=== block 1 ===
Figure 1. Ports around the boundary (block 1).
Scale: 2 px per micron. Pins as bars across the die edge, other pins in grey.
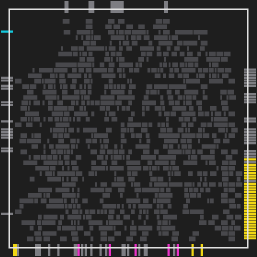
Figure 2. Sequential cells grouped by signal name (block 1).
Scale: 2 px per micron.
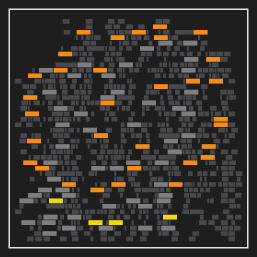
Figure 3. Nets reached from selected ports (block 1).
Scale: 3 px per micron.
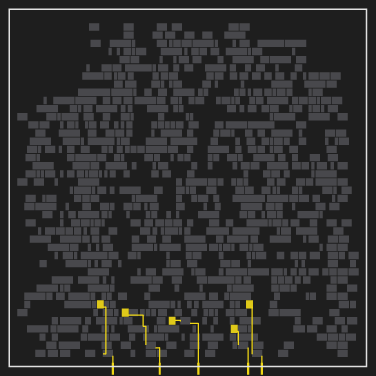
===== src/rtl/mmio_timer_intc.sv =====
// Memory-mapped timer plus edge-triggered external interrupt front-end on the data-memory bus.
// Build option: define TIMER_PRESCALE_EN to add the PRESCALE register and prescaler counter.
module mmio_timer_intc #(
    parameter logic [31:0] BASE_ADDR = 32'hFFFF_FF00,
    parameter int          EXT_N     = 4
) (
    input  logic             clk,
    input  logic             rst,
    input  logic [31:0]      mem_addr,
    input  logic [31:0]      mem_data,
    input  logic             mem_we,
    input  logic             mem_rd,
    input  logic [EXT_N-1:0] ext_irq,
    output logic             sel,
    output logic [31:0]      rd_data,
    output logic [4:0]       int_
);

    typedef enum logic [5:0] {
        REG_COUNT    = 6'h00,
        REG_COMPARE  = 6'h01,
        REG_CTRL     = 6'h02,
        REG_STATUS   = 6'h03,
        REG_PRESCALE = 6'h04
    } reg_word_e;

    logic [5:0] word;
    logic       wr;
    logic       wr_count, wr_compare, wr_ctrl, wr_status, wr_prescale;

    logic [31:0]      count_q, count_d;
    logic [31:0]      compare_q, compare_d;
    logic             en_q, en_d;
    logic             autoreload_q, autoreload_d;
    logic             tie_q, tie_d;
    logic [EXT_N-1:0] emask_q, emask_d;
    logic             tpend_q, tpend_d;
    logic [EXT_N-1:0] epend_q, epend_d;
    logic [EXT_N-1:0] s1_q, s2_q, s3_q;

    logic             tick;
    logic             match;
    logic [EXT_N-1:0] ext_rise;
    logic [EXT_N-1:0] ext_clr;
    logic [31:0]      prescale_rd;

    // Loads are side-effect free and the byte lanes are irrelevant to word registers.
    logic unused_bus;
    assign unused_bus = ^{mem_rd, mem_addr[1:0]};

    assign sel  = (mem_addr[31:8] == BASE_ADDR[31:8]);
    assign word = mem_addr[7:2];
    assign wr   = mem_we & sel;

    assign wr_count    = wr && (word == REG_COUNT);
    assign wr_compare  = wr && (word == REG_COMPARE);
    assign wr_ctrl     = wr && (word == REG_CTRL);
    assign wr_status   = wr && (word == REG_STATUS);
    assign wr_prescale = wr && (word == REG_PRESCALE);

`ifdef TIMER_PRESCALE_EN
    logic [15:0] prescale_q, prescale_d;
    logic [15:0] pcnt_q, pcnt_d;

    always_comb begin
        prescale_d = wr_prescale ? mem_data[15:0] : prescale_q;
        tick       = en_q && (pcnt_q == prescale_q);
        pcnt_d     = (!en_q || tick) ? 16'd0 : pcnt_q + 16'd1;
    end

    always_ff @(posedge clk) begin
        if (rst) begin
            prescale_q <= '0;
            pcnt_q     <= '0;
        end else begin
            prescale_q <= prescale_d;
            pcnt_q     <= pcnt_d;
        end
    end

    assign prescale_rd = {16'd0, prescale_q};
`else
    logic unused_prescale;
    assign unused_prescale = wr_prescale;
    assign tick            = en_q;
    assign prescale_rd     = '0;
`endif

    // A software COUNT write owns the cycle: no increment and no match evaluation.
    assign match = tick && !wr_count && (count_q == compare_q);

    always_comb begin
        // NOTE: every combinational output gets a default first, so no path can infer a latch.
        count_d      = count_q;
        compare_d    = compare_q;
        en_d         = en_q;
        autoreload_d = autoreload_q;
        tie_d        = tie_q;
        emask_d      = emask_q;

        if (wr_count) begin
            count_d = mem_data;
        end else if (tick) begin
            count_d = (match && autoreload_q) ? 32'd0 : count_q + 32'd1;
        end

        if (wr_compare) begin
            compare_d = mem_data;
        end

        if (wr_ctrl) begin
            en_d         = mem_data[0];
            autoreload_d = mem_data[1];
            tie_d        = mem_data[2];
            emask_d      = mem_data[7:4];
        end
    end

    // Hardware sets take priority over any software clear landing in the same cycle.
    assign ext_rise = s2_q & ~s3_q;
    assign ext_clr  = wr_status ? mem_data[4:1] : '0;

    always_comb begin
        tpend_d = match | (tpend_q & ~(wr_status & mem_data[0]) & ~wr_compare);
        epend_d = ext_rise | (epend_q & ~ext_clr);
    end

    always_ff @(posedge clk) begin
        // NOTE: state registers use non-blocking assignment so every flop samples pre-edge values.
        if (rst) begin
            count_q      <= '0;
            compare_q    <= '0;
            en_q         <= 1'b0;
            autoreload_q <= 1'b0;
            tie_q        <= 1'b0;
            emask_q      <= '0;
            tpend_q      <= 1'b0;
            epend_q      <= '0;
            s1_q         <= '0;
            s2_q         <= '0;
            s3_q         <= '0;
        end else begin
            count_q      <= count_d;
            compare_q    <= compare_d;
            en_q         <= en_d;
            autoreload_q <= autoreload_d;
            tie_q        <= tie_d;
            emask_q      <= emask_d;
            tpend_q      <= tpend_d;
            epend_q      <= epend_d;
            s1_q         <= ext_irq;
            s2_q         <= s1_q;
            s3_q         <= s2_q;
        end
    end

    always_comb begin
        rd_data = '0;
        if (sel) begin
            case (word)
                REG_COUNT:    rd_data = count_q;
                REG_COMPARE:  rd_data = compare_q;
                REG_CTRL:     rd_data = {24'd0, emask_q, 1'b0, tie_q, autoreload_q, en_q};
                REG_STATUS:   rd_data = {27'd0, epend_q, tpend_q};
                REG_PRESCALE: rd_data = prescale_rd;
                default:      rd_data = '0;
            endcase
        end
    end

    // Driven only from flops, so the CPU sees glitch-free request lines.
    assign int_ = {tpend_q & tie_q, epend_q & emask_q};

endmodule


===== config.mk =====
export PLATFORM = sky130hd
export DESIGN_NAME = mmio_timer_intc
export DESIGN_NICKNAME = d
export VERILOG_FILES = /design/src/rtl/mmio_timer_intc.sv
export SDC_FILE = /design/constraint.sdc
export NUM_CORES = 1
export LEC_CHECK = 0
export CAP_MARGIN = 20
export CORE_MARGIN = 2
export CORE_UTILIZATION = 40
export CTS_CLUSTER_DIAMETER = 100
export DETAILED_ROUTE_END_ITERATION = 10
export HOLD_SLACK_MARGIN = 0.06
export PLACE_DENSITY_LB_ADDON = 0.1
export SYNTH_ARGS = -nofsm -noshare
export SYNTH_HDL_FRONTEND = slang
export SYNTH_SLANG_ARGS = --single-unit

===== constraint.sdc =====
create_clock -name clk -period 5.65 [get_ports clk]
set_clock_uncertainty 0.1 [all_clocks]
set_input_delay 1.4125 -clock clk [delete_from_list [all_inputs] [get_ports clk]]
set_output_delay 1.4125 -clock clk [all_outputs]
set_load 0.005 [all_outputs]

==> flow_summary.json <==
{
  "p_sw_uw": 317,
  "critPathArrivalTime_ps": 3700,
  "place_ws_ps": 445,
  "dr_total_vias": 4936,
  "placed_area_sq_um": 6380,
  "core-area_sq_um": 12700,
  "synth_warnings": 0,
  "cp_top_family": "buffers and inverters",
  "grt_pass1_wl_microns": 25000,
  "inverters": 13,
  "grt.met1_usage_pct": 32.5,
  "clock_sinks": 88,
  "post_cts_resized": 0,
  "fmax_mhz": 192,
  "fp-utilization_pct": 41.3,
  "topCellsByArea": "dfxtp_1 (34%), mux2i_1 (7.8%), xor2_1 (7.3%), nor2_1 (5.9%), clkbuf_1 (4.0%)",
  "start_kind": "input pin",
  "total_leakage_power_uw": 0.00256,
  "grt_busiest_layer": "met2",
  "cts_tree": "done",
  "final-clk-cell-share_pct": 4.90,
  "setup_violations": 0,
  "antenna_found_initial": 0,
  "worst-path-buf-inv": 3,
  "drt_pre_antenna_iters": 5,
  "layout.area.comb_sq_um": 3180,
  "period_minus_slack_ps": 5210,
  "worst_ep_required_time_ps": 4140,
  "tns_ps": 0,
  "status": "complete, no violations",
  "grt_overflow_total": 0,
  "grtUsageMet2_pct": 32.7,
  "min_path_cells": 1,
  "ir_drop_v": 0.000172,
  "yosys_cells": 644,
  "tool_warnings": 29,
  "nNonClkBuffers": 122,
  "power_density_nw_per_um2": 206,
  "max-slew-margin-rel_pct": 28.0,
  "layout_setup_ws_ps": 442,
  "io_pins": 110,
  "clockRootBuffer": "clkbuf_16",
  "hp-start": "s1_q[0]",
  "bufAreaShareNonClock_pct": 17.7,
  "hold_ws_ps": 342
}
## Picture notes: Figure 1
legend:
  magenta:
    port: int_
    pins: 5
    direction: output
    edge: south
  yellow:
    port: mem_addr
    pins: 32
    direction: input
    edge: 28 east, 4 south
  cyan:
    port: clk
    pins: 1
    direction: input
    edge: west
port bufs: 106
DIE HEIGHT: 119 microns
die width: 119 microns

## Picture notes: Figure 2
legend:
  yellow:
    signal: epend_q
    flops: 4
  orange:
    signal: compare_q
    flops: 32
    where: widely spread

## Picture notes: Figure 3
legend:
  yellow:
    port: int_
    bits: 5
    direction: output
    edge: south
    end_cells: 5
    buffers: 5
    wire: 90.9 microns

worst max-delay path by stage:
| stage | start | endpoint | cells after the start |
|---|---|---|---|
| floorplan | mem_addr[5] | rd_data[11] | 6 |
| global placement | mem_addr[28] | rd_data[17] | 8 |
| detailed placement | mem_addr[24] | rd_data[20] | 8 |
| CTS | mem_addr[24] | rd_data[20] | 8 |
| global route | mem_addr[24] | rd_data[20] | 8 |
| finish | mem_addr[24] | rd_data[21] | 8 |

=== block 2 ===
Figure 4. Sequential cells grouped by signal name (block 2).
Scale: 2 px per micron.
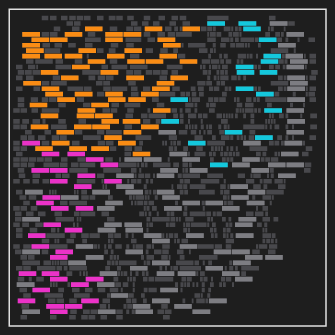
Figure 5. Ports around the boundary (block 2).
Scale: 2 px per micron. Pins as bars across the die edge, other pins in grey.
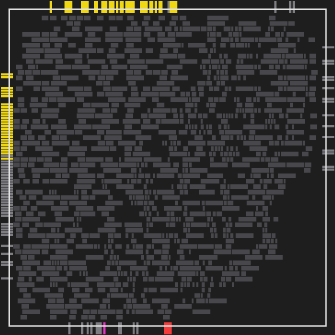
File: src/rtl/voice_allocator.sv
`default_nettype none
// ============================================================================
// Module   : voice_allocator
// Purpose  : Polyphonic note-to-voice allocator with oldest-voice stealing,
//            plus a serial saturating mixer of the per-voice samples.
// Revision : 1.0 - initial release
// ============================================================================
module voice_allocator #(
    parameter int NUM_VOICES = 4,
    parameter int DATA_BITS  = 16,
    parameter int AGE_BITS   = 8
) (
    input  logic                            clk,
    input  logic                            rst,
    input  logic                            event_valid,
    output logic                            event_ready,
    input  logic                            event_on,
    input  logic [7:0]                      event_note,
    output logic [NUM_VOICES*8-1:0]         voice_note,
    output logic [NUM_VOICES-1:0]           voice_gate,
    input  logic                            sample_tick,
    input  logic [NUM_VOICES*DATA_BITS-1:0] voice_din,
    output logic [DATA_BITS-1:0]            mix_dout,
    output logic                            mix_valid
);

    localparam int c_IDX_W = $clog2(NUM_VOICES);
    localparam int c_ACC_W = DATA_BITS + c_IDX_W;
    localparam logic [c_IDX_W-1:0] c_LAST = c_IDX_W'(NUM_VOICES - 1);
    localparam logic signed [c_ACC_W-1:0] c_MAX = {{(c_IDX_W+1){1'b0}}, {(DATA_BITS-1){1'b1}}};
    localparam logic signed [c_ACC_W-1:0] c_MIN = ~c_MAX;

    localparam logic [2:0] c_ST_IDLE      = 3'd0;
    localparam logic [2:0] c_ST_SCAN      = 3'd1;
    localparam logic [2:0] c_ST_APPLY     = 3'd2;
    localparam logic [2:0] c_ST_GATE_LOW  = 3'd3;
    localparam logic [2:0] c_ST_GATE_HIGH = 3'd4;

    logic [2:0]          r_state;
    logic                r_on;
    logic [7:0]          r_note_in;
    logic [c_IDX_W-1:0]  r_idx;
    logic                r_match_found, r_free_found, r_old_found;
    logic [c_IDX_W-1:0]  r_match_idx, r_free_idx, r_old_idx, r_target;
    logic [AGE_BITS-1:0] r_old_age;
    logic [NUM_VOICES-1:0] r_gate;
    logic [7:0]          r_note [NUM_VOICES];
    logic [AGE_BITS-1:0] r_age  [NUM_VOICES];

    logic                w_commit;
    logic [c_IDX_W-1:0]  w_commit_idx;

    assign event_ready = (r_state == c_ST_IDLE);
    assign voice_gate  = r_gate;

    for (genvar gi = 0; gi < NUM_VOICES; gi++) begin : g_note_out
        assign voice_note[gi*8 +: 8] = r_note[gi];
    end

    always_ff @(posedge clk or posedge rst) begin
        if (rst) begin
            r_state       <= c_ST_IDLE;
            r_on          <= 1'b0;
            r_note_in     <= '0;
            r_idx         <= '0;
            r_match_found <= 1'b0;
            r_free_found  <= 1'b0;
            r_old_found   <= 1'b0;
            r_match_idx   <= '0;
            r_free_idx    <= '0;
            r_old_idx     <= '0;
            r_old_age     <= '0;
            r_target      <= '0;
            r_gate        <= '0;
            for (int i = 0; i < NUM_VOICES; i++) r_note[i] <= '0;
        end else begin
            case (r_state)
                c_ST_IDLE: begin
                    if (event_valid) begin
                        r_on          <= event_on;
                        r_note_in     <= event_note;
                        r_idx         <= '0;
                        r_match_found <= 1'b0;
                        r_free_found  <= 1'b0;
                        r_old_found   <= 1'b0;
                        r_state       <= c_ST_SCAN;
                    end
                end
                c_ST_SCAN: begin
                    if (r_gate[r_idx] && r_note[r_idx] == r_note_in && !r_match_found) begin
                        r_match_found <= 1'b1;
                        r_match_idx   <= r_idx;
                    end
                    if (!r_gate[r_idx] && !r_free_found) begin
                        r_free_found <= 1'b1;
                        r_free_idx   <= r_idx;
                    end
                    // Strict compare keeps the lowest index on equal ages
                    if (r_gate[r_idx] && (!r_old_found || r_age[r_idx] > r_old_age)) begin
                        r_old_found <= 1'b1;
                        r_old_idx   <= r_idx;
                        r_old_age   <= r_age[r_idx];
                    end
                    if (r_idx == c_LAST) r_state <= c_ST_APPLY;
                    else                 r_idx   <= r_idx + c_IDX_W'(1);
                end
                c_ST_APPLY: begin
                    r_state <= c_ST_IDLE;
                    if (r_on) begin
                        if (r_match_found) begin
                            r_gate[r_match_idx] <= 1'b0;
                            r_target            <= r_match_idx;
                            r_state             <= c_ST_GATE_LOW;
                        end else if (r_free_found) begin
                            r_note[r_free_idx] <= r_note_in;
                            r_gate[r_free_idx] <= 1'b1;
                        end else begin
                            r_gate[r_old_idx] <= 1'b0;
                            r_target          <= r_old_idx;
                            r_state           <= c_ST_GATE_LOW;
                        end
                    end else if (r_match_found) begin
                        r_gate[r_match_idx] <= 1'b0;
                    end
                end
                c_ST_GATE_LOW: r_state <= c_ST_GATE_HIGH;
                c_ST_GATE_HIGH: begin
                    r_note[r_target] <= r_note_in;
                    r_gate[r_target] <= 1'b1;
                    r_state          <= c_ST_IDLE;
                end
                default: r_state <= c_ST_IDLE;
            endcase
        end
    end

    assign w_commit = (r_state == c_ST_GATE_HIGH) ||
                      (r_state == c_ST_APPLY && r_on && !r_match_found && r_free_found);
    assign w_commit_idx = (r_state == c_ST_GATE_HIGH) ? r_target : r_free_idx;

    always_ff @(posedge clk or posedge rst) begin
        if (rst) begin
            for (int i = 0; i < NUM_VOICES; i++) r_age[i] <= '0;
        end else if (w_commit) begin
            for (int i = 0; i < NUM_VOICES; i++) begin
                if (c_IDX_W'(i) == w_commit_idx)
                    r_age[i] <= '0;
                else if (r_gate[i] && r_age[i] != '1)
                    r_age[i] <= r_age[i] + AGE_BITS'(1);
            end
        end
    end

    // Mixer: capture, N accumulate cycles, then a clamp/output cycle
    logic signed [DATA_BITS-1:0] r_stage [NUM_VOICES];
    logic signed [c_ACC_W-1:0]   r_acc;
    logic [c_IDX_W-1:0]          r_mix_idx;
    logic                        r_mix_busy, r_mix_fin, r_mix_valid;
    logic [DATA_BITS-1:0]        r_mix_dout;
    logic signed [c_ACC_W-1:0]   w_sext;
    logic [DATA_BITS-1:0]        w_clamped;

    assign w_sext    = {{c_IDX_W{r_stage[r_mix_idx][DATA_BITS-1]}}, r_stage[r_mix_idx]};
    assign mix_dout  = r_mix_dout;
    assign mix_valid = r_mix_valid;

    always_comb begin
        w_clamped = r_acc[DATA_BITS-1:0];
        if (r_acc > c_MAX)      w_clamped = c_MAX[DATA_BITS-1:0];
        else if (r_acc < c_MIN) w_clamped = c_MIN[DATA_BITS-1:0];
    end

    always_ff @(posedge clk or posedge rst) begin
        if (rst) begin
            for (int i = 0; i < NUM_VOICES; i++) r_stage[i] <= '0;
            r_acc       <= '0;
            r_mix_idx   <= '0;
            r_mix_busy  <= 1'b0;
            r_mix_fin   <= 1'b0;
            r_mix_valid <= 1'b0;
            r_mix_dout  <= '0;
        end else begin
            r_mix_valid <= 1'b0;
            if (r_mix_fin) begin
                r_mix_dout  <= w_clamped;
                r_mix_valid <= 1'b1;
                r_mix_busy  <= 1'b0;
                r_mix_fin   <= 1'b0;
            end else if (r_mix_busy) begin
                r_acc <= r_acc + w_sext;
                if (r_mix_idx == c_LAST) r_mix_fin <= 1'b1;
                else                     r_mix_idx <= r_mix_idx + c_IDX_W'(1);
            end
            // The output cycle counts as idle, so back-to-back ticks are accepted
            if (sample_tick && (!r_mix_busy || r_mix_fin)) begin
                for (int i = 0; i < NUM_VOICES; i++)
                    r_stage[i] <= voice_din[i*DATA_BITS +: DATA_BITS];
                r_acc      <= '0;
                r_mix_idx  <= '0;
                r_mix_busy <= 1'b1;
                r_mix_fin  <= 1'b0;
            end
        end
    end

endmodule
`default_nettype wire

File: config.mk
export PLATFORM = sky130hd
export DESIGN_NAME = voice_allocator
export DESIGN_NICKNAME = d
export VERILOG_FILES = /design/src/rtl/voice_allocator.sv
export SDC_FILE = /design/constraint.sdc
export NUM_CORES = 1
export LEC_CHECK = 0
export CORE_MARGIN = 1
export CORE_UTILIZATION = 43
export DETAILED_ROUTE_END_ITERATION = 8
export SYNTH_ARGS = -nofsm -noshare
export SYNTH_HDL_FRONTEND = slang
export SYNTH_SLANG_ARGS = --single-unit
export TNS_END_PERCENT = 20
File: constraint.sdc
create_clock -name clk -period 8.2 [get_ports clk]
set_input_delay 2.05 -clock clk [delete_from_list [all_inputs] [get_ports clk]]
set_output_delay 2.05 -clock clk [all_outputs]
set_load 0.01 [all_outputs]
==> flow_summary.json <==
{
  "status": "complete, no violations",
  "antenna_found_initial": 2,
  "slew_violations": 0,
  "num-clock-buffers": 29,
  "worst_ep_required_time_ps": 6150,
  "track_usage_pct": 20.3,
  "hpwl_microns": 16800,
  "synth-edff-count": 0,
  "cts.clk_slew.worst_paths_ps": 60,
  "cts.htree.levels": 1,
  "final-clk-cell-share_pct": 6.36,
  "avgSynthCellArea_sq_um": 11.5,
  "yosys_area_sq_um": 10400,
  "cts_buffers": 24,
  "worstReg2RegEnd": "r_acc[14]",
  "taps": 319,
  "largest_class": "registers",
  "p_clk_share_pct": 20.4,
  "max-slew-margin-rel_pct": 20.4,
  "synthAoiAreaFrac_pct": 10.2,
  "crit_chain": "nor3_1 > clkdlybuf4s50_1",
  "stdcell_area_sq_um": 12900,
  "grt_pass1_wl_microns": 39300,
  "dr_total_vias": 7429,
  "nFillCells": 2070,
  "critPathMaxFanout": 12,
  "clock_sinks": 204,
  "ys_seq_elements": 204,
  "crit_path_top_delay_cell": "clkdlybuf4s50_1",
  "postCtsSetupBuffers": 0,
  "bufAreaShareNonClock_pct": 10.7,
  "intPower_uw": 3350,
  "min_path_type": "flop to flop",
  "combPwrFrac_pct": 47.0,
  "endpoint_kind": "primary output",
  "core-area_sq_um": 23600,
  "drcViolationCount": 0,
  "cts_tree": "done",
  "skew_ps": 10.4,
  "routed_wl_microns": 24100,
  "clock_latency_ps": 520,
  "slowest_delay_ps": 610,
  "clockRootBuffer": "clkbuf_16",
  "layout.area.comb_sq_um": 4990,
  "synth.distinct_cells": 63,
  "hold_end": "r_stage[28]",
  "powerComb_uw": 2530,
  "worst_pin_slew_ps": 1190,
  "xor_area_share_pct": 2.27,
  "seq_cells": 204,
  "swShare_pct": 37.7,
  "n_antenna_cell": 2,
  "stdcell_count": 1371,
  "p_total_uw": 5380,
  "top_logic_kind": "multiplexers",
  "r2r_slack_ps": 4720,
  "place_ws_ps": 3960,
  "powerSeq_uw": 1750,
  "period_minus_slack_ps": 4020,
  "drt_pre_antenna_iters": 5,
  "adder_share_pct": 3.91,
  "p_sw_uw": 2030,
  "synth_top_cell_by_area": "dfrtp_1",
  "critPathArrivalTime_ps": 1970,
  "cp.depth": 2,
  "fp_nets": 1013
}
Notes on Figure 4 above:
legend:
  orange:
    signal: r_stage
    flops: 64
  cyan:
    signal: r_acc
    flops: 18
    where: north-east
  magenta:
    signal: voice_note
    flops: 32
not coloured: 90

Notes on Figure 5 above:
legend:
  red:
    port: voice_gate
    pins: 4
    direction: output
    edge: south
  magenta:
    port: event_on
    pins: 1
    direction: input
    edge: south
  yellow:
    port: voice_din
    pins: 64
    direction: input
    edge: 38 north, 26 west
port bufs: 130
DIE HEIGHT: 158 microns
die width: 158 microns

registers in the layout, summed over array words and instances, names as in the netlist:
signal / cells
voice_gate: 4
r_age: 32
r_acc: 18
r_mix_busy: 1
r_on: 1
r_state: 3
r_match_idx: 2
r_target: 2
r_note_in: 8
r_mix_fin: 1
r_mix_idx: 2
r_old_found: 1
mix_valid: 1
r_old_age: 8
r_match_found: 1
r_free_idx: 2
r_stage: 64
r_free_found: 1
mix_dout: 16
r_idx: 2
voice_note: 32
r_old_idx: 2
layer usage:
metal	global-route usage [%]	part of all wire, %
met4	4.30	1.5
met1	31.4	50
met5	0	0
met2	29.4	43
met3	3.61	5.2

=== block 3 ===
===== config.mk =====
export PLATFORM = sky130hd
export DESIGN_NAME = display_scan_controller_flat
export DESIGN_NICKNAME = d
export VERILOG_FILES = /design/src/rtl/display_scan_controller_if.sv /design/src/rtl/display_scan_controller.sv /design/src/flat_wrapper.sv
export SDC_FILE = /design/constraint.sdc
export NUM_CORES = 1
export LEC_CHECK = 0
export CORE_UTILIZATION = 45
export DETAILED_ROUTE_END_ITERATION = 8
export PLACE_DENSITY = 0.75
export SETUP_SLACK_MARGIN = 0.3
export SKIP_CTS_REPAIR_TIMING = 1
export SKIP_LAST_GASP = 1
export SYNTH_ARGS = -nofsm -noshare
export SYNTH_HDL_FRONTEND = slang
export SYNTH_SLANG_ARGS = --single-unit

===== constraint.sdc =====
create_clock -name clk -period 6.79 [get_ports clk]
set_input_delay 1.6975 -clock clk [delete_from_list [all_inputs] [get_ports clk]]
set_output_delay 1.6975 -clock clk [all_outputs]
set_load 0.03 [all_outputs]

===== src/rtl/display_scan_controller_if.sv =====
// Signal bundle between the display scan controller and its environment.
// brightness exists only when SCAN_BRIGHTNESS_PWM_EN is defined.
interface display_scan_controller_if;
  logic       run;
  logic [7:0] digit_mask;
  logic [2:0] S;
  logic       enable;
  logic       digit_start;
  logic       frame_done;

`ifdef SCAN_BRIGHTNESS_PWM_EN
  logic [2:0] brightness;

  modport master (
    output run, digit_mask, brightness,
    input  S, enable, digit_start, frame_done
  );

  modport slave (
    input  run, digit_mask, brightness,
    output S, enable, digit_start, frame_done
  );
`else
  modport master (
    output run, digit_mask,
    input  S, enable, digit_start, frame_done
  );

  modport slave (
    input  run, digit_mask,
    output S, enable, digit_start, frame_done
  );
`endif
endinterface


===== src/rtl/display_scan_controller.sv =====
// Seven-segment digit scan controller: BLANK gap then SHOW window per active digit.
// Optional macro SCAN_BRIGHTNESS_PWM_EN adds brightness PWM gating of enable during SHOW.
module display_scan_controller #(
  parameter int TICK_DIV     = 1000,
  parameter int BLANK_CYCLES = 16
) (
  input  logic                     clk,
  input  logic                     reset,
  display_scan_controller_if.slave bus
);

  localparam int MAX_LEN = (TICK_DIV > BLANK_CYCLES) ? TICK_DIV : BLANK_CYCLES;
  localparam int CNT_W   = (MAX_LEN > 1) ? $clog2(MAX_LEN) : 1;
  localparam logic [CNT_W-1:0] BLANK_LAST = CNT_W'(BLANK_CYCLES - 1);
  localparam logic [CNT_W-1:0] SHOW_LAST  = CNT_W'(TICK_DIV - 1);

  // state | meaning
  // IDLE  | not scanning, enable low, S held
  // BLANK | enable low anti-ghost gap before the selected digit
  // SHOW  | enable high (or PWM-gated) window for the selected digit
  typedef enum logic [1:0] {
    ST_IDLE,
    ST_BLANK,
    ST_SHOW
  } state_t;

  state_t           state_q;
  logic [2:0]       sel_q;
  logic             enable_q;
  logic             digit_start_q;
  logic             frame_done_q;
  logic [CNT_W-1:0] cnt_q;

  logic [2:0] first_sel;
  logic       first_found;
  logic [2:0] nxt_sel;
  logic       nxt_found;
  logic       nxt_wrap;
  logic [2:0] probe;
  logic       mask_any;
  logic       show_en;

  assign mask_any = |bus.digit_mask;

  // Circular search for the next set mask bit after sel_q; lands on sel_q itself if it is the only one.
  always_comb begin
    first_sel   = '0;
    first_found = 1'b0;
    for (int i = 0; i < 8; i++) begin
      if (!first_found && bus.digit_mask[i]) begin
        first_sel   = 3'(i);
        first_found = 1'b1;
      end
    end

    nxt_sel   = sel_q;
    nxt_found = 1'b0;
    probe     = '0;
    for (int k = 1; k <= 8; k++) begin
      probe = sel_q + 3'(k);
      if (!nxt_found && bus.digit_mask[probe]) begin
        nxt_sel   = probe;
        nxt_found = 1'b1;
      end
    end
    nxt_wrap = (nxt_sel <= sel_q);
  end

`ifdef SCAN_BRIGHTNESS_PWM_EN
  logic [2:0] pwm_cnt_q;
  logic [2:0] pwm_cnt_d;

  assign pwm_cnt_d = pwm_cnt_q + 3'd1;
  // enable is registered, so gate with the count that will be current next cycle.
  assign show_en   = (pwm_cnt_d <= bus.brightness);

  always_ff @(posedge clk or posedge reset) begin
    if (reset) begin
      pwm_cnt_q <= '0;
    end else begin
      pwm_cnt_q <= pwm_cnt_d;
    end
  end
`else
  assign show_en = 1'b1;
`endif

  always_ff @(posedge clk or posedge reset) begin
    if (reset) begin
      state_q       <= ST_IDLE;
      sel_q         <= '0;
      enable_q      <= 1'b0;
      digit_start_q <= 1'b0;
      frame_done_q  <= 1'b0;
      cnt_q         <= '0;
    end else begin
      digit_start_q <= 1'b0;
      frame_done_q  <= 1'b0;

      case (state_q)
        ST_IDLE: begin
          enable_q <= 1'b0;
          cnt_q    <= '0;
          if (bus.run && mask_any) begin
            state_q <= ST_BLANK;
            sel_q   <= first_sel;
          end
        end

        ST_BLANK: begin
          enable_q <= 1'b0;
          if (!bus.run || !mask_any) begin
            state_q <= ST_IDLE;
            cnt_q   <= '0;
          end else if (cnt_q == BLANK_LAST) begin
            state_q       <= ST_SHOW;
            cnt_q         <= '0;
            enable_q      <= show_en;
            digit_start_q <= 1'b1;
          end else begin
            cnt_q <= cnt_q + 1'b1;
          end
        end

        ST_SHOW: begin
          if (!bus.run || !mask_any) begin
            state_q  <= ST_IDLE;
            enable_q <= 1'b0;
            cnt_q    <= '0;
          end else if (!bus.digit_mask[sel_q] || cnt_q == SHOW_LAST) begin
            state_q      <= ST_BLANK;
            sel_q        <= nxt_sel;
            frame_done_q <= nxt_wrap;
            enable_q     <= 1'b0;
            cnt_q        <= '0;
          end else begin
            cnt_q    <= cnt_q + 1'b1;
            enable_q <= show_en;
          end
        end

        default: begin
          state_q  <= ST_IDLE;
          enable_q <= 1'b0;
          cnt_q    <= '0;
        end
      endcase
    end
  end

  assign bus.S           = sel_q;
  assign bus.enable      = enable_q;
  assign bus.digit_start = digit_start_q;
  assign bus.frame_done  = frame_done_q;

endmodule


===== src/flat_wrapper.sv =====
// flat-port wrapper written by rule: the top's interface ports become plain ports
module display_scan_controller_flat 
#(
  parameter int TICK_DIV     = 1000,
  parameter int BLANK_CYCLES = 16
)
  (clk, reset, bus_run, bus_digit_mask, bus_S, bus_enable, bus_digit_start, bus_frame_done);
  display_scan_controller_if bus_i ();
  input  logic clk;
  input  logic reset;
  input wire logic [$bits(bus_i.run)-1:0] bus_run;
  input wire logic [$bits(bus_i.digit_mask)-1:0] bus_digit_mask;
  output wire logic [$bits(bus_i.S)-1:0] bus_S;
  output wire logic [$bits(bus_i.enable)-1:0] bus_enable;
  output wire logic [$bits(bus_i.digit_start)-1:0] bus_digit_start;
  output wire logic [$bits(bus_i.frame_done)-1:0] bus_frame_done;
  assign bus_i.run = bus_run;
  assign bus_i.digit_mask = bus_digit_mask;
  assign bus_S = bus_i.S;
  assign bus_enable = bus_i.enable;
  assign bus_digit_start = bus_i.digit_start;
  assign bus_frame_done = bus_i.frame_done;
  display_scan_controller #(.TICK_DIV(TICK_DIV), .BLANK_CYCLES(BLANK_CYCLES)) u_core (.clk(clk), .reset(reset), .bus(bus_i));
endmodule

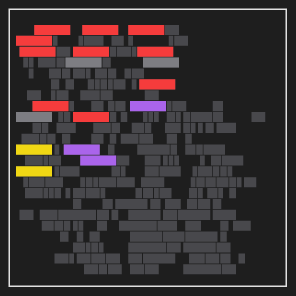
Figure 6: block 3, sequential cells grouped by signal name.
Scale: 4 px per micron.
legend:
  yellow:
    signal: u_core.state_q
    flops: 2
  red:
    signal: u_core.cnt_q
    flops: 10
  purple:
    signal: u_core.bus.S
    flops: 3
not coloured: 3

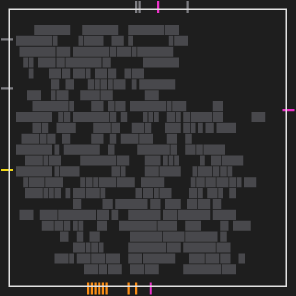
Figure 7: block 3, ports around the boundary.
Scale: 4 px per micron. Pins as bars across the die edge, other pins in grey.
legend:
  magenta:
    port: bus_S
    pins: 3
    direction: output
    edge: 1 north, 1 south, 1 east
  yellow:
    port: bus_run
    pins: 1
    direction: input
    edge: west
  orange:
    port: bus_digit_mask
    pins: 8
    direction: input
    edge: south

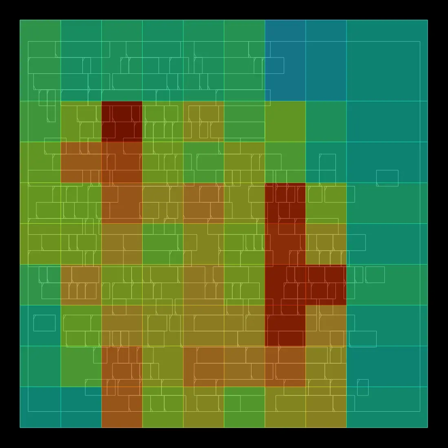
Figure 8: block 3, track usage over the die.
final design utilization: 53.8%
routing usage on met2: 33.0%
GRT met1 Usage: 29.6%

==> flow_summary.json <==
{
  "status": "complete, no violations",
  "cts.clk_slew.worst_paths_ps": 60,
  "clock_latency_ps": 260,
  "syn_to_final_growth_pct": 10.7,
  "muxShareOfSynthArea_pct": 21.5,
  "final_layout_size_suffix_gt1_share_pct": 13.4,
  "period_used_pct": 67.8,
  "tns_ps": 0,
  "taps": 50,
  "ir_drop_v": 0.000291,
  "synth_top_cell_by_area": "dfrtp_1",
  "nNetsFinal": 246,
  "hold_end": "u_core.cnt_q[0]",
  "hp-start": "u_core.cnt_q[0]",
  "slowest_delay_ps": 630,
  "cts.htree.levels": 1,
  "postSynthSeqShare_pct": 22.4,
  "synth.distinct_cells": 63,
  "inverters": 10,
  "chip_area_sq_um": 4750,
  "skew_ps": 5.59,
  "seq_share_pct": 20.2,
  "n_antenna_cell": 0,
  "yosys_area_sq_um": 2010
}
metrics by stage:
step	power, uW	setup slack [ps]	instances
after CTS	1030	2200	274
final	1030	2190	274
after global routing	1120	1910	274
after global placement	930	2010	270
after floorplan	804	2690	214
after detailed placement	939	1940	270
power by group:
group / switching (uW) / internal, uW
logic: 408 / 356
clock network: 36.7 / 51.6
registers: 58.8 / 123
state kept, by name (all words and copies together) (netlist names):
signal                  count
u_core.bus.S                3
u_core.bus.digit_start      1
u_core.bus.enable           1
u_core.bus.frame_done       1
u_core.cnt_q               10
u_core.state_q              2

=== block 4 ===
--- config.mk ---
export PLATFORM = sky130hd
export DESIGN_NAME = piso_serializer
export DESIGN_NICKNAME = d
export VERILOG_FILES = /design/src/rtl/piso_serializer_pkg.sv /design/src/rtl/piso_serializer.sv
export SDC_FILE = /design/constraint.sdc
export NUM_CORES = 1
export LEC_CHECK = 0
export CORE_MARGIN = 10
export CORE_UTILIZATION = 60
export DETAILED_ROUTE_END_ITERATION = 10
export DONT_BUFFER_PORTS = 1
export HOLD_SLACK_MARGIN = 0.06
export PLACE_DENSITY = 0.74
export SLEW_MARGIN = 20
export SYNTH_ARGS = -nofsm -noshare
export SYNTH_HDL_FRONTEND = slang
export SYNTH_SLANG_ARGS = --single-unit
--- constraint.sdc ---
create_clock -name clk -period 2.1 [get_ports clk]
set_input_delay 0.315 -clock clk [delete_from_list [all_inputs] [get_ports clk]]
set_output_delay 0.315 -clock clk [all_outputs]
set_load 0.01 [all_outputs]
--- src/rtl/piso_serializer_pkg.sv ---
// piso_serializer_pkg: shared state encoding and idle line level for the serializer and its neighbours
package piso_serializer_pkg;
    typedef enum logic {ST_IDLE = 1'b0, ST_SHIFT = 1'b1} state_e;
    localparam logic IDLE_BIT_DEF = 1'b0;
endpackage

--- src/rtl/piso_serializer.sv ---
// piso_serializer: double-buffered parallel-in/serial-out stage with valid/ready input
module piso_serializer
    import piso_serializer_pkg::*;
#(
    parameter int   WIDTH     = 8,
    parameter bit   MSB_FIRST = 1'b1,
    parameter logic IDLE_BIT  = IDLE_BIT_DEF
) (
    input  logic             clk,
    input  logic             rst,
    input  logic [WIDTH-1:0] din,
    input  logic             din_valid,
    output logic             din_ready,
    output logic             sout,
    output logic             sout_valid,
    output logic             busy
);
    localparam int CW = $clog2(WIDTH);
    localparam logic [CW-1:0] LAST = CW'(WIDTH - 1);

    state_e           state_q, state_d;
    logic [WIDTH-1:0] hold_q, hold_d, sh_q, sh_d;
    logic             hold_full_q, hold_full_d;
    logic [CW-1:0]    cnt_q, cnt_d;
    logic             sout_q, sout_d, sv_q, sv_d;
    logic             last, load_sh, xfer;

    assign last       = cnt_q == LAST;
    assign load_sh    = hold_full_q & (state_q == ST_IDLE | last);
    assign din_ready  = !hold_full_q | load_sh;
    assign xfer       = din_valid & din_ready;
    assign busy       = hold_full_q | (state_q == ST_SHIFT);
    assign sout       = sout_q;
    assign sout_valid = sv_q;

    // hold register: refilled on any transfer, drained when the shifter takes it
    always_comb begin
        hold_d      = xfer ? din : hold_q;
        hold_full_d = xfer | (hold_full_q & !load_sh);
    end

    // shifter FSM: reload from hold, advance one bit per clock, or fall back to idle
    always_comb begin
        state_d = state_q;
        sh_d    = sh_q;
        cnt_d   = cnt_q;
        sout_d  = sout_q;
        sv_d    = sv_q;
        if (load_sh) begin
            state_d = ST_SHIFT;
            sh_d    = hold_q;
            cnt_d   = '0;
            sout_d  = MSB_FIRST ? hold_q[WIDTH-1] : hold_q[0];
            sv_d    = 1'b1;
        end else if (state_q == ST_SHIFT && !last) begin
            sh_d   = MSB_FIRST ? sh_q << 1 : sh_q >> 1;
            cnt_d  = cnt_q + 1'b1;
            sout_d = MSB_FIRST ? sh_q[WIDTH-2] : sh_q[1];
        end else if (state_q == ST_SHIFT) begin
            state_d = ST_IDLE;
            sout_d  = IDLE_BIT;
            sv_d    = 1'b0;
        end
    end

    // state registers, cleared asynchronously so sout drops to idle at once
    always_ff @(posedge clk or negedge rst) begin
        if (!rst) begin
            state_q     <= ST_IDLE;
            hold_q      <= '0;
            hold_full_q <= 1'b0;
            sh_q        <= '0;
            cnt_q       <= '0;
            sout_q      <= IDLE_BIT;
            sv_q        <= 1'b0;
        end else begin
            state_q     <= state_d;
            hold_q      <= hold_d;
            hold_full_q <= hold_full_d;
            sh_q        <= sh_d;
            cnt_q       <= cnt_d;
            sout_q      <= sout_d;
            sv_q        <= sv_d;
        end
    end
endmodule

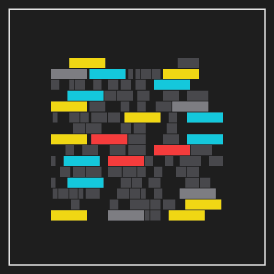
Figure 9: block 4, sequential cells grouped by signal name.
Scale: 4 px per micron.
legend:
  yellow:
    signal: hold_q
    flops: 8
  cyan:
    signal: sh_q
    flops: 7
  red:
    signal: cnt_q
    flops: 3
not coloured: 4

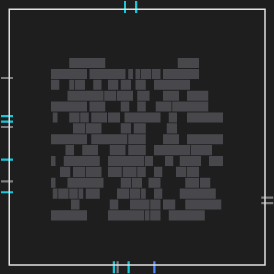
Figure 10: block 4, ports around the boundary.
Scale: 4 px per micron. Pins as bars across the die edge, other pins in grey.
legend:
  blue:
    port: sout_valid
    pins: 1
    direction: output
    edge: south
  cyan:
    port: din
    pins: 8
    direction: input
    edge: 4 west, 2 north, 2 south
all pins by edge: 7 west, 4 south, 2 north, 2 east
die width: 63.6 microns
DIE HEIGHT: 63.6 microns

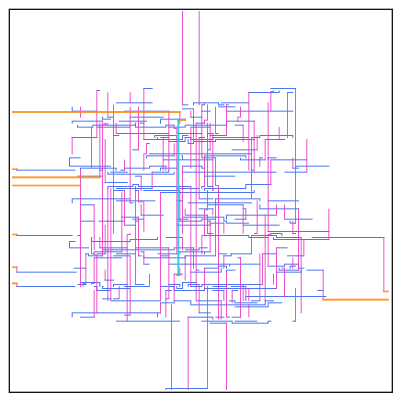
Figure 11: block 4, metal layers overlaid.
Scale: 6 px per micron.
legend:
  orange:
    layer: metal 3
    wire_length: 69.2 microns
  cyan:
    layer: metal 4
    wire_length: 25.8 microns
  magenta:
    layer: metal 2
    wire_length: 959 microns
  blue:
    layer: metal 1
    wire_length: 1,010 microns

==> flow_summary.json <==
{
  "crit_chain": "ha_1 > ha_1 > and3b_2 > inv_1",
  "nNetsFinal": 111,
  "status": "complete, no violations",
  "hold_ws_ps": 104,
  "reg.largest.list": "hold_q (8), sh_q (7), cnt_q (3)",
  "seq_cells": 22,
  "grt_max_degree": 23,
  "synth_area_sq_um": 1140,
  "path_class": "flop to primary output",
  "vias_per_cell": 5.70,
  "chip_area_sq_um": 4040,
  "cp_top_family": "adder cells",
  "synth_warnings": 0,
  "async_flop_share_pct": 100,
  "cts_buffers": 3,
  "rsz0062_at_grt": "false",
  "combPwrFrac_pct": 40.5,
  "drt-met1-wl_microns": 1010,
  "grt_pass1_vias": 726,
  "swShare_pct": 32.9,
  "grt_pass1_wl_microns": 3450,
  "taps": 25,
  "netlist.area_leader.share_pct": 48.3,
  "grt.met1_usage_pct": 13.9,
  "core-area_sq_um": 1760,
  "endpoint_kind": "primary output",
  "largest_reg_flops": 8,
  "clockRootBuffer": "clkbuf_4",
  "stdcell_area_sq_um": 1200,
  "syn_to_final_growth_pct": 4.94,
  "gp_congestion": 0.711,
  "top_cell": "dfrtp_1",
  "portBuffers": 0,
  "period_used_pct": 91.9,
  "synth-edff-count": 0,
  "period_minus_slack_ps": 1930,
  "rows": 15,
  "yosys_cells": 96,
  "grt_busiest_layer": "met2",
  "total_leakage_power_uw": 0.000517,
  "num-clock-buffers": 4,
  "place_ws_ps": 273,
  "placed_area_sq_um": 1150,
  "hpwl_microns": 1430,
  "worst_pin_slew_ps": 978,
  "dr_total_vias": 696,
  "skew_ps": 1.78,
  "critPathCapture": "din_ready",
  "tool_warnings": 26,
  "met2_wirelength_microns": 958,
  "cts.htree.levels": 1,
  "lay_top_count": "dfrtp_1",
  "cts_tree": "done",
  "ant_nets": 0,
  "grt_overflow_total": 0,
  "power_leader": "registers",
  "dp_cells": 117
}
[timing repair]
item / in CTS / in global routing
hold endpoints to repair: 22 / 0
endpoints found under the setup margin: 0 / 1
gates resized: 0 / 1
setup buffers: 0 / 0
hold buffers: 1 / 0
[kinds of logic after synthesis]
| group | after synthesis | synth area share (%) |
|---|---|---|
| and+or+nand+nor | 36 | 20.1 |
| DFF | 22 | 48.3 |
| adders and majority gates | 2 | 2.20 |
| buffers and inverters | 9 | 4.94 |
| muxes | 16 | 16.9 |
| AOI/OAI and AO/OA | 11 | 7.57 |

=== block 5 ===
<file path="src/rtl/mem_access_arbiter_if.sv">
// Requester, grant and memory-side signals of the
// two-port memory access arbiter.
interface mem_access_arbiter_if #(
  parameter int DATA_WIDTH   = 32,
  parameter int MEMORY_DEPTH = 64
);
  logic                    if_req_i;
  logic [MEMORY_DEPTH-1:0] if_addr_i;
  logic                    if_gnt_o;
  logic                    if_rvalid_o;
  logic [DATA_WIDTH-1:0]   if_rdata_o;

  logic                    d_req_i;
  logic                    d_we_i;
  logic [MEMORY_DEPTH-1:0] d_addr_i;
  logic [DATA_WIDTH-1:0]   d_wdata_i;
  logic                    d_gnt_o;
  logic                    d_rvalid_o;
  logic [DATA_WIDTH-1:0]   d_rdata_o;

  logic [MEMORY_DEPTH-1:0] mem_addr_o;
  logic [DATA_WIDTH-1:0]   mem_wdata_o;
  logic                    mem_we_o;
  logic [DATA_WIDTH-1:0]   mem_rdata_i;

  modport slave (
    input  if_req_i, if_addr_i,
    input  d_req_i, d_we_i, d_addr_i, d_wdata_i,
    input  mem_rdata_i,
    output if_gnt_o, if_rvalid_o, if_rdata_o,
    output d_gnt_o, d_rvalid_o, d_rdata_o,
    output mem_addr_o, mem_wdata_o, mem_we_o
  );

  modport master (
    output if_req_i, if_addr_i,
    output d_req_i, d_we_i, d_addr_i, d_wdata_i,
    output mem_rdata_i,
    input  if_gnt_o, if_rvalid_o, if_rdata_o,
    input  d_gnt_o, d_rvalid_o, d_rdata_o,
    input  mem_addr_o, mem_wdata_o, mem_we_o
  );
endinterface

</file>
<file path="src/rtl/mem_access_arbiter.sv">
// Fetch/data arbiter onto one single-cycle memory port,
// data-first with a starvation escape for fetch.
module mem_access_arbiter #(
  parameter int DATA_WIDTH   = 32,
  parameter int MEMORY_DEPTH = 64,
  parameter int MAX_WAIT     = 4
) (
  input logic                  clk,
  input logic                  rst_n,
  mem_access_arbiter_if.slave  bus
);
  typedef enum logic [1:0] {
    IDLE,
    IF_RD,
    D_RD,
    D_WR
  } state_t;

  localparam logic [3:0] LP_MAX = 4'(MAX_WAIT);

  state_t                  r_state;
  state_t                  w_state_nxt;
  logic [3:0]              r_wait;
  logic [3:0]              w_wait_nxt;
  logic                    w_force;
  logic                    w_if_gnt;
  logic                    w_d_gnt;
  logic                    w_if_rv;
  logic                    w_d_rv;
  logic [MEMORY_DEPTH-1:0] w_addr;
  logic [DATA_WIDTH-1:0]   w_wdata;
  logic                    w_we;

  always_ff @(posedge clk or negedge rst_n) begin
    if (!rst_n) begin
      r_state <= IDLE;
      r_wait  <= 4'd0;
    end else begin
      r_state <= w_state_nxt;
      r_wait  <= w_wait_nxt;
    end
  end

  // Grants are gated by rst_n so nothing leaks out while held in reset.
  assign w_force  = (r_wait == LP_MAX);
  assign w_if_gnt = rst_n & bus.if_req_i
                  & (~bus.d_req_i | w_force);
  assign w_d_gnt  = rst_n & bus.d_req_i & ~w_if_gnt;

  always_comb begin
    w_state_nxt = IDLE;
    w_addr      = '0;
    w_wdata     = '0;
    w_we        = 1'b0;
    unique case (1'b1)
      w_if_gnt: begin
        w_addr      = bus.if_addr_i;
        w_state_nxt = IF_RD;
      end
      w_d_gnt: begin
        w_addr      = bus.d_addr_i;
        w_wdata     = bus.d_wdata_i;
        w_we        = bus.d_we_i;
        w_state_nxt = bus.d_we_i ? D_WR : D_RD;
      end
      default: ;
    endcase
  end

  always_comb begin
    w_wait_nxt = 4'd0;
    if (bus.if_req_i && !w_if_gnt) begin
      w_wait_nxt = w_force ? r_wait : r_wait + 4'd1;
    end
  end

  assign w_if_rv = rst_n & (r_state == IF_RD);
  assign w_d_rv  = rst_n & (r_state == D_RD);

  assign bus.if_gnt_o    = w_if_gnt;
  assign bus.d_gnt_o     = w_d_gnt;
  assign bus.mem_addr_o  = w_addr;
  assign bus.mem_wdata_o = w_wdata;
  assign bus.mem_we_o    = w_we;
  assign bus.if_rvalid_o = w_if_rv;
  assign bus.d_rvalid_o  = w_d_rv;
  assign bus.if_rdata_o  = w_if_rv ? bus.mem_rdata_i : '0;
  assign bus.d_rdata_o   = w_d_rv ? bus.mem_rdata_i : '0;
endmodule

</file>
<file path="src/flat_wrapper.sv">
// flat-port wrapper written by rule: the top's interface ports become plain ports
module mem_access_arbiter_flat 
#(
  parameter int DATA_WIDTH   = 32,
  parameter int MEMORY_DEPTH = 64,
  parameter int MAX_WAIT     = 4
)
  (clk, rst_n, bus_if_req_i, bus_if_addr_i, bus_d_req_i, bus_d_we_i, bus_d_addr_i, bus_d_wdata_i, bus_mem_rdata_i, bus_if_gnt_o, bus_if_rvalid_o, bus_if_rdata_o, bus_d_gnt_o, bus_d_rvalid_o, bus_d_rdata_o, bus_mem_addr_o, bus_mem_wdata_o, bus_mem_we_o);
  mem_access_arbiter_if #(.DATA_WIDTH(DATA_WIDTH), .MEMORY_DEPTH(MEMORY_DEPTH)) bus_i ();
  input logic clk;
  input logic rst_n;
  input wire logic [$bits(bus_i.if_req_i)-1:0] bus_if_req_i;
  input wire logic [$bits(bus_i.if_addr_i)-1:0] bus_if_addr_i;
  input wire logic [$bits(bus_i.d_req_i)-1:0] bus_d_req_i;
  input wire logic [$bits(bus_i.d_we_i)-1:0] bus_d_we_i;
  input wire logic [$bits(bus_i.d_addr_i)-1:0] bus_d_addr_i;
  input wire logic [$bits(bus_i.d_wdata_i)-1:0] bus_d_wdata_i;
  input wire logic [$bits(bus_i.mem_rdata_i)-1:0] bus_mem_rdata_i;
  output wire logic [$bits(bus_i.if_gnt_o)-1:0] bus_if_gnt_o;
  output wire logic [$bits(bus_i.if_rvalid_o)-1:0] bus_if_rvalid_o;
  output wire logic [$bits(bus_i.if_rdata_o)-1:0] bus_if_rdata_o;
  output wire logic [$bits(bus_i.d_gnt_o)-1:0] bus_d_gnt_o;
  output wire logic [$bits(bus_i.d_rvalid_o)-1:0] bus_d_rvalid_o;
  output wire logic [$bits(bus_i.d_rdata_o)-1:0] bus_d_rdata_o;
  output wire logic [$bits(bus_i.mem_addr_o)-1:0] bus_mem_addr_o;
  output wire logic [$bits(bus_i.mem_wdata_o)-1:0] bus_mem_wdata_o;
  output wire logic [$bits(bus_i.mem_we_o)-1:0] bus_mem_we_o;
  assign bus_i.if_req_i = bus_if_req_i;
  assign bus_i.if_addr_i = bus_if_addr_i;
  assign bus_i.d_req_i = bus_d_req_i;
  assign bus_i.d_we_i = bus_d_we_i;
  assign bus_i.d_addr_i = bus_d_addr_i;
  assign bus_i.d_wdata_i = bus_d_wdata_i;
  assign bus_i.mem_rdata_i = bus_mem_rdata_i;
  assign bus_if_gnt_o = bus_i.if_gnt_o;
  assign bus_if_rvalid_o = bus_i.if_rvalid_o;
  assign bus_if_rdata_o = bus_i.if_rdata_o;
  assign bus_d_gnt_o = bus_i.d_gnt_o;
  assign bus_d_rvalid_o = bus_i.d_rvalid_o;
  assign bus_d_rdata_o = bus_i.d_rdata_o;
  assign bus_mem_addr_o = bus_i.mem_addr_o;
  assign bus_mem_wdata_o = bus_i.mem_wdata_o;
  assign bus_mem_we_o = bus_i.mem_we_o;
  mem_access_arbiter #(.DATA_WIDTH(DATA_WIDTH), .MEMORY_DEPTH(MEMORY_DEPTH), .MAX_WAIT(MAX_WAIT)) u_core (.clk(clk), .rst_n(rst_n), .bus(bus_i));
endmodule
</file>
<file path="config.mk">
export PLATFORM = sky130hd
export DESIGN_NAME = mem_access_arbiter_flat
export DESIGN_NICKNAME = d
export VERILOG_FILES = /design/src/rtl/mem_access_arbiter_if.sv /design/src/rtl/mem_access_arbiter.sv /design/src/flat_wrapper.sv
export SDC_FILE = /design/constraint.sdc
export NUM_CORES = 1
export LEC_CHECK = 0
export CORE_AREA = 2 2 139 141
export DETAILED_ROUTE_END_ITERATION = 16
export DIE_AREA = 0 0 141 143
export PLACE_DENSITY_LB_ADDON = 0.12
export SETUP_SLACK_MARGIN = 0.05
export SLEW_MARGIN = 20
export SYNTH_ARGS = -nofsm -noshare
export SYNTH_HDL_FRONTEND = slang
export SYNTH_SLANG_ARGS = --single-unit
</file>
<file path="constraint.sdc">
create_clock -name clk -period 1.9 [get_ports clk]
set_clock_uncertainty 0.1 [all_clocks]
set_input_delay 0.19 -clock clk [delete_from_list [all_inputs] [get_ports clk]]
set_output_delay 0.19 -clock clk [all_outputs]
set_load 0.1 [all_outputs]
</file>
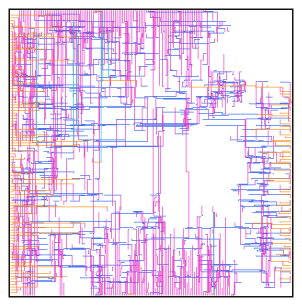
Figure 12: block 5, metal layers overlaid.
Scale: 2 px per micron.
legend:
  magenta:
    layer: metal 2
    wire_length: 8,880 microns
  orange:
    layer: metal 3
    wire_length: 1,480 microns
  blue:
    layer: metal 1
    wire_length: 4,850 microns
  cyan:
    layer: metal 4
    wire_length: 328 microns

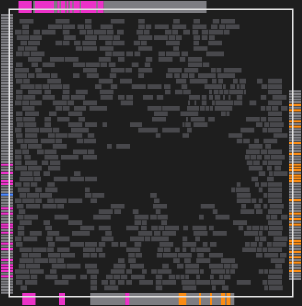
Figure 13: block 5, ports around the boundary.
Scale: 2 px per micron. Pins as bars across the die edge, other pins in grey.
legend:
  orange:
    port: bus_mem_rdata_i
    pins: 32
    direction: input
    edge: 22 east, 10 south
  magenta:
    port: bus_mem_addr_o
    pins: 64
    direction: output
    edge: 36 north, 16 west, 12 south
  blue:
    port: bus_if_gnt_o
    pins: 1
    direction: output
    edge: west
all pins by edge: 103 west, 101 north, 88 south, 70 east

==> flow_summary.json <==
{
  "place_ws_ps": -143,
  "synthCells": 218,
  "ys_seq_elements": 6,
  "hp-start": "rst_n",
  "hold_end": "u_core.r_wait[0]",
  "logic_gate_count": 186,
  "largest_reg_flops": 4,
  "regMostFlops": "u_core.r_wait",
  "routed.top_layer": "met4",
  "comb_share_pct": 24.4,
  "stdcell_count": 842,
  "seq_cells": 6,
  "post_cts_resized": 6,
  "fin_util_pct": 46.2,
  "drt_iter0_markers": 38,
  "layout_setup_ws_ps": -336,
  "min_path_cells": 4,
  "ctsHoldBuffers": 0,
  "n_antenna_cell": 0,
  "slowest_delay_ps": 380,
  "min_path_type": "input pin to flop",
  "worst_pin_slew_ps": 263,
  "grt_max_degree": 39,
  "r2r_slack_ps": -20,
  "placed_area_sq_um": 8080,
  "top_logic_kind": "simple AND/OR/NAND/NOR gates",
  "gp_congestion": 0.782,
  "max-slew-margin-rel_pct": 82.4,
  "layout.area.comb_sq_um": 2100,
  "tns_ps": -29590,
  "status": "finished with violations",
  "ir_drop_v": 0.000269,
  "setup_violations": 100,
  "seq_area_sq_um": 150,
  "muxShareOfSynthArea_pct": 0.616,
  "yosys_area_sq_um": 1630,
  "top_cell": "and2_1",
  "drcViolationCount": 0,
  "synth_warnings": 0,
  "fp.dieH_microns": 143,
  "period_used_pct": 118,
  "worstReg2RegEnd": "u_core.r_state[0]",
  "synth_area_sq_um": 1630,
  "violations": "negative setup slack",
  "reg.largest.list": "u_core.r_wait (4), u_core.r_state (2)"
}
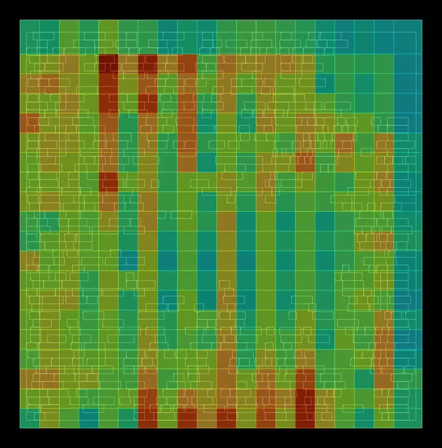
Figure 14: block 5, track usage over the die.
GR peak layer: met2
GRT met1 Usage: 12.1%
M3 GR Usage: 5.30%
detail-routed net length per standard cell: 18.5 microns
routing usage on met2: 27.1%

cells in the final DEF (no fill, tap or decap), drive strengths merged:
master	count
dfrtp	6
o211a	2
xnor2	1
mux2i	1
a211oi	1
or3	2
a21boi	1
nand2b	1
nor2	2
a21oi	3
a21o	1
ha	2
and2	97
clkdlybuf4s50	195
a22o	64
dlygate4sd3	2
inv	3
nand2	2
and3b	1
clkbuf	11
nand3	3
nor3	1
buf	205
nand3b	1
power by group:
group	internal (uW)	switching, uW	leakage, uW
registers	137	5.68	0.0000800
logic	1330	1660	0.00354
clock network	270	69.8	0.0000370

=== block 6 ===
[src/rtl/bicubic_pkg.sv]
// rtl/bicubic_pkg.sv - shared tap count, column index type and {sign,mag} pixel helpers
package bicubic_pkg;

  localparam int TAP_N = 4;

  typedef logic [1:0] col_idx_t;

  // The sign bit sits directly above the magnitude field.
  function automatic int sign_idx(input int mag_w);
    return mag_w;
  endfunction

  // A zero magnitude is always stored as +0.
  function automatic logic norm_sign(input logic sign, input logic mag_nonzero);
    return sign & mag_nonzero;
  endfunction

endpackage

[src/rtl/bicubic_tile_bank.sv]
// rtl/bicubic_tile_bank.sv - one 4x4 pixel bank with row write port, column read mux and full flag
module bicubic_tile_bank
  import bicubic_pkg::*;
#(
  parameter int MAG_W = 8
) (
  input  logic                         clk,
  input  logic                         rst,
  input  logic                         i_wr_en,
  input  logic [1:0]                   i_wr_row,
  input  logic [TAP_N-1:0][MAG_W:0]    i_wr_pix,
  input  logic                         i_set_full,
  input  logic                         i_clr_full,
  input  col_idx_t                     i_rd_col,
  output logic [TAP_N-1:0][MAG_W:0]    o_rd_pix,
  output logic                         o_full
);

  logic [MAG_W:0] r_mem [TAP_N][TAP_N];
  logic           r_full;

  always_ff @(posedge clk or posedge rst) begin
    if (rst) begin
      for (int r = 0; r < TAP_N; r++) begin
        for (int c = 0; c < TAP_N; c++) begin
          r_mem[r][c] <= '0;
        end
      end
      r_full <= 1'b0;
    end else begin
      if (i_wr_en) begin
        for (int c = 0; c < TAP_N; c++) begin
          r_mem[i_wr_row][c] <= i_wr_pix[c];
        end
      end
      // Set and clear never coincide: set needs the bank empty, clear needs it full.
      if (i_set_full) begin
        r_full <= 1'b1;
      end else if (i_clr_full) begin
        r_full <= 1'b0;
      end
    end
  end

  always_comb begin
    o_rd_pix = '0;
    for (int k = 0; k < TAP_N; k++) begin
      o_rd_pix[k] = r_mem[k][i_rd_col];
    end
  end

  assign o_full = r_full;

endmodule

[src/rtl/bicubic_row_transpose_buffer.sv]
// rtl/bicubic_row_transpose_buffer.sv - double-banked 4x4 row-in / column-out transpose buffer
module bicubic_row_transpose_buffer
  import bicubic_pkg::*;
#(
  parameter int MAG_W = 8
) (
  input  logic             clk,
  input  logic             rst,
  input  logic             in_valid,
  output logic             in_ready,
  input  logic [MAG_W-1:0] in_mag1,
  input  logic [MAG_W-1:0] in_mag2,
  input  logic [MAG_W-1:0] in_mag3,
  input  logic [MAG_W-1:0] in_mag4,
  input  logic             in_sign1,
  input  logic             in_sign2,
  input  logic             in_sign3,
  input  logic             in_sign4,
  output logic             out_valid,
  input  logic             out_ready,
  output logic [MAG_W:0]   out_p1,
  output logic [MAG_W:0]   out_p2,
  output logic [MAG_W:0]   out_p3,
  output logic [MAG_W:0]   out_p4,
  output logic [1:0]       out_col,
  output logic             out_last
);

  localparam int SIGN_IDX = sign_idx(MAG_W);

  logic [TAP_N-1:0][MAG_W-1:0] w_in_mag;
  logic [TAP_N-1:0]            w_in_sign;
  logic [TAP_N-1:0][MAG_W:0]   w_wr_pix;
  logic [TAP_N-1:0][MAG_W:0]   w_rd_pix [2];
  logic [1:0]                  w_full;
  logic                        w_wr_fire;
  logic                        w_rd_fire;
  logic                        w_wr_last;
  logic                        w_rd_last;

  logic                        r_wr_bank;
  logic [1:0]                  r_wr_row;
  logic                        r_rd_bank;
  col_idx_t                    r_rd_col;

  assign w_in_mag  = {in_mag4, in_mag3, in_mag2, in_mag1};
  assign w_in_sign = {in_sign4, in_sign3, in_sign2, in_sign1};

  always_comb begin
    w_wr_pix = '0;
    for (int c = 0; c < TAP_N; c++) begin
      w_wr_pix[c][MAG_W-1:0] = w_in_mag[c];
      w_wr_pix[c][SIGN_IDX]  = norm_sign(w_in_sign[c], |w_in_mag[c]);
    end
  end

  assign in_ready  = !w_full[r_wr_bank];
  assign out_valid = w_full[r_rd_bank];
  assign w_wr_fire = in_valid && in_ready;
  assign w_rd_fire = out_valid && out_ready;
  assign w_wr_last = (r_wr_row == 2'd3);
  assign w_rd_last = (r_rd_col == 2'd3);

  for (genvar b = 0; b < 2; b++) begin : g_bank
    localparam logic BANK = 1'(b);

    bicubic_tile_bank #(
      .MAG_W (MAG_W)
    ) u_bank (
      .clk        (clk),
      .rst        (rst),
      .i_wr_en    (w_wr_fire && (r_wr_bank == BANK)),
      .i_wr_row   (r_wr_row),
      .i_wr_pix   (w_wr_pix),
      .i_set_full (w_wr_fire && w_wr_last && (r_wr_bank == BANK)),
      .i_clr_full (w_rd_fire && w_rd_last && (r_rd_bank == BANK)),
      .i_rd_col   (r_rd_col),
      .o_rd_pix   (w_rd_pix[b]),
      .o_full     (w_full[b])
    );
  end

  always_ff @(posedge clk or posedge rst) begin
    if (rst) begin
      r_wr_bank <= 1'b0;
      r_wr_row  <= 2'd0;
      r_rd_bank <= 1'b0;
      r_rd_col  <= 2'd0;
    end else begin
      if (w_wr_fire) begin
        r_wr_row <= r_wr_row + 2'd1;
        if (w_wr_last) begin
          r_wr_bank <= !r_wr_bank;
        end
      end
      if (w_rd_fire) begin
        r_rd_col <= r_rd_col + 2'd1;
        if (w_rd_last) begin
          r_rd_bank <= !r_rd_bank;
        end
      end
    end
  end

  assign out_p1   = w_rd_pix[r_rd_bank][0];
  assign out_p2   = w_rd_pix[r_rd_bank][1];
  assign out_p3   = w_rd_pix[r_rd_bank][2];
  assign out_p4   = w_rd_pix[r_rd_bank][3];
  assign out_col  = r_rd_col;
  assign out_last = w_rd_last;

endmodule

[config.mk]
export PLATFORM = sky130hd
export DESIGN_NAME = bicubic_row_transpose_buffer
export DESIGN_NICKNAME = d
export VERILOG_FILES = /design/src/rtl/bicubic_pkg.sv /design/src/rtl/bicubic_tile_bank.sv /design/src/rtl/bicubic_row_transpose_buffer.sv
export SDC_FILE = /design/constraint.sdc
export NUM_CORES = 1
export LEC_CHECK = 0
export ABC_AREA = 1
export CAP_MARGIN = 40
export CORE_ASPECT_RATIO = 1.75
export CORE_MARGIN = 10
export CORE_UTILIZATION = 27
export CTS_CLUSTER_DIAMETER = 30
export DETAILED_ROUTE_END_ITERATION = 10
export GPL_ROUTABILITY_DRIVEN = 0
export GPL_TIMING_DRIVEN = 0
export PLACE_DENSITY = 0.44
export SYNTH_ARGS = -nofsm -noshare
export SYNTH_HDL_FRONTEND = slang
export SYNTH_HIERARCHICAL = 1
export SYNTH_SLANG_ARGS = --single-unit
export TNS_END_PERCENT = 5
[constraint.sdc]
create_clock -name clk -period 5.5 [get_ports clk]
set_input_delay 1.1 -clock clk [delete_from_list [all_inputs] [get_ports clk]]
set_output_delay 1.1 -clock clk [all_outputs]
set_load 0.01 [all_outputs]
==> flow_summary.json <==
{
  "hold_ws_ps": 466,
  "grt.met1_usage_pct": 22.0,
  "synth_area_sq_um": 15900,
  "clock_path_buffers": 3,
  "critPathCapture": "out_p3[5]",
  "fmax_mhz": 223,
  "muxShareOfSynthArea_pct": 0,
  "met2_wirelength_microns": 36000,
  "hp-start": "g_bank[0].u_bank/r_mem[125]",
  "power_density_nw_per_um2": 654,
  "synth_warnings": 6,
  "met3_usage_pct": 2.46,
  "clock_latency_ps": 590,
  "status": "complete, no violations",
  "drt_pre_antenna_iters": 5,
  "taps": 773,
  "yosys_area_sq_um": 15900,
  "layout.area.comb_sq_um": 6380,
  "async_flop_share_pct": 100,
  "setup_violations": 0,
  "nFillCells": 6269,
  "grt_max_degree": 83,
  "max-cap-violations": 0,
  "grtUsageMet2_pct": 36.2,
  "rsz0062_at_grt": "false",
  "cts_tree": "done",
  "wl_met3_microns": 3030,
  "ctsHoldBuffers": 0,
  "adder_share_pct": 0.158,
  "postSynthSeqShare_pct": 46.7,
  "r2r_cells": 8,
  "avgSynthCellArea_sq_um": 6.90,
  "place_ws_ps": 1580,
  "synthAoiAreaFrac_pct": 2.59,
  "post_cts_resized": 0,
  "period_minus_slack_ps": 4470,
  "min_path_type": "flop to flop",
  "comb_share_pct": 31.4
}
where the power goes:
part	total, uW	switching [uW]	internal, uW
registers	3650	549	3100
logic	5970	3990	1980
clock network	3650	1300	2350
total	13300	5830	7440
worst max-delay path, stage by stage (launching register included):
cell	delay [ps]
dfrtp_1	500
buf_2	270
clkinv_1	250
clkbuf_1	600
nand3_1	230
nand2_1	130
nand2_1	80
nand2_1	130
clkdlybuf4s50_1	580
logic make-up (layout without fill, tap and decap cells):
kind of cell	count (synthesis)	after routing
adders and majority gates	2	2
AOI/OAI and AO/OA	79	79
and+or+nand+nor	1397	1397
DFF	296	296
buffers and inverters	525	747
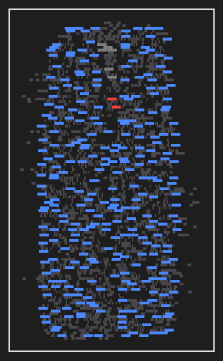
Figure 15: block 6, sequential cells grouped by signal name.
Scale: 1 px per micron.
legend:
  red:
    signal: r_wr_row
    flops: 2
  blue:
    signal: g_bank.u_bank/r_mem
    flops: 288
not coloured: 6
Seq/total area: 36.5%
FF+latch area: 7410 sq um


=== block 7 ===
--- src/rtl/carfield_pkg.sv ---
// Carfield reset-domain definitions shared by the per-domain warm-reset sequencer.
package carfield_pkg;

   localparam int unsigned NumRstDomains = 6;

   typedef enum logic [2:0] {
      RstDomPeriph     = 3'd0,
      RstDomSafety     = 3'd1,
      RstDomSecurity   = 3'd2,
      RstDomIntCluster = 3'd3,
      RstDomFpCluster  = 3'd4,
      RstDomL2         = 3'd5
   } carfield_rst_domains_e;

   typedef enum logic [2:0] {
      Idle    = 3'd0,
      Isolate = 3'd1,
      Reset   = 3'd2,
      Settle  = 3'd3,
      Release = 3'd4,
      Done    = 3'd5
   } rst_seq_state_e;

endpackage

--- src/rtl/lzc.sv ---
// Trailing/leading zero counter with the common_cells lzc interface.
// MODE=0 counts trailing zeros, so cnt_o is the lowest set index.
module lzc #(
   parameter int unsigned WIDTH     = 2,
   parameter bit          MODE      = 1'b0,
   parameter int unsigned CNT_WIDTH = (WIDTH > 1) ? $clog2(WIDTH) : 1
) (
   input  logic [WIDTH-1:0]     in_i,
   output logic [CNT_WIDTH-1:0] cnt_o,
   output logic                 empty_o
);

   logic found;

   always_comb begin
      cnt_o = '0;
      found = 1'b0;
      for (int unsigned i = 0; i < WIDTH; i++) begin
         if (!found && in_i[MODE ? (WIDTH - 1 - i) : i]) begin
            cnt_o = CNT_WIDTH'(i);
            found = 1'b1;
         end
      end
   end

   assign empty_o = ~|in_i;

endmodule

--- src/rtl/carfield_domain_rst_seq.sv ---
// Per-domain warm-reset sequencer: isolate, drain, pulse domain reset, settle,
// release isolation. One domain at a time, lowest pending index first.
module carfield_domain_rst_seq
   import carfield_pkg::*;
#(
   parameter int unsigned NumDomains    = NumRstDomains,
   parameter int unsigned RstHoldCycles = 16,
   parameter int unsigned DrainTimeout  = 1024,
   parameter int unsigned SettleCycles  = 2,
   localparam int unsigned IdxW         = (NumDomains > 1) ? $clog2(NumDomains) : 1
) (
   input  logic                  clk_i,
   input  logic                  rst_ni,
   input  logic [NumDomains-1:0] rst_req_i,
   input  logic [NumDomains-1:0] isolated_i,
   output logic [NumDomains-1:0] isolate_o,
   output logic [NumDomains-1:0] domain_rst_no,
   output logic                  busy_o,
   output logic [IdxW-1:0]       active_idx_o,
   output logic                  done_o,
   output logic [NumDomains-1:0] timeout_o
);

   // Isolation handshake: isolate_o[i] is a level request held by this block;
   // isolated_i[i] is the cell's level acknowledge. A state waiting on the
   // acknowledge advances on the first cycle it sees the awaited level, or
   // after DrainTimeout cycles without it (flagging timeout_o[i]).

   localparam int unsigned MaxHD  = (RstHoldCycles > DrainTimeout) ? RstHoldCycles : DrainTimeout;
   localparam int unsigned MaxCnt = (MaxHD > SettleCycles) ? MaxHD : SettleCycles;
   localparam int unsigned CntW   = $clog2(MaxCnt + 1);

   typedef logic [CntW-1:0] cnt_t;

   localparam cnt_t DrainLoad  = cnt_t'(DrainTimeout - 1);
   localparam cnt_t HoldLoad   = cnt_t'(RstHoldCycles - 1);
   localparam cnt_t SettleLoad = cnt_t'(SettleCycles - 1);

   rst_seq_state_e state_q, state_d;

   logic [IdxW-1:0]       idx_q, idx_d;
   logic [IdxW-1:0]       sel_idx;
   logic                  sel_empty;
   cnt_t                  cnt_q, cnt_d;
   logic [NumDomains-1:0] pending_q, pending_d;
   logic [NumDomains-1:0] timeout_q, timeout_d;
   logic [NumDomains-1:0] isolate_q, isolate_d;
   logic [NumDomains-1:0] dom_rst_n_q, dom_rst_n_d;
   logic                  busy_q, busy_d;
   logic                  done_q, done_d;
   logic [IdxW-1:0]       active_idx_q, active_idx_d;

   lzc #(
      .WIDTH     (NumDomains),
      .MODE      (1'b0),
      .CNT_WIDTH (IdxW)
   ) i_pending_lzc (
      .in_i    (pending_q),
      .cnt_o   (sel_idx),
      .empty_o (sel_empty)
   );

   // Next state, counter, pending and sticky timeout bookkeeping.
   always_comb begin
      state_d   = state_q;
      idx_d     = idx_q;
      cnt_d     = cnt_q;
      pending_d = pending_q;
      timeout_d = timeout_q;

      unique case (state_q)
         Idle: begin
            if (!sel_empty) begin
               idx_d              = sel_idx;
               pending_d[sel_idx] = 1'b0;
               timeout_d[sel_idx] = 1'b0;
               state_d            = Isolate;
            end
         end
         Isolate: begin
            if (isolated_i[idx_q]) begin
               state_d = Reset;
            end else if (cnt_q == '0) begin
               timeout_d[idx_q] = 1'b1;
               state_d          = Reset;
            end else begin
               cnt_d = cnt_q - cnt_t'(1);
            end
         end
         Reset: begin
            if (cnt_q == '0) state_d = Settle;
            else             cnt_d   = cnt_q - cnt_t'(1);
         end
         Settle: begin
            if (cnt_q == '0) state_d = Release;
            else             cnt_d   = cnt_q - cnt_t'(1);
         end
         Release: begin
            if (!isolated_i[idx_q]) begin
               state_d = Done;
            end else if (cnt_q == '0) begin
               timeout_d[idx_q] = 1'b1;
               state_d          = Done;
            end else begin
               cnt_d = cnt_q - cnt_t'(1);
            end
         end
         Done:    state_d = Idle;
         default: state_d = Idle;
      endcase

      // No state loops onto itself, so a state change is exactly a state entry.
      if (state_d != state_q) begin
         unique case (state_d)
            Isolate, Release: cnt_d = DrainLoad;
            Reset:            cnt_d = HoldLoad;
            Settle:           cnt_d = SettleLoad;
            default:          cnt_d = '0;
         endcase
      end

      // A new request beats the clear on entry, so the domain is served again.
      pending_d = pending_d | rst_req_i;
   end

   // Outputs are decoded from the next state so they register alongside it.
   always_comb begin
      isolate_d    = '0;
      dom_rst_n_d  = '1;
      busy_d       = (state_d != Idle);
      done_d       = (state_d == Done);
      active_idx_d = busy_d ? idx_d : '0;
      if (state_d inside {Isolate, Reset, Settle}) isolate_d[idx_d] = 1'b1;
      if (state_d == Reset) dom_rst_n_d[idx_d] = 1'b0;
   end

   always_ff @(posedge clk_i or negedge rst_ni) begin
      if (!rst_ni) begin
         state_q      <= Idle;
         idx_q        <= '0;
         cnt_q        <= '0;
         pending_q    <= '0;
         timeout_q    <= '0;
         isolate_q    <= '0;
         dom_rst_n_q  <= '0;
         busy_q       <= 1'b0;
         done_q       <= 1'b0;
         active_idx_q <= '0;
      end else begin
         state_q      <= state_d;
         idx_q        <= idx_d;
         cnt_q        <= cnt_d;
         pending_q    <= pending_d;
         timeout_q    <= timeout_d;
         isolate_q    <= isolate_d;
         dom_rst_n_q  <= dom_rst_n_d;
         busy_q       <= busy_d;
         done_q       <= done_d;
         active_idx_q <= active_idx_d;
      end
   end

   assign isolate_o     = isolate_q;
   assign domain_rst_no = dom_rst_n_q;
   assign busy_o        = busy_q;
   assign active_idx_o  = active_idx_q;
   assign done_o        = done_q;
   assign timeout_o     = timeout_q;

endmodule

--- config.mk ---
export PLATFORM = sky130hd
export DESIGN_NAME = carfield_domain_rst_seq
export DESIGN_NICKNAME = d
export VERILOG_FILES = /design/src/rtl/carfield_pkg.sv /design/src/rtl/lzc.sv /design/src/rtl/carfield_domain_rst_seq.sv
export SDC_FILE = /design/constraint.sdc
export NUM_CORES = 1
export LEC_CHECK = 0
export CELL_PAD_IN_SITES_DETAIL_PLACEMENT = 1
export CELL_PAD_IN_SITES_GLOBAL_PLACEMENT = 2
export CORE_MARGIN = 2
export CORE_UTILIZATION = 33
export CTS_CLUSTER_SIZE = 25
export DETAILED_ROUTE_END_ITERATION = 12
export PLACE_DENSITY_LB_ADDON = 0.12
export SYNTH_ARGS = -nofsm -noshare
export SYNTH_HDL_FRONTEND = slang
export SYNTH_SLANG_ARGS = --single-unit
--- constraint.sdc ---
create_clock -name clk_i -period 3.1 [get_ports clk_i]
set_input_delay 0.62 -clock clk_i [delete_from_list [all_inputs] [get_ports clk_i]]
set_output_delay 0.62 -clock clk_i [all_outputs]
set_load 0.005 [all_outputs]
==> flow_summary.json <==
{
  "status": "complete, no violations",
  "async_flop_share_pct": 100,
  "nFillCells": 784,
  "path_class": "flop to flop",
  "p_clk_uw": 383,
  "grt_overflow_total": 0,
  "routed.top_layer": "met4",
  "max-cap-violations": 0,
  "powerSeq_uw": 918,
  "p_total_uw": 2100,
  "fp-utilization_pct": 34.0,
  "xor_area_share_pct": 0.379,
  "hold_ws_ps": 485,
  "p_clk_share_pct": 18.2,
  "yosys_cells": 249,
  "cts_buffers": 5,
  "nNetsFinal": 302,
  "fmax_mhz": 392,
  "postCtsSetupBuffers": 0,
  "layout.area.comb_sq_um": 1070,
  "hp-start": "timeout_o[5]"
}
## cells in the final DEF, fill, tap and decap left out, drive strengths merged, types with 2 or more instances in the layout
cell type,synthesis,final
a31o,3,3
nor3,10,10
o21bai,2,2
dfrtp,46,46
nor2,28,28
o31ai,4,4
clkdlybuf4s50,0,35
or3,7,7
a21o,7,7
nor4b,2,2
clkbuf,7,5
nor4,6,6
and3,2,2
buf,3,6
inv,14,15
or4,5,5
or2,2,2
o21a,4,4
o21ai,22,22
o211ai,2,2
nand3,4,4
nand2,25,25
nand2b,6,6
a31oi,4,4
mux2i,3,3
a21oi,9,9
nor2b,3,3
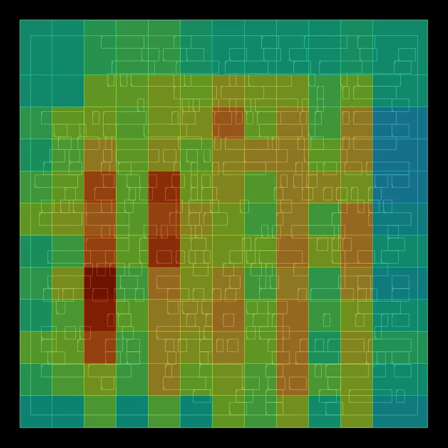
Figure 16: block 7, track usage over the die.
total track usage: 17.2%
routing usage on met2: 28.9%
GRT met1 Usage: 22.5%
final design utilization: 42.4%
detail-routed net length per standard cell: 15.5 microns


=== block 8 ===
<file path="src/rtl/mem_port_arbiter.sv">
// Purpose: round-robin arbiter sharing one single-port synchronous RAM between two masters.
// Latency: a request sampled in IDLE at cycle 0 acks in cycle 2 (write) or cycle 3 (read).
// Backpressure: a losing or late master just holds its cmd until it is granted at a later IDLE.
//
// Ports:
//   clk, reset           clock (rising edge) and asynchronous active-high reset
//   m0_*/m1_*            master command (one-hot MNONE/MREAD/MWRITE), address, write data,
//                        one-cycle ack pulse and read data (held until that master's next read)
//   ram_addr/wdata/write registered RAM request; ram_rdata is valid the cycle after ram_addr
//   busy                 high whenever an access is in progress
//   cmd_err              sticky flag, set when a non-one-hot command is seen in IDLE
module mem_port_arbiter #(
  parameter int AW = 9,
  parameter int DW = 16
) (
  input  logic          clk,
  input  logic          reset,
  input  logic [2:0]    m0_cmd,
  input  logic [AW-1:0] m0_addr,
  input  logic [DW-1:0] m0_wdata,
  output logic          m0_ack,
  output logic [DW-1:0] m0_rdata,
  input  logic [2:0]    m1_cmd,
  input  logic [AW-1:0] m1_addr,
  input  logic [DW-1:0] m1_wdata,
  output logic          m1_ack,
  output logic [DW-1:0] m1_rdata,
  output logic [AW-1:0] ram_addr,
  output logic [DW-1:0] ram_wdata,
  output logic          ram_write,
  input  logic [DW-1:0] ram_rdata,
  output logic          busy,
  output logic          cmd_err
);

  localparam logic [2:0] MNONE  = 3'b001;
  localparam logic [2:0] MREAD  = 3'b010;
  localparam logic [2:0] MWRITE = 3'b100;

  typedef enum logic [1:0] {
    IDLE    = 2'd0,
    ACCESS  = 2'd1,
    CAPTURE = 2'd2,
    DONE    = 2'd3
  } state_t;

  state_t state;
  state_t state_nxt;

  logic          owner;       // master that owns the access in flight
  logic          last_owner;  // master granted most recently; loses the next tie
  logic          is_write;    // latched command type of the access in flight

  logic          m0_req;
  logic          m1_req;
  logic          m0_legal;
  logic          m1_legal;
  logic          grant;
  logic          grant_sel;
  logic          sel_write;
  logic [AW-1:0] sel_addr;
  logic [DW-1:0] sel_wdata;

  // Request decode: any non-one-hot code counts as "not requesting".
  always_comb begin
    m0_legal = (m0_cmd == MNONE) || (m0_cmd == MREAD) || (m0_cmd == MWRITE);
    m1_legal = (m1_cmd == MNONE) || (m1_cmd == MREAD) || (m1_cmd == MWRITE);
    m0_req   = (m0_cmd == MREAD) || (m0_cmd == MWRITE);
    m1_req   = (m1_cmd == MREAD) || (m1_cmd == MWRITE);
  end

  // Round-robin pick; on a tie the master that was not served last wins.
  always_comb begin
    grant     = 1'b0;
    grant_sel = 1'b0;
    if (m0_req && m1_req) begin
      grant     = 1'b1;
      grant_sel = ~last_owner;
    end else if (m0_req) begin
      grant     = 1'b1;
      grant_sel = 1'b0;
    end else if (m1_req) begin
      grant     = 1'b1;
      grant_sel = 1'b1;
    end
  end

  always_comb begin
    sel_write = grant_sel ? (m1_cmd == MWRITE) : (m0_cmd == MWRITE);
    sel_addr  = grant_sel ? m1_addr  : m0_addr;
    sel_wdata = grant_sel ? m1_wdata : m0_wdata;
  end

  // FSM: state register
  always_ff @(posedge clk or posedge reset) begin
    if (reset) begin
      state <= IDLE;
    end else begin
      state <= state_nxt;
    end
  end

  // FSM: next state
  always_comb begin
    state_nxt = state;
    case (state)
      IDLE:    if (grant) state_nxt = ACCESS;
      ACCESS:  state_nxt = is_write ? DONE : CAPTURE;
      CAPTURE: state_nxt = DONE;
      DONE:    state_nxt = IDLE;
      default: state_nxt = IDLE;
    endcase
  end

  // FSM: outputs decoded from registered state only, so no input-to-output path.
  always_comb begin
    busy   = (state != IDLE);
    m0_ack = (state == DONE) && !owner;
    m1_ack = (state == DONE) &&  owner;
  end

  // Request latch and RAM interface. ram_write is high only during ACCESS:
  // it is set at the grant edge and cleared at the following edge.
  always_ff @(posedge clk or posedge reset) begin
    if (reset) begin
      owner      <= 1'b0;
      last_owner <= 1'b1;
      is_write   <= 1'b0;
      ram_addr   <= '0;
      ram_wdata  <= '0;
      ram_write  <= 1'b0;
    end else if (state == IDLE && grant) begin
      owner      <= grant_sel;
      last_owner <= grant_sel;
      is_write   <= sel_write;
      ram_addr   <= sel_addr;
      ram_wdata  <= sel_wdata;
      ram_write  <= sel_write;
    end else begin
      ram_write  <= 1'b0;
    end
  end

  // Read data capture: ram_rdata is valid in CAPTURE and is held per master.
  always_ff @(posedge clk or posedge reset) begin
    if (reset) begin
      m0_rdata <= '0;
      m1_rdata <= '0;
    end else if (state == CAPTURE) begin
      if (owner) begin
        m1_rdata <= ram_rdata;
      end else begin
        m0_rdata <= ram_rdata;
      end
    end
  end

  // Illegal commands are only judged while the arbiter is listening (IDLE).
  always_ff @(posedge clk or posedge reset) begin
    if (reset) begin
      cmd_err <= 1'b0;
    end else if (state == IDLE && (!m0_legal || !m1_legal)) begin
      cmd_err <= 1'b1;
    end
  end

endmodule
</file>
<file path="config.mk">
export PLATFORM = sky130hd
export DESIGN_NAME = mem_port_arbiter
export DESIGN_NICKNAME = d
export VERILOG_FILES = /design/src/rtl/mem_port_arbiter.sv
export SDC_FILE = /design/constraint.sdc
export NUM_CORES = 1
export LEC_CHECK = 0
export ABC_AREA = 1
export CELL_PAD_IN_SITES_DETAIL_PLACEMENT = 0
export CELL_PAD_IN_SITES_GLOBAL_PLACEMENT = 2
export CORE_MARGIN = 10
export CORE_UTILIZATION = 21
export CTS_CLUSTER_SIZE = 28
export DETAILED_ROUTE_END_ITERATION = 10
export PLACE_DENSITY = 0.83
export SYNTH_ARGS = -nofsm -noshare
export SYNTH_HDL_FRONTEND = slang
export SYNTH_SLANG_ARGS = --single-unit
</file>
<file path="constraint.sdc">
create_clock -name clk -period 2 [get_ports clk]
set_clock_uncertainty 0.1 [all_clocks]
set_input_delay 0.2 -clock clk [delete_from_list [all_inputs] [get_ports clk]]
set_output_delay 0.2 -clock clk [all_outputs]
set_load 0.01 [all_outputs]
</file>
==> flow_summary.json <==
{
  "critPathCapture": "m0_ack",
  "fp-utilization_pct": 21.3,
  "synth-edff-count": 0,
  "status": "complete, no violations",
  "cts.htree.levels": 3,
  "stdcell_count": 700,
  "yosys_cells": 367,
  "crit_chain": "ha_1 > inv_1 > nor2_1 > clkdlybuf4s50_1",
  "xor_area_share_pct": 0,
  "met2_wirelength_microns": 4770,
  "tool_warnings": 30,
  "critPathLaunch": "state[0]",
  "bufAreaShareNonClock_pct": 29.0,
  "cts_buffers": 9,
  "postSynthSeqShare_pct": 49.9,
  "p_clk_uw": 1450,
  "r2r_cells": 8,
  "fmax_mhz": 532,
  "powerSeq_uw": 2310,
  "period_used_pct": 93.9,
  "reg.largest.list": "m0_rdata (16), m1_rdata (16), ram_wdata (16)",
  "clockRootBuffer": "clkbuf_16",
  "io_pins": 136,
  "rows": 45,
  "topCellsByArea": "dfrtp_1 (49%), nand2_1 (14%), inv_1 (6.4%), o21ai_0 (6.1%), nand3_2 (5.9%)",
  "post_cts_resized": 1,
  "final-clk-cell-share_pct": 5.41,
  "syn_to_final_growth_pct": 57.7,
  "flop_cell": "dfrtp_1",
  "comb_share_pct": 24.9,
  "dp_cells": 684,
  "layout.area.comb_sq_um": 1260,
  "ctsHoldBuffers": 0,
  "critPathArrivalTime_ps": 1580,
  "clock_path_buffers": 2,
  "p_sw_uw": 2370,
  "endpoint_kind": "primary output",
  "drt_pre_antenna_iters": 5,
  "synth_area_sq_um": 3210,
  "layout_top_cells": "clkdlybuf4s50_1 (134), nand2_1 (120), dfrtp_1 (63)",
  "logic_gate_count": 230,
  "grt_pass1_wl_microns": 16200,
  "drcViolationCount": 0,
  "swShare_pct": 34.8,
  "max-cap-violations": 0,
  "power_leader": "combinational logic",
  "adder_share_pct": 1.95,
  "netlist.area_leader.share_pct": 49.1,
  "taps": 188,
  "grt_overflow_total": 0,
  "yosys.area_share.simple_pct": 30.5,
  "hpwl_microns": 7600,
  "n_antenna_cell": 0
}
==> synthesized netlist by cell type, types with 2 or more instances <==
master    number
nand2_1      120
dfrtp_1       63
inv_1         55
o21ai_0       39
nand3b_1      25
nand3_2       19
nand3_1        9
buf_6          5
clkbuf_1       5
ha_1           5
nand2_2        4
buf_2          2
buf_8          2
nand3_4        2
nor3_1         2
==> through the flow <==
step           area, sq um  util [%]  total power, uW
2_1_floorplan         3210         -             3700
3_3_place_gp          4780      31.7             5400
3_5_place_dp          4780      31.7             5460
4_1_cts               5050      33.5             6950
5_1_grt               5060      33.5             7360
6_report              5060      33.5             6800
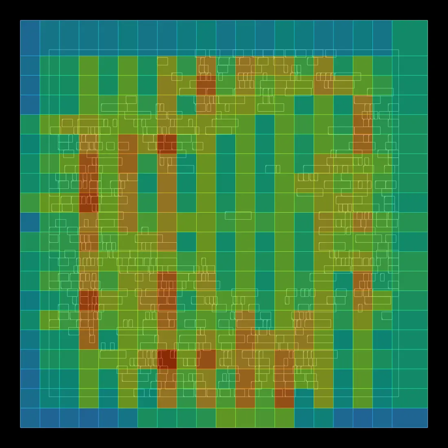
Figure 17: block 8, track usage over the die.
GRT met1 Usage: 11.6%
total track usage: 10.1%
M3 GR Usage: 3.96%
GR peak layer: met2
routing usage on met2: 16.4%

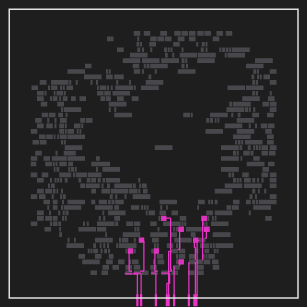
Figure 18: block 8, nets reached from selected ports.
Scale: 2 px per micron.
legend:
  magenta:
    port: m1_addr
    bits: 9
    direction: input
    edge: south
    end_cells: 9
    buffers: 9
    wire: 292 microns


=== block 9 ===
Figure 19. Sequential cells grouped by signal name (block 9).
Scale: 1.5 px per micron.
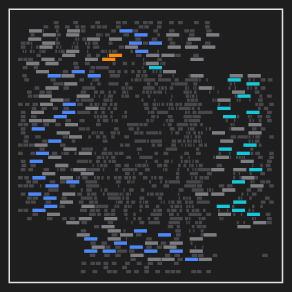
Figure 20. Nets reached from selected ports (block 9).
Scale: 2 px per micron.
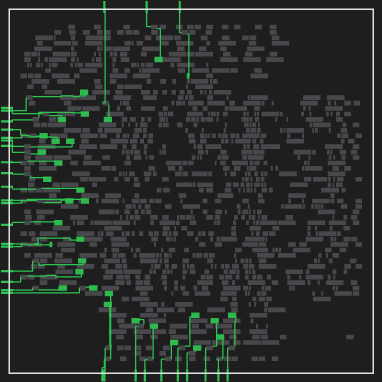
<file path="src/rtl/lut4_pkg.sv">
// ---------------------------------------------------------------------------
// lut4_pkg
// Shared definitions for the LUT4 / S-box sequencer:
//   - FSM state encoding (IDLE, LO, HI, RESP)
//   - operation codes (LUT4 single pass, SBOX4 two passes)
//   - helper that merges the low-bit and high-bit pass results per nibble
// No ports (package).
// ---------------------------------------------------------------------------
package lut4_pkg;

    typedef logic [1:0] state_t;

    localparam state_t ST_IDLE = 2'd0;
    localparam state_t ST_LO   = 2'd1;
    localparam state_t ST_HI   = 2'd2;
    localparam state_t ST_RESP = 2'd3;

    localparam logic OP_LUT4  = 1'b0;
    localparam logic OP_SBOX4 = 1'b1;

    // Each pass yields {2'b00, entry} per nibble; the S-box result takes the
    // two live bits of each pass and stacks hi over lo.
    function automatic logic [31:0] sbox_merge(input logic [31:0] res_lo,
                                               input logic [31:0] res_hi);
        logic [31:0] merged;
        merged = 32'd0;
        for (int i = 0; i < 8; i++) begin
            merged[4*i +: 4] = {res_hi[4*i +: 2], res_lo[4*i +: 2]};
        end
        return merged;
    endfunction

endpackage

</file>
<file path="src/rtl/lut4_rv32_v1.sv">
// ---------------------------------------------------------------------------
// lut4_rv32_v1
// Combinational 2-bit LUT4 lookup over eight nibbles.
//   rs1_i [31:0] : eight 4-bit indices
//   rs2_i [31:0] : sixteen 2-bit table entries, entry k at bits [2k+1:2k]
//   rd_o  [31:0] : nibble i = {2'b00, entry[rs1_i nibble i]}
// ---------------------------------------------------------------------------
module lut4_rv32_v1 (
    input  logic [31:0] rs1_i,
    input  logic [31:0] rs2_i,
    output logic [31:0] rd_o
);

    function automatic logic [1:0] pick(input logic [31:0] tab,
                                        input logic [3:0]  k);
        return tab[{k, 1'b0} +: 2];
    endfunction

    // Eight independent table lookups, one per nibble.
    always_comb begin
        rd_o = 32'd0;
        for (int i = 0; i < 8; i++) begin
            rd_o[4*i +: 4] = {2'b00, pick(rs2_i, rs1_i[4*i +: 4])};
        end
    end

endmodule

</file>
<file path="src/rtl/lut4_sbox_seq.sv">
// ---------------------------------------------------------------------------
// lut4_sbox_seq
// Sequencer time-sharing one lut4_rv32_v1 datapath to perform either a LUT4
// lookup (one pass) or a 4-bit S-box (low-bit pass then high-bit pass).
//   clk, resetn            : clock (rising edge), async active-low reset
//   req_valid/req_ready    : request handshake (ready only in IDLE)
//   req_op                 : 0 = LUT4, 1 = SBOX4
//   req_rs1                : eight 4-bit indices
//   req_lut_lo/req_lut_hi  : 2-bit tables for result bits [1:0] / [3:2]
//   rsp_valid/rsp_ready    : response handshake (valid only in RESP)
//   rsp_rd                 : result, driven from registers only
//   busy                   : any state other than IDLE
//   op_count [COUNT_W-1:0] : responses handed off since reset (wraps)
// ---------------------------------------------------------------------------
module lut4_sbox_seq
    import lut4_pkg::*;
#(
    parameter int COUNT_W = 16
) (
    input  logic               clk,
    input  logic               resetn,
    input  logic               req_valid,
    output logic               req_ready,
    input  logic               req_op,
    input  logic [31:0]        req_rs1,
    input  logic [31:0]        req_lut_lo,
    input  logic [31:0]        req_lut_hi,
    output logic               rsp_valid,
    input  logic               rsp_ready,
    output logic [31:0]        rsp_rd,
    output logic               busy,
    output logic [COUNT_W-1:0] op_count
);

    state_t              state_q, state_d;
    logic                op_q;
    logic [31:0]         rs1_q, lut_lo_q, lut_hi_q;
    logic [31:0]         res_lo_q, res_hi_q;
    logic [COUNT_W-1:0]  op_count_q;
    logic [31:0]         dp_rs2_s, dp_rd_s;
    logic                accept_s, handoff_s;

    assign accept_s  = (state_q == ST_IDLE) & req_valid;
    assign handoff_s = (state_q == ST_RESP) & rsp_ready;

    // Select which latched table feeds the shared datapath this cycle.
    always_comb begin
        if (state_q == ST_HI) begin
            dp_rs2_s = lut_hi_q;
        end else begin
            dp_rs2_s = lut_lo_q;
        end
    end

    lut4_rv32_v1 u_dp (
        .rs1_i (rs1_q),
        .rs2_i (dp_rs2_s),
        .rd_o  (dp_rd_s)
    );

    // FSM state register.
    always_ff @(posedge clk or negedge resetn) begin
        if (!resetn) begin
            state_q <= ST_IDLE;
        end else begin
            state_q <= state_d;
        end
    end

    // FSM next-state logic.
    always_comb begin
        state_d = state_q;
        case (state_q)
            ST_IDLE: begin
                if (req_valid) state_d = ST_LO;
                else           state_d = ST_IDLE;
            end
            ST_LO: begin
                if (op_q == OP_SBOX4) state_d = ST_HI;
                else                  state_d = ST_RESP;
            end
            ST_HI:   state_d = ST_RESP;
            ST_RESP: begin
                if (rsp_ready) state_d = ST_IDLE;
                else           state_d = ST_RESP;
            end
            default: state_d = ST_IDLE;
        endcase
    end

    // FSM outputs decoded straight from the state register.
    always_comb begin
        req_ready = (state_q == ST_IDLE);
        rsp_valid = (state_q == ST_RESP);
        busy      = (state_q != ST_IDLE);
    end

    // Operand capture on accept; held for the whole operation.
    always_ff @(posedge clk or negedge resetn) begin
        if (!resetn) begin
            op_q     <= OP_LUT4;
            rs1_q    <= 32'd0;
            lut_lo_q <= 32'd0;
            lut_hi_q <= 32'd0;
        end else if (accept_s) begin
            op_q     <= req_op;
            rs1_q    <= req_rs1;
            lut_lo_q <= req_lut_lo;
            lut_hi_q <= req_lut_hi;
        end else begin
            op_q     <= op_q;
            rs1_q    <= rs1_q;
            lut_lo_q <= lut_lo_q;
            lut_hi_q <= lut_hi_q;
        end
    end

    // Pass results: LO state fills res_lo, HI state fills res_hi.
    always_ff @(posedge clk or negedge resetn) begin
        if (!resetn) begin
            res_lo_q <= 32'd0;
            res_hi_q <= 32'd0;
        end else if (state_q == ST_LO) begin
            res_lo_q <= dp_rd_s;
        end else if (state_q == ST_HI) begin
            res_hi_q <= dp_rd_s;
        end else begin
            res_lo_q <= res_lo_q;
            res_hi_q <= res_hi_q;
        end
    end

    // Response word built from the result registers only, so it stays stable
    // throughout RESP and never sees the request inputs.
    always_comb begin
        if (op_q == OP_SBOX4) begin
            rsp_rd = sbox_merge(res_lo_q, res_hi_q);
        end else begin
            rsp_rd = res_lo_q;
        end
    end

    // Completed-response counter, wraps naturally at 2^COUNT_W.
    always_ff @(posedge clk or negedge resetn) begin
        if (!resetn) begin
            op_count_q <= '0;
        end else if (handoff_s) begin
            op_count_q <= op_count_q + {{(COUNT_W-1){1'b0}}, 1'b1};
        end else begin
            op_count_q <= op_count_q;
        end
    end

    assign op_count = op_count_q;

endmodule

</file>
<file path="config.mk">
export PLATFORM = sky130hd
export DESIGN_NAME = lut4_sbox_seq
export DESIGN_NICKNAME = d
export VERILOG_FILES = /design/src/rtl/lut4_pkg.sv /design/src/rtl/lut4_rv32_v1.sv /design/src/rtl/lut4_sbox_seq.sv
export SDC_FILE = /design/constraint.sdc
export NUM_CORES = 1
export LEC_CHECK = 0
export CAP_MARGIN = 20
export CORE_MARGIN = 5
export CORE_UTILIZATION = 30
export DETAILED_ROUTE_END_ITERATION = 7
export PLACE_DENSITY = 0.47
export SYNTH_ARGS = -nofsm -noshare
export SYNTH_HDL_FRONTEND = slang
export SYNTH_SLANG_ARGS = --single-unit
</file>
<file path="constraint.sdc">
create_clock -name clk -period 3.07 [get_ports clk]
set_input_delay 0.7675 -clock clk [delete_from_list [all_inputs] [get_ports clk]]
set_output_delay 0.7675 -clock clk [all_outputs]
set_load 0.005 [all_outputs]
</file>
==> flow_summary.json <==
{
  "status": "complete, no violations",
  "slowest_delay_ps": 710,
  "grtUsageMet2_pct": 27.0,
  "seq_area_sq_um": 3680,
  "yosys_cells": 834,
  "reg2reg_from": "state_q[1]",
  "synthCells": 834,
  "worst_ep_required_time_ps": 2300,
  "cts.htree.levels": 4,
  "skew_ps": 14.4,
  "critPathMaxFanout": 18,
  "grt.met1_usage_pct": 27.1,
  "stdcell_count": 1384,
  "lay_top_count": "clkdlybuf4s50_1",
  "core-area_sq_um": 28900,
  "drt_iter0_markers": 701,
  "setup_violations": 0,
  "max-cap-violations": 0,
  "chip_area_sq_um": 32800,
  "crit_path_top_delay_cell": "dfrtp_1",
  "wl_met3_microns": 2110,
  "combPwrFrac_pct": 53.5,
  "ant_nets": 0,
  "place_ws_ps": 474,
  "period_used_pct": 86.7,
  "nNonClkBuffers": 188,
  "num-clock-buffers": 17,
  "gp_congestion": 0.935,
  "powerSeq_uw": 4260,
  "yosys_area_sq_um": 8790,
  "nFillCells": 2929,
  "critPathLaunch": "op_q",
  "logic_gate_count": 614,
  "routed_wl_microns": 30300,
  "vias_per_cell": 5.38,
  "clock_sinks": 147,
  "min_path_type": "input pin to asynchronous set/reset pin",
  "rows": 62,
  "clockRootBuffer": "clkbuf_16",
  "avgSynthCellArea_sq_um": 10.5,
  "layout_top_cells": "clkdlybuf4s50_1 (150), dfrtp_1 (147), mux2_2 (100)",
  "largest_class": "multi-input combinational cells",
  "crit_chain": "and2_1 > clkdlybuf4s50_1",
  "synth_warnings": 0,
  "routedWlPerCell_microns": 21.9,
  "syn_to_final_growth_pct": 30.4,
  "drt_pre_antenna_iters": 6,
  "intPower_uw": 7510,
  "top_cell": "dfrtp_1",
  "routed.top_layer": "met4",
  "ctsHoldBuffers": 0,
  "dr_total_vias": 7448,
  "comb_share_pct": 41.8,
  "portBuffers": 151,
  "p_clk_uw": 2100,
  "worstReg2RegEnd": "res_lo_q[16]",
  "p_clk_share_pct": 15.3,
  "fp_nets": 936,
  "dp_cells": 1352,
  "cts_buffers": 17,
  "bufAreaShareNonClock_pct": 16.3
}
## Picture notes: Figure 19
legend:
  cyan:
    signal: res_hi_q
    flops: 16
  orange:
    signal: state_q
    flops: 2
  blue:
    signal: lut_hi_q
    flops: 32

## Picture notes: Figure 20
legend:
  green:
    port: req_lut_lo
    bits: 32
    direction: input
    edge: 19 west, 10 south, 3 north
    end_cells: 32
    buffers: 32
    wire: 946 microns

[cells by family (layout without fill, tap and decap cells)]
kind of cell / count (synthesis) / in the layout / share of synthesized area [%]
xor gates and xnor gates: 15 / 15 / 1.49
buffers and inverters: 73 / 239 / 3.71
muxes: 168 / 168 / 24.0
and+or+nand+nor: 242 / 242 / 13.6
adders and majority gates: 1 / 1 / 0.142
AOI/OAI and AO/OA: 188 / 188 / 15.2
DFF: 147 / 147 / 41.8

=== block 10 ===
<file path="src/rtl/fb_pkg.sv">
// Shared definitions for the framebuffer write path (fb_writer, fb_addr_calc,
// and pixel_gen's read-address path): geometry, memory shape, FSM states and
// the byte-lane packing rule (even column = low byte, odd column = high byte).
package fb_pkg;

  localparam int FB_W     = 160;          // pixels per row (must be even)
  localparam int FB_H     = 120;          // rows
  localparam int ADDR_W   = 14;
  localparam int DATA_W   = 16;           // two pixels per word
  localparam int PIX_W    = 8;            // RRRGGGBB
  localparam int X_W      = 8;
  localparam int Y_W      = 7;
  localparam int FB_WORDS = FB_W / 2 * FB_H;

  typedef enum logic [2:0] {
    IDLE = 3'd0,
    RD   = 3'd1,
    RDW  = 3'd2,
    WR   = 3'd3,
    FILL = 3'd4
  } fb_state_e;

  // Lane is simply the column LSB.
  typedef enum logic {
    LANE_LO = 1'b0,
    LANE_HI = 1'b1
  } fb_lane_e;

  // Replace one pixel of a packed word, leaving its neighbour untouched.
  function automatic logic [DATA_W-1:0] merge_pixel(input logic [DATA_W-1:0] word,
                                                    input fb_lane_e          lane,
                                                    input logic [PIX_W-1:0]  color);
    logic [DATA_W-1:0] merged;
    merged = word;
    if (lane == LANE_HI) merged[DATA_W-1 -: PIX_W] = color;
    else                 merged[PIX_W-1:0]         = color;
    return merged;
  endfunction

endpackage

</file>
<file path="src/rtl/fb_addr_calc.sv">
// Pixel coordinate to word address: y*(FB_W/2) + x/2, plus the range check.
// Purely combinational so pixel_gen can reuse it on its read path.
module fb_addr_calc
  import fb_pkg::*;
(
  input  logic [X_W-1:0]    x,
  input  logic [Y_W-1:0]    y,
  output logic [ADDR_W-1:0] addr,
  output logic              in_range
);

  assign addr     = ADDR_W'(y) * ADDR_W'(FB_W / 2) + ADDR_W'(x[X_W-1:1]);
  assign in_range = (int'(x) < FB_W) && (int'(y) < FB_H);

endmodule

</file>
<file path="src/rtl/fb_writer.sv">
// Framebuffer write engine: single-pixel read-modify-write into a 16-bit,
// two-pixel-per-word single-port memory, touching the memory only while
// grant is high. Define FB_FILL_EN to add the whole-frame bulk fill
// (fill_req / fill_color / fill_done).
module fb_writer
  import fb_pkg::*;
(
  input  logic              clk,
  input  logic              rst,
  input  logic              grant,
  input  logic              req_valid,
  output logic              req_ready,
  input  logic [X_W-1:0]    req_x,
  input  logic [Y_W-1:0]    req_y,
  input  logic [PIX_W-1:0]  req_color,
  output logic              req_err,
  output logic              mem_we,
  output logic [ADDR_W-1:0] mem_addr,
  output logic [DATA_W-1:0] mem_din,
  input  logic [DATA_W-1:0] mem_dout,
  output logic              busy
`ifdef FB_FILL_EN
  ,
  input  logic              fill_req,
  input  logic [PIX_W-1:0]  fill_color,
  output logic              fill_done
`endif
);

  fb_state_e         state_q, state_d;
  logic [ADDR_W-1:0] addr_q,  addr_d;   // RMW word address, or fill word counter
  logic [DATA_W-1:0] din_q,   din_d;    // merged word, or packed fill colour
  fb_lane_e          lane_q,  lane_d;
  logic [PIX_W-1:0]  color_q, color_d;
  logic              err_q,   err_d;
`ifdef FB_FILL_EN
  logic              done_q,  done_d;
`endif

  logic [ADDR_W-1:0] calc_addr;
  logic              calc_in_range;
  logic              fill_start;
  logic              accept;

  fb_addr_calc u_addr_calc (
    .x        (req_x),
    .y        (req_y),
    .addr     (calc_addr),
    .in_range (calc_in_range)
  );

`ifdef FB_FILL_EN
  assign fill_start = (state_q == IDLE) && fill_req;
`else
  assign fill_start = 1'b0;
`endif

  assign req_ready = !rst && (state_q == IDLE) && !fill_start;
  assign accept    = req_valid && req_ready;

  // Write strobe follows grant combinationally so it can never be high
  // outside an owned cycle; the word itself is only written from WR or FILL.
  assign mem_we   = grant && ((state_q == WR) || (state_q == FILL));
  assign mem_addr = addr_q;
  assign mem_din  = din_q;
  assign req_err  = err_q;
  assign busy     = (state_q != IDLE);
`ifdef FB_FILL_EN
  assign fill_done = done_q;
`endif

  // Next-state and datapath updates for the RMW / fill sequencer.
  always_comb begin
    // NOTE: every target gets a default first, so no path can infer a latch.
    state_d = state_q;
    addr_d  = addr_q;
    din_d   = din_q;
    lane_d  = lane_q;
    color_d = color_q;
    err_d   = 1'b0;
`ifdef FB_FILL_EN
    done_d  = 1'b0;
`endif
    unique case (state_q)
      IDLE: begin
`ifdef FB_FILL_EN
        if (fill_start) begin
          state_d = FILL;
          addr_d  = '0;
          din_d   = {fill_color, fill_color};
        end else
`endif
        if (accept) begin
          lane_d  = fb_lane_e'(req_x[0]);
          color_d = req_color;
          if (calc_in_range) begin
            addr_d  = calc_addr;
            state_d = RD;
          end else begin
            err_d = 1'b1;
          end
        end
      end
      RD:  if (grant) state_d = RDW;
      RDW: begin
        // Read data is only trusted if the port was ours on both cycles.
        if (grant) begin
          din_d   = merge_pixel(mem_dout, lane_q, color_q);
          state_d = WR;
        end else begin
          state_d = RD;
        end
      end
      WR:  if (grant) state_d = IDLE;
      FILL: begin
`ifdef FB_FILL_EN
        if (grant) begin
          if (addr_q == ADDR_W'(FB_WORDS - 1)) begin
            state_d = IDLE;
            done_d  = 1'b1;
          end else begin
            addr_d = addr_q + ADDR_W'(1);
          end
        end
`else
        state_d = IDLE;
`endif
      end
      default: state_d = IDLE;
    endcase
  end

  // State and output registers; reset abandons any RMW or fill in flight.
  always_ff @(posedge clk or posedge rst) begin
    if (rst) begin
      state_q <= IDLE;
      addr_q  <= '0;
      din_q   <= '0;
      lane_q  <= LANE_LO;
      color_q <= '0;
      err_q   <= 1'b0;
`ifdef FB_FILL_EN
      done_q  <= 1'b0;
`endif
    end else begin
      // NOTE: non-blocking assignments so all flops update from pre-edge values.
      state_q <= state_d;
      addr_q  <= addr_d;
      din_q   <= din_d;
      lane_q  <= lane_d;
      color_q <= color_d;
      err_q   <= err_d;
`ifdef FB_FILL_EN
      done_q  <= done_d;
`endif
    end
  end

endmodule

</file>
<file path="config.mk">
export PLATFORM = sky130hd
export DESIGN_NAME = fb_writer
export DESIGN_NICKNAME = d
export VERILOG_FILES = /design/src/rtl/fb_pkg.sv /design/src/rtl/fb_addr_calc.sv /design/src/rtl/fb_writer.sv
export SDC_FILE = /design/constraint.sdc
export NUM_CORES = 1
export LEC_CHECK = 0
export CAP_MARGIN = 20
export CORE_MARGIN = 4
export CORE_UTILIZATION = 30
export DETAILED_ROUTE_END_ITERATION = 7
export GPL_ROUTABILITY_DRIVEN = 0
export PLACE_DENSITY = 0.55
export SLEW_MARGIN = 25
export SYNTH_ARGS = -nofsm -noshare
export SYNTH_HDL_FRONTEND = slang
export SYNTH_SLANG_ARGS = --single-unit
</file>
<file path="constraint.sdc">
create_clock -name clk -period 3.2 [get_ports clk]
set_input_delay 0.8 -clock clk [delete_from_list [all_inputs] [get_ports clk]]
set_output_delay 0.8 -clock clk [all_outputs]
set_load 0.03 [all_outputs]
</file>
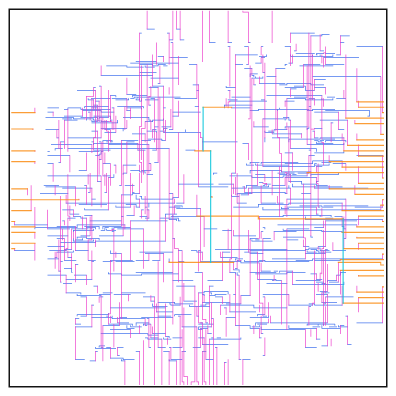
Figure 21: block 10, metal layers overlaid.
Scale: 4 px per micron.
legend:
  blue:
    layer: metal 1
    wire_length: 2,440 microns
  orange:
    layer: metal 3
    wire_length: 384 microns
  magenta:
    layer: metal 2
    wire_length: 2,560 microns
  cyan:
    layer: metal 4
    wire_length: 59.8 microns

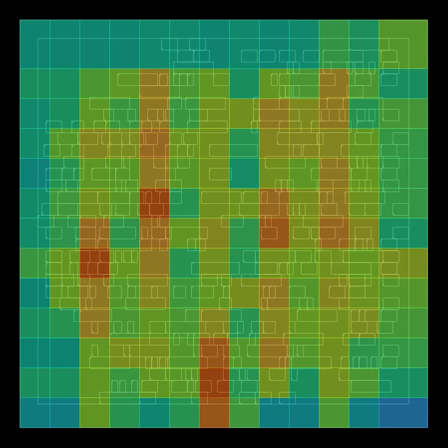
Figure 22: block 10, track usage over the die.
GRT met1 Usage: 16.9%
GR peak layer: met2
M3 GR Usage: 3.21%
detail-routed net length per standard cell: 12.7 microns

==> flow_summary.json <==
{
  "cts.htree.levels": 2,
  "r2r_cells": 6,
  "tns_ps": 0,
  "synth_warnings": 0,
  "yosys-top-cells-count": "nand2_1 (69), dfrtp_1 (42), o21ai_0 (26), mux2i_1 (16), ha_1 (13)",
  "rsz0062_at_grt": "false",
  "power_density_nw_per_um2": 829,
  "ys_seq_elements": 42,
  "endpoint_kind": "flop",
  "reg2reg_from": "state_q[1]",
  "portBuffers": 76,
  "seq_cells": 42,
  "skew_ps": 7.17,
  "lay_top_count": "clkdlybuf4s50_1",
  "layout_top_cells": "clkdlybuf4s50_1 (76), nand2_1 (69), dfrtp_1 (42)",
  "critPathMaxFanout": 4,
  "top_cell": "nand2_1",
  "topCellsByArea": "dfrtp_1 (47%), nand2_1 (12%), ha_1 (7.3%), mux2i_1 (7.2%), o21ai_0 (5.9%)",
  "status": "complete, no violations",
  "fmax_mhz": 320,
  "yosys.area_share.simple_pct": 19.3,
  "synth-edff-count": 0,
  "num-clock-buffers": 6,
  "path_class": "input pin to flop",
  "hold_end": "mem_addr[0]",
  "synthAoiAreaFrac_pct": 10.6,
  "rows": 31,
  "r2r_slack_ps": 1290,
  "grt_overflow_total": 0,
  "final_layout_size_suffix_gt1_share_pct": 13.6,
  "layout.area.comb_sq_um": 1150,
  "chip_area_sq_um": 8840,
  "total_leakage_power_uw": 0.00157,
  "cts.clk_slew.worst_paths_ps": 80,
  "swShare_pct": 38.7,
  "post_cts_resized": 0,
  "worst_ep_required_time_ps": 3410,
  "synth_top_cell_by_area": "dfrtp_1",
  "p_total_uw": 2840
}
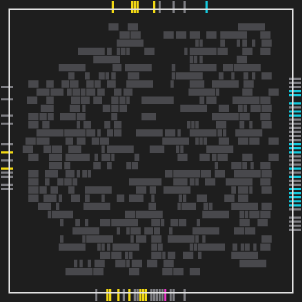
Figure 23: block 10, ports around the boundary.
Scale: 3 px per micron. Pins as bars across the die edge, other pins in grey.
legend:
  yellow:
    port: mem_addr
    pins: 14
    direction: output
    edge: 7 south, 5 north, 2 west
  magenta:
    port: grant
    pins: 1
    direction: input
    edge: south
  cyan:
    port: mem_dout
    pins: 16
    direction: input
    edge: 15 east, 1 north

how the worst max path moves through the flow:
stage	cells after the start	endpoint	slack, ps	startpoint
4_1_cts	9	mem_addr[12]	30	req_y[1]
3_3_place_gp	9	mem_addr[12]	-240	req_y[1]
6_report	9	mem_addr[12]	80	req_y[1]
3_5_place_dp	9	mem_addr[12]	-290	req_y[1]
5_1_grt	9	mem_addr[12]	3	req_y[1]
2_1_floorplan	8	mem_addr[12]	190	req_y[1]
state kept, by name (all words and copies together), names as in the netlist:
signal and count:
lane_q 1, mem_din 16, color_q 8, state_q 2, req_err 1, mem_addr 14

=== block 11 ===
Figure 24. Ports around the boundary (block 11).
Scale: 1 px per micron. Pins as bars across the die edge, other pins in grey.
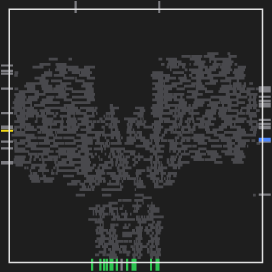
`src/rtl/uart_pkg.sv`:
```
// uart_pkg: shared encodings, oversampling constants and FSM states for uart_ctrl
package uart_pkg;
    localparam logic [1:0] PAR_NONE = 2'b00;
    localparam logic [1:0] PAR_EVEN = 2'b01;
    localparam logic [1:0] PAR_ODD  = 2'b10;
    localparam int OVERSAMPLE = 16;
    localparam int START_MID  = 7;
    typedef enum logic [2:0] {TX_IDLE, TX_START, TX_DATA, TX_PARITY, TX_STOP} tx_state_t;
    typedef enum logic [2:0] {RX_IDLE, RX_START, RX_DATA, RX_PARITY, RX_STOP} rx_state_t;
endpackage

```
`src/rtl/uart_fifo.sv`:
```
// uart_fifo: synchronous first-word-fall-through FIFO with registered full/empty
module uart_fifo #(
    parameter int DATA_WIDTH = 8,
    parameter int FIFO_DEPTH = 16
) (
    input  logic                  clk,
    input  logic                  reset_n,
    input  logic                  wr,
    input  logic [DATA_WIDTH-1:0] wr_data,
    input  logic                  rd,
    output logic [DATA_WIDTH-1:0] rd_data,
    output logic                  full,
    output logic                  empty
);
    localparam int AW = $clog2(FIFO_DEPTH);
    logic [DATA_WIDTH-1:0] mem [FIFO_DEPTH];
    logic [AW-1:0]         wr_ptr, rd_ptr;
    logic [AW:0]           count, count_nxt;
    logic                  do_wr, do_rd;
    assign do_wr     = wr && !full;
    assign do_rd     = rd && !empty;
    assign count_nxt = count + (AW+1)'(do_wr) - (AW+1)'(do_rd);
    // Head is masked while empty so the read port shows zero out of reset.
    assign rd_data   = empty ? '0 : mem[rd_ptr];
    always_ff @(posedge clk or negedge reset_n) begin
        if (!reset_n) begin
            wr_ptr <= '0;
            rd_ptr <= '0;
            count  <= '0;
            full   <= 1'b0;
            empty  <= 1'b1;
        end else begin
            wr_ptr <= do_wr ? wr_ptr + AW'(1) : wr_ptr;
            rd_ptr <= do_rd ? rd_ptr + AW'(1) : rd_ptr;
            count  <= count_nxt;
            full   <= count_nxt == (AW+1)'(FIFO_DEPTH);
            empty  <= count_nxt == '0;
        end
    end
    always_ff @(posedge clk) begin
        if (do_wr) mem[wr_ptr] <= wr_data;
    end
endmodule

```
`src/rtl/uart_ctrl.sv`:
```
// uart_ctrl: buffered 16x-oversampled UART with programmable baud, parity and stop bits
module uart_ctrl #(
    parameter int DATA_WIDTH = 8,
    parameter int FIFO_DEPTH = 16,
    parameter int DVSR_WIDTH = 16
) (
    input  logic                  clk,
    input  logic                  reset_n,
    input  logic [DVSR_WIDTH-1:0] dvsr,
    input  logic [1:0]            parity_mode,
    input  logic                  two_stop,
    input  logic                  rx,
    output logic                  tx,
    input  logic                  tx_wr,
    input  logic [DATA_WIDTH-1:0] tx_data,
    output logic                  tx_full,
    output logic                  tx_busy,
    input  logic                  rx_rd,
    output logic [DATA_WIDTH-1:0] rx_data,
    output logic                  rx_empty,
    output logic                  parity_err,
    output logic                  frame_err,
    output logic                  overrun,
    input  logic                  err_clr
);
    import uart_pkg::*;
    logic                  tick, tx_empty_q, tx_pop, rx_push, rx_full_q;
    logic [DVSR_WIDTH-1:0] bcnt;
    logic [DATA_WIDTH-1:0] tx_head;
    tx_state_t             tx_state, tx_state_n;
    logic [4:0]            tx_tcnt, tx_tcnt_n;
    logic [3:0]            tx_bits, tx_bits_n;
    logic [DATA_WIDTH-1:0] tx_sh, tx_sh_n;
    logic                  tx_pen, tx_pen_n, tx_pbit, tx_pbit_n, tx_two, tx_two_n, tx_n, tx_bit_end;
    logic                  rx_s1, rx_s2, rx_pen, rx_sample, rx_perr, rx_perr_n, set_ferr;
    rx_state_t             rx_state, rx_state_n;
    logic [3:0]            rx_tcnt, rx_tcnt_n, rx_bits, rx_bits_n;
    logic [DATA_WIDTH-1:0] rx_sh, rx_sh_n;

    uart_fifo #(.DATA_WIDTH(DATA_WIDTH), .FIFO_DEPTH(FIFO_DEPTH)) u_tx_fifo (
        .clk(clk), .reset_n(reset_n), .wr(tx_wr), .wr_data(tx_data), .rd(tx_pop),
        .rd_data(tx_head), .full(tx_full), .empty(tx_empty_q)
    );
    uart_fifo #(.DATA_WIDTH(DATA_WIDTH), .FIFO_DEPTH(FIFO_DEPTH)) u_rx_fifo (
        .clk(clk), .reset_n(reset_n), .wr(rx_push), .wr_data(rx_sh), .rd(rx_rd),
        .rd_data(rx_data), .full(rx_full_q), .empty(rx_empty)
    );

    // dvsr of 0 behaves as 1; a count stranded above a lowered dvsr restarts at 0.
    assign tick       = (dvsr == '0) || (bcnt == dvsr - DVSR_WIDTH'(1));
    assign tx_busy    = (tx_state != TX_IDLE) || !tx_empty_q;
    assign tx_bit_end = tick && tx_tcnt == ((tx_state == TX_STOP && tx_two) ? 5'(2*OVERSAMPLE-1) : 5'(OVERSAMPLE-1));
    assign rx_pen     = parity_mode == PAR_EVEN || parity_mode == PAR_ODD;
    assign rx_sample  = tick && rx_tcnt == (rx_state == RX_START ? 4'(START_MID-1) : 4'(OVERSAMPLE-1));

    always_comb begin
        tx_state_n = tx_state;
        tx_tcnt_n  = tick ? (tx_bit_end ? '0 : tx_tcnt + 5'd1) : tx_tcnt;
        tx_bits_n  = tx_bits;
        tx_sh_n    = tx_sh;
        tx_pen_n   = tx_pen;
        tx_pbit_n  = tx_pbit;
        tx_two_n   = tx_two;
        tx_pop     = 1'b0;
        case (tx_state)
            TX_IDLE:   tx_pop = !tx_empty_q;
            TX_START:  if (tx_bit_end) tx_state_n = TX_DATA;
            TX_DATA:   if (tx_bit_end) begin
                tx_sh_n   = tx_sh >> 1;
                tx_bits_n = tx_bits + 4'd1;
                if (tx_bits == 4'(DATA_WIDTH-1)) tx_state_n = tx_pen ? TX_PARITY : TX_STOP;
            end
            TX_PARITY: if (tx_bit_end) tx_state_n = TX_STOP;
            TX_STOP:   if (tx_bit_end) begin
                tx_state_n = TX_IDLE;
                tx_pop     = !tx_empty_q;
            end
            default:   tx_state_n = TX_IDLE;
        endcase
        // Loading straight from STOP keeps queued frames contiguous.
        if (tx_pop) begin
            tx_state_n = TX_START;
            tx_tcnt_n  = '0;
            tx_bits_n  = '0;
            tx_sh_n    = tx_head;
            tx_pen_n   = parity_mode == PAR_EVEN || parity_mode == PAR_ODD;
            tx_pbit_n  = ^tx_head ^ (parity_mode == PAR_ODD);
            tx_two_n   = two_stop;
        end
        tx_n = tx_state_n == TX_START ? 1'b0 : tx_state_n == TX_DATA ? tx_sh_n[0] :
               tx_state_n == TX_PARITY ? tx_pbit_n : 1'b1;
    end

    always_comb begin
        rx_state_n = rx_state;
        rx_tcnt_n  = rx_sample ? '0 : rx_tcnt + 4'(tick);
        rx_bits_n  = rx_bits;
        rx_sh_n    = rx_sh;
        rx_perr_n  = rx_perr;
        rx_push    = 1'b0;
        set_ferr   = 1'b0;
        case (rx_state)
            RX_IDLE: begin
                rx_tcnt_n = '0;
                rx_bits_n = '0;
                rx_perr_n = 1'b0;
                if (!rx_s2) rx_state_n = RX_START;
            end
            RX_START:  if (rx_sample) rx_state_n = rx_s2 ? RX_IDLE : RX_DATA;
            RX_DATA:   if (rx_sample) begin
                rx_sh_n   = {rx_s2, rx_sh[DATA_WIDTH-1:1]};
                rx_bits_n = rx_bits + 4'd1;
                if (rx_bits == 4'(DATA_WIDTH-1)) rx_state_n = rx_pen ? RX_PARITY : RX_STOP;
            end
            RX_PARITY: if (rx_sample) begin
                rx_perr_n  = rx_s2 ^ (^rx_sh) ^ (parity_mode == PAR_ODD);
                rx_state_n = RX_STOP;
            end
            RX_STOP:   if (rx_sample) begin
                rx_push    = 1'b1;
                set_ferr   = !rx_s2;
                rx_state_n = RX_IDLE;
            end
            default:   rx_state_n = RX_IDLE;
        endcase
    end

    always_ff @(posedge clk or negedge reset_n) begin
        if (!reset_n) begin
            bcnt       <= '0;
            tx_state   <= TX_IDLE;
            tx_tcnt    <= '0;
            tx_bits    <= '0;
            tx_sh      <= '0;
            tx_pen     <= 1'b0;
            tx_pbit    <= 1'b0;
            tx_two     <= 1'b0;
            tx         <= 1'b1;
            rx_s1      <= 1'b1;
            rx_s2      <= 1'b1;
            rx_state   <= RX_IDLE;
            rx_tcnt    <= '0;
            rx_bits    <= '0;
            rx_sh      <= '0;
            rx_perr    <= 1'b0;
            parity_err <= 1'b0;
            frame_err  <= 1'b0;
            overrun    <= 1'b0;
        end else begin
            bcnt       <= (tick || bcnt >= dvsr) ? '0 : bcnt + DVSR_WIDTH'(1);
            tx_state   <= tx_state_n;
            tx_tcnt    <= tx_tcnt_n;
            tx_bits    <= tx_bits_n;
            tx_sh      <= tx_sh_n;
            tx_pen     <= tx_pen_n;
            tx_pbit    <= tx_pbit_n;
            tx_two     <= tx_two_n;
            tx         <= tx_n;
            rx_s1      <= rx;
            rx_s2      <= rx_s1;
            rx_state   <= rx_state_n;
            rx_tcnt    <= rx_tcnt_n;
            rx_bits    <= rx_bits_n;
            rx_sh      <= rx_sh_n;
            rx_perr    <= rx_perr_n;
            parity_err <= (parity_err && !err_clr) || (rx_push && rx_perr);
            frame_err  <= (frame_err && !err_clr) || set_ferr;
            overrun    <= (overrun && !err_clr) || (rx_push && rx_full_q);
        end
    end
endmodule

```
`config.mk`:
```
export PLATFORM = sky130hd
export DESIGN_NAME = uart_ctrl
export DESIGN_NICKNAME = d
export VERILOG_FILES = /design/src/rtl/uart_pkg.sv /design/src/rtl/uart_fifo.sv /design/src/rtl/uart_ctrl.sv
export SDC_FILE = /design/constraint.sdc
export NUM_CORES = 1
export LEC_CHECK = 0
export CAP_MARGIN = 20
export CORE_UTILIZATION = 25
export DETAILED_ROUTE_END_ITERATION = 10
export GPL_TIMING_DRIVEN = 0
export SLEW_MARGIN = 0
export SYNTH_ARGS = -nofsm -noshare
export SYNTH_HDL_FRONTEND = slang
export SYNTH_SLANG_ARGS = --single-unit
```
`constraint.sdc`:
```
create_clock -name clk -period 4.1 [get_ports clk]
set_clock_uncertainty 0.05 [all_clocks]
set_input_delay 0.82 -clock clk [delete_from_list [all_inputs] [get_ports clk]]
set_output_delay 0.82 -clock clk [all_outputs]
set_load 0.03 [all_outputs]
```
==> flow_summary.json <==
{
  "setup_violations": 1,
  "top_cell": "edfxtp_1",
  "max-slew-margin-rel_pct": 41.1,
  "portBuffers": 45,
  "status": "finished with violations",
  "violations": "negative setup slack",
  "drt_pre_antenna_iters": 4,
  "layout_setup_ws_ps": -62.8,
  "final_layout_size_suffix_gt1_share_pct": 21.3,
  "yosys.area_share.simple_pct": 8.58,
  "routed_wl_microns": 32000,
  "synth.distinct_cells": 60,
  "postSynthSeqShare_pct": 64.6,
  "synth_warnings": 0,
  "clockRootBuffer": "clkbuf_16"
}
Notes on Figure 24 above:
legend:
  yellow:
    port: rx
    pins: 1
    direction: input
    edge: west
  blue:
    port: parity_mode
    pins: 2
    direction: input
    edge: east
  green:
    port: dvsr
    pins: 16
    direction: input
    edge: south
die width: 252 microns
DIE HEIGHT: 252 microns

-- what timing repair did --
action / in CTS / in global routing
gates resized: 60 / 26
setup endpoints to repair: 185 / 80
buffers inserted: 23 / 6
hold buffers: 0 / 0
pin swaps: 18 / 17
-- power by group --
part	switching, uW	internal, uW	leakage [uW]
logic	898	795	0.00266
registers	202	4100	0.00387
clock network	1330	1810	0.000549
total	2430	6700	0.00708

=== block 12 ===
Figure 25. Nets reached from selected ports (block 12).
Scale: 2 px per micron.
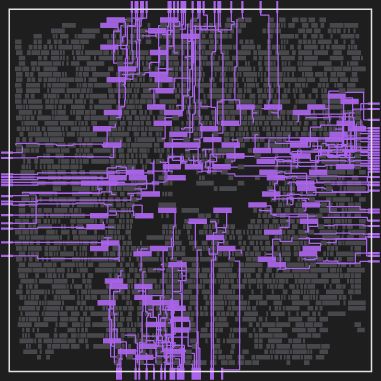
Figure 26. Ports around the boundary (block 12).
Scale: 1.5 px per micron. Pins as bars across the die edge, other pins in grey.
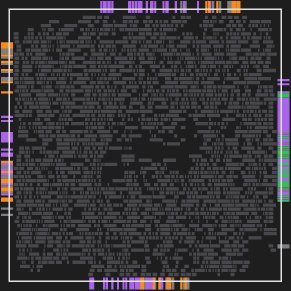
==> src/rtl/mac_lanes_if.sv <==
// Operand/result bundle for mac_lanes: control and operands in, per-lane accumulators and status out.
interface mac_lanes_if #(
  parameter int DATA_WIDTH = 8,
  parameter int NUM_LANES  = 4,
  parameter int ACC_WIDTH  = 3*DATA_WIDTH,
  parameter int CNT_WIDTH  = 16
);
  logic                            En;
  logic                            Clr;
  logic [NUM_LANES*DATA_WIDTH-1:0] Ain;
  logic [NUM_LANES*DATA_WIDTH-1:0] Bin;
  logic [NUM_LANES*ACC_WIDTH-1:0]  Cout;
  logic [NUM_LANES-1:0]            Ovf;
  logic                            Out_valid;
  logic [CNT_WIDTH-1:0]            Count;

  modport master (
    output En, Clr, Ain, Bin,
    input  Cout, Ovf, Out_valid, Count
  );

  modport slave (
    input  En, Clr, Ain, Bin,
    output Cout, Ovf, Out_valid, Count
  );
endinterface

==> src/rtl/mac_lanes.sv <==
// Multi-lane two-stage multiply-accumulate: stage P registers products, stage A accumulates
// with optional signed arithmetic, saturation and a sticky per-lane overflow flag.
module mac_lanes #(
  parameter int DATA_WIDTH = 8,
  parameter int NUM_LANES  = 4,
  parameter int ACC_WIDTH  = 3*DATA_WIDTH,
  parameter int SIGNED     = 0,
  parameter int SATURATE   = 1,
  parameter int CNT_WIDTH  = 16
) (
  input  logic         clk,
  input  logic         rst,
  mac_lanes_if.slave   bus
);
  localparam int PW   = 2*DATA_WIDTH;
  localparam bit IS_S = (SIGNED != 0);
  localparam bit IS_T = (SATURATE != 0);

  logic                 r_en_p;
  logic                 r_clr_p;
  logic                 r_valid;
  logic [CNT_WIDTH-1:0] r_count;
  logic [NUM_LANES-1:0] r_ovf;
  logic [NUM_LANES-1:0] w_ovf;

  logic [PW-1:0]        w_ax   [NUM_LANES];
  logic [PW-1:0]        w_bx   [NUM_LANES];
  logic [PW-1:0]        w_prod [NUM_LANES];
  logic [PW-1:0]        r_prod [NUM_LANES];
  logic [ACC_WIDTH-1:0] w_ext  [NUM_LANES];
  logic [ACC_WIDTH-1:0] w_sat  [NUM_LANES];
  logic [ACC_WIDTH-1:0] w_next [NUM_LANES];
  logic [ACC_WIDTH-1:0] r_acc  [NUM_LANES];
  logic [ACC_WIDTH:0]   w_sum  [NUM_LANES];

  always_comb begin
    w_ovf = '0;
    for (int unsigned i = 0; i < NUM_LANES; i++) begin
      // Operands widened to product width first so the truncated product is exact in both modes
      w_ax[i] = (IS_S && bus.Ain[i*DATA_WIDTH + DATA_WIDTH - 1]) ? '1 : '0;
      w_ax[i][DATA_WIDTH-1:0] = bus.Ain[i*DATA_WIDTH +: DATA_WIDTH];
      w_bx[i] = (IS_S && bus.Bin[i*DATA_WIDTH + DATA_WIDTH - 1]) ? '1 : '0;
      w_bx[i][DATA_WIDTH-1:0] = bus.Bin[i*DATA_WIDTH +: DATA_WIDTH];
      w_prod[i] = w_ax[i] * w_bx[i];

      w_ext[i] = (IS_S && r_prod[i][PW-1]) ? '1 : '0;
      w_ext[i][PW-1:0] = r_prod[i];
      w_sum[i] = {1'b0, r_acc[i]} + {1'b0, w_ext[i]};

      if (IS_S)
        w_ovf[i] = (r_acc[i][ACC_WIDTH-1] == w_ext[i][ACC_WIDTH-1]) &&
                   (w_sum[i][ACC_WIDTH-1] != r_acc[i][ACC_WIDTH-1]);
      else
        w_ovf[i] = w_sum[i][ACC_WIDTH];

      // Signed overflow direction follows the (shared) operand sign: negative -> min, else max
      if (IS_S) begin
        w_sat[i] = {ACC_WIDTH{~r_acc[i][ACC_WIDTH-1]}};
        w_sat[i][ACC_WIDTH-1] = r_acc[i][ACC_WIDTH-1];
      end else begin
        w_sat[i] = '1;
      end

      w_next[i] = (w_ovf[i] && IS_T) ? w_sat[i] : w_sum[i][ACC_WIDTH-1:0];
    end
  end

  always_ff @(posedge clk or posedge rst) begin
    if (rst) begin
      r_en_p  <= 1'b0;
      r_clr_p <= 1'b0;
      r_valid <= 1'b0;
      r_count <= '0;
      r_ovf   <= '0;
      for (int unsigned i = 0; i < NUM_LANES; i++) begin
        r_prod[i] <= '0;
        r_acc[i]  <= '0;
      end
    end else begin
      r_en_p  <= bus.En;
      r_clr_p <= bus.Clr;
      r_valid <= r_en_p;
      for (int unsigned i = 0; i < NUM_LANES; i++)
        r_prod[i] <= w_prod[i];

      if (r_clr_p) begin
        r_ovf   <= '0;
        r_count <= r_en_p ? CNT_WIDTH'(1) : '0;
        for (int unsigned i = 0; i < NUM_LANES; i++)
          r_acc[i] <= r_en_p ? w_ext[i] : '0;
      end else if (r_en_p) begin
        r_ovf <= r_ovf | w_ovf;
        if (r_count != '1)
          r_count <= r_count + 1'b1;
        for (int unsigned i = 0; i < NUM_LANES; i++)
          r_acc[i] <= w_next[i];
      end
    end
  end

  always_comb begin
    bus.Cout = '0;
    for (int unsigned i = 0; i < NUM_LANES; i++)
      bus.Cout[i*ACC_WIDTH +: ACC_WIDTH] = r_acc[i];
  end

  assign bus.Ovf       = r_ovf;
  assign bus.Out_valid = r_valid;
  assign bus.Count     = r_count;
endmodule

==> src/flat_wrapper.sv <==
// flat-port wrapper written by rule: the top's interface ports become plain ports
module mac_lanes_flat 
#(
  parameter int DATA_WIDTH = 8,
  parameter int NUM_LANES  = 4,
  parameter int ACC_WIDTH  = 3*DATA_WIDTH,
  parameter int SIGNED     = 0,
  parameter int SATURATE   = 1,
  parameter int CNT_WIDTH  = 16
)
  (clk, rst, bus_En, bus_Clr, bus_Ain, bus_Bin, bus_Cout, bus_Ovf, bus_Out_valid, bus_Count);
  mac_lanes_if #(.DATA_WIDTH(DATA_WIDTH), .NUM_LANES(NUM_LANES), .ACC_WIDTH(ACC_WIDTH), .CNT_WIDTH(CNT_WIDTH)) bus_i ();
  input  logic clk;
  input  logic rst;
  input wire logic [$bits(bus_i.En)-1:0] bus_En;
  input wire logic [$bits(bus_i.Clr)-1:0] bus_Clr;
  input wire logic [$bits(bus_i.Ain)-1:0] bus_Ain;
  input wire logic [$bits(bus_i.Bin)-1:0] bus_Bin;
  output wire logic [$bits(bus_i.Cout)-1:0] bus_Cout;
  output wire logic [$bits(bus_i.Ovf)-1:0] bus_Ovf;
  output wire logic [$bits(bus_i.Out_valid)-1:0] bus_Out_valid;
  output wire logic [$bits(bus_i.Count)-1:0] bus_Count;
  assign bus_i.En = bus_En;
  assign bus_i.Clr = bus_Clr;
  assign bus_i.Ain = bus_Ain;
  assign bus_i.Bin = bus_Bin;
  assign bus_Cout = bus_i.Cout;
  assign bus_Ovf = bus_i.Ovf;
  assign bus_Out_valid = bus_i.Out_valid;
  assign bus_Count = bus_i.Count;
  mac_lanes #(.DATA_WIDTH(DATA_WIDTH), .NUM_LANES(NUM_LANES), .ACC_WIDTH(ACC_WIDTH), .SIGNED(SIGNED), .SATURATE(SATURATE), .CNT_WIDTH(CNT_WIDTH)) u_core (.clk(clk), .rst(rst), .bus(bus_i));
endmodule
==> config.mk <==
export PLATFORM = sky130hd
export DESIGN_NAME = mac_lanes_flat
export DESIGN_NICKNAME = d
export VERILOG_FILES = /design/src/rtl/mac_lanes_if.sv /design/src/rtl/mac_lanes.sv /design/src/flat_wrapper.sv
export SDC_FILE = /design/constraint.sdc
export NUM_CORES = 1
export LEC_CHECK = 0
export CAP_MARGIN = 0
export CORE_MARGIN = 2
export CORE_UTILIZATION = 59
export CTS_CLUSTER_SIZE = 30
export DETAILED_ROUTE_END_ITERATION = 8
export PLACE_DENSITY = 0.82
export SLEW_MARGIN = 5
export SYNTH_ARGS = -nofsm -noshare
export SYNTH_HDL_FRONTEND = slang
export SYNTH_SLANG_ARGS = --single-unit
export TNS_END_PERCENT = 5
==> constraint.sdc <==
create_clock -name clk -period 8.1 [get_ports clk]
set_clock_uncertainty 0.1 [all_clocks]
set_input_delay 1.62 -clock clk [delete_from_list [all_inputs] [get_ports clk]]
set_output_delay 1.62 -clock clk [all_outputs]
set_load 0.05 [all_outputs]
==> flow_summary.json <==
{
  "endpoint_kind": "flop",
  "yosys_cells": 2001,
  "yosys-top-cells-count": "inv_1 (227), and2_1 (210), ha_1 (209), dfrtp_1 (183), nand2_1 (152)",
  "taps": 396,
  "powerComb_uw": 4380,
  "adder_share_pct": 30.4,
  "critPathMaxFanout": 8,
  "wl_met3_microns": 2310,
  "critPathCapture": "u_core.r_prod[15]",
  "cp.depth": 16,
  "core-area_sq_um": 30600,
  "clock_sinks": 183,
  "drt_pre_antenna_iters": 5,
  "lay_top_count": "inv_1",
  "grt_busiest_layer": "met2",
  "fp-utilization_pct": 60.0,
  "drcViolationCount": 0,
  "status": "complete, no violations",
  "cts.htree.levels": 4,
  "async_flop_share_pct": 100,
  "fin_util_pct": 69.2,
  "largest_reg_flops": 96,
  "track_usage_pct": 26.1,
  "rsz0062_at_grt": "false",
  "chip_area_sq_um": 32500,
  "clock_latency_ps": 440,
  "layout.area.comb_sq_um": 12800,
  "critPathLaunch": "bus_Bin[26]",
  "cp_common_cell": "fa_1",
  "synth_top_cell_by_area": "dfrtp_1",
  "largest_class": "multi-input combinational cells",
  "setup_violations": 0,
  "r2r_slack_ps": 4630,
  "synth_area_sq_um": 18400,
  "cp_top_family": "adder cells",
  "grtUsageMet2_pct": 44.1,
  "antenna_found_initial": 0,
  "rows": 64,
  "period_minus_slack_ps": 5990,
  "postSynthSeqShare_pct": 24.9,
  "powerSeq_uw": 1420,
  "combPwrFrac_pct": 65.9,
  "grt_max_degree": 124,
  "max-slew-margin-rel_pct": 21.1,
  "slowest_delay_ps": 540
}
About Figure 25:
legend:
  purple:
    port: bus_Cout
    bits: 96
    direction: output
    edge: 33 east, 24 south, 24 north, 15 west
    end_cells: 96
    buffers: 96
    wire: 5,960 microns
I/O Pins: 185
port bufs: 184

About Figure 26:
legend:
  purple:
    port: bus_Cout
    pins: 96
    direction: output
    edge: 33 east, 24 south, 24 north, 15 west
  green:
    port: bus_Count
    pins: 16
    direction: output
    edge: east
  orange:
    port: bus_Ain
    pins: 32
    direction: input
    edge: 16 west, 8 south, 8 north
DIE HEIGHT: 180 microns
die width: 180 microns

==> per-stage QoR <==
| step | cell area [sq um] | hold slack, ps | power (uW) | setup slack, ps | std cells |
|---|---|---|---|---|---|
| final | 21200 | 384 | 6640 | 2110 | 2575 |
| after global routing | 21200 | 414 | 7190 | 1910 | 2575 |
| after CTS | 21200 | 387 | 6640 | 2140 | 2575 |
| after detailed placement | 20600 | 371 | 5740 | 1720 | 2544 |
| after global placement | 20600 | 366 | 5600 | 1910 | 2544 |
| after floorplan | 18400 | 265 | 4740 | 1410 | 2001 |

=== block 13 ===
Figure 27. Track usage over the die (block 13).
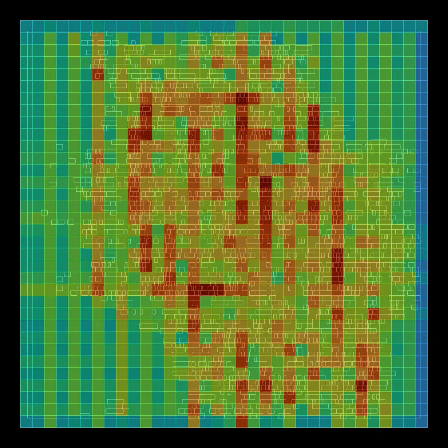
<file path="src/rtl/muldiv_unit.sv">
// Iterative MULTU/MULT/DIVU/DIV unit beside the ALU in execute.
// Shift-add multiply, restoring divide, sign fix-up in a final cycle.
module muldiv_unit #(
  parameter int WORD_W = 32
) (
  input  logic              CLK,
  input  logic              nRST,
  input  logic              start,
  input  logic [1:0]        op,
  input  logic [WORD_W-1:0] portA,
  input  logic [WORD_W-1:0] portB,
  output logic              busy,
  output logic              done,
  output logic              div_zero,
  output logic [WORD_W-1:0] hi,
  output logic [WORD_W-1:0] lo
);
  localparam int W  = WORD_W;
  localparam int CW = $clog2(WORD_W);

  typedef enum logic [1:0] {
    IDLE, CALC, FIXUP, DONE
  } state_e;

  state_e        state_q, state_d;
  logic [CW-1:0] cnt_q, cnt_d;
  logic          is_div_q, is_div_d;
  logic          sa_q, sa_d;
  logic          sb_q, sb_d;
  logic          dz_q, dz_d;
  logic [W-1:0]  b_q, b_d;
  logic [2*W-1:0] acc_q, acc_d;
  logic [W-1:0]  hi_q, hi_d;
  logic [W-1:0]  lo_q, lo_d;

  logic          accept;
  logic [W-1:0]  mag_a, mag_b;
  logic [W:0]    msum;
  logic [W:0]    trial;
  logic [2*W-1:0] prod;
  logic [W-1:0]  quo, rem;

  always_ff @(posedge CLK or negedge nRST) begin
    if (!nRST) begin
      state_q  <= IDLE;
      cnt_q    <= '0;
      is_div_q <= 1'b0;
      sa_q     <= 1'b0;
      sb_q     <= 1'b0;
      dz_q     <= 1'b0;
      b_q      <= '0;
      acc_q    <= '0;
      hi_q     <= '0;
      lo_q     <= '0;
    end else begin
      state_q  <= state_d;
      cnt_q    <= cnt_d;
      is_div_q <= is_div_d;
      sa_q     <= sa_d;
      sb_q     <= sb_d;
      dz_q     <= dz_d;
      b_q      <= b_d;
      acc_q    <= acc_d;
      hi_q     <= hi_d;
      lo_q     <= lo_d;
    end
  end

  always_comb begin
    accept = (state_q == IDLE) || (state_q == DONE);
    mag_a  = (op[0] && portA[W-1]) ? -portA : portA;
    mag_b  = (op[0] && portB[W-1]) ? -portB : portB;
    msum   = {1'b0, acc_q[2*W-1:W]}
           + {1'b0, (acc_q[0] ? b_q : {W{1'b0}})};
    trial  = acc_q[2*W-1:W-1] - {1'b0, b_q};
    prod   = (sa_q ^ sb_q) ? -acc_q : acc_q;
    quo    = (sa_q ^ sb_q) ? -acc_q[W-1:0] : acc_q[W-1:0];
    rem    = sa_q ? -acc_q[2*W-1:W] : acc_q[2*W-1:W];
  end

  always_comb begin
    state_d  = state_q;
    cnt_d    = cnt_q;
    is_div_d = is_div_q;
    sa_d     = sa_q;
    sb_d     = sb_q;
    dz_d     = 1'b0;
    b_d      = b_q;
    acc_d    = acc_q;
    hi_d     = hi_q;
    lo_d     = lo_q;
    unique case (state_q)
      CALC: begin
        cnt_d = cnt_q - 1'b1;
        if (cnt_q == '0) state_d = FIXUP;
        if (is_div_q) begin
          // restoring step: keep the trial remainder only if it did not borrow
          if (trial[W]) acc_d = {acc_q[2*W-2:0], 1'b0};
          else acc_d = {trial[W-1:0], acc_q[W-2:0], 1'b1};
        end else begin
          acc_d = {msum, acc_q[W-1:1]};
        end
      end
      FIXUP: begin
        state_d = DONE;
        if (is_div_q) begin
          hi_d = rem;
          lo_d = quo;
        end else begin
          hi_d = prod[2*W-1:W];
          lo_d = prod[W-1:0];
        end
      end
      IDLE, DONE: begin
        state_d = IDLE;
        if (start) begin
          is_div_d = op[1];
          sa_d     = op[0] & portA[W-1];
          sb_d     = op[0] & portB[W-1];
          b_d      = mag_b;
          acc_d    = {{W{1'b0}}, mag_a};
          cnt_d    = CW'(W - 1);
          if (op[1] && portB == '0) begin
            state_d = DONE;
            dz_d    = 1'b1;
          end else begin
            state_d = CALC;
          end
        end
      end
      default: state_d = IDLE;
    endcase
  end

  assign busy     = (state_q == CALC) || (state_q == FIXUP);
  assign done     = (state_q == DONE);
  assign div_zero = dz_q;
  assign hi       = hi_q;
  assign lo       = lo_q;

  logic unused_accept;
  assign unused_accept = accept;

endmodule
</file>
<file path="config.mk">
export PLATFORM = sky130hd
export DESIGN_NAME = muldiv_unit
export DESIGN_NICKNAME = d
export VERILOG_FILES = /design/src/rtl/muldiv_unit.sv
export SDC_FILE = /design/constraint.sdc
export NUM_CORES = 1
export LEC_CHECK = 0
export CORE_MARGIN = 4
export CORE_UTILIZATION = 28
export CTS_CLUSTER_DIAMETER = 150
export DETAILED_ROUTE_END_ITERATION = 6
export GPL_TIMING_DRIVEN = 0
export PLACE_DENSITY = 0.51
export REMOVE_ABC_BUFFERS = 1
export SYNTH_ARGS = -nofsm -noshare
export SYNTH_HDL_FRONTEND = slang
export SYNTH_SLANG_ARGS = --single-unit
</file>
<file path="constraint.sdc">
create_clock -name CLK -period 4.9 [get_ports CLK]
set_input_delay 1.225 -clock CLK [delete_from_list [all_inputs] [get_ports CLK]]
set_output_delay 1.225 -clock CLK [all_outputs]
set_load 0.05 [all_outputs]
</file>
==> flow_summary.json <==
{
  "status": "complete, no violations",
  "yosys.area_share.simple_pct": 20.0,
  "crit_path_top_delay_cell": "a21oi_1",
  "critPathArrivalTime_ps": 4980,
  "yosys-top-cells-count": "nor2_1 (199), a21oi_1 (198), nand2_1 (175), dfrtp_1 (171), o21ai_0 (159)",
  "cts.clk_slew.worst_paths_ps": 70,
  "period_used_pct": 94.3,
  "met2_wirelength_microns": 20700,
  "wl_met3_microns": 3050,
  "nNonClkBuffers": 147,
  "setup_violations": 0,
  "final_layout_size_suffix_gt1_share_pct": 4.57,
  "synthCells": 1841,
  "largest_class": "multi-input combinational cells",
  "hp-start": "b_q[13]",
  "top_cell": "nor2_1",
  "max-cap-violations": 0,
  "cts_buffers": 17,
  "core-area_sq_um": 50500,
  "vias_per_cell": 5.29,
  "worst_ep_required_time_ps": 5260,
  "reg2reg_from": "acc_q[32]",
  "clock_latency_ps": 470,
  "start_kind": "flop",
  "drt-met1-wl_microns": 22600,
  "cp_top_family": "AND-OR/OR-AND gates",
  "taps": 672,
  "hold_viol": 0,
  "ys_seq_elements": 171,
  "adder_share_pct": 6.63,
  "fp.dieH_microns": 235,
  "clockRootBuffer": "clkbuf_16",
  "avgSynthCellArea_sq_um": 7.82,
  "intPower_uw": 6360,
  "fp-utilization_pct": 28.5,
  "period_minus_slack_ps": 4620,
  "synthAoiAreaFrac_pct": 23.0,
  "synth_warnings": 0,
  "grt_pass1_vias": 12900,
  "stdcell_area_sq_um": 17000,
  "clock_path_buffers": 2,
  "grt.met1_usage_pct": 23.6,
  "cts.htree.levels": 4,
  "tns_ps": 0,
  "critPathCapture": "acc_q[40]",
  "layout.area.comb_sq_um": 9430,
  "critPathLaunch": "acc_q[32]",
  "antenna_found_initial": 0,
  "r2r_cells": 14,
  "top_logic_kind": "AND-OR/OR-AND gates",
  "skew_ps": 17.5,
  "hpwl_microns": 35900,
  "seq_share_pct": 25.2,
  "total_leakage_power_uw": 0.00702,
  "grt_pass1_wl_microns": 74700,
  "final-clk-cell-share_pct": 3.61,
  "ir_drop_v": 0.000351
}
## Picture notes: Figure 27
routing usage on met2: 25.2%
detail-routed net length per standard cell: 18.5 microns
GR peak layer: met2

-- cell usage in the layout, fill, tap and decap left out, types with 31 or more instances in the layout --
cell type and count:
mux2i_1 55, inv_1 74, dfrtp_1 170, o21ai_0 159, clkdlybuf4s50_1 133, o211ai_1 31, nor2_1 196, nand2_1 174
a21oi_1 198, xor2_1 73, xnor2_1 96, nor3_1 45, ha_1 71
-- timing repair --
item / 4_1_cts / 5_1_grt
buffers inserted: 0 / 2
gates resized: 1 / 0
pin swaps: 0 / 1
hold buffers: 0 / 0
setup endpoints to repair: 1 / 1
cloned: 0 / 0

=== block 14 ===
File: config.mk
export PLATFORM = sky130hd
export DESIGN_NAME = wishbone_sram_banked_flat
export DESIGN_NICKNAME = d
export VERILOG_FILES = /design/src/rtl/wishbone_sram_banked_if.sv /design/src/rtl/wishbone_sram_banked.sv /design/src/flat_wrapper.sv
export SDC_FILE = /design/constraint.sdc
export NUM_CORES = 1
export LEC_CHECK = 0
export ABC_CLOCK_PERIOD_IN_PS = 2510
export CAP_MARGIN = 15
export CORE_MARGIN = 4
export CORE_UTILIZATION = 38
export CTS_BUF_LIST = sky130_fd_sc_hd__clkbuf_8
export DETAILED_ROUTE_END_ITERATION = 8
export HOLD_SLACK_MARGIN = 0.15
export PLACE_DENSITY = 0.81
export SLEW_MARGIN = 10
export SYNTH_ARGS = -nofsm -noshare
export SYNTH_HDL_FRONTEND = slang
export SYNTH_SLANG_ARGS = --single-unit
File: constraint.sdc
create_clock -name wb_clk_i -period 2.51 [get_ports wb_clk_i]
set_clock_uncertainty 0.15 [all_clocks]
set_input_delay 0.753 -clock wb_clk_i [delete_from_list [all_inputs] [get_ports wb_clk_i]]
set_output_delay 0.753 -clock wb_clk_i [all_outputs]
set_load 0.05 [all_outputs]
File: src/rtl/wishbone_sram_banked_if.sv
// Wishbone classic bus bundle between the Caravel management core and the
// banked SRAM slave.
interface wishbone_sram_banked_if;
    logic        wbs_cyc_i;
    logic        wbs_stb_i;
    logic        wbs_we_i;
    logic [3:0]  wbs_sel_i;
    logic [31:0] wbs_adr_i;
    logic [31:0] wbs_dat_i;
    logic        wbs_ack_o;
    logic [31:0] wbs_dat_o;

    modport master (
        output wbs_cyc_i, wbs_stb_i, wbs_we_i, wbs_sel_i, wbs_adr_i, wbs_dat_i,
        input  wbs_ack_o, wbs_dat_o
    );

    modport slave (
        input  wbs_cyc_i, wbs_stb_i, wbs_we_i, wbs_sel_i, wbs_adr_i, wbs_dat_i,
        output wbs_ack_o, wbs_dat_o
    );
endinterface

File: src/rtl/wishbone_sram_banked.sv
// Wishbone classic slave fronting NUM_BANKS single-port SRAM macros.
// One bank is selected per access; macro read latency is a parameter and
// every output, including the macro controls, comes straight from a flop.
module wishbone_sram_banked #(
    parameter int          NUM_BANKS    = 2,
    parameter int          BANK_ADDR_W  = 8,
    parameter int          READ_LATENCY = 1,
    parameter logic [31:0] BASE_ADDR    = 32'h3000_0000,
    parameter logic [31:0] ADDR_MASK    = 32'hFFFF_0000
) (
    input  logic                      wb_clk_i,
    input  logic                      wb_rst_i,
    wishbone_sram_banked_if.slave     wbs,
    output logic [NUM_BANKS-1:0]      sram_csb_o,
    output logic [NUM_BANKS-1:0]      sram_web_o,
    output logic [3:0]                sram_wmask_o,
    output logic [BANK_ADDR_W-1:0]    sram_addr_o,
    output logic [31:0]               sram_din_o,
    input  logic [32*NUM_BANKS-1:0]   sram_dout_i,
    output logic [NUM_BANKS-1:0]      bank_active_o,
    output logic                      busy_o
);
    localparam int BANK_SEL_W = (NUM_BANKS > 1) ? $clog2(NUM_BANKS) : 1;
    localparam int CNT_W      = 2;
    localparam logic [BANK_SEL_W:0] NB_L = (BANK_SEL_W + 1)'(NUM_BANKS);
    // Word and bank fields together; they must sit below the decoded window.
    localparam logic [63:0] FIELD_MASK = ((64'd1 << (BANK_ADDR_W + BANK_SEL_W)) - 64'd1) << 2;

    if (READ_LATENCY < 1 || READ_LATENCY > 4) begin : g_bad_latency
        $error("READ_LATENCY must be within 1..4");
    end
    if (NUM_BANKS < 1 || NUM_BANKS > 8) begin : g_bad_banks
        $error("NUM_BANKS must be within 1..8");
    end
    if ((FIELD_MASK & {32'h0, ADDR_MASK}) != 64'd0) begin : g_bad_mask
        $error("bank/word address fields overlap ADDR_MASK");
    end

    typedef enum logic [1:0] {IDLE, ACCESS, WAIT, ACK} state_t;

    typedef struct packed {
        logic                  we;
        logic [BANK_SEL_W-1:0] bank;
    } req_t;

    state_t                 state_q, state_n;
    logic [CNT_W-1:0]       cnt_q, cnt_n;
    req_t                   req_q, req_n;
    logic                   ack_q, ack_n;
    logic [31:0]            dat_q, dat_n;
    logic [NUM_BANKS-1:0]   csb_q, csb_n;
    logic [NUM_BANKS-1:0]   web_q, web_n;
    logic [3:0]             wmask_q, wmask_n;
    logic [BANK_ADDR_W-1:0] addr_q, addr_n;
    logic [31:0]            din_q, din_n;
    logic [NUM_BANKS-1:0]   act_q, act_n;
    logic                   busy_q, busy_n;

    logic                   hit;
    logic [BANK_ADDR_W-1:0] word;
    logic [BANK_SEL_W-1:0]  bank;
    logic                   bank_ok;
    logic [NUM_BANKS-1:0]   bank_oh;
    logic [31:0]            rd_slice;

    // Upper address bits between the bank field and the mask alias freely.
    assign hit     = wbs.wbs_cyc_i & wbs.wbs_stb_i & ((wbs.wbs_adr_i & ADDR_MASK) == BASE_ADDR);
    assign word    = wbs.wbs_adr_i[BANK_ADDR_W+1:2];
    assign bank    = wbs.wbs_adr_i[BANK_ADDR_W+2 +: BANK_SEL_W];
    assign bank_ok = {1'b0, bank} < NB_L;

    // Decode the requested bank one-hot and pick the captured bank's read slice.
    always_comb begin
        bank_oh  = '0;
        rd_slice = '0;
        for (int k = 0; k < NUM_BANKS; k++) begin
            bank_oh[k] = (bank == BANK_SEL_W'(k));
            if (req_q.bank == BANK_SEL_W'(k)) rd_slice = sram_dout_i[k*32 +: 32];
        end
    end

    // Next-state and next-output logic; everything defaults to holding.
    always_comb begin
        state_n = state_q;
        cnt_n   = cnt_q;
        req_n   = req_q;
        ack_n   = 1'b0;
        dat_n   = dat_q;
        csb_n   = '1;
        web_n   = '1;
        wmask_n = wmask_q;
        addr_n  = addr_q;
        din_n   = din_q;
        act_n   = act_q;
        unique case (state_q)
            IDLE: begin
                if (hit) begin
                    addr_n  = word;
                    din_n   = wbs.wbs_dat_i;
                    wmask_n = wbs.wbs_we_i ? wbs.wbs_sel_i : 4'h0;
                    req_n   = '{we: wbs.wbs_we_i, bank: bank};
                    if (bank_ok) begin
                        csb_n   = ~bank_oh;
                        web_n   = wbs.wbs_we_i ? ~bank_oh : '1;
                        act_n   = bank_oh;
                        state_n = ACCESS;
                    end else begin
                        // Hole in the bank space: acknowledge without touching a macro.
                        ack_n   = 1'b1;
                        if (!wbs.wbs_we_i) dat_n = '0;
                        state_n = ACK;
                    end
                end
            end
            ACCESS: begin
                if (!wbs.wbs_cyc_i) begin
                    act_n   = '0;
                    state_n = IDLE;
                end else if (req_q.we) begin
                    ack_n   = 1'b1;
                    state_n = ACK;
                end else begin
                    cnt_n   = CNT_W'(READ_LATENCY - 1);
                    state_n = WAIT;
                end
            end
            WAIT: begin
                if (!wbs.wbs_cyc_i) begin
                    act_n   = '0;
                    state_n = IDLE;
                end else if (cnt_q == '0) begin
                    dat_n   = rd_slice;
                    ack_n   = 1'b1;
                    state_n = ACK;
                end else begin
                    cnt_n = cnt_q - 1'b1;
                end
            end
            ACK: begin
                act_n   = '0;
                state_n = IDLE;
            end
            default: state_n = IDLE;
        endcase
        busy_n = (state_n != IDLE);
    end

    // State and output registers with synchronous reset.
    always_ff @(posedge wb_clk_i) begin
        if (wb_rst_i) begin
            state_q <= IDLE;
            cnt_q   <= '0;
            req_q   <= '0;
            ack_q   <= 1'b0;
            dat_q   <= '0;
            csb_q   <= '1;
            web_q   <= '1;
            wmask_q <= '0;
            addr_q  <= '0;
            din_q   <= '0;
            act_q   <= '0;
            busy_q  <= 1'b0;
        end else begin
            state_q <= state_n;
            cnt_q   <= cnt_n;
            req_q   <= req_n;
            ack_q   <= ack_n;
            dat_q   <= dat_n;
            csb_q   <= csb_n;
            web_q   <= web_n;
            wmask_q <= wmask_n;
            addr_q  <= addr_n;
            din_q   <= din_n;
            act_q   <= act_n;
            busy_q  <= busy_n;
        end
    end

    assign wbs.wbs_ack_o = ack_q;
    assign wbs.wbs_dat_o = dat_q;
    assign sram_csb_o    = csb_q;
    assign sram_web_o    = web_q;
    assign sram_wmask_o  = wmask_q;
    assign sram_addr_o   = addr_q;
    assign sram_din_o    = din_q;
    assign bank_active_o = act_q;
    assign busy_o        = busy_q;
endmodule

File: src/flat_wrapper.sv
// flat-port wrapper written by rule: the top's interface ports become plain ports
module wishbone_sram_banked_flat 
#(
    parameter int          NUM_BANKS    = 2,
    parameter int          BANK_ADDR_W  = 8,
    parameter int          READ_LATENCY = 1,
    parameter logic [31:0] BASE_ADDR    = 32'h3000_0000,
    parameter logic [31:0] ADDR_MASK    = 32'hFFFF_0000
)
  (wb_clk_i, wb_rst_i, sram_csb_o, sram_web_o, sram_wmask_o, sram_addr_o, sram_din_o, sram_dout_i, bank_active_o, busy_o, wbs_wbs_cyc_i, wbs_wbs_stb_i, wbs_wbs_we_i, wbs_wbs_sel_i, wbs_wbs_adr_i, wbs_wbs_dat_i, wbs_wbs_ack_o, wbs_wbs_dat_o);
  wishbone_sram_banked_if wbs_i ();
  input  logic wb_clk_i;
  input  logic wb_rst_i;
  output logic [NUM_BANKS-1:0] sram_csb_o;
  output logic [NUM_BANKS-1:0] sram_web_o;
  output logic [3:0] sram_wmask_o;
  output logic [BANK_ADDR_W-1:0] sram_addr_o;
  output logic [31:0] sram_din_o;
  input  logic [32*NUM_BANKS-1:0] sram_dout_i;
  output logic [NUM_BANKS-1:0] bank_active_o;
  output logic busy_o;
  input wire logic [$bits(wbs_i.wbs_cyc_i)-1:0] wbs_wbs_cyc_i;
  input wire logic [$bits(wbs_i.wbs_stb_i)-1:0] wbs_wbs_stb_i;
  input wire logic [$bits(wbs_i.wbs_we_i)-1:0] wbs_wbs_we_i;
  input wire logic [$bits(wbs_i.wbs_sel_i)-1:0] wbs_wbs_sel_i;
  input wire logic [$bits(wbs_i.wbs_adr_i)-1:0] wbs_wbs_adr_i;
  input wire logic [$bits(wbs_i.wbs_dat_i)-1:0] wbs_wbs_dat_i;
  output wire logic [$bits(wbs_i.wbs_ack_o)-1:0] wbs_wbs_ack_o;
  output wire logic [$bits(wbs_i.wbs_dat_o)-1:0] wbs_wbs_dat_o;
  assign wbs_i.wbs_cyc_i = wbs_wbs_cyc_i;
  assign wbs_i.wbs_stb_i = wbs_wbs_stb_i;
  assign wbs_i.wbs_we_i = wbs_wbs_we_i;
  assign wbs_i.wbs_sel_i = wbs_wbs_sel_i;
  assign wbs_i.wbs_adr_i = wbs_wbs_adr_i;
  assign wbs_i.wbs_dat_i = wbs_wbs_dat_i;
  assign wbs_wbs_ack_o = wbs_i.wbs_ack_o;
  assign wbs_wbs_dat_o = wbs_i.wbs_dat_o;
  wishbone_sram_banked #(.NUM_BANKS(NUM_BANKS), .BANK_ADDR_W(BANK_ADDR_W), .READ_LATENCY(READ_LATENCY), .BASE_ADDR(BASE_ADDR), .ADDR_MASK(ADDR_MASK)) u_core (.wb_clk_i(wb_clk_i), .wb_rst_i(wb_rst_i), .wbs(wbs_i), .sram_csb_o(sram_csb_o), .sram_web_o(sram_web_o), .sram_wmask_o(sram_wmask_o), .sram_addr_o(sram_addr_o), .sram_din_o(sram_din_o), .sram_dout_i(sram_dout_i), .bank_active_o(bank_active_o), .busy_o(busy_o));
endmodule
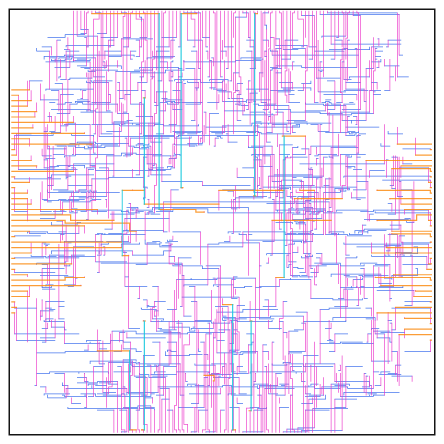
Figure 28: block 14, metal layers overlaid.
Scale: 4 px per micron.
legend:
  orange:
    layer: metal 3
    wire_length: 743 microns
  magenta:
    layer: metal 2
    wire_length: 5,680 microns
  blue:
    layer: metal 1
    wire_length: 4,190 microns
  cyan:
    layer: metal 4
    wire_length: 317 microns
detail-routed net length per standard cell: 15.3 microns
drt total wl: 10,900 microns

==> flow_summary.json <==
{
  "combPwrFrac_pct": 9.5,
  "async_flop_share_pct": 0,
  "path_class": "flop to primary output",
  "drt_pre_antenna_iters": 4,
  "total_leakage_power_uw": 0.00210,
  "synthCells": 366,
  "postSynthSeqShare_pct": 49.4,
  "critPathMaxFanout": 2,
  "status": "complete, no violations",
  "power_density_nw_per_um2": 441,
  "taps": 129,
  "layout.area.comb_sq_um": 1700,
  "p_total_uw": 2760,
  "layout_setup_ws_ps": 58.2,
  "synthAoiAreaFrac_pct": 9.95,
  "ant_nets": 0,
  "p_clk_uw": 1070,
  "cts_tree": "done",
  "core-area_sq_um": 9280
}
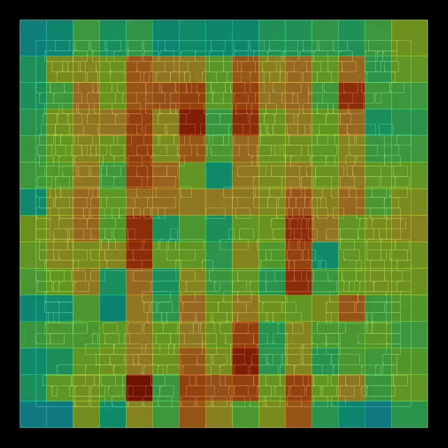
Figure 29: block 14, track usage over the die.
M3 GR Usage: 5.10%
GR peak layer: met2

-- worst paths after layout --
check	start	cells past startpoint	to
setup reg to reg	u_core.state_q[1]	8	u_core.sram_din_o[15]
hold reg to reg	u_core.bank_active_o[0]	2	u_core.bank_active_o[0]
hold / removal	u_core.bank_active_o[0]	2	u_core.bank_active_o[0]
setup / recovery	u_core.wbs.wbs_dat_o[18]	1	wbs_wbs_dat_o[18]
-- worst min-delay path, stage by stage (launching register included) --
cell and delay (ps):
dfxtp_1 310, nand2b_1 60, mux2i_1 50

=== block 15 ===
Figure 30. Track usage over the die (block 15).
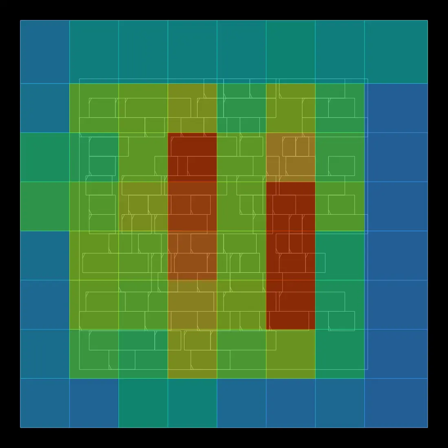
Figure 31. Ports around the boundary (block 15).
Scale: 4 px per micron. Pins as bars across the die edge, other pins in grey.
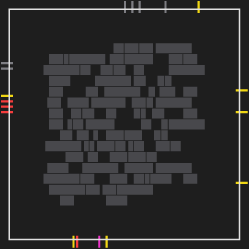
Figure 32. Nets reached from selected ports (block 15).
Scale: 6 px per micron.
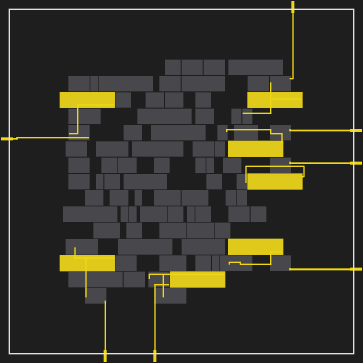
**src/rtl/digit_pkg.sv**
```systemverilog
// rtl/digit_pkg.sv - shared types and constants for the BCD two-digit joiner
package digit_pkg;

  localparam int BCD_MAX = 9;
  localparam int DIGIT_W = 4;
  localparam int NUM_W   = 7;

  typedef enum logic {
    IDLE      = 1'b0,
    HAVE_TENS = 1'b1
  } state_t;

  // tens*10 as two shifts so no multiplier is inferred; max 9*10 = 90 fits NUM_W
  function automatic logic [NUM_W-1:0] times_ten(input logic [DIGIT_W-1:0] tens);
    logic [NUM_W-1:0] t;
    t = {{(NUM_W-DIGIT_W){1'b0}}, tens};
    return (t << 3) + (t << 1);
  endfunction

endpackage

```
**src/rtl/entry_timer.sv**
```systemverilog
// rtl/entry_timer.sv - counts cycles while a tens digit waits for its ones digit
module entry_timer #(
  parameter int TIMEOUT_CYCLES = 1_000_000
) (
  input  logic clk,
  input  logic rst,
  input  logic run,
  input  logic restart,
  output logic expired
);

  localparam int CW = $clog2(TIMEOUT_CYCLES + 1);

  logic [CW-1:0] count;

  // expired is asserted during the cycle whose closing edge would be the TIMEOUT_CYCLES-th
  assign expired = run && !restart && (count == CW'(TIMEOUT_CYCLES - 1));

  always_ff @(posedge clk or posedge rst) begin
    if (rst) begin
      count <= '0;
    end else if (!run || restart || expired) begin
      count <= '0;
    end else begin
      count <= count + 1'b1;
    end
  end

endmodule

```
**src/rtl/digit_join.sv**
```systemverilog
// rtl/digit_join.sv - joins two BCD digits into a binary 0..99 value
// Optional entry timeout enabled by defining DIGIT_JOIN_TIMEOUT_EN.
module digit_join
  import digit_pkg::*;
#(
  parameter int TIMEOUT_CYCLES = 1_000_000
) (
  input  logic               clk,
  input  logic               rst,
  input  logic [DIGIT_W-1:0] digit_in,
  input  logic               digit_valid,
  input  logic               clear,
  output logic [NUM_W-1:0]   whole_num,
  output logic               num_valid,
  output logic               busy,
  output logic               err
);

  state_t             state;
  logic [DIGIT_W-1:0] tens;
  logic               digit_ok;
  logic               expired;

  if (TIMEOUT_CYCLES < 1) begin : g_bad_timeout
    $error("digit_join: TIMEOUT_CYCLES must be at least 1");
  end

  assign digit_ok = digit_valid && (digit_in <= DIGIT_W'(BCD_MAX));
  assign busy     = (state == HAVE_TENS);

`ifdef DIGIT_JOIN_TIMEOUT_EN
  entry_timer #(
    .TIMEOUT_CYCLES(TIMEOUT_CYCLES)
  ) u_entry_timer (
    .clk     (clk),
    .rst     (rst),
    .run     (busy),
    .restart (digit_ok || clear),
    .expired (expired)
  );
`else
  assign expired = 1'b0;
`endif

  always_ff @(posedge clk or posedge rst) begin
    if (rst) begin
      state     <= IDLE;
      tens      <= '0;
      whole_num <= '0;
      num_valid <= 1'b0;
      err       <= 1'b0;
    end else begin
      num_valid <= 1'b0;
      err       <= 1'b0;
      // clear outranks any digit presented in the same cycle
      if (clear) begin
        state <= IDLE;
        tens  <= '0;
      end else if (digit_ok) begin
        if (state == IDLE) begin
          tens  <= digit_in;
          state <= HAVE_TENS;
        end else begin
          whole_num <= times_ten(tens) + NUM_W'(digit_in);
          num_valid <= 1'b1;
          tens      <= '0;
          state     <= IDLE;
        end
      end else begin
        if (digit_valid) err <= 1'b1;
        if (expired) begin
          whole_num <= NUM_W'(tens);
          num_valid <= 1'b1;
          tens      <= '0;
          state     <= IDLE;
        end
      end
    end
  end

endmodule

```
**config.mk**
```make
export PLATFORM = sky130hd
export DESIGN_NAME = digit_join
export DESIGN_NICKNAME = d
export VERILOG_FILES = /design/src/rtl/digit_pkg.sv /design/src/rtl/entry_timer.sv /design/src/rtl/digit_join.sv
export SDC_FILE = /design/constraint.sdc
export NUM_CORES = 1
export LEC_CHECK = 0
export CAP_MARGIN = 20
export CORE_MARGIN = 8
export CORE_UTILIZATION = 48
export DETAILED_ROUTE_END_ITERATION = 6
export HOLD_SLACK_MARGIN = 0.15
export PLACE_DENSITY_LB_ADDON = 0.15
export SLEW_MARGIN = 40
export SYNTH_ARGS = -nofsm -noshare
export SYNTH_HDL_FRONTEND = slang
export SYNTH_SLANG_ARGS = --single-unit
export TNS_END_PERCENT = 100
```
**constraint.sdc**
```tcl
create_clock -name clk -period 2.5 [get_ports clk]
set_clock_uncertainty 0.1 [all_clocks]
set_input_delay 0.25 -clock clk [delete_from_list [all_inputs] [get_ports clk]]
set_output_delay 0.25 -clock clk [all_outputs]
set_load 0.02 [all_outputs]
```
==> flow_summary.json <==
{
  "layout.area.comb_sq_um": 440,
  "slew_violations": 0,
  "adder_share_pct": 15.7,
  "max-cap-violations": 0,
  "synthCells": 63,
  "flop_cell": "dfrtp_1",
  "routed_wl_microns": 1610,
  "nNonClkBuffers": 21,
  "clock_path_buffers": 2,
  "drt-met1-wl_microns": 741,
  "period_minus_slack_ps": 2320,
  "die_x_microns": 57.2,
  "xor_area_share_pct": 1.08,
  "drcViolationCount": 0,
  "hold_ws_ps": 214,
  "ctsHoldBuffers": 0,
  "slowest_delay_ps": 530,
  "post_cts_resized": 0,
  "syn_to_final_growth_pct": 30.0,
  "fp_nets": 80,
  "min_path_type": "input pin to asynchronous set/reset pin",
  "status": "complete, no violations",
  "synth_area_sq_um": 813,
  "yosys_cells": 63,
  "placed_area_sq_um": 1030,
  "synth_warnings": 0,
  "drt_iter0_markers": 4,
  "seq_cells": 14,
  "gp_congestion": 0.730,
  "r2r_slack_ps": 270,
  "pwr-share-seq_pct": 43.6,
  "ys_seq_elements": 14,
  "r2r_cells": 7,
  "dr_total_vias": 574,
  "clock_sinks": 14,
  "n_antenna_cell": 0,
  "rsz0062_at_grt": "false",
  "logic_gate_count": 43,
  "hpwl_microns": 1260,
  "fp-utilization_pct": 49.2,
  "p_sw_uw": 209,
  "tns_ps": 0,
  "antenna_found_initial": 0,
  "comb_share_pct": 41.7,
  "period_used_pct": 93.0,
  "p_clk_share_pct": 18.7,
  "dp_cells": 101,
  "bufAreaShareNonClock_pct": 18.9,
  "worst_pin_slew_ps": 552,
  "worst-path-buf-inv": 3,
  "clock_latency_ps": 270,
  "critPathLaunch": "digit_in[3]",
  "taps": 17,
  "core-area_sq_um": 1650,
  "async_flop_share_pct": 100,
  "critPathMaxFanout": 2,
  "wl_met3_microns": 59,
  "yosys-top-cells-count": "dfrtp_1 (14), ha_1 (7), inv_1 (6)",
  "final-clk-cell-share_pct": 2.13,
  "chip_area_sq_um": 3270,
  "critPathCapture": "whole_num[6]",
  "total_leakage_power_uw": 0.000504
}
Notes on Figure 30 above:
detail-routed net length per standard cell: 15.4 microns
total track usage: 10.3%

Notes on Figure 31 above:
legend:
  magenta:
    port: num_valid
    pins: 1
    direction: output
    edge: south
  yellow:
    port: whole_num
    pins: 7
    direction: output
    edge: 3 east, 2 south, 1 west, 1 north
  red:
    port: digit_in
    pins: 4
    direction: input
    edge: 3 west, 1 south

Notes on Figure 32 above:
legend:
  yellow:
    port: whole_num
    bits: 7
    direction: output
    edge: 3 east, 2 south, 1 west, 1 north
    end_cells: 7
    buffers: 7
    wire: 172 microns
I/O Pins: 18
port bufs: 17

## cells by family after synthesis
| logic type | count (synthesis) |
|---|---|
| compound gates | 22 |
| buf+inv | 6 |
| fa+ha+maj | 9 |
| simple gates | 7 |
| mux | 4 |
| flops | 14 |
| xor+xnor | 1 |
## state kept, by name, indices dropped and copies added, names as in the netlist
name       count
busy           1
tens           4
err            1
whole_num      7
num_valid      1
## layer usage
| metal | global-route usage [%] | vias up |
|---|---|---|
| li1 | - | 283 |
| met1 | 12.8 | 274 |
| met2 | 15.5 | 13 |
| met3 | 2.66 | 4 |
| met4 | 6.04 | 0 |
| met5 | 0 | - |

=== block 16 ===
Figure 33. Ports around the boundary (block 16).
Pins as bars across the die edge, other pins in grey.
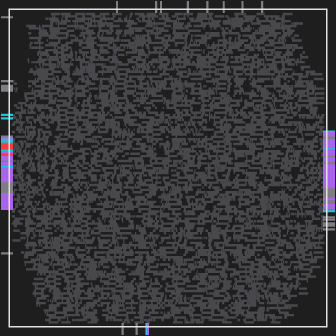
Figure 34. Metal layers overlaid (block 16).
Scale: 1 px per micron.
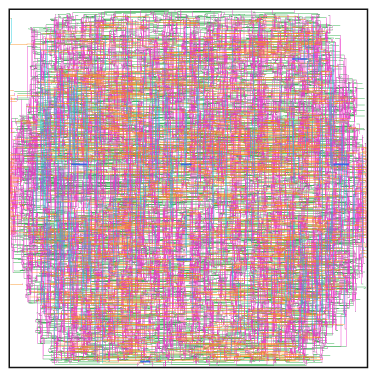
## config.mk

```make
export PLATFORM = sky130hd
export DESIGN_NAME = regfile_mp
export DESIGN_NICKNAME = d
export VERILOG_FILES = /design/src/rtl/regfile_mp.sv
export SDC_FILE = /design/constraint.sdc
export NUM_CORES = 2
export LEC_CHECK = 0
export CAP_MARGIN = 25
export CORE_MARGIN = 1.5
export CORE_UTILIZATION = 50
export CTS_CLUSTER_SIZE = 12
export DETAILED_ROUTE_END_ITERATION = 8
export PLACE_DENSITY_LB_ADDON = 0.05
export RECOVER_POWER = 50
export SYNTH_ARGS = -nofsm -noshare
export SYNTH_HDL_FRONTEND = slang
export SYNTH_SLANG_ARGS = --single-unit
```

## constraint.sdc

```tcl
create_clock -name clk -period 4.6 [get_ports clk]
set_input_delay 1.15 -clock clk [delete_from_list [all_inputs] [get_ports clk]]
set_output_delay 1.15 -clock clk [all_outputs]
set_load 0.02 [all_outputs]
```

## src/rtl/regfile_mp.sv

```systemverilog
// regfile_mp
// Multi-port register file for decode/writeback: NUM_RD registered read
// ports, two write ports (port 1 wins on an address collision), same-cycle
// write-to-read bypass and an optional hardwired-zero register 0.
// The array has no reset; a counter-driven clear sequencer zeroes it
// after reset or on a clr request so the storage stays RAM-inferable.
//
// Ports
//   clk, rst         clock (rising edge), asynchronous active-high reset
//   clr              synchronous request to re-zero every register
//   busy             clear sequence running; all accesses ignored
//   rd_en[i]         read enable, port i
//   rd_addr          read addresses, port i at [i*ADDR_W +: ADDR_W]
//   rd_data          registered read data, port i at [i*DATA_W +: DATA_W]
//   we0/wa0/wd0      write port 0
//   we1/wa1/wd1      write port 1 (higher priority)
module regfile_mp #(
    parameter int DATA_W   = 32,
    parameter int DEPTH    = 32,
    parameter int ADDR_W   = 5,
    parameter int NUM_RD   = 2,
    parameter int ZERO_REG = 1
) (
    input  logic                     clk,
    input  logic                     rst,
    input  logic                     clr,
    output logic                     busy,
    input  logic [NUM_RD-1:0]        rd_en,
    input  logic [NUM_RD*ADDR_W-1:0] rd_addr,
    output logic [NUM_RD*DATA_W-1:0] rd_data,
    input  logic                     we0,
    input  logic                     we1,
    input  logic [ADDR_W-1:0]        wa0,
    input  logic [ADDR_W-1:0]        wa1,
    input  logic [DATA_W-1:0]        wd0,
    input  logic [DATA_W-1:0]        wd1
);

    typedef enum logic {CLEAR, RUN} state_t;

    state_t              state, state_nxt;
    logic [ADDR_W-1:0]   clr_cnt, clr_cnt_nxt;
    logic [DATA_W-1:0]   mem [DEPTH];

    logic [NUM_RD-1:0][DATA_W-1:0] rd_q;
    logic [NUM_RD-1:0][DATA_W-1:0] rd_nxt;

    logic we0_eff, we1_eff;

    // Address maps to a real, writable/readable register (not the
    // hardwired zero and not past DEPTH).
    function automatic logic live_addr(input logic [ADDR_W-1:0] a);
        logic ok;
        ok = (32'(a) < 32'(DEPTH));
        if (ZERO_REG != 0 && a == '0)
            ok = 1'b0;
        return ok;
    endfunction

    // A clr request in RUN drops the writes of that cycle, which also
    // removes them from the bypass path.
    assign we0_eff = (state == RUN) && !clr && we0 && live_addr(wa0);
    assign we1_eff = (state == RUN) && !clr && we1 && live_addr(wa1);

    assign busy    = (state == CLEAR);
    assign rd_data = rd_q;

    // ---------------------------------------------------------------
    // Clear sequencer
    // ---------------------------------------------------------------
    always_ff @(posedge clk or posedge rst) begin
        if (rst) begin
            state   <= CLEAR;
            clr_cnt <= '0;
        end else begin
            state   <= state_nxt;
            clr_cnt <= clr_cnt_nxt;
        end
    end

    always_comb begin
        state_nxt   = state;
        clr_cnt_nxt = clr_cnt;
        case (state)
            CLEAR: begin
                if (clr) begin
                    clr_cnt_nxt = '0;
                end else if (clr_cnt == ADDR_W'(DEPTH - 1)) begin
                    state_nxt   = RUN;
                    clr_cnt_nxt = '0;
                end else begin
                    clr_cnt_nxt = clr_cnt + 1'b1;
                end
            end
            RUN: begin
                if (clr) begin
                    state_nxt   = CLEAR;
                    clr_cnt_nxt = '0;
                end
            end
            default: begin
                state_nxt   = CLEAR;
                clr_cnt_nxt = '0;
            end
        endcase
    end

    // ---------------------------------------------------------------
    // Storage: no reset so it maps onto RAM. Port 1 is written last so
    // it wins when both ports hit the same address.
    // ---------------------------------------------------------------
    always_ff @(posedge clk) begin
        if (state == CLEAR) begin
            mem[clr_cnt] <= '0;
        end else begin
            if (we0_eff)
                mem[wa0] <= wd0;
            if (we1_eff)
                mem[wa1] <= wd1;
        end
    end

    // ---------------------------------------------------------------
    // Read ports
    // ---------------------------------------------------------------
    always_comb begin
        for (int p = 0; p < NUM_RD; p++) begin
            logic [ADDR_W-1:0] a;
            a         = rd_addr[p*ADDR_W +: ADDR_W];
            rd_nxt[p] = '0;
            if (live_addr(a)) begin
                if (we1_eff && wa1 == a)
                    rd_nxt[p] = wd1;
                else if (we0_eff && wa0 == a)
                    rd_nxt[p] = wd0;
                else
                    rd_nxt[p] = mem[a];
            end
        end
    end

    always_ff @(posedge clk or posedge rst) begin
        if (rst) begin
            rd_q <= '0;
        end else begin
            for (int p = 0; p < NUM_RD; p++) begin
                if (state == CLEAR)
                    rd_q[p] <= '0;
                else if (rd_en[p])
                    rd_q[p] <= rd_nxt[p];
            end
        end
    end

endmodule

```

==> flow_summary.json <==
{
  "cts.htree.levels": 4,
  "cp.depth": 8,
  "die_x_microns": 357,
  "drcViolationCount": 38,
  "violations": "design-rule violations, max-capacitance violations, max-slew violations",
  "slew_violations": 288,
  "status": "finished with violations",
  "antenna_found_initial": 18,
  "critPathCapture": "mem[28][17]",
  "path_class": "input pin to flop",
  "ys_seq_elements": 1094,
  "max-cap-violations": 9,
  "met2_wirelength_microns": 110000,
  "start_kind": "input pin",
  "flop_cell": "edfxtp_1",
  "clock_path_buffers": 3,
  "setup_violations": 0,
  "powerComb_uw": 2110
}
About Figure 33:
legend:
  red:
    port: wa0
    pins: 5
    direction: input
    edge: west
  cyan:
    port: rd_addr
    pins: 10
    direction: input
    edge: 6 west, 3 east, 1 south
  purple:
    port: rd_data
    pins: 64
    direction: output
    edge: 37 east, 26 west, 1 south
all pins by edge: 72 east, 71 west, 8 north, 5 south

About Figure 34:
legend:
  magenta:
    layer: metal 2
    wire_length: 110 mm
  orange:
    layer: metal 3
    wire_length: 40.3 mm
  green:
    layer: metal 1
    wire_length: 96.7 mm
  blue:
    layer: metal 5
    wire_length: 72.7 microns
  cyan:
    layer: metal 4
    wire_length: 12,700 microns

==> cells by family (layout without fill, tap and decap cells) <==
family | count (synthesis) | in the layout
buffers and inverters | 736 | 824
flip-flops | 1094 | 1094
multiplexers | 679 | 679
other | 0 | 10
XOR/XNOR | 20 | 20
AND/OR/NAND/NOR | 1430 | 1430
AND-OR/OR-AND | 1567 | 1567
adder cells (fa/ha/maj) | 2 | 2
==> flip-flops by register name (all words and copies together), names as in the netlist <==
| signal | cells |
|---|---|
| clr_cnt | 5 |
| mem | 1024 |
| rd_data | 64 |
| state | 1 |

=== block 17 ===
Figure 35. Nets reached from selected ports (block 17).
Scale: 6 px per micron.
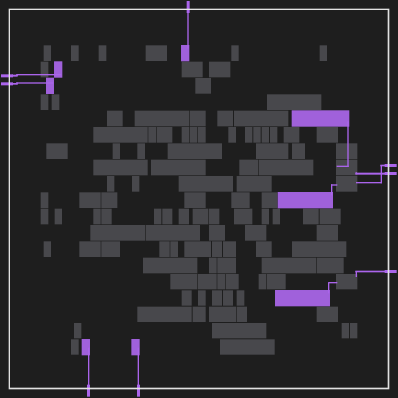
Figure 36. Ports around the boundary (block 17).
Scale: 4 px per micron. Pins as bars across the die edge, other pins in grey.
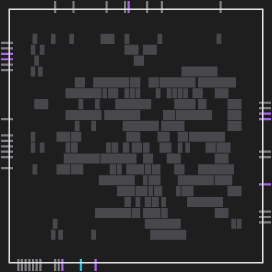
<file path="src/rtl/tt_um_uart_tx.sv">
`default_nettype none
// ============================================================================
// tt_um_uart_tx : 8N1 UART transmitter in the TinyTapeout user-project shell
// Revision      : 1.0
// ============================================================================
module tt_um_uart_tx #(
   parameter int CLKS_PER_BIT = 16
) (
   input  logic       clk,
   input  logic       rst_n,
   input  logic       ena,
   input  logic [7:0] ui_in,
   input  logic [7:0] uio_in,
   output logic [7:0] uo_out,
   output logic [7:0] uio_out,
   output logic [7:0] uio_oe
);

   localparam int                 C_CNT_W     = (CLKS_PER_BIT > 1) ? $clog2(CLKS_PER_BIT) : 1;
   localparam logic [C_CNT_W-1:0] C_BAUD_LAST = C_CNT_W'(CLKS_PER_BIT - 1);
   localparam logic [C_CNT_W-1:0] C_BAUD_ONE  = C_CNT_W'(1);

   typedef enum logic [1:0] {
      S_IDLE  = 2'd0,
      S_START = 2'd1,
      S_DATA  = 2'd2,
      S_STOP  = 2'd3
   } state_t;

   state_t             state_q, state_d;
   logic [C_CNT_W-1:0] baud_q, baud_d;
   logic [2:0]         bit_q, bit_d;
   logic [7:0]         shift_q, shift_d;
   logic               txd_q, txd_d;
   logic               busy_q, busy_d;
   logic               done_q, done_d;
   logic               bit_end;
   logic               unused_in;

   always_comb begin
      state_d = state_q;
      baud_d  = baud_q;
      bit_d   = bit_q;
      shift_d = shift_q;
      done_d  = 1'b0;
      bit_end = (baud_q == C_BAUD_LAST);

      if (state_q != S_IDLE) begin
         baud_d = bit_end ? '0 : baud_q + C_BAUD_ONE;
      end

      case (state_q)
         S_IDLE: begin
            baud_d = '0;
            bit_d  = '0;
            if (ena && uio_in[0]) begin
               shift_d = ui_in;
               state_d = S_START;
            end
         end
         S_START: begin
            if (bit_end) begin
               state_d = S_DATA;
            end
         end
         S_DATA: begin
            if (bit_end) begin
               shift_d = {1'b0, shift_q[7:1]};
               bit_d   = bit_q + 3'd1;
               if (bit_q == 3'd7) begin
                  state_d = S_STOP;
               end
            end
         end
         S_STOP: begin
            if (bit_end) begin
               state_d = S_IDLE;
               done_d  = 1'b1;
            end
         end
         default: begin
            state_d = S_IDLE;
         end
      endcase

      // Outputs are derived from next state so they come straight off flops.
      busy_d = (state_d != S_IDLE);
      case (state_d)
         S_START: txd_d = 1'b0;
         S_DATA:  txd_d = shift_d[0];
         default: txd_d = 1'b1;
      endcase
   end

   always_ff @(posedge clk or negedge rst_n) begin
      if (!rst_n) begin
         state_q <= S_IDLE;
         baud_q  <= '0;
         bit_q   <= '0;
         shift_q <= '0;
         txd_q   <= 1'b1;
         busy_q  <= 1'b0;
         done_q  <= 1'b0;
      end else begin
         state_q <= state_d;
         baud_q  <= baud_d;
         bit_q   <= bit_d;
         shift_q <= shift_d;
         txd_q   <= txd_d;
         busy_q  <= busy_d;
         done_q  <= done_d;
      end
   end

   assign uo_out    = {5'b0_0000, done_q, busy_q, txd_q};
   assign uio_out   = 8'h00;
   assign uio_oe    = 8'h00;
   assign unused_in = &{1'b0, uio_in[7:1]};

endmodule
`default_nettype wire

</file>
<file path="config.mk">
export PLATFORM = sky130hd
export DESIGN_NAME = tt_um_uart_tx
export DESIGN_NICKNAME = d
export VERILOG_FILES = /design/src/rtl/tt_um_uart_tx.sv
export SDC_FILE = /design/constraint.sdc
export NUM_CORES = 1
export LEC_CHECK = 0
export CAP_MARGIN = 20
export CORE_MARGIN = 5
export CORE_UTILIZATION = 40
export CTS_BUF_LIST = sky130_fd_sc_hd__clkbuf_4
export DETAILED_ROUTE_END_ITERATION = 8
export PLACE_DENSITY = 0.74
export SLEW_MARGIN = 10
export SYNTH_ARGS = -nofsm -noshare
export SYNTH_HDL_FRONTEND = slang
export SYNTH_SLANG_ARGS = --single-unit
</file>
<file path="constraint.sdc">
create_clock -name clk -period 4.43 [get_ports clk]
set_clock_uncertainty 0.2 [all_clocks]
set_input_delay 0.886 -clock clk [delete_from_list [all_inputs] [get_ports clk]]
set_output_delay 0.886 -clock clk [all_outputs]
set_load 0.01 [all_outputs]
</file>
==> flow_summary.json <==
{
  "p_sw_uw": 216,
  "reg2reg_from": "state_q[0]",
  "nNonClkBuffers": 14,
  "ys_seq_elements": 20,
  "period_minus_slack_ps": 2440,
  "setup_violations": 0,
  "max-cap-violations": 0,
  "logic_gate_count": 79,
  "r2r_slack_ps": 2510,
  "crit_chain": "clkdlybuf4s50_1",
  "power_leader": "registers",
  "syn_to_final_growth_pct": 4.57,
  "total_leakage_power_uw": 0.000561,
  "tool_warnings": 33,
  "place_ws_ps": 1760,
  "yosys-top-cells-count": "buf_4 (26), dfrtp_1 (19), nand2_1 (17), a22oi_1 (6), o21ai_0 (5)",
  "postSynthSeqShare_pct": 44.7,
  "synth_warnings": 0,
  "power_density_nw_per_um2": 512,
  "dr_total_vias": 719,
  "grt_max_degree": 21,
  "seq_area_sq_um": 502,
  "synth_area_sq_um": 1120,
  "p_clk_uw": 87.9,
  "yosys.area_share.simple_pct": 14.3,
  "start_kind": "flop",
  "layout_top_cells": "conb_1 (21), dfrtp_1 (19), nand2_1 (17)",
  "period_used_pct": 55.1,
  "gp_congestion": 0.732,
  "n_antenna_cell": 0,
  "hold_ws_ps": 289,
  "fmax_mhz": 410,
  "xor_area_share_pct": 1.56,
  "clock_latency_ps": 300,
  "synth_top_cell_by_area": "dfrtp_1",
  "taps": 31,
  "nNetsFinal": 142,
  "ir_drop_v": 0.000236,
  "netlist.area_leader.share_pct": 42.4,
  "hold_viol": 0,
  "endpoint_kind": "primary output",
  "status": "complete, no violations",
  "combPwrFrac_pct": 30.7
}
About Figure 35:
legend:
  purple:
    port: uo_out
    bits: 8
    direction: output
    edge: 3 east, 2 south, 2 west, 1 north
    end_cells: 8
    buffers: 3
    wire: 67.2 microns

About Figure 36:
legend:
  purple:
    port: uo_out
    pins: 8
    direction: output
    edge: 3 east, 2 south, 2 west, 1 north
  cyan:
    port: clk
    pins: 1
    direction: input
    edge: south

[flip-flops by register name, summed over array words and instances, names as in the netlist]
signal / flops
bit_q: 3
shift_q: 8
txd_q: 1
baud_q: 4
state_q: 2
busy_q: 1
done_q: 1
[per-layer routing]
layer | vias to the layer above | share of wire (%) | routed length [microns] | track usage (%)
met5 | - | 0 | 0 | 0
met4 | 0 | 1.0 | 20 | 6.63
met3 | 2 | 6.5 | 124 | 1.62
met2 | 29 | 47 | 887 | 16.4
met1 | 345 | 46 | 875 | 12.1
li1 | 343 | - | - | -

=== block 18 ===
Figure 37. Track usage over the die (block 18).
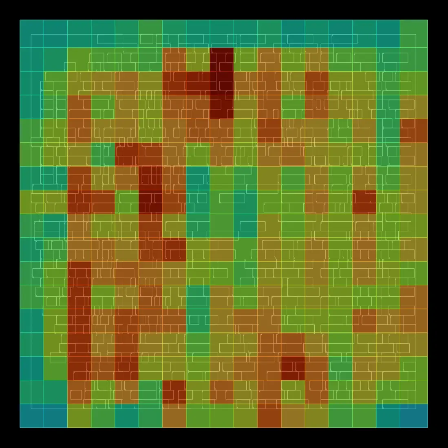
Figure 38. Metal layers overlaid (block 18).
Scale: 3 px per micron.
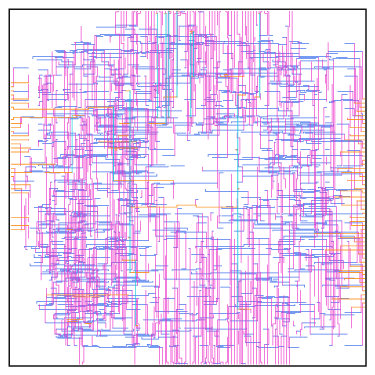
$ cat src/rtl/pc_seq_pkg.sv
// Shared encodings for the PC sequencer: FSM states, trap cause codes,
// latched redirect kinds and default trap parameters.
package pc_seq_pkg;

    typedef enum logic [2:0] {
        S_IDLE   = 3'd0,
        S_FETCH  = 3'd1,
        S_EXEC   = 3'd2,
        S_UPDATE = 3'd3,
        S_HALT   = 3'd4
    } state_t;

    typedef enum logic [1:0] {
        CAUSE_NONE     = 2'd0,
        CAUSE_EXT      = 2'd1,
        CAUSE_MISALIGN = 2'd2,
        CAUSE_TIMEOUT  = 2'd3
    } cause_t;

    typedef enum logic [1:0] {
        RD_SEQ    = 2'd0,
        RD_TARGET = 2'd1,
        RD_TRAP   = 2'd2
    } redir_t;

    localparam logic [31:0] EXC_VEC_DEFAULT      = 32'h0000_0180;
    localparam int unsigned IMEM_TIMEOUT_DEFAULT = 15;

    function automatic logic is_misaligned(input logic [1:0] addr_lo);
        return addr_lo != 2'b00;
    endfunction

endpackage

$ cat src/rtl/fetch_watchdog.sv
// Counts FETCH cycles without an instruction-memory ack; expired flags the
// cycle in which the TIMEOUT-th unacknowledged cycle is being spent.
module fetch_watchdog #(
    parameter int unsigned TIMEOUT = 15
) (
    input  logic clk,
    input  logic reset,
    input  logic clr,
    input  logic en,
    output logic expired
);

    localparam logic [7:0] LAST_CNT = 8'(TIMEOUT - 1);

    logic [7:0] cnt_q;

    always_ff @(posedge clk or negedge reset) begin
        if (!reset) begin
            cnt_q <= 8'd0;
        end else if (clr) begin
            cnt_q <= 8'd0;
        end else if (en && cnt_q != 8'hFF) begin
            cnt_q <= cnt_q + 8'd1;
        end
    end

    assign expired = (cnt_q == LAST_CNT);

endmodule

$ cat src/rtl/pc_sequencer.sv
// Fetch/execute controller: decides each instruction whether the PC steps by 4,
// loads a latched branch/jump target, or traps to the exception vector.
module pc_sequencer
    import pc_seq_pkg::*;
#(
    parameter logic [31:0] EXC_VEC      = EXC_VEC_DEFAULT,
    parameter int unsigned IMEM_TIMEOUT = IMEM_TIMEOUT_DEFAULT
) (
    input  logic        clk,
    input  logic        reset,
    input  logic        start,
    input  logic [31:0] pc_cur,
    output logic        imem_req,
    input  logic        imem_ack,
    output logic        ir_ld,
    input  logic        exec_done,
    input  logic        br_taken,
    input  logic [31:0] br_target,
    input  logic        jmp_valid,
    input  logic [31:0] jmp_target,
    input  logic        exc_req,
    output logic        exc_ack,
    input  logic        halt_req,
    input  logic        stall,
    output logic        pc_ld,
    output logic        pc_inc,
    output logic [31:0] pc_next,
    output logic [31:0] epc,
    output logic [1:0]  exc_cause,
    output logic        halted
);

    state_t      state_q, state_d;
    redir_t      redir_q, redir_d;
    cause_t      cause_q, cause_d;
    logic [31:0] target_q, target_d;
    logic        halt_q, halt_d;
    logic [31:0] epc_q;
    cause_t      exc_cause_q;

    logic wd_expired;
    logic fetch_timeout;
    logic update_go;

    fetch_watchdog #(.TIMEOUT(IMEM_TIMEOUT)) u_watchdog (
        .clk     (clk),
        .reset   (reset),
        .clr     (state_q != S_FETCH),
        .en      (state_q == S_FETCH && !imem_ack),
        .expired (wd_expired)
    );

    // An ack in the expiring cycle takes precedence over the watchdog.
    assign fetch_timeout = (state_q == S_FETCH) && !imem_ack && wd_expired;
    assign update_go     = (state_q == S_UPDATE) && !stall;

    always_ff @(posedge clk or negedge reset) begin
        if (!reset) begin
            state_q <= S_IDLE;
        end else begin
            state_q <= state_d;
        end
    end

    always_comb begin
        state_d = state_q;
        case (state_q)
            S_IDLE:   if (start) state_d = S_FETCH;
            S_FETCH: begin
                if (imem_ack)        state_d = S_EXEC;
                else if (wd_expired) state_d = S_UPDATE;
            end
            S_EXEC:   if (exec_done) state_d = S_UPDATE;
            S_UPDATE: if (!stall) state_d = halt_q ? S_HALT : S_FETCH;
            S_HALT:   if (start) state_d = S_FETCH;
            default:  state_d = S_IDLE;
        endcase
    end

    always_comb begin
        redir_d  = redir_q;
        cause_d  = cause_q;
        target_d = target_q;
        halt_d   = halt_q;
        if (fetch_timeout) begin
            redir_d = RD_TRAP;
            cause_d = CAUSE_TIMEOUT;
            halt_d  = 1'b0;
        end else if (state_q == S_EXEC && exec_done) begin
            halt_d   = halt_req;
            cause_d  = CAUSE_NONE;
            target_d = 32'd0;
            if (exc_req) begin
                redir_d = RD_TRAP;
                cause_d = CAUSE_EXT;
            end else if (jmp_valid) begin
                target_d = jmp_target;
                redir_d  = is_misaligned(jmp_target[1:0]) ? RD_TRAP : RD_TARGET;
                cause_d  = is_misaligned(jmp_target[1:0]) ? CAUSE_MISALIGN : CAUSE_NONE;
            end else if (br_taken) begin
                target_d = br_target;
                redir_d  = is_misaligned(br_target[1:0]) ? RD_TRAP : RD_TARGET;
                cause_d  = is_misaligned(br_target[1:0]) ? CAUSE_MISALIGN : CAUSE_NONE;
            end else begin
                redir_d = RD_SEQ;
            end
        end
    end

    always_ff @(posedge clk or negedge reset) begin
        if (!reset) begin
            redir_q     <= RD_SEQ;
            cause_q     <= CAUSE_NONE;
            target_q    <= 32'd0;
            halt_q      <= 1'b0;
            epc_q       <= 32'd0;
            exc_cause_q <= CAUSE_NONE;
        end else begin
            redir_q  <= redir_d;
            cause_q  <= cause_d;
            target_q <= target_d;
            halt_q   <= halt_d;
            if (update_go && redir_q == RD_TRAP) begin
                epc_q       <= pc_cur;
                exc_cause_q <= cause_q;
            end
        end
    end

    // Redirect controls come only from latched registers, never from redirect inputs.
    always_comb begin
        imem_req = 1'b0;
        ir_ld    = 1'b0;
        exc_ack  = 1'b0;
        pc_ld    = 1'b0;
        pc_inc   = 1'b0;
        pc_next  = 32'd0;
        halted   = 1'b0;
        case (state_q)
            S_FETCH: begin
                imem_req = 1'b1;
                ir_ld    = imem_ack;
            end
            S_UPDATE: begin
                if (!stall) begin
                    case (redir_q)
                        RD_TRAP: begin
                            pc_ld   = 1'b1;
                            pc_next = EXC_VEC;
                            exc_ack = 1'b1;
                        end
                        RD_TARGET: begin
                            pc_ld   = 1'b1;
                            pc_next = target_q;
                        end
                        default: pc_inc = 1'b1;
                    endcase
                end
            end
            S_HALT:  halted = 1'b1;
            default: ;
        endcase
    end

    assign epc       = epc_q;
    assign exc_cause = exc_cause_q;

endmodule

$ cat config.mk
export PLATFORM = sky130hd
export DESIGN_NAME = pc_sequencer
export DESIGN_NICKNAME = d
export VERILOG_FILES = /design/src/rtl/pc_seq_pkg.sv /design/src/rtl/fetch_watchdog.sv /design/src/rtl/pc_sequencer.sv
export SDC_FILE = /design/constraint.sdc
export NUM_CORES = 1
export LEC_CHECK = 0
export CAP_MARGIN = 5
export CELL_PAD_IN_SITES_DETAIL_PLACEMENT = 1
export CELL_PAD_IN_SITES_GLOBAL_PLACEMENT = 1
export CORE_MARGIN = 3
export CORE_UTILIZATION = 32
export CTS_CLUSTER_SIZE = 10
export DETAILED_ROUTE_END_ITERATION = 8
export PLACE_DENSITY = 0.88
export SETUP_SLACK_MARGIN = 0.2
export SLEW_MARGIN = 20
export SYNTH_ARGS = -nofsm -noshare
export SYNTH_HDL_FRONTEND = slang
export SYNTH_SLANG_ARGS = --single-unit
$ cat constraint.sdc
create_clock -name clk -period 2.1 [get_ports clk]
set_clock_uncertainty 0.2 [all_clocks]
set_input_delay 0.42 -clock clk [delete_from_list [all_inputs] [get_ports clk]]
set_output_delay 0.42 -clock clk [all_outputs]
set_load 0.1 [all_outputs]
==> flow_summary.json <==
{
  "cp.depth": 4,
  "bufAreaShareNonClock_pct": 38.1,
  "critPathMaxFanout": 3,
  "dr_total_vias": 3819,
  "seq_share_pct": 26.5,
  "max-cap-violations": 0,
  "fmax_mhz": 426,
  "tns_ps": -5480,
  "wl_met3_microns": 590,
  "met2_wirelength_microns": 9420,
  "period_minus_slack_ps": 2350,
  "violations": "negative setup slack",
  "path_class": "flop to primary output",
  "nNonClkBuffers": 222,
  "netlist.area_leader.share_pct": 50.7,
  "min_path_type": "flop to flop",
  "crit_path_top_delay_cell": "dfrtp_1",
  "topCellsByArea": "dfrtp_1 (51%), mux2_1 (8.4%), o21ai_2 (6.3%), a22oi_1 (5.9%), and3_1 (5.0%)",
  "comb_share_pct": 28.1,
  "die_x_microns": 118,
  "critPathArrivalTime_ps": 1730,
  "synthCells": 367,
  "post_cts_resized": 28,
  "ys_seq_elements": 82,
  "combPwrFrac_pct": 61.4,
  "powerComb_uw": 7470,
  "intPower_uw": 6320,
  "postCtsSetupBuffers": 16,
  "nFillCells": 1212,
  "status": "finished with violations",
  "worst_ep_required_time_ps": 1480,
  "critPathLaunch": "redir_q[1]",
  "setup_violations": 37,
  "synth_top_cell_by_area": "dfrtp_1",
  "cp_top_family": "simple AND/OR/NAND/NOR gates",
  "cts.clk_slew.worst_paths_ps": 60,
  "worstReg2RegEnd": "u_watchdog.cnt_q[0]",
  "core-area_sq_um": 12200,
  "lay_top_count": "clkdlybuf4s50_1",
  "worst-path-buf-inv": 1,
  "ir_drop_v": 0.000837,
  "avgSynthCellArea_sq_um": 11.0,
  "gp_congestion": 0.777,
  "power_leader": "combinational logic",
  "yosys_cells": 367,
  "nNetsFinal": 684,
  "layout_setup_ws_ps": -246,
  "reg2reg_from": "state_q[1]",
  "seq_area_sq_um": 2050,
  "fp-utilization_pct": 33.3,
  "start_kind": "flop",
  "largest_class": "non-clock buffers",
  "antenna_found_initial": 0,
  "synth-edff-count": 0,
  "final-clk-cell-share_pct": 3.89,
  "ant_nets": 0,
  "r2r_slack_ps": 30
}
About Figure 37:
detail-routed net length per standard cell: 21.7 microns
routing usage on met2: 43.8%
final design utilization: 63.7%
GRT met1 Usage: 24.4%

About Figure 38:
legend:
  cyan:
    layer: metal 4
    wire_length: 403 microns
  magenta:
    layer: metal 2
    wire_length: 9,420 microns
  blue:
    layer: metal 1
    wire_length: 5,800 microns
  orange:
    layer: metal 3
    wire_length: 591 microns

==> kinds of logic after synthesis <==
group	count (synthesis)	share of synthesized area, %
adder cells (fa/ha/maj)	4	1.24
multiplexers	36	9.99
AND-OR/OR-AND	94	17.8
XOR/XNOR	1	0.217
buffers and inverters	35	4.70
flip-flops	82	50.7
AND/OR/NAND/NOR	115	15.3
==> sequential cells by signal (all words and copies together), names as in the netlist <==
name	cells
exc_cause	2
halt_q	1
epc	32
cause_q	2
state_q	3
target_q	32
redir_q	2
u_watchdog.cnt_q	8

=== block 19 ===
Figure 39. Ports around the boundary (block 19).
Scale: 1 px per micron. Pins as bars across the die edge, other pins in grey.
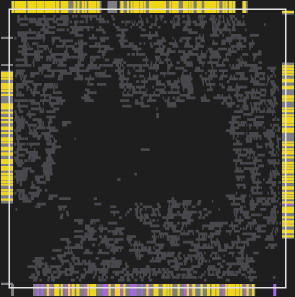
Figure 40. Track usage over the die (block 19).
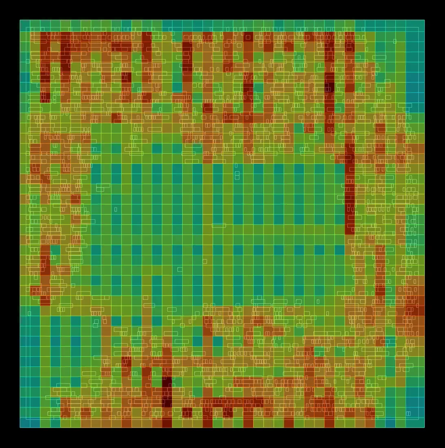
===== src/rtl/icache_way_ctrl_pkg.sv =====
// Shared icache/dcache controller definitions: FSM encodings,
// line geometry and address slice positions.
package icache_way_ctrl_pkg;

  typedef enum logic [2:0] {
    S_IDLE,
    S_LOOKUP,
    S_MISS_REQ,
    S_REFILL,
    S_WRITE,
    S_RESP
  } state_t;

  localparam int OFFSET_WIDTH   = 5;
  localparam int WORDS_PER_LINE = 8;
  localparam int WORD_WIDTH     = 32;
  localparam int CNT_WIDTH      = 3;
  localparam int WORD_LSB       = 2;
  localparam int INDEX_LSB      = OFFSET_WIDTH;

endpackage


===== src/rtl/icache_way_ctrl_refill_buffer.sv =====
// Refill line assembly: beat counter indexes an 8x32 buffer.
// clr restarts at word 0; beat_en stores beat_data; line = buffer.
import icache_way_ctrl_pkg::*;

module refill_buffer (
  input  logic                                 clk,
  input  logic                                 rst,
  input  logic                                 clr,
  input  logic                                 beat_en,
  input  logic [WORD_WIDTH-1:0]                beat_data,
  output logic [WORDS_PER_LINE*WORD_WIDTH-1:0] line
);

  logic [CNT_WIDTH-1:0]                           cnt;
  logic [WORDS_PER_LINE-1:0][WORD_WIDTH-1:0]      line_q;

  always_ff @(posedge clk or posedge rst) begin
    if (rst) begin
      cnt    <= '0;
      line_q <= '0;
    end else if (clr) begin
      cnt    <= '0;
      line_q <= '0;
    end else if (beat_en) begin
      line_q[cnt] <= beat_data;
      cnt         <= cnt + 1'b1;
    end
  end

  assign line = line_q;

endmodule


===== src/rtl/icache_way_ctrl.sv =====
// Direct-mapped read-only cache controller driving one external way.
// CPU fetch in/rsp out, memory line-read out/beats in, way r/w ports.
import icache_way_ctrl_pkg::*;

module icache_way_ctrl #(
  parameter int TARRAY_DATA_WIDTH = 24,
  parameter int DARRAY_DATA_WIDTH = 256,
  parameter int ADDR_WIDTH        = 3
) (
  input  logic                         clk,
  input  logic                         rst,
  input  logic                         from_cpu_valid,
  input  logic [31:0]                  from_cpu_addr,
  output logic                         to_cpu_ready,
  output logic                         to_cpu_rsp_valid,
  output logic [31:0]                  to_cpu_rsp_data,
  input  logic                         from_cpu_rsp_ready,
  output logic                         to_mem_req_valid,
  output logic [31:0]                  to_mem_req_addr,
  input  logic                         from_mem_req_ready,
  input  logic                         from_mem_rvalid,
  input  logic [31:0]                  from_mem_rdata,
  input  logic                         from_mem_rlast,
  output logic                         to_mem_rready,
  output logic [ADDR_WIDTH-1:0]        way_waddr,
  output logic [ADDR_WIDTH-1:0]        way_raddr,
  output logic                         way_wen,
  output logic                         way_wvalid,
  output logic [TARRAY_DATA_WIDTH-1:0] way_wtag,
  output logic [DARRAY_DATA_WIDTH-1:0] way_wdata,
  input  logic                         way_rvalid,
  input  logic [TARRAY_DATA_WIDTH-1:0] way_rtag,
  input  logic [DARRAY_DATA_WIDTH-1:0] way_rdata
);

  localparam int TAG_LSB = 32 - TARRAY_DATA_WIDTH;

  state_t                         state, state_n;
  logic [31:0]                    req_addr;
  logic [31:0]                    rsp_q;
  logic [ADDR_WIDTH-1:0]          req_index;
  logic [TARRAY_DATA_WIDTH-1:0]   req_tag;
  logic [CNT_WIDTH-1:0]           word_sel;
  logic                           hit;
  logic                           buf_clr;
  logic                           beat_en;
  logic [DARRAY_DATA_WIDTH-1:0]   line_w;
  logic                           unused_addr_bits;

  assign req_index = req_addr[INDEX_LSB +: ADDR_WIDTH];
  assign req_tag   = req_addr[31:TAG_LSB];
  assign word_sel  = req_addr[WORD_LSB +: CNT_WIDTH];
  assign hit       = way_rvalid && (way_rtag == req_tag);
  assign unused_addr_bits = ^req_addr[1:0];

  assign way_raddr       = req_index;
  assign to_mem_req_addr = {req_addr[31:OFFSET_WIDTH],
                            {OFFSET_WIDTH{1'b0}}};
  assign to_cpu_rsp_data = rsp_q;

  refill_buffer u_refill_buffer (
    .clk       (clk),
    .rst       (rst),
    .clr       (buf_clr),
    .beat_en   (beat_en),
    .beat_data (from_mem_rdata),
    .line      (line_w)
  );

  always_ff @(posedge clk or posedge rst) begin
    if (rst) begin
      state    <= S_IDLE;
      req_addr <= '0;
      rsp_q    <= '0;
    end else begin
      state <= state_n;
      if (state == S_IDLE && from_cpu_valid)
        req_addr <= from_cpu_addr;
      if (state == S_LOOKUP && hit)
        rsp_q <= way_rdata[WORD_WIDTH*word_sel +: WORD_WIDTH];
      if (state == S_WRITE)
        rsp_q <= line_w[WORD_WIDTH*word_sel +: WORD_WIDTH];
    end
  end

  always_comb begin
    state_n          = state;
    to_cpu_ready     = 1'b0;
    to_cpu_rsp_valid = 1'b0;
    to_mem_req_valid = 1'b0;
    to_mem_rready    = 1'b0;
    way_wen          = 1'b0;
    way_waddr        = '0;
    way_wvalid       = 1'b0;
    way_wtag         = '0;
    way_wdata        = '0;
    buf_clr          = 1'b0;
    beat_en          = 1'b0;
    unique case (state)
      S_IDLE: begin
        to_cpu_ready = 1'b1;
        if (from_cpu_valid)
          state_n = S_LOOKUP;
      end
      S_LOOKUP: begin
        state_n = hit ? S_RESP : S_MISS_REQ;
      end
      S_MISS_REQ: begin
        to_mem_req_valid = 1'b1;
        if (from_mem_req_ready) begin
          buf_clr = 1'b1;
          state_n = S_REFILL;
        end
      end
      S_REFILL: begin
        to_mem_rready = 1'b1;
        if (from_mem_rvalid) begin
          beat_en = 1'b1;
          // rlast ends the burst; the counter only picks the slot
          if (from_mem_rlast)
            state_n = S_WRITE;
        end
      end
      S_WRITE: begin
        way_wen    = 1'b1;
        way_waddr  = req_index;
        way_wvalid = 1'b1;
        way_wtag   = req_tag;
        way_wdata  = line_w;
        state_n    = S_RESP;
      end
      S_RESP: begin
        to_cpu_rsp_valid = 1'b1;
        if (from_cpu_rsp_ready)
          state_n = S_IDLE;
      end
      default: state_n = S_IDLE;
    endcase
  end

endmodule


===== config.mk =====
export PLATFORM = sky130hd
export DESIGN_NAME = icache_way_ctrl
export DESIGN_NICKNAME = d
export VERILOG_FILES = /design/src/rtl/icache_way_ctrl_pkg.sv /design/src/rtl/icache_way_ctrl_refill_buffer.sv /design/src/rtl/icache_way_ctrl.sv
export SDC_FILE = /design/constraint.sdc
export NUM_CORES = 1
export LEC_CHECK = 0
export ABC_CLOCK_PERIOD_IN_PS = 21600
export CAP_MARGIN = 20
export CORE_AREA = 4 4 271 273
export DETAILED_ROUTE_END_ITERATION = 16
export DIE_AREA = 0 0 275 277
export DONT_BUFFER_PORTS = 1
export PLACE_DENSITY = 0.46
export RECOVER_POWER = 100
export SLEW_MARGIN = 10
export SYNTH_ARGS = -nofsm -noshare
export SYNTH_HDL_FRONTEND = slang
export SYNTH_SLANG_ARGS = --single-unit

===== constraint.sdc =====
create_clock -name clk -period 21.6 [get_ports clk]
set_input_delay 3.24 -clock clk [delete_from_list [all_inputs] [get_ports clk]]
set_output_delay 3.24 -clock clk [all_outputs]
set_load 0.05 [all_outputs]

==> flow_summary.json <==
{
  "status": "finished with violations",
  "violations": "max-capacitance violations, max-slew violations",
  "swShare_pct": 46.7,
  "ctsHoldBuffers": 0,
  "critPathArrivalTime_ps": 10040,
  "tool_warnings": 40,
  "fmax_mhz": 75.3,
  "antenna_found_initial": 11,
  "dp_cells": 2972,
  "drt_iter0_markers": 1431,
  "inverters": 37,
  "bufAreaShareNonClock_pct": 2.45,
  "cts.htree.levels": 2,
  "yosys.area_share.simple_pct": 23.3,
  "pwr-share-seq_pct": 39.2,
  "hold_ws_ps": 515,
  "worst_pin_slew_ps": 5840,
  "min_path_cells": 2,
  "gp_congestion": 0.928,
  "lay_top_count": "nand2_1",
  "logic_gate_count": 1547,
  "critPathCapture": "way_wdata[176]",
  "worst-path-buf-inv": 2,
  "nNonClkBuffers": 114,
  "skew_ps": 25.4,
  "yosys_area_sq_um": 19400,
  "layout_setup_ws_ps": 8320,
  "slew_violations": 1037,
  "synth_warnings": 0,
  "final_layout_size_suffix_gt1_share_pct": 14.9,
  "intPower_uw": 1550,
  "clock_sinks": 324,
  "max-cap-violations": 31,
  "r2r_slack_ps": 10870,
  "grt_pass1_vias": 16300,
  "n_antenna_cell": 6,
  "hold_viol": 0,
  "r2r_cells": 7,
  "top_logic_kind": "simple AND/OR/NAND/NOR gates",
  "taps": 950,
  "dr_total_vias": 16700,
  "seq_area_sq_um": 8120,
  "hpwl_microns": 63200,
  "chip_area_sq_um": 76200,
  "seq_cells": 324,
  "path_class": "flop to primary output",
  "post_cts_resized": 0,
  "min_path_type": "flop to flop",
  "hp-start": "u_refill_buffer.line[235]",
  "drcViolationCount": 0,
  "p_sw_uw": 1360,
  "max-slew-margin-rel_pct": -290,
  "rsz0062_at_grt": "false",
  "met2_wirelength_microns": 38700,
  "netlist.area_leader.share_pct": 41.9,
  "track_usage_pct": 21.7,
  "synthAoiAreaFrac_pct": 15.5,
  "core-area_sq_um": 71100,
  "nFillCells": 7473,
  "drt_pre_antenna_iters": 5,
  "muxShareOfSynthArea_pct": 11.1,
  "critPathMaxFanout": 125,
  "cp_top_family": "buffers and inverters"
}
About Figure 39:
legend:
  blue:
    port: to_cpu_rsp_valid
    pins: 1
    direction: output
    edge: south
  yellow:
    port: way_rdata
    pins: 256
    direction: input
    edge: 108 north, 54 east, 51 south, 43 west
  purple:
    port: to_mem_req_addr
    pins: 32
    direction: output
    edge: 30 south, 2 east
all pins by edge: 244 south, 233 north, 131 east, 100 west
DIE HEIGHT: 277 microns
port bufs: 0
die width: 275 microns

About Figure 40:
GRT met1 Usage: 30.6%
detail-routed net length per standard cell: 28.5 microns
M3 GR Usage: 6.76%
GR peak layer: met2
routing usage on met2: 32.6%

-- cells in the mapped netlist, types with 33 or more instances --
cell and n:
a31oi_1 33, and2_1 161, a21oi_1 291, buf_4 39
clkbuf_1 172, nand2_1 588, mux2_2 62, nor4bb_1 97
a211oi_1 96, dfrtp_1 324, mux4_2 64, a211o_1 33
inv_1 36
-- power groups by stage --
stage / registers, uW / clock network [uW] / logic [uW]
floorplan: 934 / 0 / 934
global placement: 1150 / 0 / 1070
detailed placement: 1160 / 0 / 1090
CTS: 1150 / 705 / 1090
global route: 1160 / 732 / 1160
finish: 1140 / 687 / 1080

=== block 20 ===
<file path="config.mk">
export PLATFORM = sky130hd
export DESIGN_NAME = spi_rr_scheduler_flat
export DESIGN_NICKNAME = d
export VERILOG_FILES = /design/src/rtl/spi_rr_scheduler_pkg.sv /design/src/rtl/spi_rr_scheduler_if.sv /design/src/rtl/spi_rr_scheduler_rr_arbiter4.sv /design/src/rtl/spi_rr_scheduler.sv /design/src/flat_wrapper.sv
export SDC_FILE = /design/constraint.sdc
export NUM_CORES = 1
export LEC_CHECK = 0
export ABC_AREA = 0
export CAP_MARGIN = 10
export CORE_ASPECT_RATIO = 0.6
export CORE_MARGIN = 2
export CORE_UTILIZATION = 43
export CTS_CLUSTER_DIAMETER = 30
export DETAILED_ROUTE_END_ITERATION = 7
export MAX_ROUTING_LAYER = met4
export PLACE_DENSITY = 0.86
export SLEW_MARGIN = 20
export SYNTH_ARGS = -nofsm -noshare
export SYNTH_HDL_FRONTEND = slang
export SYNTH_SLANG_ARGS = --single-unit
</file>
<file path="constraint.sdc">
create_clock -name clk -period 1.8 [get_ports clk]
set_input_delay 0.18 -clock clk [delete_from_list [all_inputs] [get_ports clk]]
set_output_delay 0.18 -clock clk [all_outputs]
set_load 0.02 [all_outputs]
</file>
<file path="src/rtl/spi_rr_scheduler_pkg.sv">
// Shared types and constants for the SPI round-robin transaction scheduler.
package spi_sched_pkg;

    // Scheduler FSM states.
    typedef enum logic [1:0] {
        IDLE  = 2'd0,
        START = 2'd1,
        WAIT  = 2'd2,
        RESP  = 2'd3
    } state_e;

    // Width of a requester / slave index.
    localparam int ID_W = 2;

    // Counter width that can hold 0..timeout.
    function automatic int cnt_width(input int timeout);
        return (timeout < 1) ? 1 : $clog2(timeout + 1);
    endfunction

endpackage

</file>
<file path="src/rtl/spi_rr_scheduler_if.sv">
// Requester and SPI-master facing signals of the scheduler, bundled as one interface.
interface spi_rr_scheduler_if
    import spi_sched_pkg::*;
#(
    parameter int BITS_SIZE = 8,
    parameter int NUM_REQ   = 4
);
    // Requester side
    logic [NUM_REQ-1:0]           req;
    logic [NUM_REQ*BITS_SIZE-1:0] req_data;
    logic [NUM_REQ-1:0]           grant;
    logic                         rsp_valid;
    logic [ID_W-1:0]              rsp_id;
    logic [BITS_SIZE-1:0]         rsp_data;
    logic                         rsp_timeout;
    logic                         busy;
    // SPI master side
    logic                         spi_tx_start;
    logic [ID_W-1:0]              spi_slave_sel;
    logic [BITS_SIZE-1:0]         spi_data_in;
    logic                         spi_rx_done;
    logic [BITS_SIZE-1:0]         spi_data_out;

    // The scheduler itself.
    modport slave (
        input  req, req_data, spi_rx_done, spi_data_out,
        output grant, rsp_valid, rsp_id, rsp_data, rsp_timeout, busy,
               spi_tx_start, spi_slave_sel, spi_data_in
    );

    // The environment: requesters plus the SPI master.
    modport master (
        output req, req_data, spi_rx_done, spi_data_out,
        input  grant, rsp_valid, rsp_id, rsp_data, rsp_timeout, busy,
               spi_tx_start, spi_slave_sel, spi_data_in
    );
endinterface

</file>
<file path="src/rtl/spi_rr_scheduler_rr_arbiter4.sv">
// Combinational rotating-priority picker: first set request at or above ptr, wrapping 3 -> 0.
module rr_arbiter4
    import spi_sched_pkg::*;
(
    input  logic [3:0]      req,
    input  logic [ID_W-1:0] ptr,
    output logic            any,
    output logic [ID_W-1:0] id
);
    logic            found;
    logic [ID_W-1:0] idx;

    // Scan the four candidates in priority order starting from ptr.
    always_comb begin
        any   = |req;
        id    = ptr;
        found = 1'b0;
        idx   = ptr;
        for (int i = 0; i < 4; i++) begin
            idx = ptr + ID_W'(i);
            if (!found && req[idx]) begin
                id    = idx;
                found = 1'b1;
            end
        end
    end
endmodule

</file>
<file path="src/rtl/spi_rr_scheduler.sv">
// Round-robin scheduler: arbitrates four requesters, runs one SPI byte exchange at a time,
// and returns the received word (or a timeout indication) to the winner.
module spi_rr_scheduler
    import spi_sched_pkg::*;
#(
    parameter int BITS_SIZE = 8,
    parameter int NUM_REQ   = 4,
    parameter int TIMEOUT   = 1023
)(
    input  logic              clk,
    input  logic              reset_n,
    spi_rr_scheduler_if.slave bus
);
    localparam int CNT_W = cnt_width(TIMEOUT);

    state_e                 state_q, state_d;
    logic [ID_W-1:0]        ptr_q, ptr_d;
    logic [CNT_W-1:0]       cnt_q, cnt_d;
    logic [ID_W-1:0]        sel_q, sel_d;
    logic [BITS_SIZE-1:0]   data_in_q, data_in_d;
    logic [ID_W-1:0]        rsp_id_q, rsp_id_d;
    logic [BITS_SIZE-1:0]   rsp_data_q, rsp_data_d;
    logic                   rsp_to_q, rsp_to_d;
    logic [NUM_REQ-1:0]     grant_q, grant_d;
    logic                   tx_start_q, tx_start_d;
    logic                   rsp_valid_q, rsp_valid_d;
    logic                   busy_q, busy_d;

    logic                   arb_any;
    logic [ID_W-1:0]        arb_id;

    rr_arbiter4 u_arb (
        .req (bus.req),
        .ptr (ptr_q),
        .any (arb_any),
        .id  (arb_id)
    );

    // Next-state and registered-output computation; outputs are decided one cycle ahead.
    always_comb begin
        state_d     = state_q;
        ptr_d       = ptr_q;
        cnt_d       = cnt_q;
        sel_d       = sel_q;
        data_in_d   = data_in_q;
        rsp_id_d    = rsp_id_q;
        rsp_data_d  = rsp_data_q;
        rsp_to_d    = rsp_to_q;
        grant_d     = '0;
        tx_start_d  = 1'b0;
        rsp_valid_d = 1'b0;

        case (state_q)
            IDLE: begin
                if (arb_any) begin
                    state_d    = START;
                    sel_d      = arb_id;
                    data_in_d  = bus.req_data[int'(arb_id)*BITS_SIZE +: BITS_SIZE];
                    grant_d    = NUM_REQ'(1) << arb_id;
                    tx_start_d = 1'b1;
                end
            end
            START: begin
                state_d = WAIT;
                cnt_d   = '0;
            end
            WAIT: begin
                // A completed receive wins over a simultaneous timeout.
                if (bus.spi_rx_done) begin
                    state_d     = RESP;
                    rsp_id_d    = sel_q;
                    rsp_data_d  = bus.spi_data_out;
                    rsp_to_d    = 1'b0;
                    rsp_valid_d = 1'b1;
                end else if (cnt_q == CNT_W'(TIMEOUT - 1)) begin
                    state_d     = RESP;
                    rsp_id_d    = sel_q;
                    rsp_data_d  = '0;
                    rsp_to_d    = 1'b1;
                    rsp_valid_d = 1'b1;
                end else begin
                    cnt_d = cnt_q + CNT_W'(1);
                end
            end
            RESP: begin
                ptr_d   = rsp_id_q + ID_W'(1);
                state_d = IDLE;
            end
            default: state_d = IDLE;
        endcase

        busy_d = (state_d != IDLE);
    end

    // State and output registers; reset abandons any in-flight transaction.
    always_ff @(posedge clk) begin
        if (!reset_n) begin
            state_q     <= IDLE;
            ptr_q       <= '0;
            cnt_q       <= '0;
            sel_q       <= '0;
            data_in_q   <= '0;
            rsp_id_q    <= '0;
            rsp_data_q  <= '0;
            rsp_to_q    <= 1'b0;
            grant_q     <= '0;
            tx_start_q  <= 1'b0;
            rsp_valid_q <= 1'b0;
            busy_q      <= 1'b0;
        end else begin
            state_q     <= state_d;
            ptr_q       <= ptr_d;
            cnt_q       <= cnt_d;
            sel_q       <= sel_d;
            data_in_q   <= data_in_d;
            rsp_id_q    <= rsp_id_d;
            rsp_data_q  <= rsp_data_d;
            rsp_to_q    <= rsp_to_d;
            grant_q     <= grant_d;
            tx_start_q  <= tx_start_d;
            rsp_valid_q <= rsp_valid_d;
            busy_q      <= busy_d;
        end
    end

    assign bus.grant         = grant_q;
    assign bus.rsp_valid     = rsp_valid_q;
    assign bus.rsp_id        = rsp_id_q;
    assign bus.rsp_data      = rsp_data_q;
    assign bus.rsp_timeout   = rsp_to_q;
    assign bus.busy          = busy_q;
    assign bus.spi_tx_start  = tx_start_q;
    assign bus.spi_slave_sel = sel_q;
    assign bus.spi_data_in   = data_in_q;

endmodule

</file>
<file path="src/flat_wrapper.sv">
// flat-port wrapper written by rule: the top's interface ports become plain ports
module spi_rr_scheduler_flat import spi_sched_pkg::*;
#(
    parameter int BITS_SIZE = 8,
    parameter int NUM_REQ   = 4,
    parameter int TIMEOUT   = 1023
)
  (clk, reset_n, bus_req, bus_req_data, bus_spi_rx_done, bus_spi_data_out, bus_grant, bus_rsp_valid, bus_rsp_id, bus_rsp_data, bus_rsp_timeout, bus_busy, bus_spi_tx_start, bus_spi_slave_sel, bus_spi_data_in);
  spi_rr_scheduler_if #(.BITS_SIZE(BITS_SIZE), .NUM_REQ(NUM_REQ)) bus_i ();
  input  logic clk;
  input  logic reset_n;
  input wire logic [$bits(bus_i.req)-1:0] bus_req;
  input wire logic [$bits(bus_i.req_data)-1:0] bus_req_data;
  input wire logic [$bits(bus_i.spi_rx_done)-1:0] bus_spi_rx_done;
  input wire logic [$bits(bus_i.spi_data_out)-1:0] bus_spi_data_out;
  output wire logic [$bits(bus_i.grant)-1:0] bus_grant;
  output wire logic [$bits(bus_i.rsp_valid)-1:0] bus_rsp_valid;
  output wire logic [$bits(bus_i.rsp_id)-1:0] bus_rsp_id;
  output wire logic [$bits(bus_i.rsp_data)-1:0] bus_rsp_data;
  output wire logic [$bits(bus_i.rsp_timeout)-1:0] bus_rsp_timeout;
  output wire logic [$bits(bus_i.busy)-1:0] bus_busy;
  output wire logic [$bits(bus_i.spi_tx_start)-1:0] bus_spi_tx_start;
  output wire logic [$bits(bus_i.spi_slave_sel)-1:0] bus_spi_slave_sel;
  output wire logic [$bits(bus_i.spi_data_in)-1:0] bus_spi_data_in;
  assign bus_i.req = bus_req;
  assign bus_i.req_data = bus_req_data;
  assign bus_i.spi_rx_done = bus_spi_rx_done;
  assign bus_i.spi_data_out = bus_spi_data_out;
  assign bus_grant = bus_i.grant;
  assign bus_rsp_valid = bus_i.rsp_valid;
  assign bus_rsp_id = bus_i.rsp_id;
  assign bus_rsp_data = bus_i.rsp_data;
  assign bus_rsp_timeout = bus_i.rsp_timeout;
  assign bus_busy = bus_i.busy;
  assign bus_spi_tx_start = bus_i.spi_tx_start;
  assign bus_spi_slave_sel = bus_i.spi_slave_sel;
  assign bus_spi_data_in = bus_i.spi_data_in;
  spi_rr_scheduler #(.BITS_SIZE(BITS_SIZE), .NUM_REQ(NUM_REQ), .TIMEOUT(TIMEOUT)) u_core (.clk(clk), .reset_n(reset_n), .bus(bus_i));
endmodule
</file>
==> flow_summary.json <==
{
  "synthCells": 198,
  "synth.distinct_cells": 39,
  "power_density_nw_per_um2": 1180,
  "ys_seq_elements": 42,
  "layout_top_cells": "clkdlybuf4s50_1 (74), dfxtp_1 (42), nor2_1 (25)",
  "xor_area_share_pct": 4.16,
  "drcViolationCount": 0,
  "period_minus_slack_ps": 1680,
  "power_leader": "combinational logic",
  "total_leakage_power_uw": 0.00116,
  "fp-utilization_pct": 45.5,
  "critPathCapture": "u_core.bus.spi_data_in[0]",
  "p_total_uw": 3450,
  "antenna_found_initial": 0,
  "worst_ep_required_time_ps": 1970,
  "status": "complete, no violations",
  "hold_viol": 0,
  "chip_area_sq_um": 4970,
  "routed_wl_microns": 5060,
  "ctsHoldBuffers": 0,
  "die_x_microns": 89.7,
  "hpwl_microns": 3970
}
## worst max-delay path: stages, from the launching register on
cell,delay [ps]
dfxtp_1,370
nand2b_1,130
o21ai_0,160
a211oi_4,310
buf_12,210
mux2i_1,230
o221ai_1,140
## metal layers
layer / GRT usage, % / vias up / part of all wire, %
met5: - / - / 0
met4: 8.32 / 0 / 1.3
met3: 4.93 / 4 / 4.4
li1: - / 877 / -
met2: 30.5 / 50 / 43
met1: 33.2 / 809 / 52
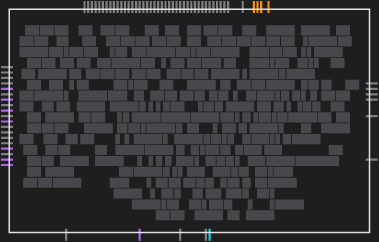
Figure 41: block 20, ports around the boundary.
Scale: 4 px per micron. Pins as bars across the die edge, other pins in grey.
legend:
  orange:
    port: bus_grant
    pins: 4
    direction: output
    edge: north
  cyan:
    port: bus_spi_rx_done
    pins: 1
    direction: input
    edge: south
  purple:
    port: bus_rsp_data
    pins: 8
    direction: output
    edge: 7 west, 1 south
all pins by edge: 45 north, 19 west, 6 east, 5 south

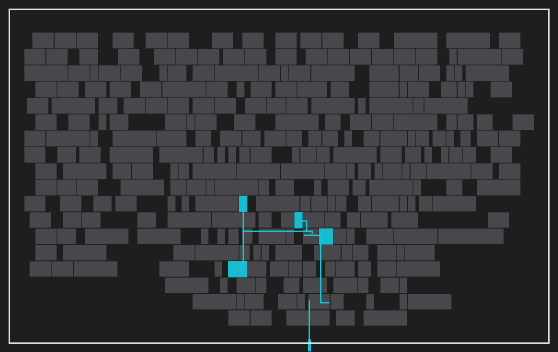
Figure 42: block 20, nets reached from selected ports.
Scale: 6 px per micron.
legend:
  cyan:
    port: bus_spi_rx_done
    bits: 1
    direction: input
    edge: south
    end_cells: 4
    buffers: 2
    wire: 48.2 microns


=== block 21 ===
## config.mk

```make
export PLATFORM = sky130hd
export DESIGN_NAME = layer_sequencer
export DESIGN_NICKNAME = d
export VERILOG_FILES = /design/src/rtl/layer_sequencer.sv
export SDC_FILE = /design/constraint.sdc
export NUM_CORES = 1
export LEC_CHECK = 0
export CORE_UTILIZATION = 35
export CTS_BUF_LIST = sky130_fd_sc_hd__clkbuf_16
export DETAILED_ROUTE_END_ITERATION = 8
export GPL_TIMING_DRIVEN = 0
export SYNTH_ARGS = -nofsm -noshare
export SYNTH_HDL_FRONTEND = slang
export SYNTH_SLANG_ARGS = --single-unit
```

## constraint.sdc

```tcl
create_clock -name clk -period 2.6 [get_ports clk]
set_input_delay 0.52 -clock clk [delete_from_list [all_inputs] [get_ports clk]]
set_output_delay 0.52 -clock clk [all_outputs]
set_load 0.005 [all_outputs]
```

## src/rtl/layer_sequencer.sv

```systemverilog
// layer_sequencer: runs a layer as num_filters filter passes, each a chain of scheduler
// rounds with drain write-back. Define LAYER_SEQUENCER_PERF_EN to add the cycle_count output.
module layer_sequencer #(
  parameter int FILT_W  = 8,
  parameter int ROUND_W = 12
) (
  input  logic               clk,
  input  logic               rst,
  input  logic               start,
  input  logic [FILT_W-1:0]  num_filters,
  output logic               busy,
  output logic               done,
  output logic               filter_load_req,
  input  logic               filter_load_ack,
  output logic               sched_rst,
  input  logic               sched_round_ready,
  input  logic               sched_done,
  output logic               sched_advance,
  output logic               drain_req,
  input  logic               drain_ack,
  output logic [FILT_W-1:0]  filter_index,
  output logic [ROUND_W-1:0] round_index
`ifdef LAYER_SEQUENCER_PERF_EN
  ,
  output logic [31:0]        cycle_count
`endif
);
  typedef enum logic [2:0] {
    IDLE, LOAD, SCHED_RST, RUN, DRAIN, ADVANCE, NEXT, FINISH
  } state_e;

  localparam logic [FILT_W-1:0]  F_ONE = 1;
  localparam logic [ROUND_W-1:0] R_ONE = 1;

  state_e             state_q, state_d;
  logic [FILT_W-1:0]  nfilt_q, nfilt_d;
  logic [FILT_W-1:0]  fidx_q, fidx_d;
  logic [ROUND_W-1:0] ridx_q, ridx_d;
  logic               last_q, last_d;
  logic               srst_cnt_q, srst_cnt_d;  // second SCHED_RST cycle marker

  always_ff @(posedge clk or negedge rst) begin
    if (!rst) begin
      state_q    <= IDLE;
      nfilt_q    <= '0;
      fidx_q     <= '0;
      ridx_q     <= '0;
      last_q     <= 1'b0;
      srst_cnt_q <= 1'b0;
    end else begin
      state_q    <= state_d;
      nfilt_q    <= nfilt_d;
      fidx_q     <= fidx_d;
      ridx_q     <= ridx_d;
      last_q     <= last_d;
      srst_cnt_q <= srst_cnt_d;
    end
  end

  always_comb begin
    state_d    = state_q;
    nfilt_d    = nfilt_q;
    fidx_d     = fidx_q;
    ridx_d     = ridx_q;
    last_d     = last_q;
    srst_cnt_d = srst_cnt_q;
    case (state_q)
      IDLE: if (start) begin
        nfilt_d = num_filters;
        fidx_d  = '0;
        ridx_d  = '0;
        state_d = (num_filters == '0) ? FINISH : LOAD;
      end
      LOAD: if (filter_load_ack) begin
        srst_cnt_d = 1'b0;
        state_d    = SCHED_RST;
      end
      SCHED_RST: begin
        srst_cnt_d = 1'b1;
        if (srst_cnt_q) state_d = RUN;
      end
      RUN: begin
        // sched_done wins so a coincident round_ready never triggers an advance
        if (sched_done) begin
          last_d  = 1'b1;
          state_d = DRAIN;
        end else if (sched_round_ready) begin
          last_d  = 1'b0;
          state_d = DRAIN;
        end
      end
      DRAIN: if (drain_ack) begin
        ridx_d  = ridx_q + R_ONE;
        state_d = last_q ? NEXT : ADVANCE;
      end
      ADVANCE: state_d = RUN;
      NEXT: begin
        ridx_d = '0;
        if (fidx_q + F_ONE == nfilt_q) begin
          state_d = FINISH;
        end else begin
          fidx_d  = fidx_q + F_ONE;
          state_d = LOAD;
        end
      end
      FINISH:  state_d = IDLE;
      default: state_d = IDLE;
    endcase
  end

  assign busy            = state_q inside {LOAD, SCHED_RST, RUN, DRAIN, ADVANCE, NEXT};
  assign done            = (state_q == FINISH);
  assign filter_load_req = (state_q == LOAD);
  assign drain_req       = (state_q == DRAIN);
  assign sched_advance   = (state_q == ADVANCE);
  assign sched_rst       = !(state_q inside {RUN, DRAIN, ADVANCE});
  assign filter_index    = fidx_q;
  assign round_index     = ridx_q;

`ifdef LAYER_SEQUENCER_PERF_EN
  logic        accept;
  logic [31:0] cyc_q;

  assign accept = (state_q == IDLE) && start;

  always_ff @(posedge clk or negedge rst) begin
    if (!rst)                        cyc_q <= '0;
    else if (accept)                 cyc_q <= '0;
    else if (busy && (cyc_q != '1))  cyc_q <= cyc_q + 32'd1;
  end

  assign cycle_count = cyc_q;
`endif
endmodule

```

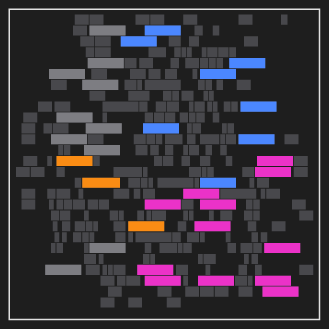
Figure 43: block 21, sequential cells grouped by signal name.
Scale: 4 px per micron.
legend:
  magenta:
    signal: round_index
    flops: 12
  blue:
    signal: filter_index
    flops: 8
  orange:
    signal: state_q
    flops: 3
not coloured: 10

==> flow_summary.json <==
{
  "met3_usage_pct": 2.98,
  "dr_total_vias": 1743,
  "grt_pass1_wl_microns": 7820,
  "clock_latency_ps": 280,
  "fp-utilization_pct": 36.2,
  "grt_pass1_vias": 1642,
  "worst-path-buf-inv": 1,
  "power_density_nw_per_um2": 855,
  "vias_per_cell": 5.23,
  "ant_nets": 0,
  "p_clk_uw": 558,
  "tns_ps": 0,
  "syn_to_final_growth_pct": 31.5,
  "critPathArrivalTime_ps": 2620,
  "die_x_microns": 77.2,
  "async_flop_share_pct": 100,
  "core-area_sq_um": 5470,
  "synth.distinct_cells": 44,
  "crit_chain": "ha_1 > xor2_1 > a2111oi_2 > o311ai_1 > nor4_2 > buf_4 > nor2_1 > mux2_2",
  "ir_drop_v": 0.000435,
  "n_antenna_cell": 0,
  "setup_violations": 0,
  "max-slew-margin-rel_pct": 48.8,
  "portBuffers": 40,
  "routedWlPerCell_microns": 13.3,
  "largest_reg_flops": 12,
  "chip_area_sq_um": 5960,
  "layout_setup_ws_ps": 141,
  "cp_top_family": "AND-OR/OR-AND gates",
  "cts_buffers": 5,
  "xor_area_share_pct": 6.64,
  "cts_tree": "done",
  "powerComb_uw": 871,
  "synth_warnings": 0,
  "critPathMaxFanout": 10,
  "muxShareOfSynthArea_pct": 6.19,
  "flop_cell": "dfrtp_1",
  "grt_overflow_total": 0,
  "status": "complete, no violations",
  "start_kind": "flop",
  "rsz0062_at_grt": "false",
  "grt_max_degree": 34,
  "min_path_type": "input pin to asynchronous set/reset pin",
  "fp_nets": 231,
  "yosys_area_sq_um": 1980
}
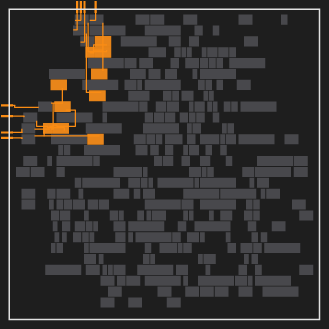
Figure 44: block 21, nets reached from selected ports.
Scale: 4 px per micron.
legend:
  orange:
    port: num_filters
    bits: 8
    direction: input
    edge: 4 north, 4 west
    end_cells: 10
    buffers: 8
    wire: 146 microns

final cells by class:
type / count / area, sq um
repair buffers: 40 / 395
well taps: 72 / 90.1
multi-input cells: 167 / 1090
plain buffers: 10 / 47.5
fillers: 542 / 2870
clock buffers: 5 / 125
inverters: 3 / 11.3
flip-flops and latches: 33 / 827
clock inverters: 3 / 13.8
stage by stage:
step / cells / hold slack [ps]
after floorplan: 214 / 224
after global placement: 326 / 514
after detailed placement: 326 / 521
after CTS: 333 / 354
after global routing: 333 / 389
final: 333 / 321

=== block 22 ===
Figure 45. Metal layers overlaid (block 22).
Scale: 6 px per micron.
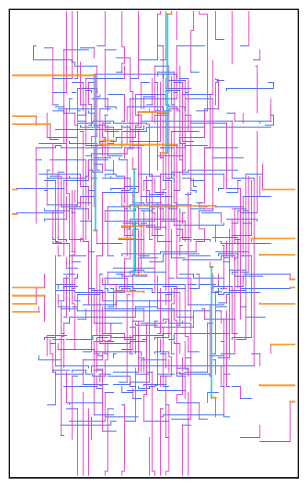
Figure 46. Sequential cells grouped by signal name (block 22).
Scale: 4 px per micron.
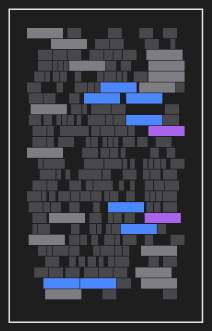
--- config.mk ---
export PLATFORM = sky130hd
export DESIGN_NAME = countdown_timer
export DESIGN_NICKNAME = d
export VERILOG_FILES = /design/src/rtl/countdown_timer.sv
export SDC_FILE = /design/constraint.sdc
export NUM_CORES = 1
export LEC_CHECK = 0
export CORE_ASPECT_RATIO = 1.75
export CORE_MARGIN = 4
export CORE_UTILIZATION = 52
export CTS_BUF_LIST = sky130_fd_sc_hd__clkbuf_4 sky130_fd_sc_hd__clkbuf_8
export DETAILED_ROUTE_END_ITERATION = 16
export GPL_TIMING_DRIVEN = 0
export PLACE_DENSITY_LB_ADDON = 0.08
export SLEW_MARGIN = 20
export SYNTH_ARGS = -nofsm -noshare
export SYNTH_HDL_FRONTEND = slang
export SYNTH_SLANG_ARGS = --single-unit
--- constraint.sdc ---
create_clock -name inclk -period 5.23 [get_ports inclk]
set_input_delay 1.046 -clock inclk [delete_from_list [all_inputs] [get_ports inclk]]
set_output_delay 1.046 -clock inclk [all_outputs]
set_load 0.03 [all_outputs]
--- src/rtl/countdown_timer.sv ---
// BCD mm:ss countdown driven by a resynchronised seconds square wave (s_clk), with start/pause/clear/load control.
// Optional macro ALARM_TIMEOUT_EN: the alarm self-clears after ALARM_SECS ticks spent in DONE.
module countdown_timer #(
  parameter int SYNC_STAGES = 2,
  parameter int ALARM_SECS  = 10
) (
  input  logic       inclk,
  input  logic       rst,
  input  logic       s_clk,
  input  logic       start,
  input  logic       pause,
  input  logic       clear,
  input  logic       load,
  input  logic [7:0] preset_min,
  input  logic [7:0] preset_sec,
  output logic [7:0] min_bcd,
  output logic [7:0] sec_bcd,
  output logic       running,
  output logic       done,
  output logic       alarm,
  output logic [1:0] state
);

  typedef enum logic [1:0] {
    IDLE  = 2'd0,
    RUN   = 2'd1,
    PAUSE = 2'd2,
    DONE  = 2'd3
  } state_t;

  // Reject parameter values outside the supported range at elaboration.
  generate
    if (SYNC_STAGES < 2 || ALARM_SECS < 1 || ALARM_SECS > 255) begin : g_bad_params
      $error("countdown_timer: SYNC_STAGES must be >= 2 and ALARM_SECS within 1..255");
    end
  endgenerate

  logic [SYNC_STAGES-1:0] sync_reg;
  logic                   prev_reg;
  logic                   tick_reg;

  state_t     state_reg, state_next;
  logic [7:0] min_reg, min_next;
  logic [7:0] sec_reg, sec_next;
  logic       done_reg, done_next;
  logic       alarm_reg, alarm_next;
  logic       running_reg;
  logic       count_zero;
  logic [15:0] dec_value;

  always_ff @(posedge inclk or posedge rst) begin
    if (rst) begin
      sync_reg <= '0;
      prev_reg <= 1'b0;
      tick_reg <= 1'b0;
    end else begin
      sync_reg <= {sync_reg[SYNC_STAGES-2:0], s_clk};
      prev_reg <= sync_reg[SYNC_STAGES-1];
      tick_reg <= sync_reg[SYNC_STAGES-1] & ~prev_reg;
    end
  end

  function automatic logic [3:0] clamp9(input logic [3:0] d);
    return (d > 4'd9) ? 4'd9 : d;
  endfunction

  function automatic logic [3:0] clamp5(input logic [3:0] d);
    return (d > 4'd5) ? 4'd5 : d;
  endfunction

  // One-second BCD decrement; only ever called with a non-zero count.
  function automatic logic [15:0] dec_count(input logic [7:0] m, input logic [7:0] s);
    logic [7:0] nm;
    logic [7:0] ns;
    nm = m;
    ns = s;
    if (s[3:0] != 4'd0) begin
      ns[3:0] = s[3:0] - 4'd1;
    end else if (s[7:4] != 4'd0) begin
      ns[3:0] = 4'd9;
      ns[7:4] = s[7:4] - 4'd1;
    end else begin
      ns = 8'h59;
      if (m[3:0] != 4'd0) begin
        nm[3:0] = m[3:0] - 4'd1;
      end else begin
        nm[3:0] = 4'd9;
        nm[7:4] = m[7:4] - 4'd1;
      end
    end
    return {nm, ns};
  endfunction

  assign count_zero = (min_reg == 8'h00) && (sec_reg == 8'h00);
  assign dec_value  = dec_count(min_reg, sec_reg);

`ifdef ALARM_TIMEOUT_EN
  localparam logic [7:0] ALARM_LIMIT = 8'(ALARM_SECS);
  logic [7:0] acnt_reg, acnt_next;

  always_ff @(posedge inclk or posedge rst) begin
    if (rst) begin
      acnt_reg <= 8'd0;
    end else begin
      acnt_reg <= acnt_next;
    end
  end
`endif

  always_comb begin
    state_next = state_reg;
    min_next   = min_reg;
    sec_next   = sec_reg;
    done_next  = 1'b0;
    alarm_next = alarm_reg;
`ifdef ALARM_TIMEOUT_EN
    acnt_next  = acnt_reg;
`endif
    if (clear) begin
      min_next   = 8'h00;
      sec_next   = 8'h00;
      state_next = IDLE;
      alarm_next = 1'b0;
    end else if (load && state_reg != RUN) begin
      min_next   = {clamp9(preset_min[7:4]), clamp9(preset_min[3:0])};
      sec_next   = {clamp5(preset_sec[7:4]), clamp9(preset_sec[3:0])};
      state_next = IDLE;
      alarm_next = 1'b0;
    end else if (start && (state_reg == IDLE || state_reg == PAUSE) && !count_zero) begin
      state_next = RUN;
    end else if (pause && state_reg == RUN) begin
      state_next = PAUSE;
    end else if (tick_reg) begin
      if (state_reg == RUN && !count_zero) begin
        min_next = dec_value[15:8];
        sec_next = dec_value[7:0];
        if (dec_value == 16'h0000) begin
          state_next = DONE;
          done_next  = 1'b1;
          alarm_next = 1'b1;
`ifdef ALARM_TIMEOUT_EN
          acnt_next  = 8'd0;
`endif
        end
      end
`ifdef ALARM_TIMEOUT_EN
      else if (state_reg == DONE) begin
        if (acnt_reg + 8'd1 == ALARM_LIMIT) begin
          alarm_next = 1'b0;
          state_next = IDLE;
          acnt_next  = 8'd0;
        end else begin
          acnt_next = acnt_reg + 8'd1;
        end
      end
`endif
    end
  end

  always_ff @(posedge inclk or posedge rst) begin
    if (rst) begin
      state_reg   <= IDLE;
      min_reg     <= 8'h00;
      sec_reg     <= 8'h00;
      done_reg    <= 1'b0;
      alarm_reg   <= 1'b0;
      running_reg <= 1'b0;
    end else begin
      state_reg   <= state_next;
      min_reg     <= min_next;
      sec_reg     <= sec_next;
      done_reg    <= done_next;
      alarm_reg   <= alarm_next;
      running_reg <= (state_next == RUN);
    end
  end

  assign min_bcd = min_reg;
  assign sec_bcd = sec_reg;
  assign running = running_reg;
  assign done    = done_reg;
  assign alarm   = alarm_reg;
  assign state   = state_reg;

endmodule
==> flow_summary.json <==
{
  "status": "complete, no violations",
  "die_x_microns": 47.9,
  "crit_chain": "clkdlybuf4s50_1 > nand4bb_1 > nor2_1 > nand3b_4 > or3b_2 > a311oi_2",
  "stdcell_count": 230,
  "final-clk-cell-share_pct": 2.36,
  "grt.met1_usage_pct": 25.4,
  "antenna_found_initial": 0,
  "hold_end": "sync_reg[1]",
  "seq_cells": 25,
  "fp.dieH_microns": 77.9,
  "ir_drop_v": 0.000169,
  "power_density_nw_per_um2": 236,
  "cts.clk_slew.worst_paths_ps": 90,
  "grt_pass1_vias": 1361,
  "portBuffers": 43,
  "hp-start": "sync_reg[0]",
  "place_ws_ps": 2020,
  "logic_gate_count": 118,
  "slowest_delay_ps": 500,
  "synth_warnings": 0,
  "slew_violations": 0,
  "n_antenna_cell": 0,
  "dr_total_vias": 1409,
  "drt_iter0_markers": 43,
  "crit_path_top_delay_cell": "or3b_2",
  "grt_overflow_total": 0,
  "met3_usage_pct": 2.55,
  "placed_area_sq_um": 1910,
  "start_kind": "input pin",
  "clock_sinks": 25,
  "drt_pre_antenna_iters": 4,
  "vias_per_cell": 6.13,
  "top_logic_kind": "simple AND/OR/NAND/NOR gates",
  "r2r_slack_ps": 2760,
  "fp_nets": 181,
  "layout.area.comb_sq_um": 774,
  "grtUsageMet2_pct": 39.4,
  "flop_cell": "dfrtp_1",
  "layout_top_cells": "clkdlybuf4s50_1 (43), dfrtp_1 (25), nor2_1 (16)",
  "dp_cells": 226,
  "core-area_sq_um": 2690,
  "gp_congestion": 0.821,
  "critPathCapture": "sec_bcd[2]",
  "period_minus_slack_ps": 2940,
  "adder_share_pct": 1.73,
  "critPathArrivalTime_ps": 3110,
  "worstReg2RegEnd": "sec_bcd[3]",
  "nNetsFinal": 229,
  "period_used_pct": 56.2,
  "cp.depth": 6,
  "max-slew-margin-rel_pct": 36.4,
  "cp_top_family": "simple AND/OR/NAND/NOR gates",
  "worst_ep_required_time_ps": 5410,
  "skew_ps": 3.84,
  "r2r_cells": 8,
  "path_class": "input pin to flop",
  "clockRootBuffer": "clkbuf_8",
  "xor_area_share_pct": 1.81,
  "synthAoiAreaFrac_pct": 18.5,
  "yosys_cells": 156
}
## Picture notes: Figure 45
legend:
  orange:
    layer: metal 3
    wire_length: 131 microns
  magenta:
    layer: metal 2
    wire_length: 2,160 microns
  cyan:
    layer: metal 4
    wire_length: 88.4 microns
  blue:
    layer: metal 1
    wire_length: 1,420 microns
detail-routed net length per standard cell: 16.5 microns
total track usage: 22.3%

## Picture notes: Figure 46
legend:
  purple:
    signal: state
    flops: 2
  blue:
    signal: min_bcd
    flops: 8
not coloured: 15
Seq/total area: 31.9%
seq pwr: 218 uW
FF+latch area: 626 sq um
final design utilization: 72.9%

[synth_stat cells, drive strengths merged (4+ instances only)]
cell and n:
dfrtp 25, inv 6, a21oi 9, nor3 9, nand3b 4, clkbuf 6
or4 4, o21ai 6, nand3 5, nor2 16, a211oi 4, nand2 12
[routing by layer]
layer	routed length (microns)	share of wire [%]	vias to the layer above
met3	130	3.4	9
met1	1420	37	689
met2	2160	57	39
li1	-	-	672
met4	88	2.3	0
met5	0	0	-
[report_power, final]
group | switching [uW] | internal [uW] | total, uW
logic | 71.7 | 57.7 | 129
registers | 14.3 | 204 | 218
clock network | 60.9 | 53.3 | 114
total | 147 | 315 | 462

=== block 23 ===
`config.mk`:
```
export PLATFORM = sky130hd
export DESIGN_NAME = shadow_ctrl
export DESIGN_NICKNAME = d
export VERILOG_FILES = /design/src/rtl/shadow_ctrl.sv
export SDC_FILE = /design/constraint.sdc
export NUM_CORES = 1
export LEC_CHECK = 0
export CAP_MARGIN = 5
export CORE_MARGIN = 1.5
export CORE_UTILIZATION = 45
export CTS_CLUSTER_DIAMETER = 30
export DETAILED_ROUTE_END_ITERATION = 8
export GPL_TIMING_DRIVEN = 0
export PLACE_DENSITY_LB_ADDON = 0.08
export SETUP_SLACK_MARGIN = 0.05
export SYNTH_ARGS = -nofsm -noshare
export SYNTH_HDL_FRONTEND = slang
export SYNTH_SLANG_ARGS = --single-unit
```
`constraint.sdc`:
```
create_clock -name clk -period 2.6 [get_ports clk]
set_input_delay 0.52 -clock clk [delete_from_list [all_inputs] [get_ports clk]]
set_output_delay 0.52 -clock clk [all_outputs]
set_load 0.01 [all_outputs]
```
`src/rtl/shadow_ctrl.sv`:
```
// Shadow block-cipher round controller: sequences an external byte-wide branch unit and key schedule.
// Optional abort input is enabled by defining SHADOW_CTRL_ABORT_EN.
module shadow_ctrl #(
   parameter int unsigned ROUNDS = 16
) (
   input  logic        clk,
   input  logic        rst,
`ifdef SHADOW_CTRL_ABORT_EN
   input  logic        abort,
`endif
   input  logic        start,
   input  logic [31:0] pt_in,
   input  logic [63:0] key_in,
   output logic        ready,
   output logic        done,
   output logic [31:0] ct_out,
   output logic [7:0]  br_in0,
   output logic [7:0]  br_in1,
   output logic [7:0]  br_key,
   input  logic [7:0]  br_out0,
   input  logic [7:0]  br_out1,
   output logic        ks_step,
   input  logic [63:0] ks_next
);

   localparam logic [1:0] ST_IDLE = 2'd0;
   localparam logic [1:0] ST_LOAD = 2'd1;
   localparam logic [1:0] ST_RUN  = 2'd2;
   localparam logic [1:0] ST_DONE = 2'd3;

   localparam logic [5:0] LAST_STEP  = 6'(4 * ROUNDS - 1);
   localparam logic [3:0] LAST_ROUND = 4'(ROUNDS - 1);

   logic [1:0]  state_q, state_d;
   logic [31:0] s_q, s_d;
   logic [63:0] k_q, k_d;
   logic [5:0]  step_q, step_d;
   logic [31:0] ct_out_q, ct_out_d;

   logic        abort_act;
   logic [1:0]  q;
   logic        in_run;
   logic        last_round;
   logic [15:0] half_sel;
   logic [15:0] half_wb;

`ifdef SHADOW_CTRL_ABORT_EN
   assign abort_act = abort;
`else
   assign abort_act = 1'b0;
`endif

   assign q          = step_q[1:0];
   assign in_run     = (state_q == ST_RUN);
   assign last_round = (step_q[5:2] == LAST_ROUND);

   // Even quarters work on the upper half of s, odd quarters on the lower half.
   // Operand selection is kept apart from the write-back so the external
   // combinational branch unit never closes a loop through one block.
   always_comb begin
      // NOTE: every output gets a default before any branch so no latch is inferred.
      half_sel = q[0] ? s_q[15:0] : s_q[31:16];
      br_in0   = '0;
      br_in1   = '0;
      br_key   = '0;
      ks_step  = 1'b0;
      if (in_run) begin
         br_in0 = half_sel[15:8];
         br_in1 = half_sel[7:0];
         unique case (q)
            2'd0: br_key = k_q[63:56];
            2'd1: br_key = k_q[55:48];
            2'd2: br_key = k_q[47:40];
            default: br_key = k_q[39:32];
         endcase
         ks_step = (q == 2'd3) && !abort_act;
      end
   end

   // Second half of every round but the last writes the results back uncrossed.
   assign half_wb = (q[1] && !last_round) ? {br_out0, br_out1} : {br_out1, br_out0};

   always_comb begin
      state_d  = state_q;
      s_d      = s_q;
      k_d      = k_q;
      step_d   = step_q;
      ct_out_d = ct_out_q;
      unique case (state_q)
         ST_IDLE: begin
            if (start) state_d = ST_LOAD;
         end
         ST_LOAD: begin
            if (abort_act) begin
               state_d = ST_IDLE;
            end else begin
               s_d     = pt_in;
               k_d     = key_in;
               step_d  = '0;
               state_d = ST_RUN;
            end
         end
         ST_RUN: begin
            if (abort_act) begin
               state_d = ST_IDLE;
            end else begin
               if (q[0]) s_d[15:0]  = half_wb;
               else      s_d[31:16] = half_wb;
               if (ks_step) k_d = ks_next;
               step_d = step_q + 6'd1;
               if (step_q == LAST_STEP) begin
                  state_d  = ST_DONE;
                  ct_out_d = s_d;
               end
            end
         end
         default: state_d = ST_IDLE;
      endcase
   end

   always_ff @(posedge clk) begin
      // NOTE: state registers use non-blocking assignments so every flop samples pre-edge values.
      if (rst) begin
         state_q  <= ST_IDLE;
         s_q      <= '0;
         k_q      <= '0;
         step_q   <= '0;
         ct_out_q <= '0;
      end else begin
         state_q  <= state_d;
         s_q      <= s_d;
         k_q      <= k_d;
         step_q   <= step_d;
         ct_out_q <= ct_out_d;
      end
   end

   assign ready  = (state_q == ST_IDLE);
   assign done   = (state_q == ST_DONE);
   assign ct_out = ct_out_q;

endmodule

```
==> flow_summary.json <==
{
  "status": "finished with violations",
  "violations": "negative setup slack",
  "nFillCells": 1368,
  "routedWlPerCell_microns": 20.6,
  "post_cts_resized": 102,
  "critPathArrivalTime_ps": 2280,
  "lay_top_count": "clkdlybuf4s50_1",
  "crit_path_top_delay_cell": "a222oi_1",
  "core-area_sq_um": 15800,
  "layout_setup_ws_ps": -198,
  "wl_met3_microns": 2080,
  "total_leakage_power_uw": 0.00362,
  "bufAreaShareNonClock_pct": 23.3,
  "dr_total_vias": 7093,
  "comb_share_pct": 49.2,
  "met3_usage_pct": 5.33,
  "fin_util_pct": 62.0,
  "cp_top_family": "AND-OR/OR-AND gates",
  "synthAoiAreaFrac_pct": 25.7,
  "slowest_delay_ps": 570,
  "avgSynthCellArea_sq_um": 8.81,
  "path_class": "flop to primary output",
  "seq_cells": 104,
  "intPower_uw": 4460,
  "ant_nets": 0,
  "cts.clk_slew.worst_paths_ps": 70,
  "top_logic_kind": "AND-OR/OR-AND gates",
  "muxShareOfSynthArea_pct": 12.5,
  "stdcell_area_sq_um": 9810,
  "topCellsByArea": "dfxtp_1 (29%), mux2i_1 (9.1%), a211oi_2 (8.6%), nor2b_1 (4.2%), and3b_1 (4.0%)",
  "routed_wl_microns": 25500,
  "xor_area_share_pct": 0,
  "fp_nets": 1015,
  "fmax_mhz": 357,
  "netlist.area_leader.share_pct": 28.6,
  "p_total_uw": 7470,
  "ctsHoldBuffers": 0,
  "max-slew-margin-rel_pct": 51.6,
  "setup_violations": 8,
  "grtUsageMet2_pct": 44.9,
  "p_clk_share_pct": 20.1,
  "synth_area_sq_um": 7290,
  "synthCells": 827,
  "io_pins": 238,
  "nNonClkBuffers": 268,
  "async_flop_share_pct": 0,
  "synth.distinct_cells": 37,
  "postCtsSetupBuffers": 9,
  "rows": 46,
  "cts_tree": "done",
  "met2_wirelength_microns": 11000,
  "track_usage_pct": 30.1,
  "top_cell": "dfxtp_1",
  "rsz0062_at_grt": "true",
  "largest_class": "multi-input combinational cells",
  "synth_top_cell_by_area": "dfxtp_1",
  "slew_violations": 0,
  "p_sw_uw": 3010,
  "grt_pass1_wl_microns": 38100,
  "skew_ps": 15.8,
  "layout_top_cells": "clkdlybuf4s50_1 (148), dfxtp_1 (100), mux2i_1 (59)",
  "drt_pre_antenna_iters": 6
}
## how the worst max path moves through the flow
stage	endpoint	depth (start not counted)	start	slack [ps]
after floorplan	br_key[0]	9	step_q[0]	200
after CTS	br_key[5]	9	step_q[0]	-190
after detailed placement	br_key[5]	10	step_q[0]	-980
after global routing	br_key[1]	9	step_q[0]	-210
final	br_key[7]	8	step_q[0]	-200
after global placement	br_key[5]	10	step_q[0]	-1010
## sequential cells by signal, summed over array words and instances, names as in the netlist
signal   flops
ct_out      32
k_q         32
s_q         32
state_q      2
step_q       6
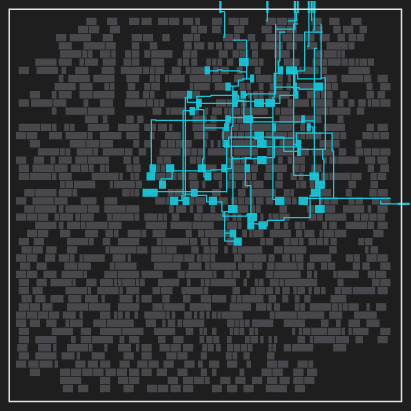
Figure 47: block 23, nets reached from selected ports.
Scale: 3 px per micron.
legend:
  cyan:
    port: br_out0
    bits: 8
    direction: input
    edge: 7 north, 1 east
    end_cells: 56
    buffers: 8
    wire: 1,140 microns


=== block 24 ===
Figure 48. Nets reached from selected ports (block 24).
Scale: 6 px per micron.
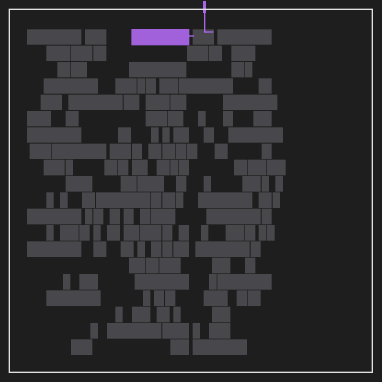
Figure 49. The metal 2 layer (block 24).
Scale: 4 px per micron.
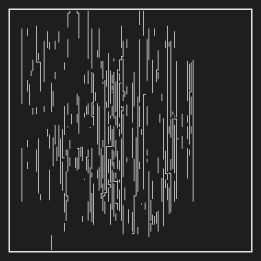
**src/rtl/apu_frame_pkg.sv**
```systemverilog
// Shared constants and types for the APU frame sequencer: step counts,
// sequence-mode encoding and bit positions of the step-hit vector.
package apu_frame_pkg;

  localparam int unsigned CNT_W = 15;

  localparam logic [CNT_W-1:0] STEP1 = 15'd3728;
  localparam logic [CNT_W-1:0] STEP2 = 15'd7456;
  localparam logic [CNT_W-1:0] STEP3 = 15'd11185;
  localparam logic [CNT_W-1:0] STEP4 = 15'd14914;
  localparam logic [CNT_W-1:0] STEP5 = 15'd18640;

  typedef enum logic {
    FRAME_MODE_4STEP = 1'b0,
    FRAME_MODE_5STEP = 1'b1
  } frame_mode_e;

  // Step-hit vector layout: {quarter, half, irq, wrap}
  localparam int unsigned HIT_W    = 4;
  localparam int unsigned HIT_Q    = 3;
  localparam int unsigned HIT_H    = 2;
  localparam int unsigned HIT_IRQ  = 1;
  localparam int unsigned HIT_WRAP = 0;

endpackage

```
**src/rtl/apu_frame_step_decode.sv**
```systemverilog
// Decodes the count the sequencer is about to take into the strobe, IRQ and
// wrap events that belong to that step in the current sequence mode.
module apu_frame_step_decode
  import apu_frame_pkg::*;
(
  input  logic [CNT_W-1:0] cnt_next,
  input  frame_mode_e      mode,
  output logic [HIT_W-1:0] hits
);

  always_comb begin
    hits = '0;
    if (cnt_next == STEP1 || cnt_next == STEP3) begin
      hits[HIT_Q] = 1'b1;
    end
    if (cnt_next == STEP2) begin
      hits[HIT_Q] = 1'b1;
      hits[HIT_H] = 1'b1;
    end
    if (mode == FRAME_MODE_4STEP) begin
      if (cnt_next == STEP4) begin
        hits[HIT_Q]    = 1'b1;
        hits[HIT_H]    = 1'b1;
        hits[HIT_IRQ]  = 1'b1;
        hits[HIT_WRAP] = 1'b1;
      end
    end else if (cnt_next == STEP5) begin
      // STEP4 is silent in 5-step mode; the final step never raises IRQ
      hits[HIT_Q]    = 1'b1;
      hits[HIT_H]    = 1'b1;
      hits[HIT_WRAP] = 1'b1;
    end
  end

endmodule

```
**src/rtl/apu_frame_counter.sv**
```systemverilog
// APU frame sequencer: $4017 mode/IRQ-inhibit register, step counter,
// registered quarter/half-frame strobes and the frame interrupt flag.
module apu_frame_counter
  import apu_frame_pkg::*;
(
  input  logic       ACLK1,
  input  logic       RES,
  input  logic       WR4017,
  input  logic [7:0] DB,
  input  logic       R4015,
  output logic       nLFO1,
  output logic       nLFO2,
  output logic       FRAME_INT,
  output logic       MODE
);

  logic [CNT_W-1:0] cnt;
  logic [CNT_W-1:0] cnt_next;
  logic [HIT_W-1:0] hits;
  logic             at_wrap;
  logic             irq_inh;
  logic             wr_pend;
  logic             irq_set;
  logic             unused_db;
  frame_mode_e      mode;

  // at_wrap remembers that cnt sits on the wrap point, so the next edge loads 0
  assign cnt_next  = at_wrap ? '0 : cnt + 1'b1;
  assign irq_set   = hits[HIT_IRQ] && !irq_inh;
  assign MODE      = mode;
  assign unused_db = ^DB[5:0];

  apu_frame_step_decode u_step_decode (
    .cnt_next (cnt_next),
    .mode     (mode),
    .hits     (hits)
  );

  always_ff @(posedge ACLK1 or posedge RES) begin
    if (RES) begin
      cnt       <= '0;
      at_wrap   <= 1'b0;
      mode      <= FRAME_MODE_4STEP;
      irq_inh   <= 1'b0;
      wr_pend   <= 1'b0;
      FRAME_INT <= 1'b0;
      nLFO1     <= 1'b1;
      nLFO2     <= 1'b1;
    end else if (WR4017) begin
      // A write overrides any step hit on this edge, but an already
      // pending immediate strobe still fires.
      cnt     <= '0;
      at_wrap <= 1'b0;
      mode    <= frame_mode_e'(DB[7]);
      irq_inh <= DB[6];
      wr_pend <= DB[7];
      nLFO1   <= ~wr_pend;
      nLFO2   <= ~wr_pend;
      if (DB[6] || R4015) begin
        FRAME_INT <= 1'b0;
      end
    end else begin
      cnt     <= cnt_next;
      at_wrap <= hits[HIT_WRAP];
      wr_pend <= 1'b0;
      nLFO1   <= ~(hits[HIT_Q] | wr_pend);
      nLFO2   <= ~(hits[HIT_H] | wr_pend);
      if (irq_set) begin
        FRAME_INT <= 1'b1;
      end else if (R4015) begin
        FRAME_INT <= 1'b0;
      end
    end
  end

  always_ff @(posedge ACLK1) begin
    if (!RES) begin
      assert (cnt <= STEP5);
      assert (mode == FRAME_MODE_5STEP || cnt <= STEP4);
    end
  end

endmodule

```
**config.mk**
```make
export PLATFORM = sky130hd
export DESIGN_NAME = apu_frame_counter
export DESIGN_NICKNAME = d
export VERILOG_FILES = /design/src/rtl/apu_frame_pkg.sv /design/src/rtl/apu_frame_step_decode.sv /design/src/rtl/apu_frame_counter.sv
export SDC_FILE = /design/constraint.sdc
export NUM_CORES = 1
export LEC_CHECK = 0
export CORE_MARGIN = 2
export CORE_UTILIZATION = 40
export CTS_CLUSTER_SIZE = 28
export DETAILED_ROUTE_END_ITERATION = 7
export HOLD_SLACK_MARGIN = 0.15
export PLACE_DENSITY = 0.65
export SETUP_SLACK_MARGIN = 0.05
export SLEW_MARGIN = 10
export SYNTH_ARGS = -nofsm -noshare
export SYNTH_HDL_FRONTEND = slang
export SYNTH_SLANG_ARGS = --single-unit
```
**constraint.sdc**
```tcl
create_clock -name ACLK1 -period 3.1 [get_ports ACLK1]
set_input_delay 0.465 -clock ACLK1 [delete_from_list [all_inputs] [get_ports ACLK1]]
set_output_delay 0.465 -clock ACLK1 [all_outputs]
set_load 0.05 [all_outputs]
```
==> flow_summary.json <==
{
  "clock_latency_ps": 310,
  "drcViolationCount": 0,
  "p_clk_uw": 134,
  "slew_violations": 0,
  "grt.met1_usage_pct": 21.8,
  "synthCells": 136,
  "powerSeq_uw": 303,
  "core-area_sq_um": 3030,
  "grt_overflow_total": 0,
  "chip_area_sq_um": 3630,
  "swShare_pct": 25.2,
  "max-cap-violations": 0,
  "critPathLaunch": "cnt[0]",
  "p_sw_uw": 124,
  "tool_warnings": 32,
  "avgSynthCellArea_sq_um": 9.31,
  "synth_warnings": 0,
  "max-slew-margin-rel_pct": 44.5,
  "adder_share_pct": 0.988,
  "yosys-top-cells-count": "dfrtp_1 (20), nor2_1 (17), nor3_1 (11), xnor2_1 (7), o21ai_0 (6)",
  "routed_wl_microns": 2580,
  "tns_ps": 0,
  "combPwrFrac_pct": 11.0,
  "routedWlPerCell_microns": 13.7,
  "cts_tree": "done",
  "period_used_pct": 81.7,
  "hold_end": "nLFO2",
  "routed.top_layer": "met4",
  "rsz0062_at_grt": "false",
  "rows": 20,
  "yosys.area_share.simple_pct": 28.9,
  "lay_top_count": "dfrtp_1",
  "r2r_cells": 8,
  "setup_violations": 0,
  "worst_ep_required_time_ps": 3320,
  "layout.area.comb_sq_um": 668,
  "n_antenna_cell": 0,
  "flop_cell": "dfrtp_1",
  "nFillCells": 304,
  "post_cts_resized": 0,
  "period_minus_slack_ps": 2530,
  "top_logic_kind": "simple AND/OR/NAND/NOR gates",
  "start_kind": "flop",
  "grt_pass1_vias": 1017,
  "worstReg2RegEnd": "FRAME_INT",
  "ys_seq_elements": 22,
  "reg2reg_from": "cnt[0]",
  "cts_buffers": 3,
  "fp.dieH_microns": 60.3,
  "worst_pin_slew_ps": 832,
  "synthAoiAreaFrac_pct": 12.5,
  "muxShareOfSynthArea_pct": 3.56,
  "cts.htree.levels": 1,
  "cp.depth": 8,
  "synth_top_cell_by_area": "dfrtp_1",
  "layout_setup_ws_ps": 568,
  "antenna_found_initial": 0,
  "stdcell_count": 188,
  "power_leader": "registers",
  "ctsHoldBuffers": 0,
  "critPathMaxFanout": 9,
  "fmax_mhz": 395,
  "hold_viol": 0,
  "drt-met1-wl_microns": 1150,
  "clock_sinks": 22,
  "critPathArrivalTime_ps": 2760,
  "grt_max_degree": 23,
  "status": "complete, no violations",
  "met3_usage_pct": 1.52,
  "cp_top_family": "simple AND/OR/NAND/NOR gates"
}
About Figure 48:
legend:
  purple:
    port: nLFO1
    bits: 1
    direction: output
    edge: north
    end_cells: 1
    buffers: 1
    wire: 5.70 microns
I/O Pins: 16
port bufs: 9

About Figure 49:
share of all routed wire: 51%
nets with wire on the layer: 131
longest straight run: 36.4 microns
main direction: vertical
wire length on this layer: 1,310 microns

[sequential cells by signal, summed over array words and instances, names as in the netlist]
name and flops:
at_wrap 1, cnt 15, MODE 1, nLFO1 1
wr_pend 1, nLFO2 1, FRAME_INT 1, irq_inh 1
[final cells by class]
type                            instances  share of cell area [%]
Clock buffer                            4                    1.86
Inverter                                5                    1.33
Multi-Input combinational cell        104                    47.3
Sequential cell                        22                    39.2
Tap cell                               44                    3.90
Timing Repair Buffer                    9                    6.38
[tightest hold or removal path, cell delays in order (launching register included)]
cell and delay (ps):
dfrtp_1 340, a41o_1 110, nor2_1 40

=== block 25 ===
Figure 50. Track usage over the die (block 25).
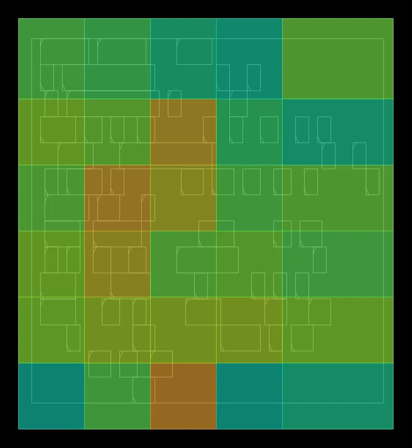
Figure 51. Metal layers overlaid (block 25).
Scale: 8 px per micron.
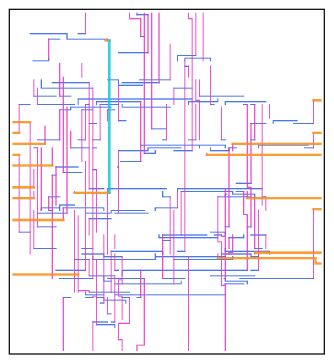
`config.mk`:
```
export PLATFORM = sky130hd
export DESIGN_NAME = mux_8_1_if
export DESIGN_NICKNAME = d
export VERILOG_FILES = /design/src/rtl/mux_pkg.sv /design/src/rtl/mux_8_1_comb.sv /design/src/rtl/mux_8_1_if.sv
export SDC_FILE = /design/constraint.sdc
export NUM_CORES = 1
export LEC_CHECK = 0
export ABC_AREA = 1
export CELL_PAD_IN_SITES_DETAIL_PLACEMENT = 1
export CELL_PAD_IN_SITES_GLOBAL_PLACEMENT = 2
export CORE_ASPECT_RATIO = 1.1
export CORE_UTILIZATION = 25
export CTS_BUF_LIST = sky130_fd_sc_hd__clkbuf_8 sky130_fd_sc_hd__clkbuf_16
export DETAILED_ROUTE_END_ITERATION = 16
export DONT_BUFFER_PORTS = 1
export PLACE_DENSITY_LB_ADDON = 0.1
export SYNTH_ARGS = -nofsm -noshare
export SYNTH_HDL_FRONTEND = slang
export SYNTH_SLANG_ARGS = --single-unit
```
`constraint.sdc`:
```
create_clock -name clk -period 0.8 [get_ports clk]
set_clock_uncertainty 0.05 [all_clocks]
set_input_delay 0.08 -clock clk [delete_from_list [all_inputs] [get_ports clk]]
set_output_delay 0.08 -clock clk [all_outputs]
set_load 0.03 [all_outputs]
```
`src/rtl/mux_pkg.sv`:
```
// Shared constants for the 8-to-1 word-select mux.
// Select width, input count and default data width live here.
package mux_pkg;
    localparam int MUX_SEL_W  = 3;
    localparam int MUX_N      = 8;
    localparam int MUX_DATA_W = 3;
endpackage

```
`src/rtl/mux_8_1_comb.sv`:
```
// Purpose: combinational 8-to-1 word select, decoded as an if / else-if chain.
// Latency: zero cycles (pure combinational).
// Backpressure: none; no handshake.
module mux_8_1_comb
    import mux_pkg::*;
#(
    parameter int WIDTH = MUX_DATA_W
) (
    input  logic [MUX_SEL_W-1:0] s,
    input  logic [WIDTH-1:0]     d0,
    input  logic [WIDTH-1:0]     d1,
    input  logic [WIDTH-1:0]     d2,
    input  logic [WIDTH-1:0]     d3,
    input  logic [WIDTH-1:0]     d4,
    input  logic [WIDTH-1:0]     d5,
    input  logic [WIDTH-1:0]     d6,
    input  logic [WIDTH-1:0]     d7,
    output logic [WIDTH-1:0]     sel_data
);

    // The trailing else turns an unknown select into a known zero.
    always_comb begin
        sel_data = '0;
        if (s == 3'd0)
            sel_data = d0;
        else if (s == 3'd1)
            sel_data = d1;
        else if (s == 3'd2)
            sel_data = d2;
        else if (s == 3'd3)
            sel_data = d3;
        else if (s == 3'd4)
            sel_data = d4;
        else if (s == 3'd5)
            sel_data = d5;
        else if (s == 3'd6)
            sel_data = d6;
        else if (s == 3'd7)
            sel_data = d7;
        else
            sel_data = '0;
    end

endmodule

```
`src/rtl/mux_8_1_if.sv`:
```
// Purpose: registered 8-to-1 word-select stage between datapath blocks.
// Latency: one clk cycle from s/d0..d7 to y; async reset clears y at once.
// Backpressure: none; y reloads on every rising edge.
module mux_8_1_if
    import mux_pkg::*;
#(
    parameter int WIDTH = MUX_DATA_W
) (
    input  logic                 clk,
    input  logic                 rst,
    input  logic [MUX_SEL_W-1:0] s,
    input  logic [WIDTH-1:0]     d0,
    input  logic [WIDTH-1:0]     d1,
    input  logic [WIDTH-1:0]     d2,
    input  logic [WIDTH-1:0]     d3,
    input  logic [WIDTH-1:0]     d4,
    input  logic [WIDTH-1:0]     d5,
    input  logic [WIDTH-1:0]     d6,
    input  logic [WIDTH-1:0]     d7,
    output logic [WIDTH-1:0]     y
);

    logic [WIDTH-1:0] sel_data;

    mux_8_1_comb #(
        .WIDTH(WIDTH)
    ) u_comb (
        .s        (s),
        .d0       (d0),
        .d1       (d1),
        .d2       (d2),
        .d3       (d3),
        .d4       (d4),
        .d5       (d5),
        .d6       (d6),
        .d7       (d7),
        .sel_data (sel_data)
    );

    always_ff @(posedge clk or posedge rst) begin
        if (rst)
            y <= '0;
        else
            y <= sel_data;
    end

endmodule

```
==> flow_summary.json <==
{
  "topCellsByArea": "dfrtp_1 (20%), nand2_1 (15%), nand4_1 (15%), buf_6 (8.9%), nand3_1 (7.9%)",
  "pwr-share-seq_pct": 29.0,
  "setup_violations": 3,
  "hpwl_microns": 940,
  "layout.area.comb_sq_um": 248,
  "period_used_pct": 101,
  "final_layout_size_suffix_gt1_share_pct": 17.6,
  "wl_met3_microns": 94,
  "avgSynthCellArea_sq_um": 6.45,
  "grt_pass1_wl_microns": 1860,
  "status": "finished with violations",
  "p_total_uw": 787,
  "seq_share_pct": 15.5,
  "p_clk_uw": 427,
  "synthAoiAreaFrac_pct": 6.91,
  "grt.met1_usage_pct": 17.2,
  "slew_violations": 0,
  "io_pins": 32,
  "vias_per_cell": 5.19,
  "grt_overflow_total": 0,
  "clockRootBuffer": "clkbuf_8",
  "synth_warnings": 0,
  "postSynthSeqShare_pct": 19.7,
  "drt_iter0_markers": 2,
  "cts_buffers": 3,
  "violations": "negative setup slack",
  "met2_wirelength_microns": 640,
  "swShare_pct": 27.1,
  "max-cap-violations": 0,
  "layout_setup_ws_ps": -6.67,
  "seq_cells": 3,
  "final-clk-cell-share_pct": 8.87,
  "syn_to_final_growth_pct": 33.6
}
## Picture notes: Figure 50
total track usage: 15.7%
M3 GR Usage: 3.14%
GR peak layer: met2
final design utilization: 36.3%

## Picture notes: Figure 51
legend:
  cyan:
    layer: metal 4
    wire_length: 19.0 microns
  blue:
    layer: metal 1
    wire_length: 444 microns
  magenta:
    layer: metal 2
    wire_length: 641 microns
  orange:
    layer: metal 3
    wire_length: 94.6 microns
detail-routed net length per standard cell: 14.3 microns
vias post-DR: 436
drt total wl: 1200 microns

==> worst paths after layout <==
path / cells past startpoint / slack [ps] / from / end
min in group asynchronous: 2 / 120 / rst / y[1]
setup / recovery: 0 / -7 / y[2] / y[2]
max in group asynchronous: 2 / 430 / rst / y[0]
hold / removal: 3 / 30 / d2[2] / y[2]
==> per-stage QoR <==
| step | hold WS [ps] | util, % | cells |
|---|---|---|---|
| finish | 26.9 | 36.3 | 84 |
| floorplan | -216 | - | 59 |
| detailed placement | -208 | 26.9 | 72 |
| CTS | 31.9 | 36.1 | 84 |
| global placement | -212 | 26.9 | 72 |
| global route | 42.0 | 36.3 | 84 |


## Gallery

Sequential cells grouped by signal name.
shot_01.png
Scale: 1 px per micron.
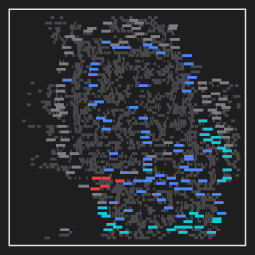
shot_02.png
Scale: 2 px per micron.
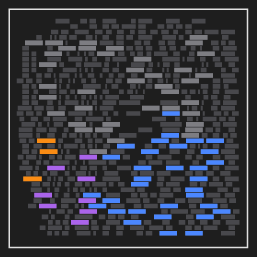
shot_03.png
Scale: 1.5 px per micron.
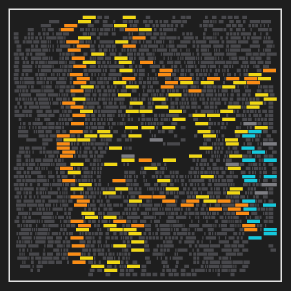
shot_04.png
Scale: 2 px per micron.
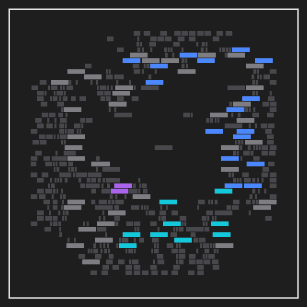
shot_05.png
Scale: 2 px per micron.
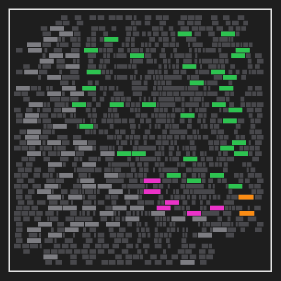
shot_06.png
Scale: 3 px per micron.
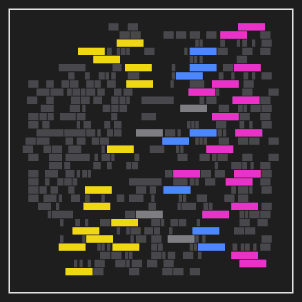
block 12: shot_03.png
block 18: shot_02.png
block 10: shot_06.png
block 13: shot_01.png
block 23: shot_05.png
block 8: shot_04.png
The one with the largest die is shot_01.png.

Key to shot_01.png:
legend:
  blue:
    signal: acc_q
    flops: 64
  red:
    signal: cnt_q
    flops: 5
    where: south
  cyan:
    signal: lo
    flops: 32
not coloured: 70


==> notes/layouts.md <==
Pictures saved along the way, in no particular order.

Metal layers overlaid.
(a)
Scale: 1.5 px per micron.
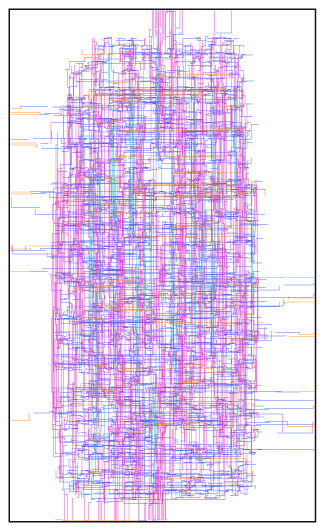
(b)
Scale: 1.5 px per micron.
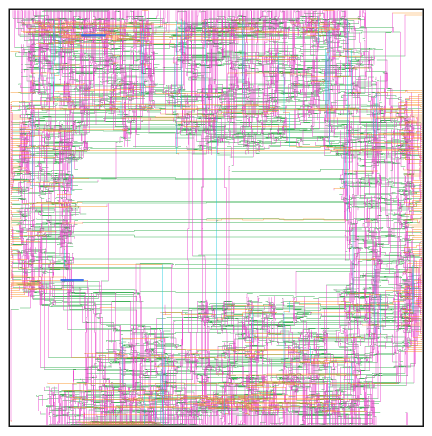
(c)
Scale: 1.5 px per micron.
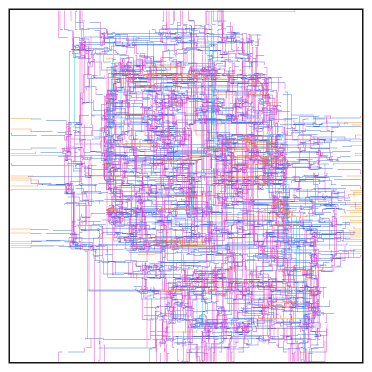
(d)
Scale: 1.5 px per micron.
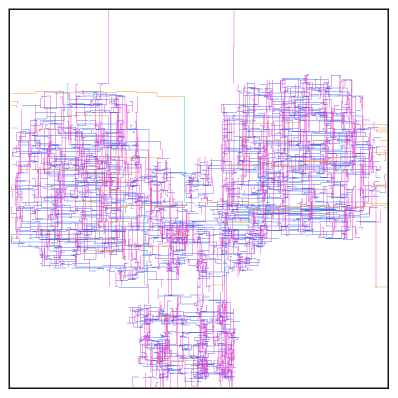
(e)
Scale: 2 px per micron.
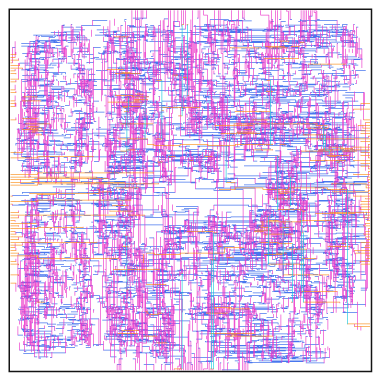
(f)
Scale: 6 px per micron.
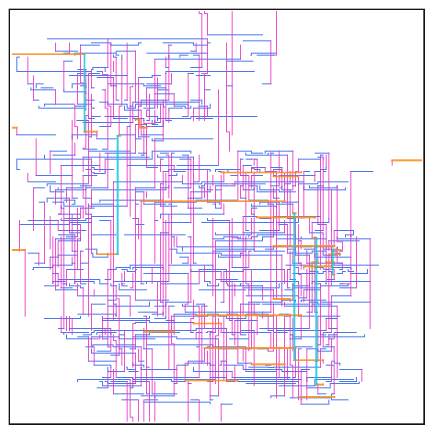
- least wire: (f)
- most wire: (b)
(d) comes from block 11.
(b) comes from block 19.
(a) comes from block 6.
(f) comes from block 3.
(e) comes from block 12.
(c) comes from block 13.

Power is estimated from default activity; no workload was simulated.
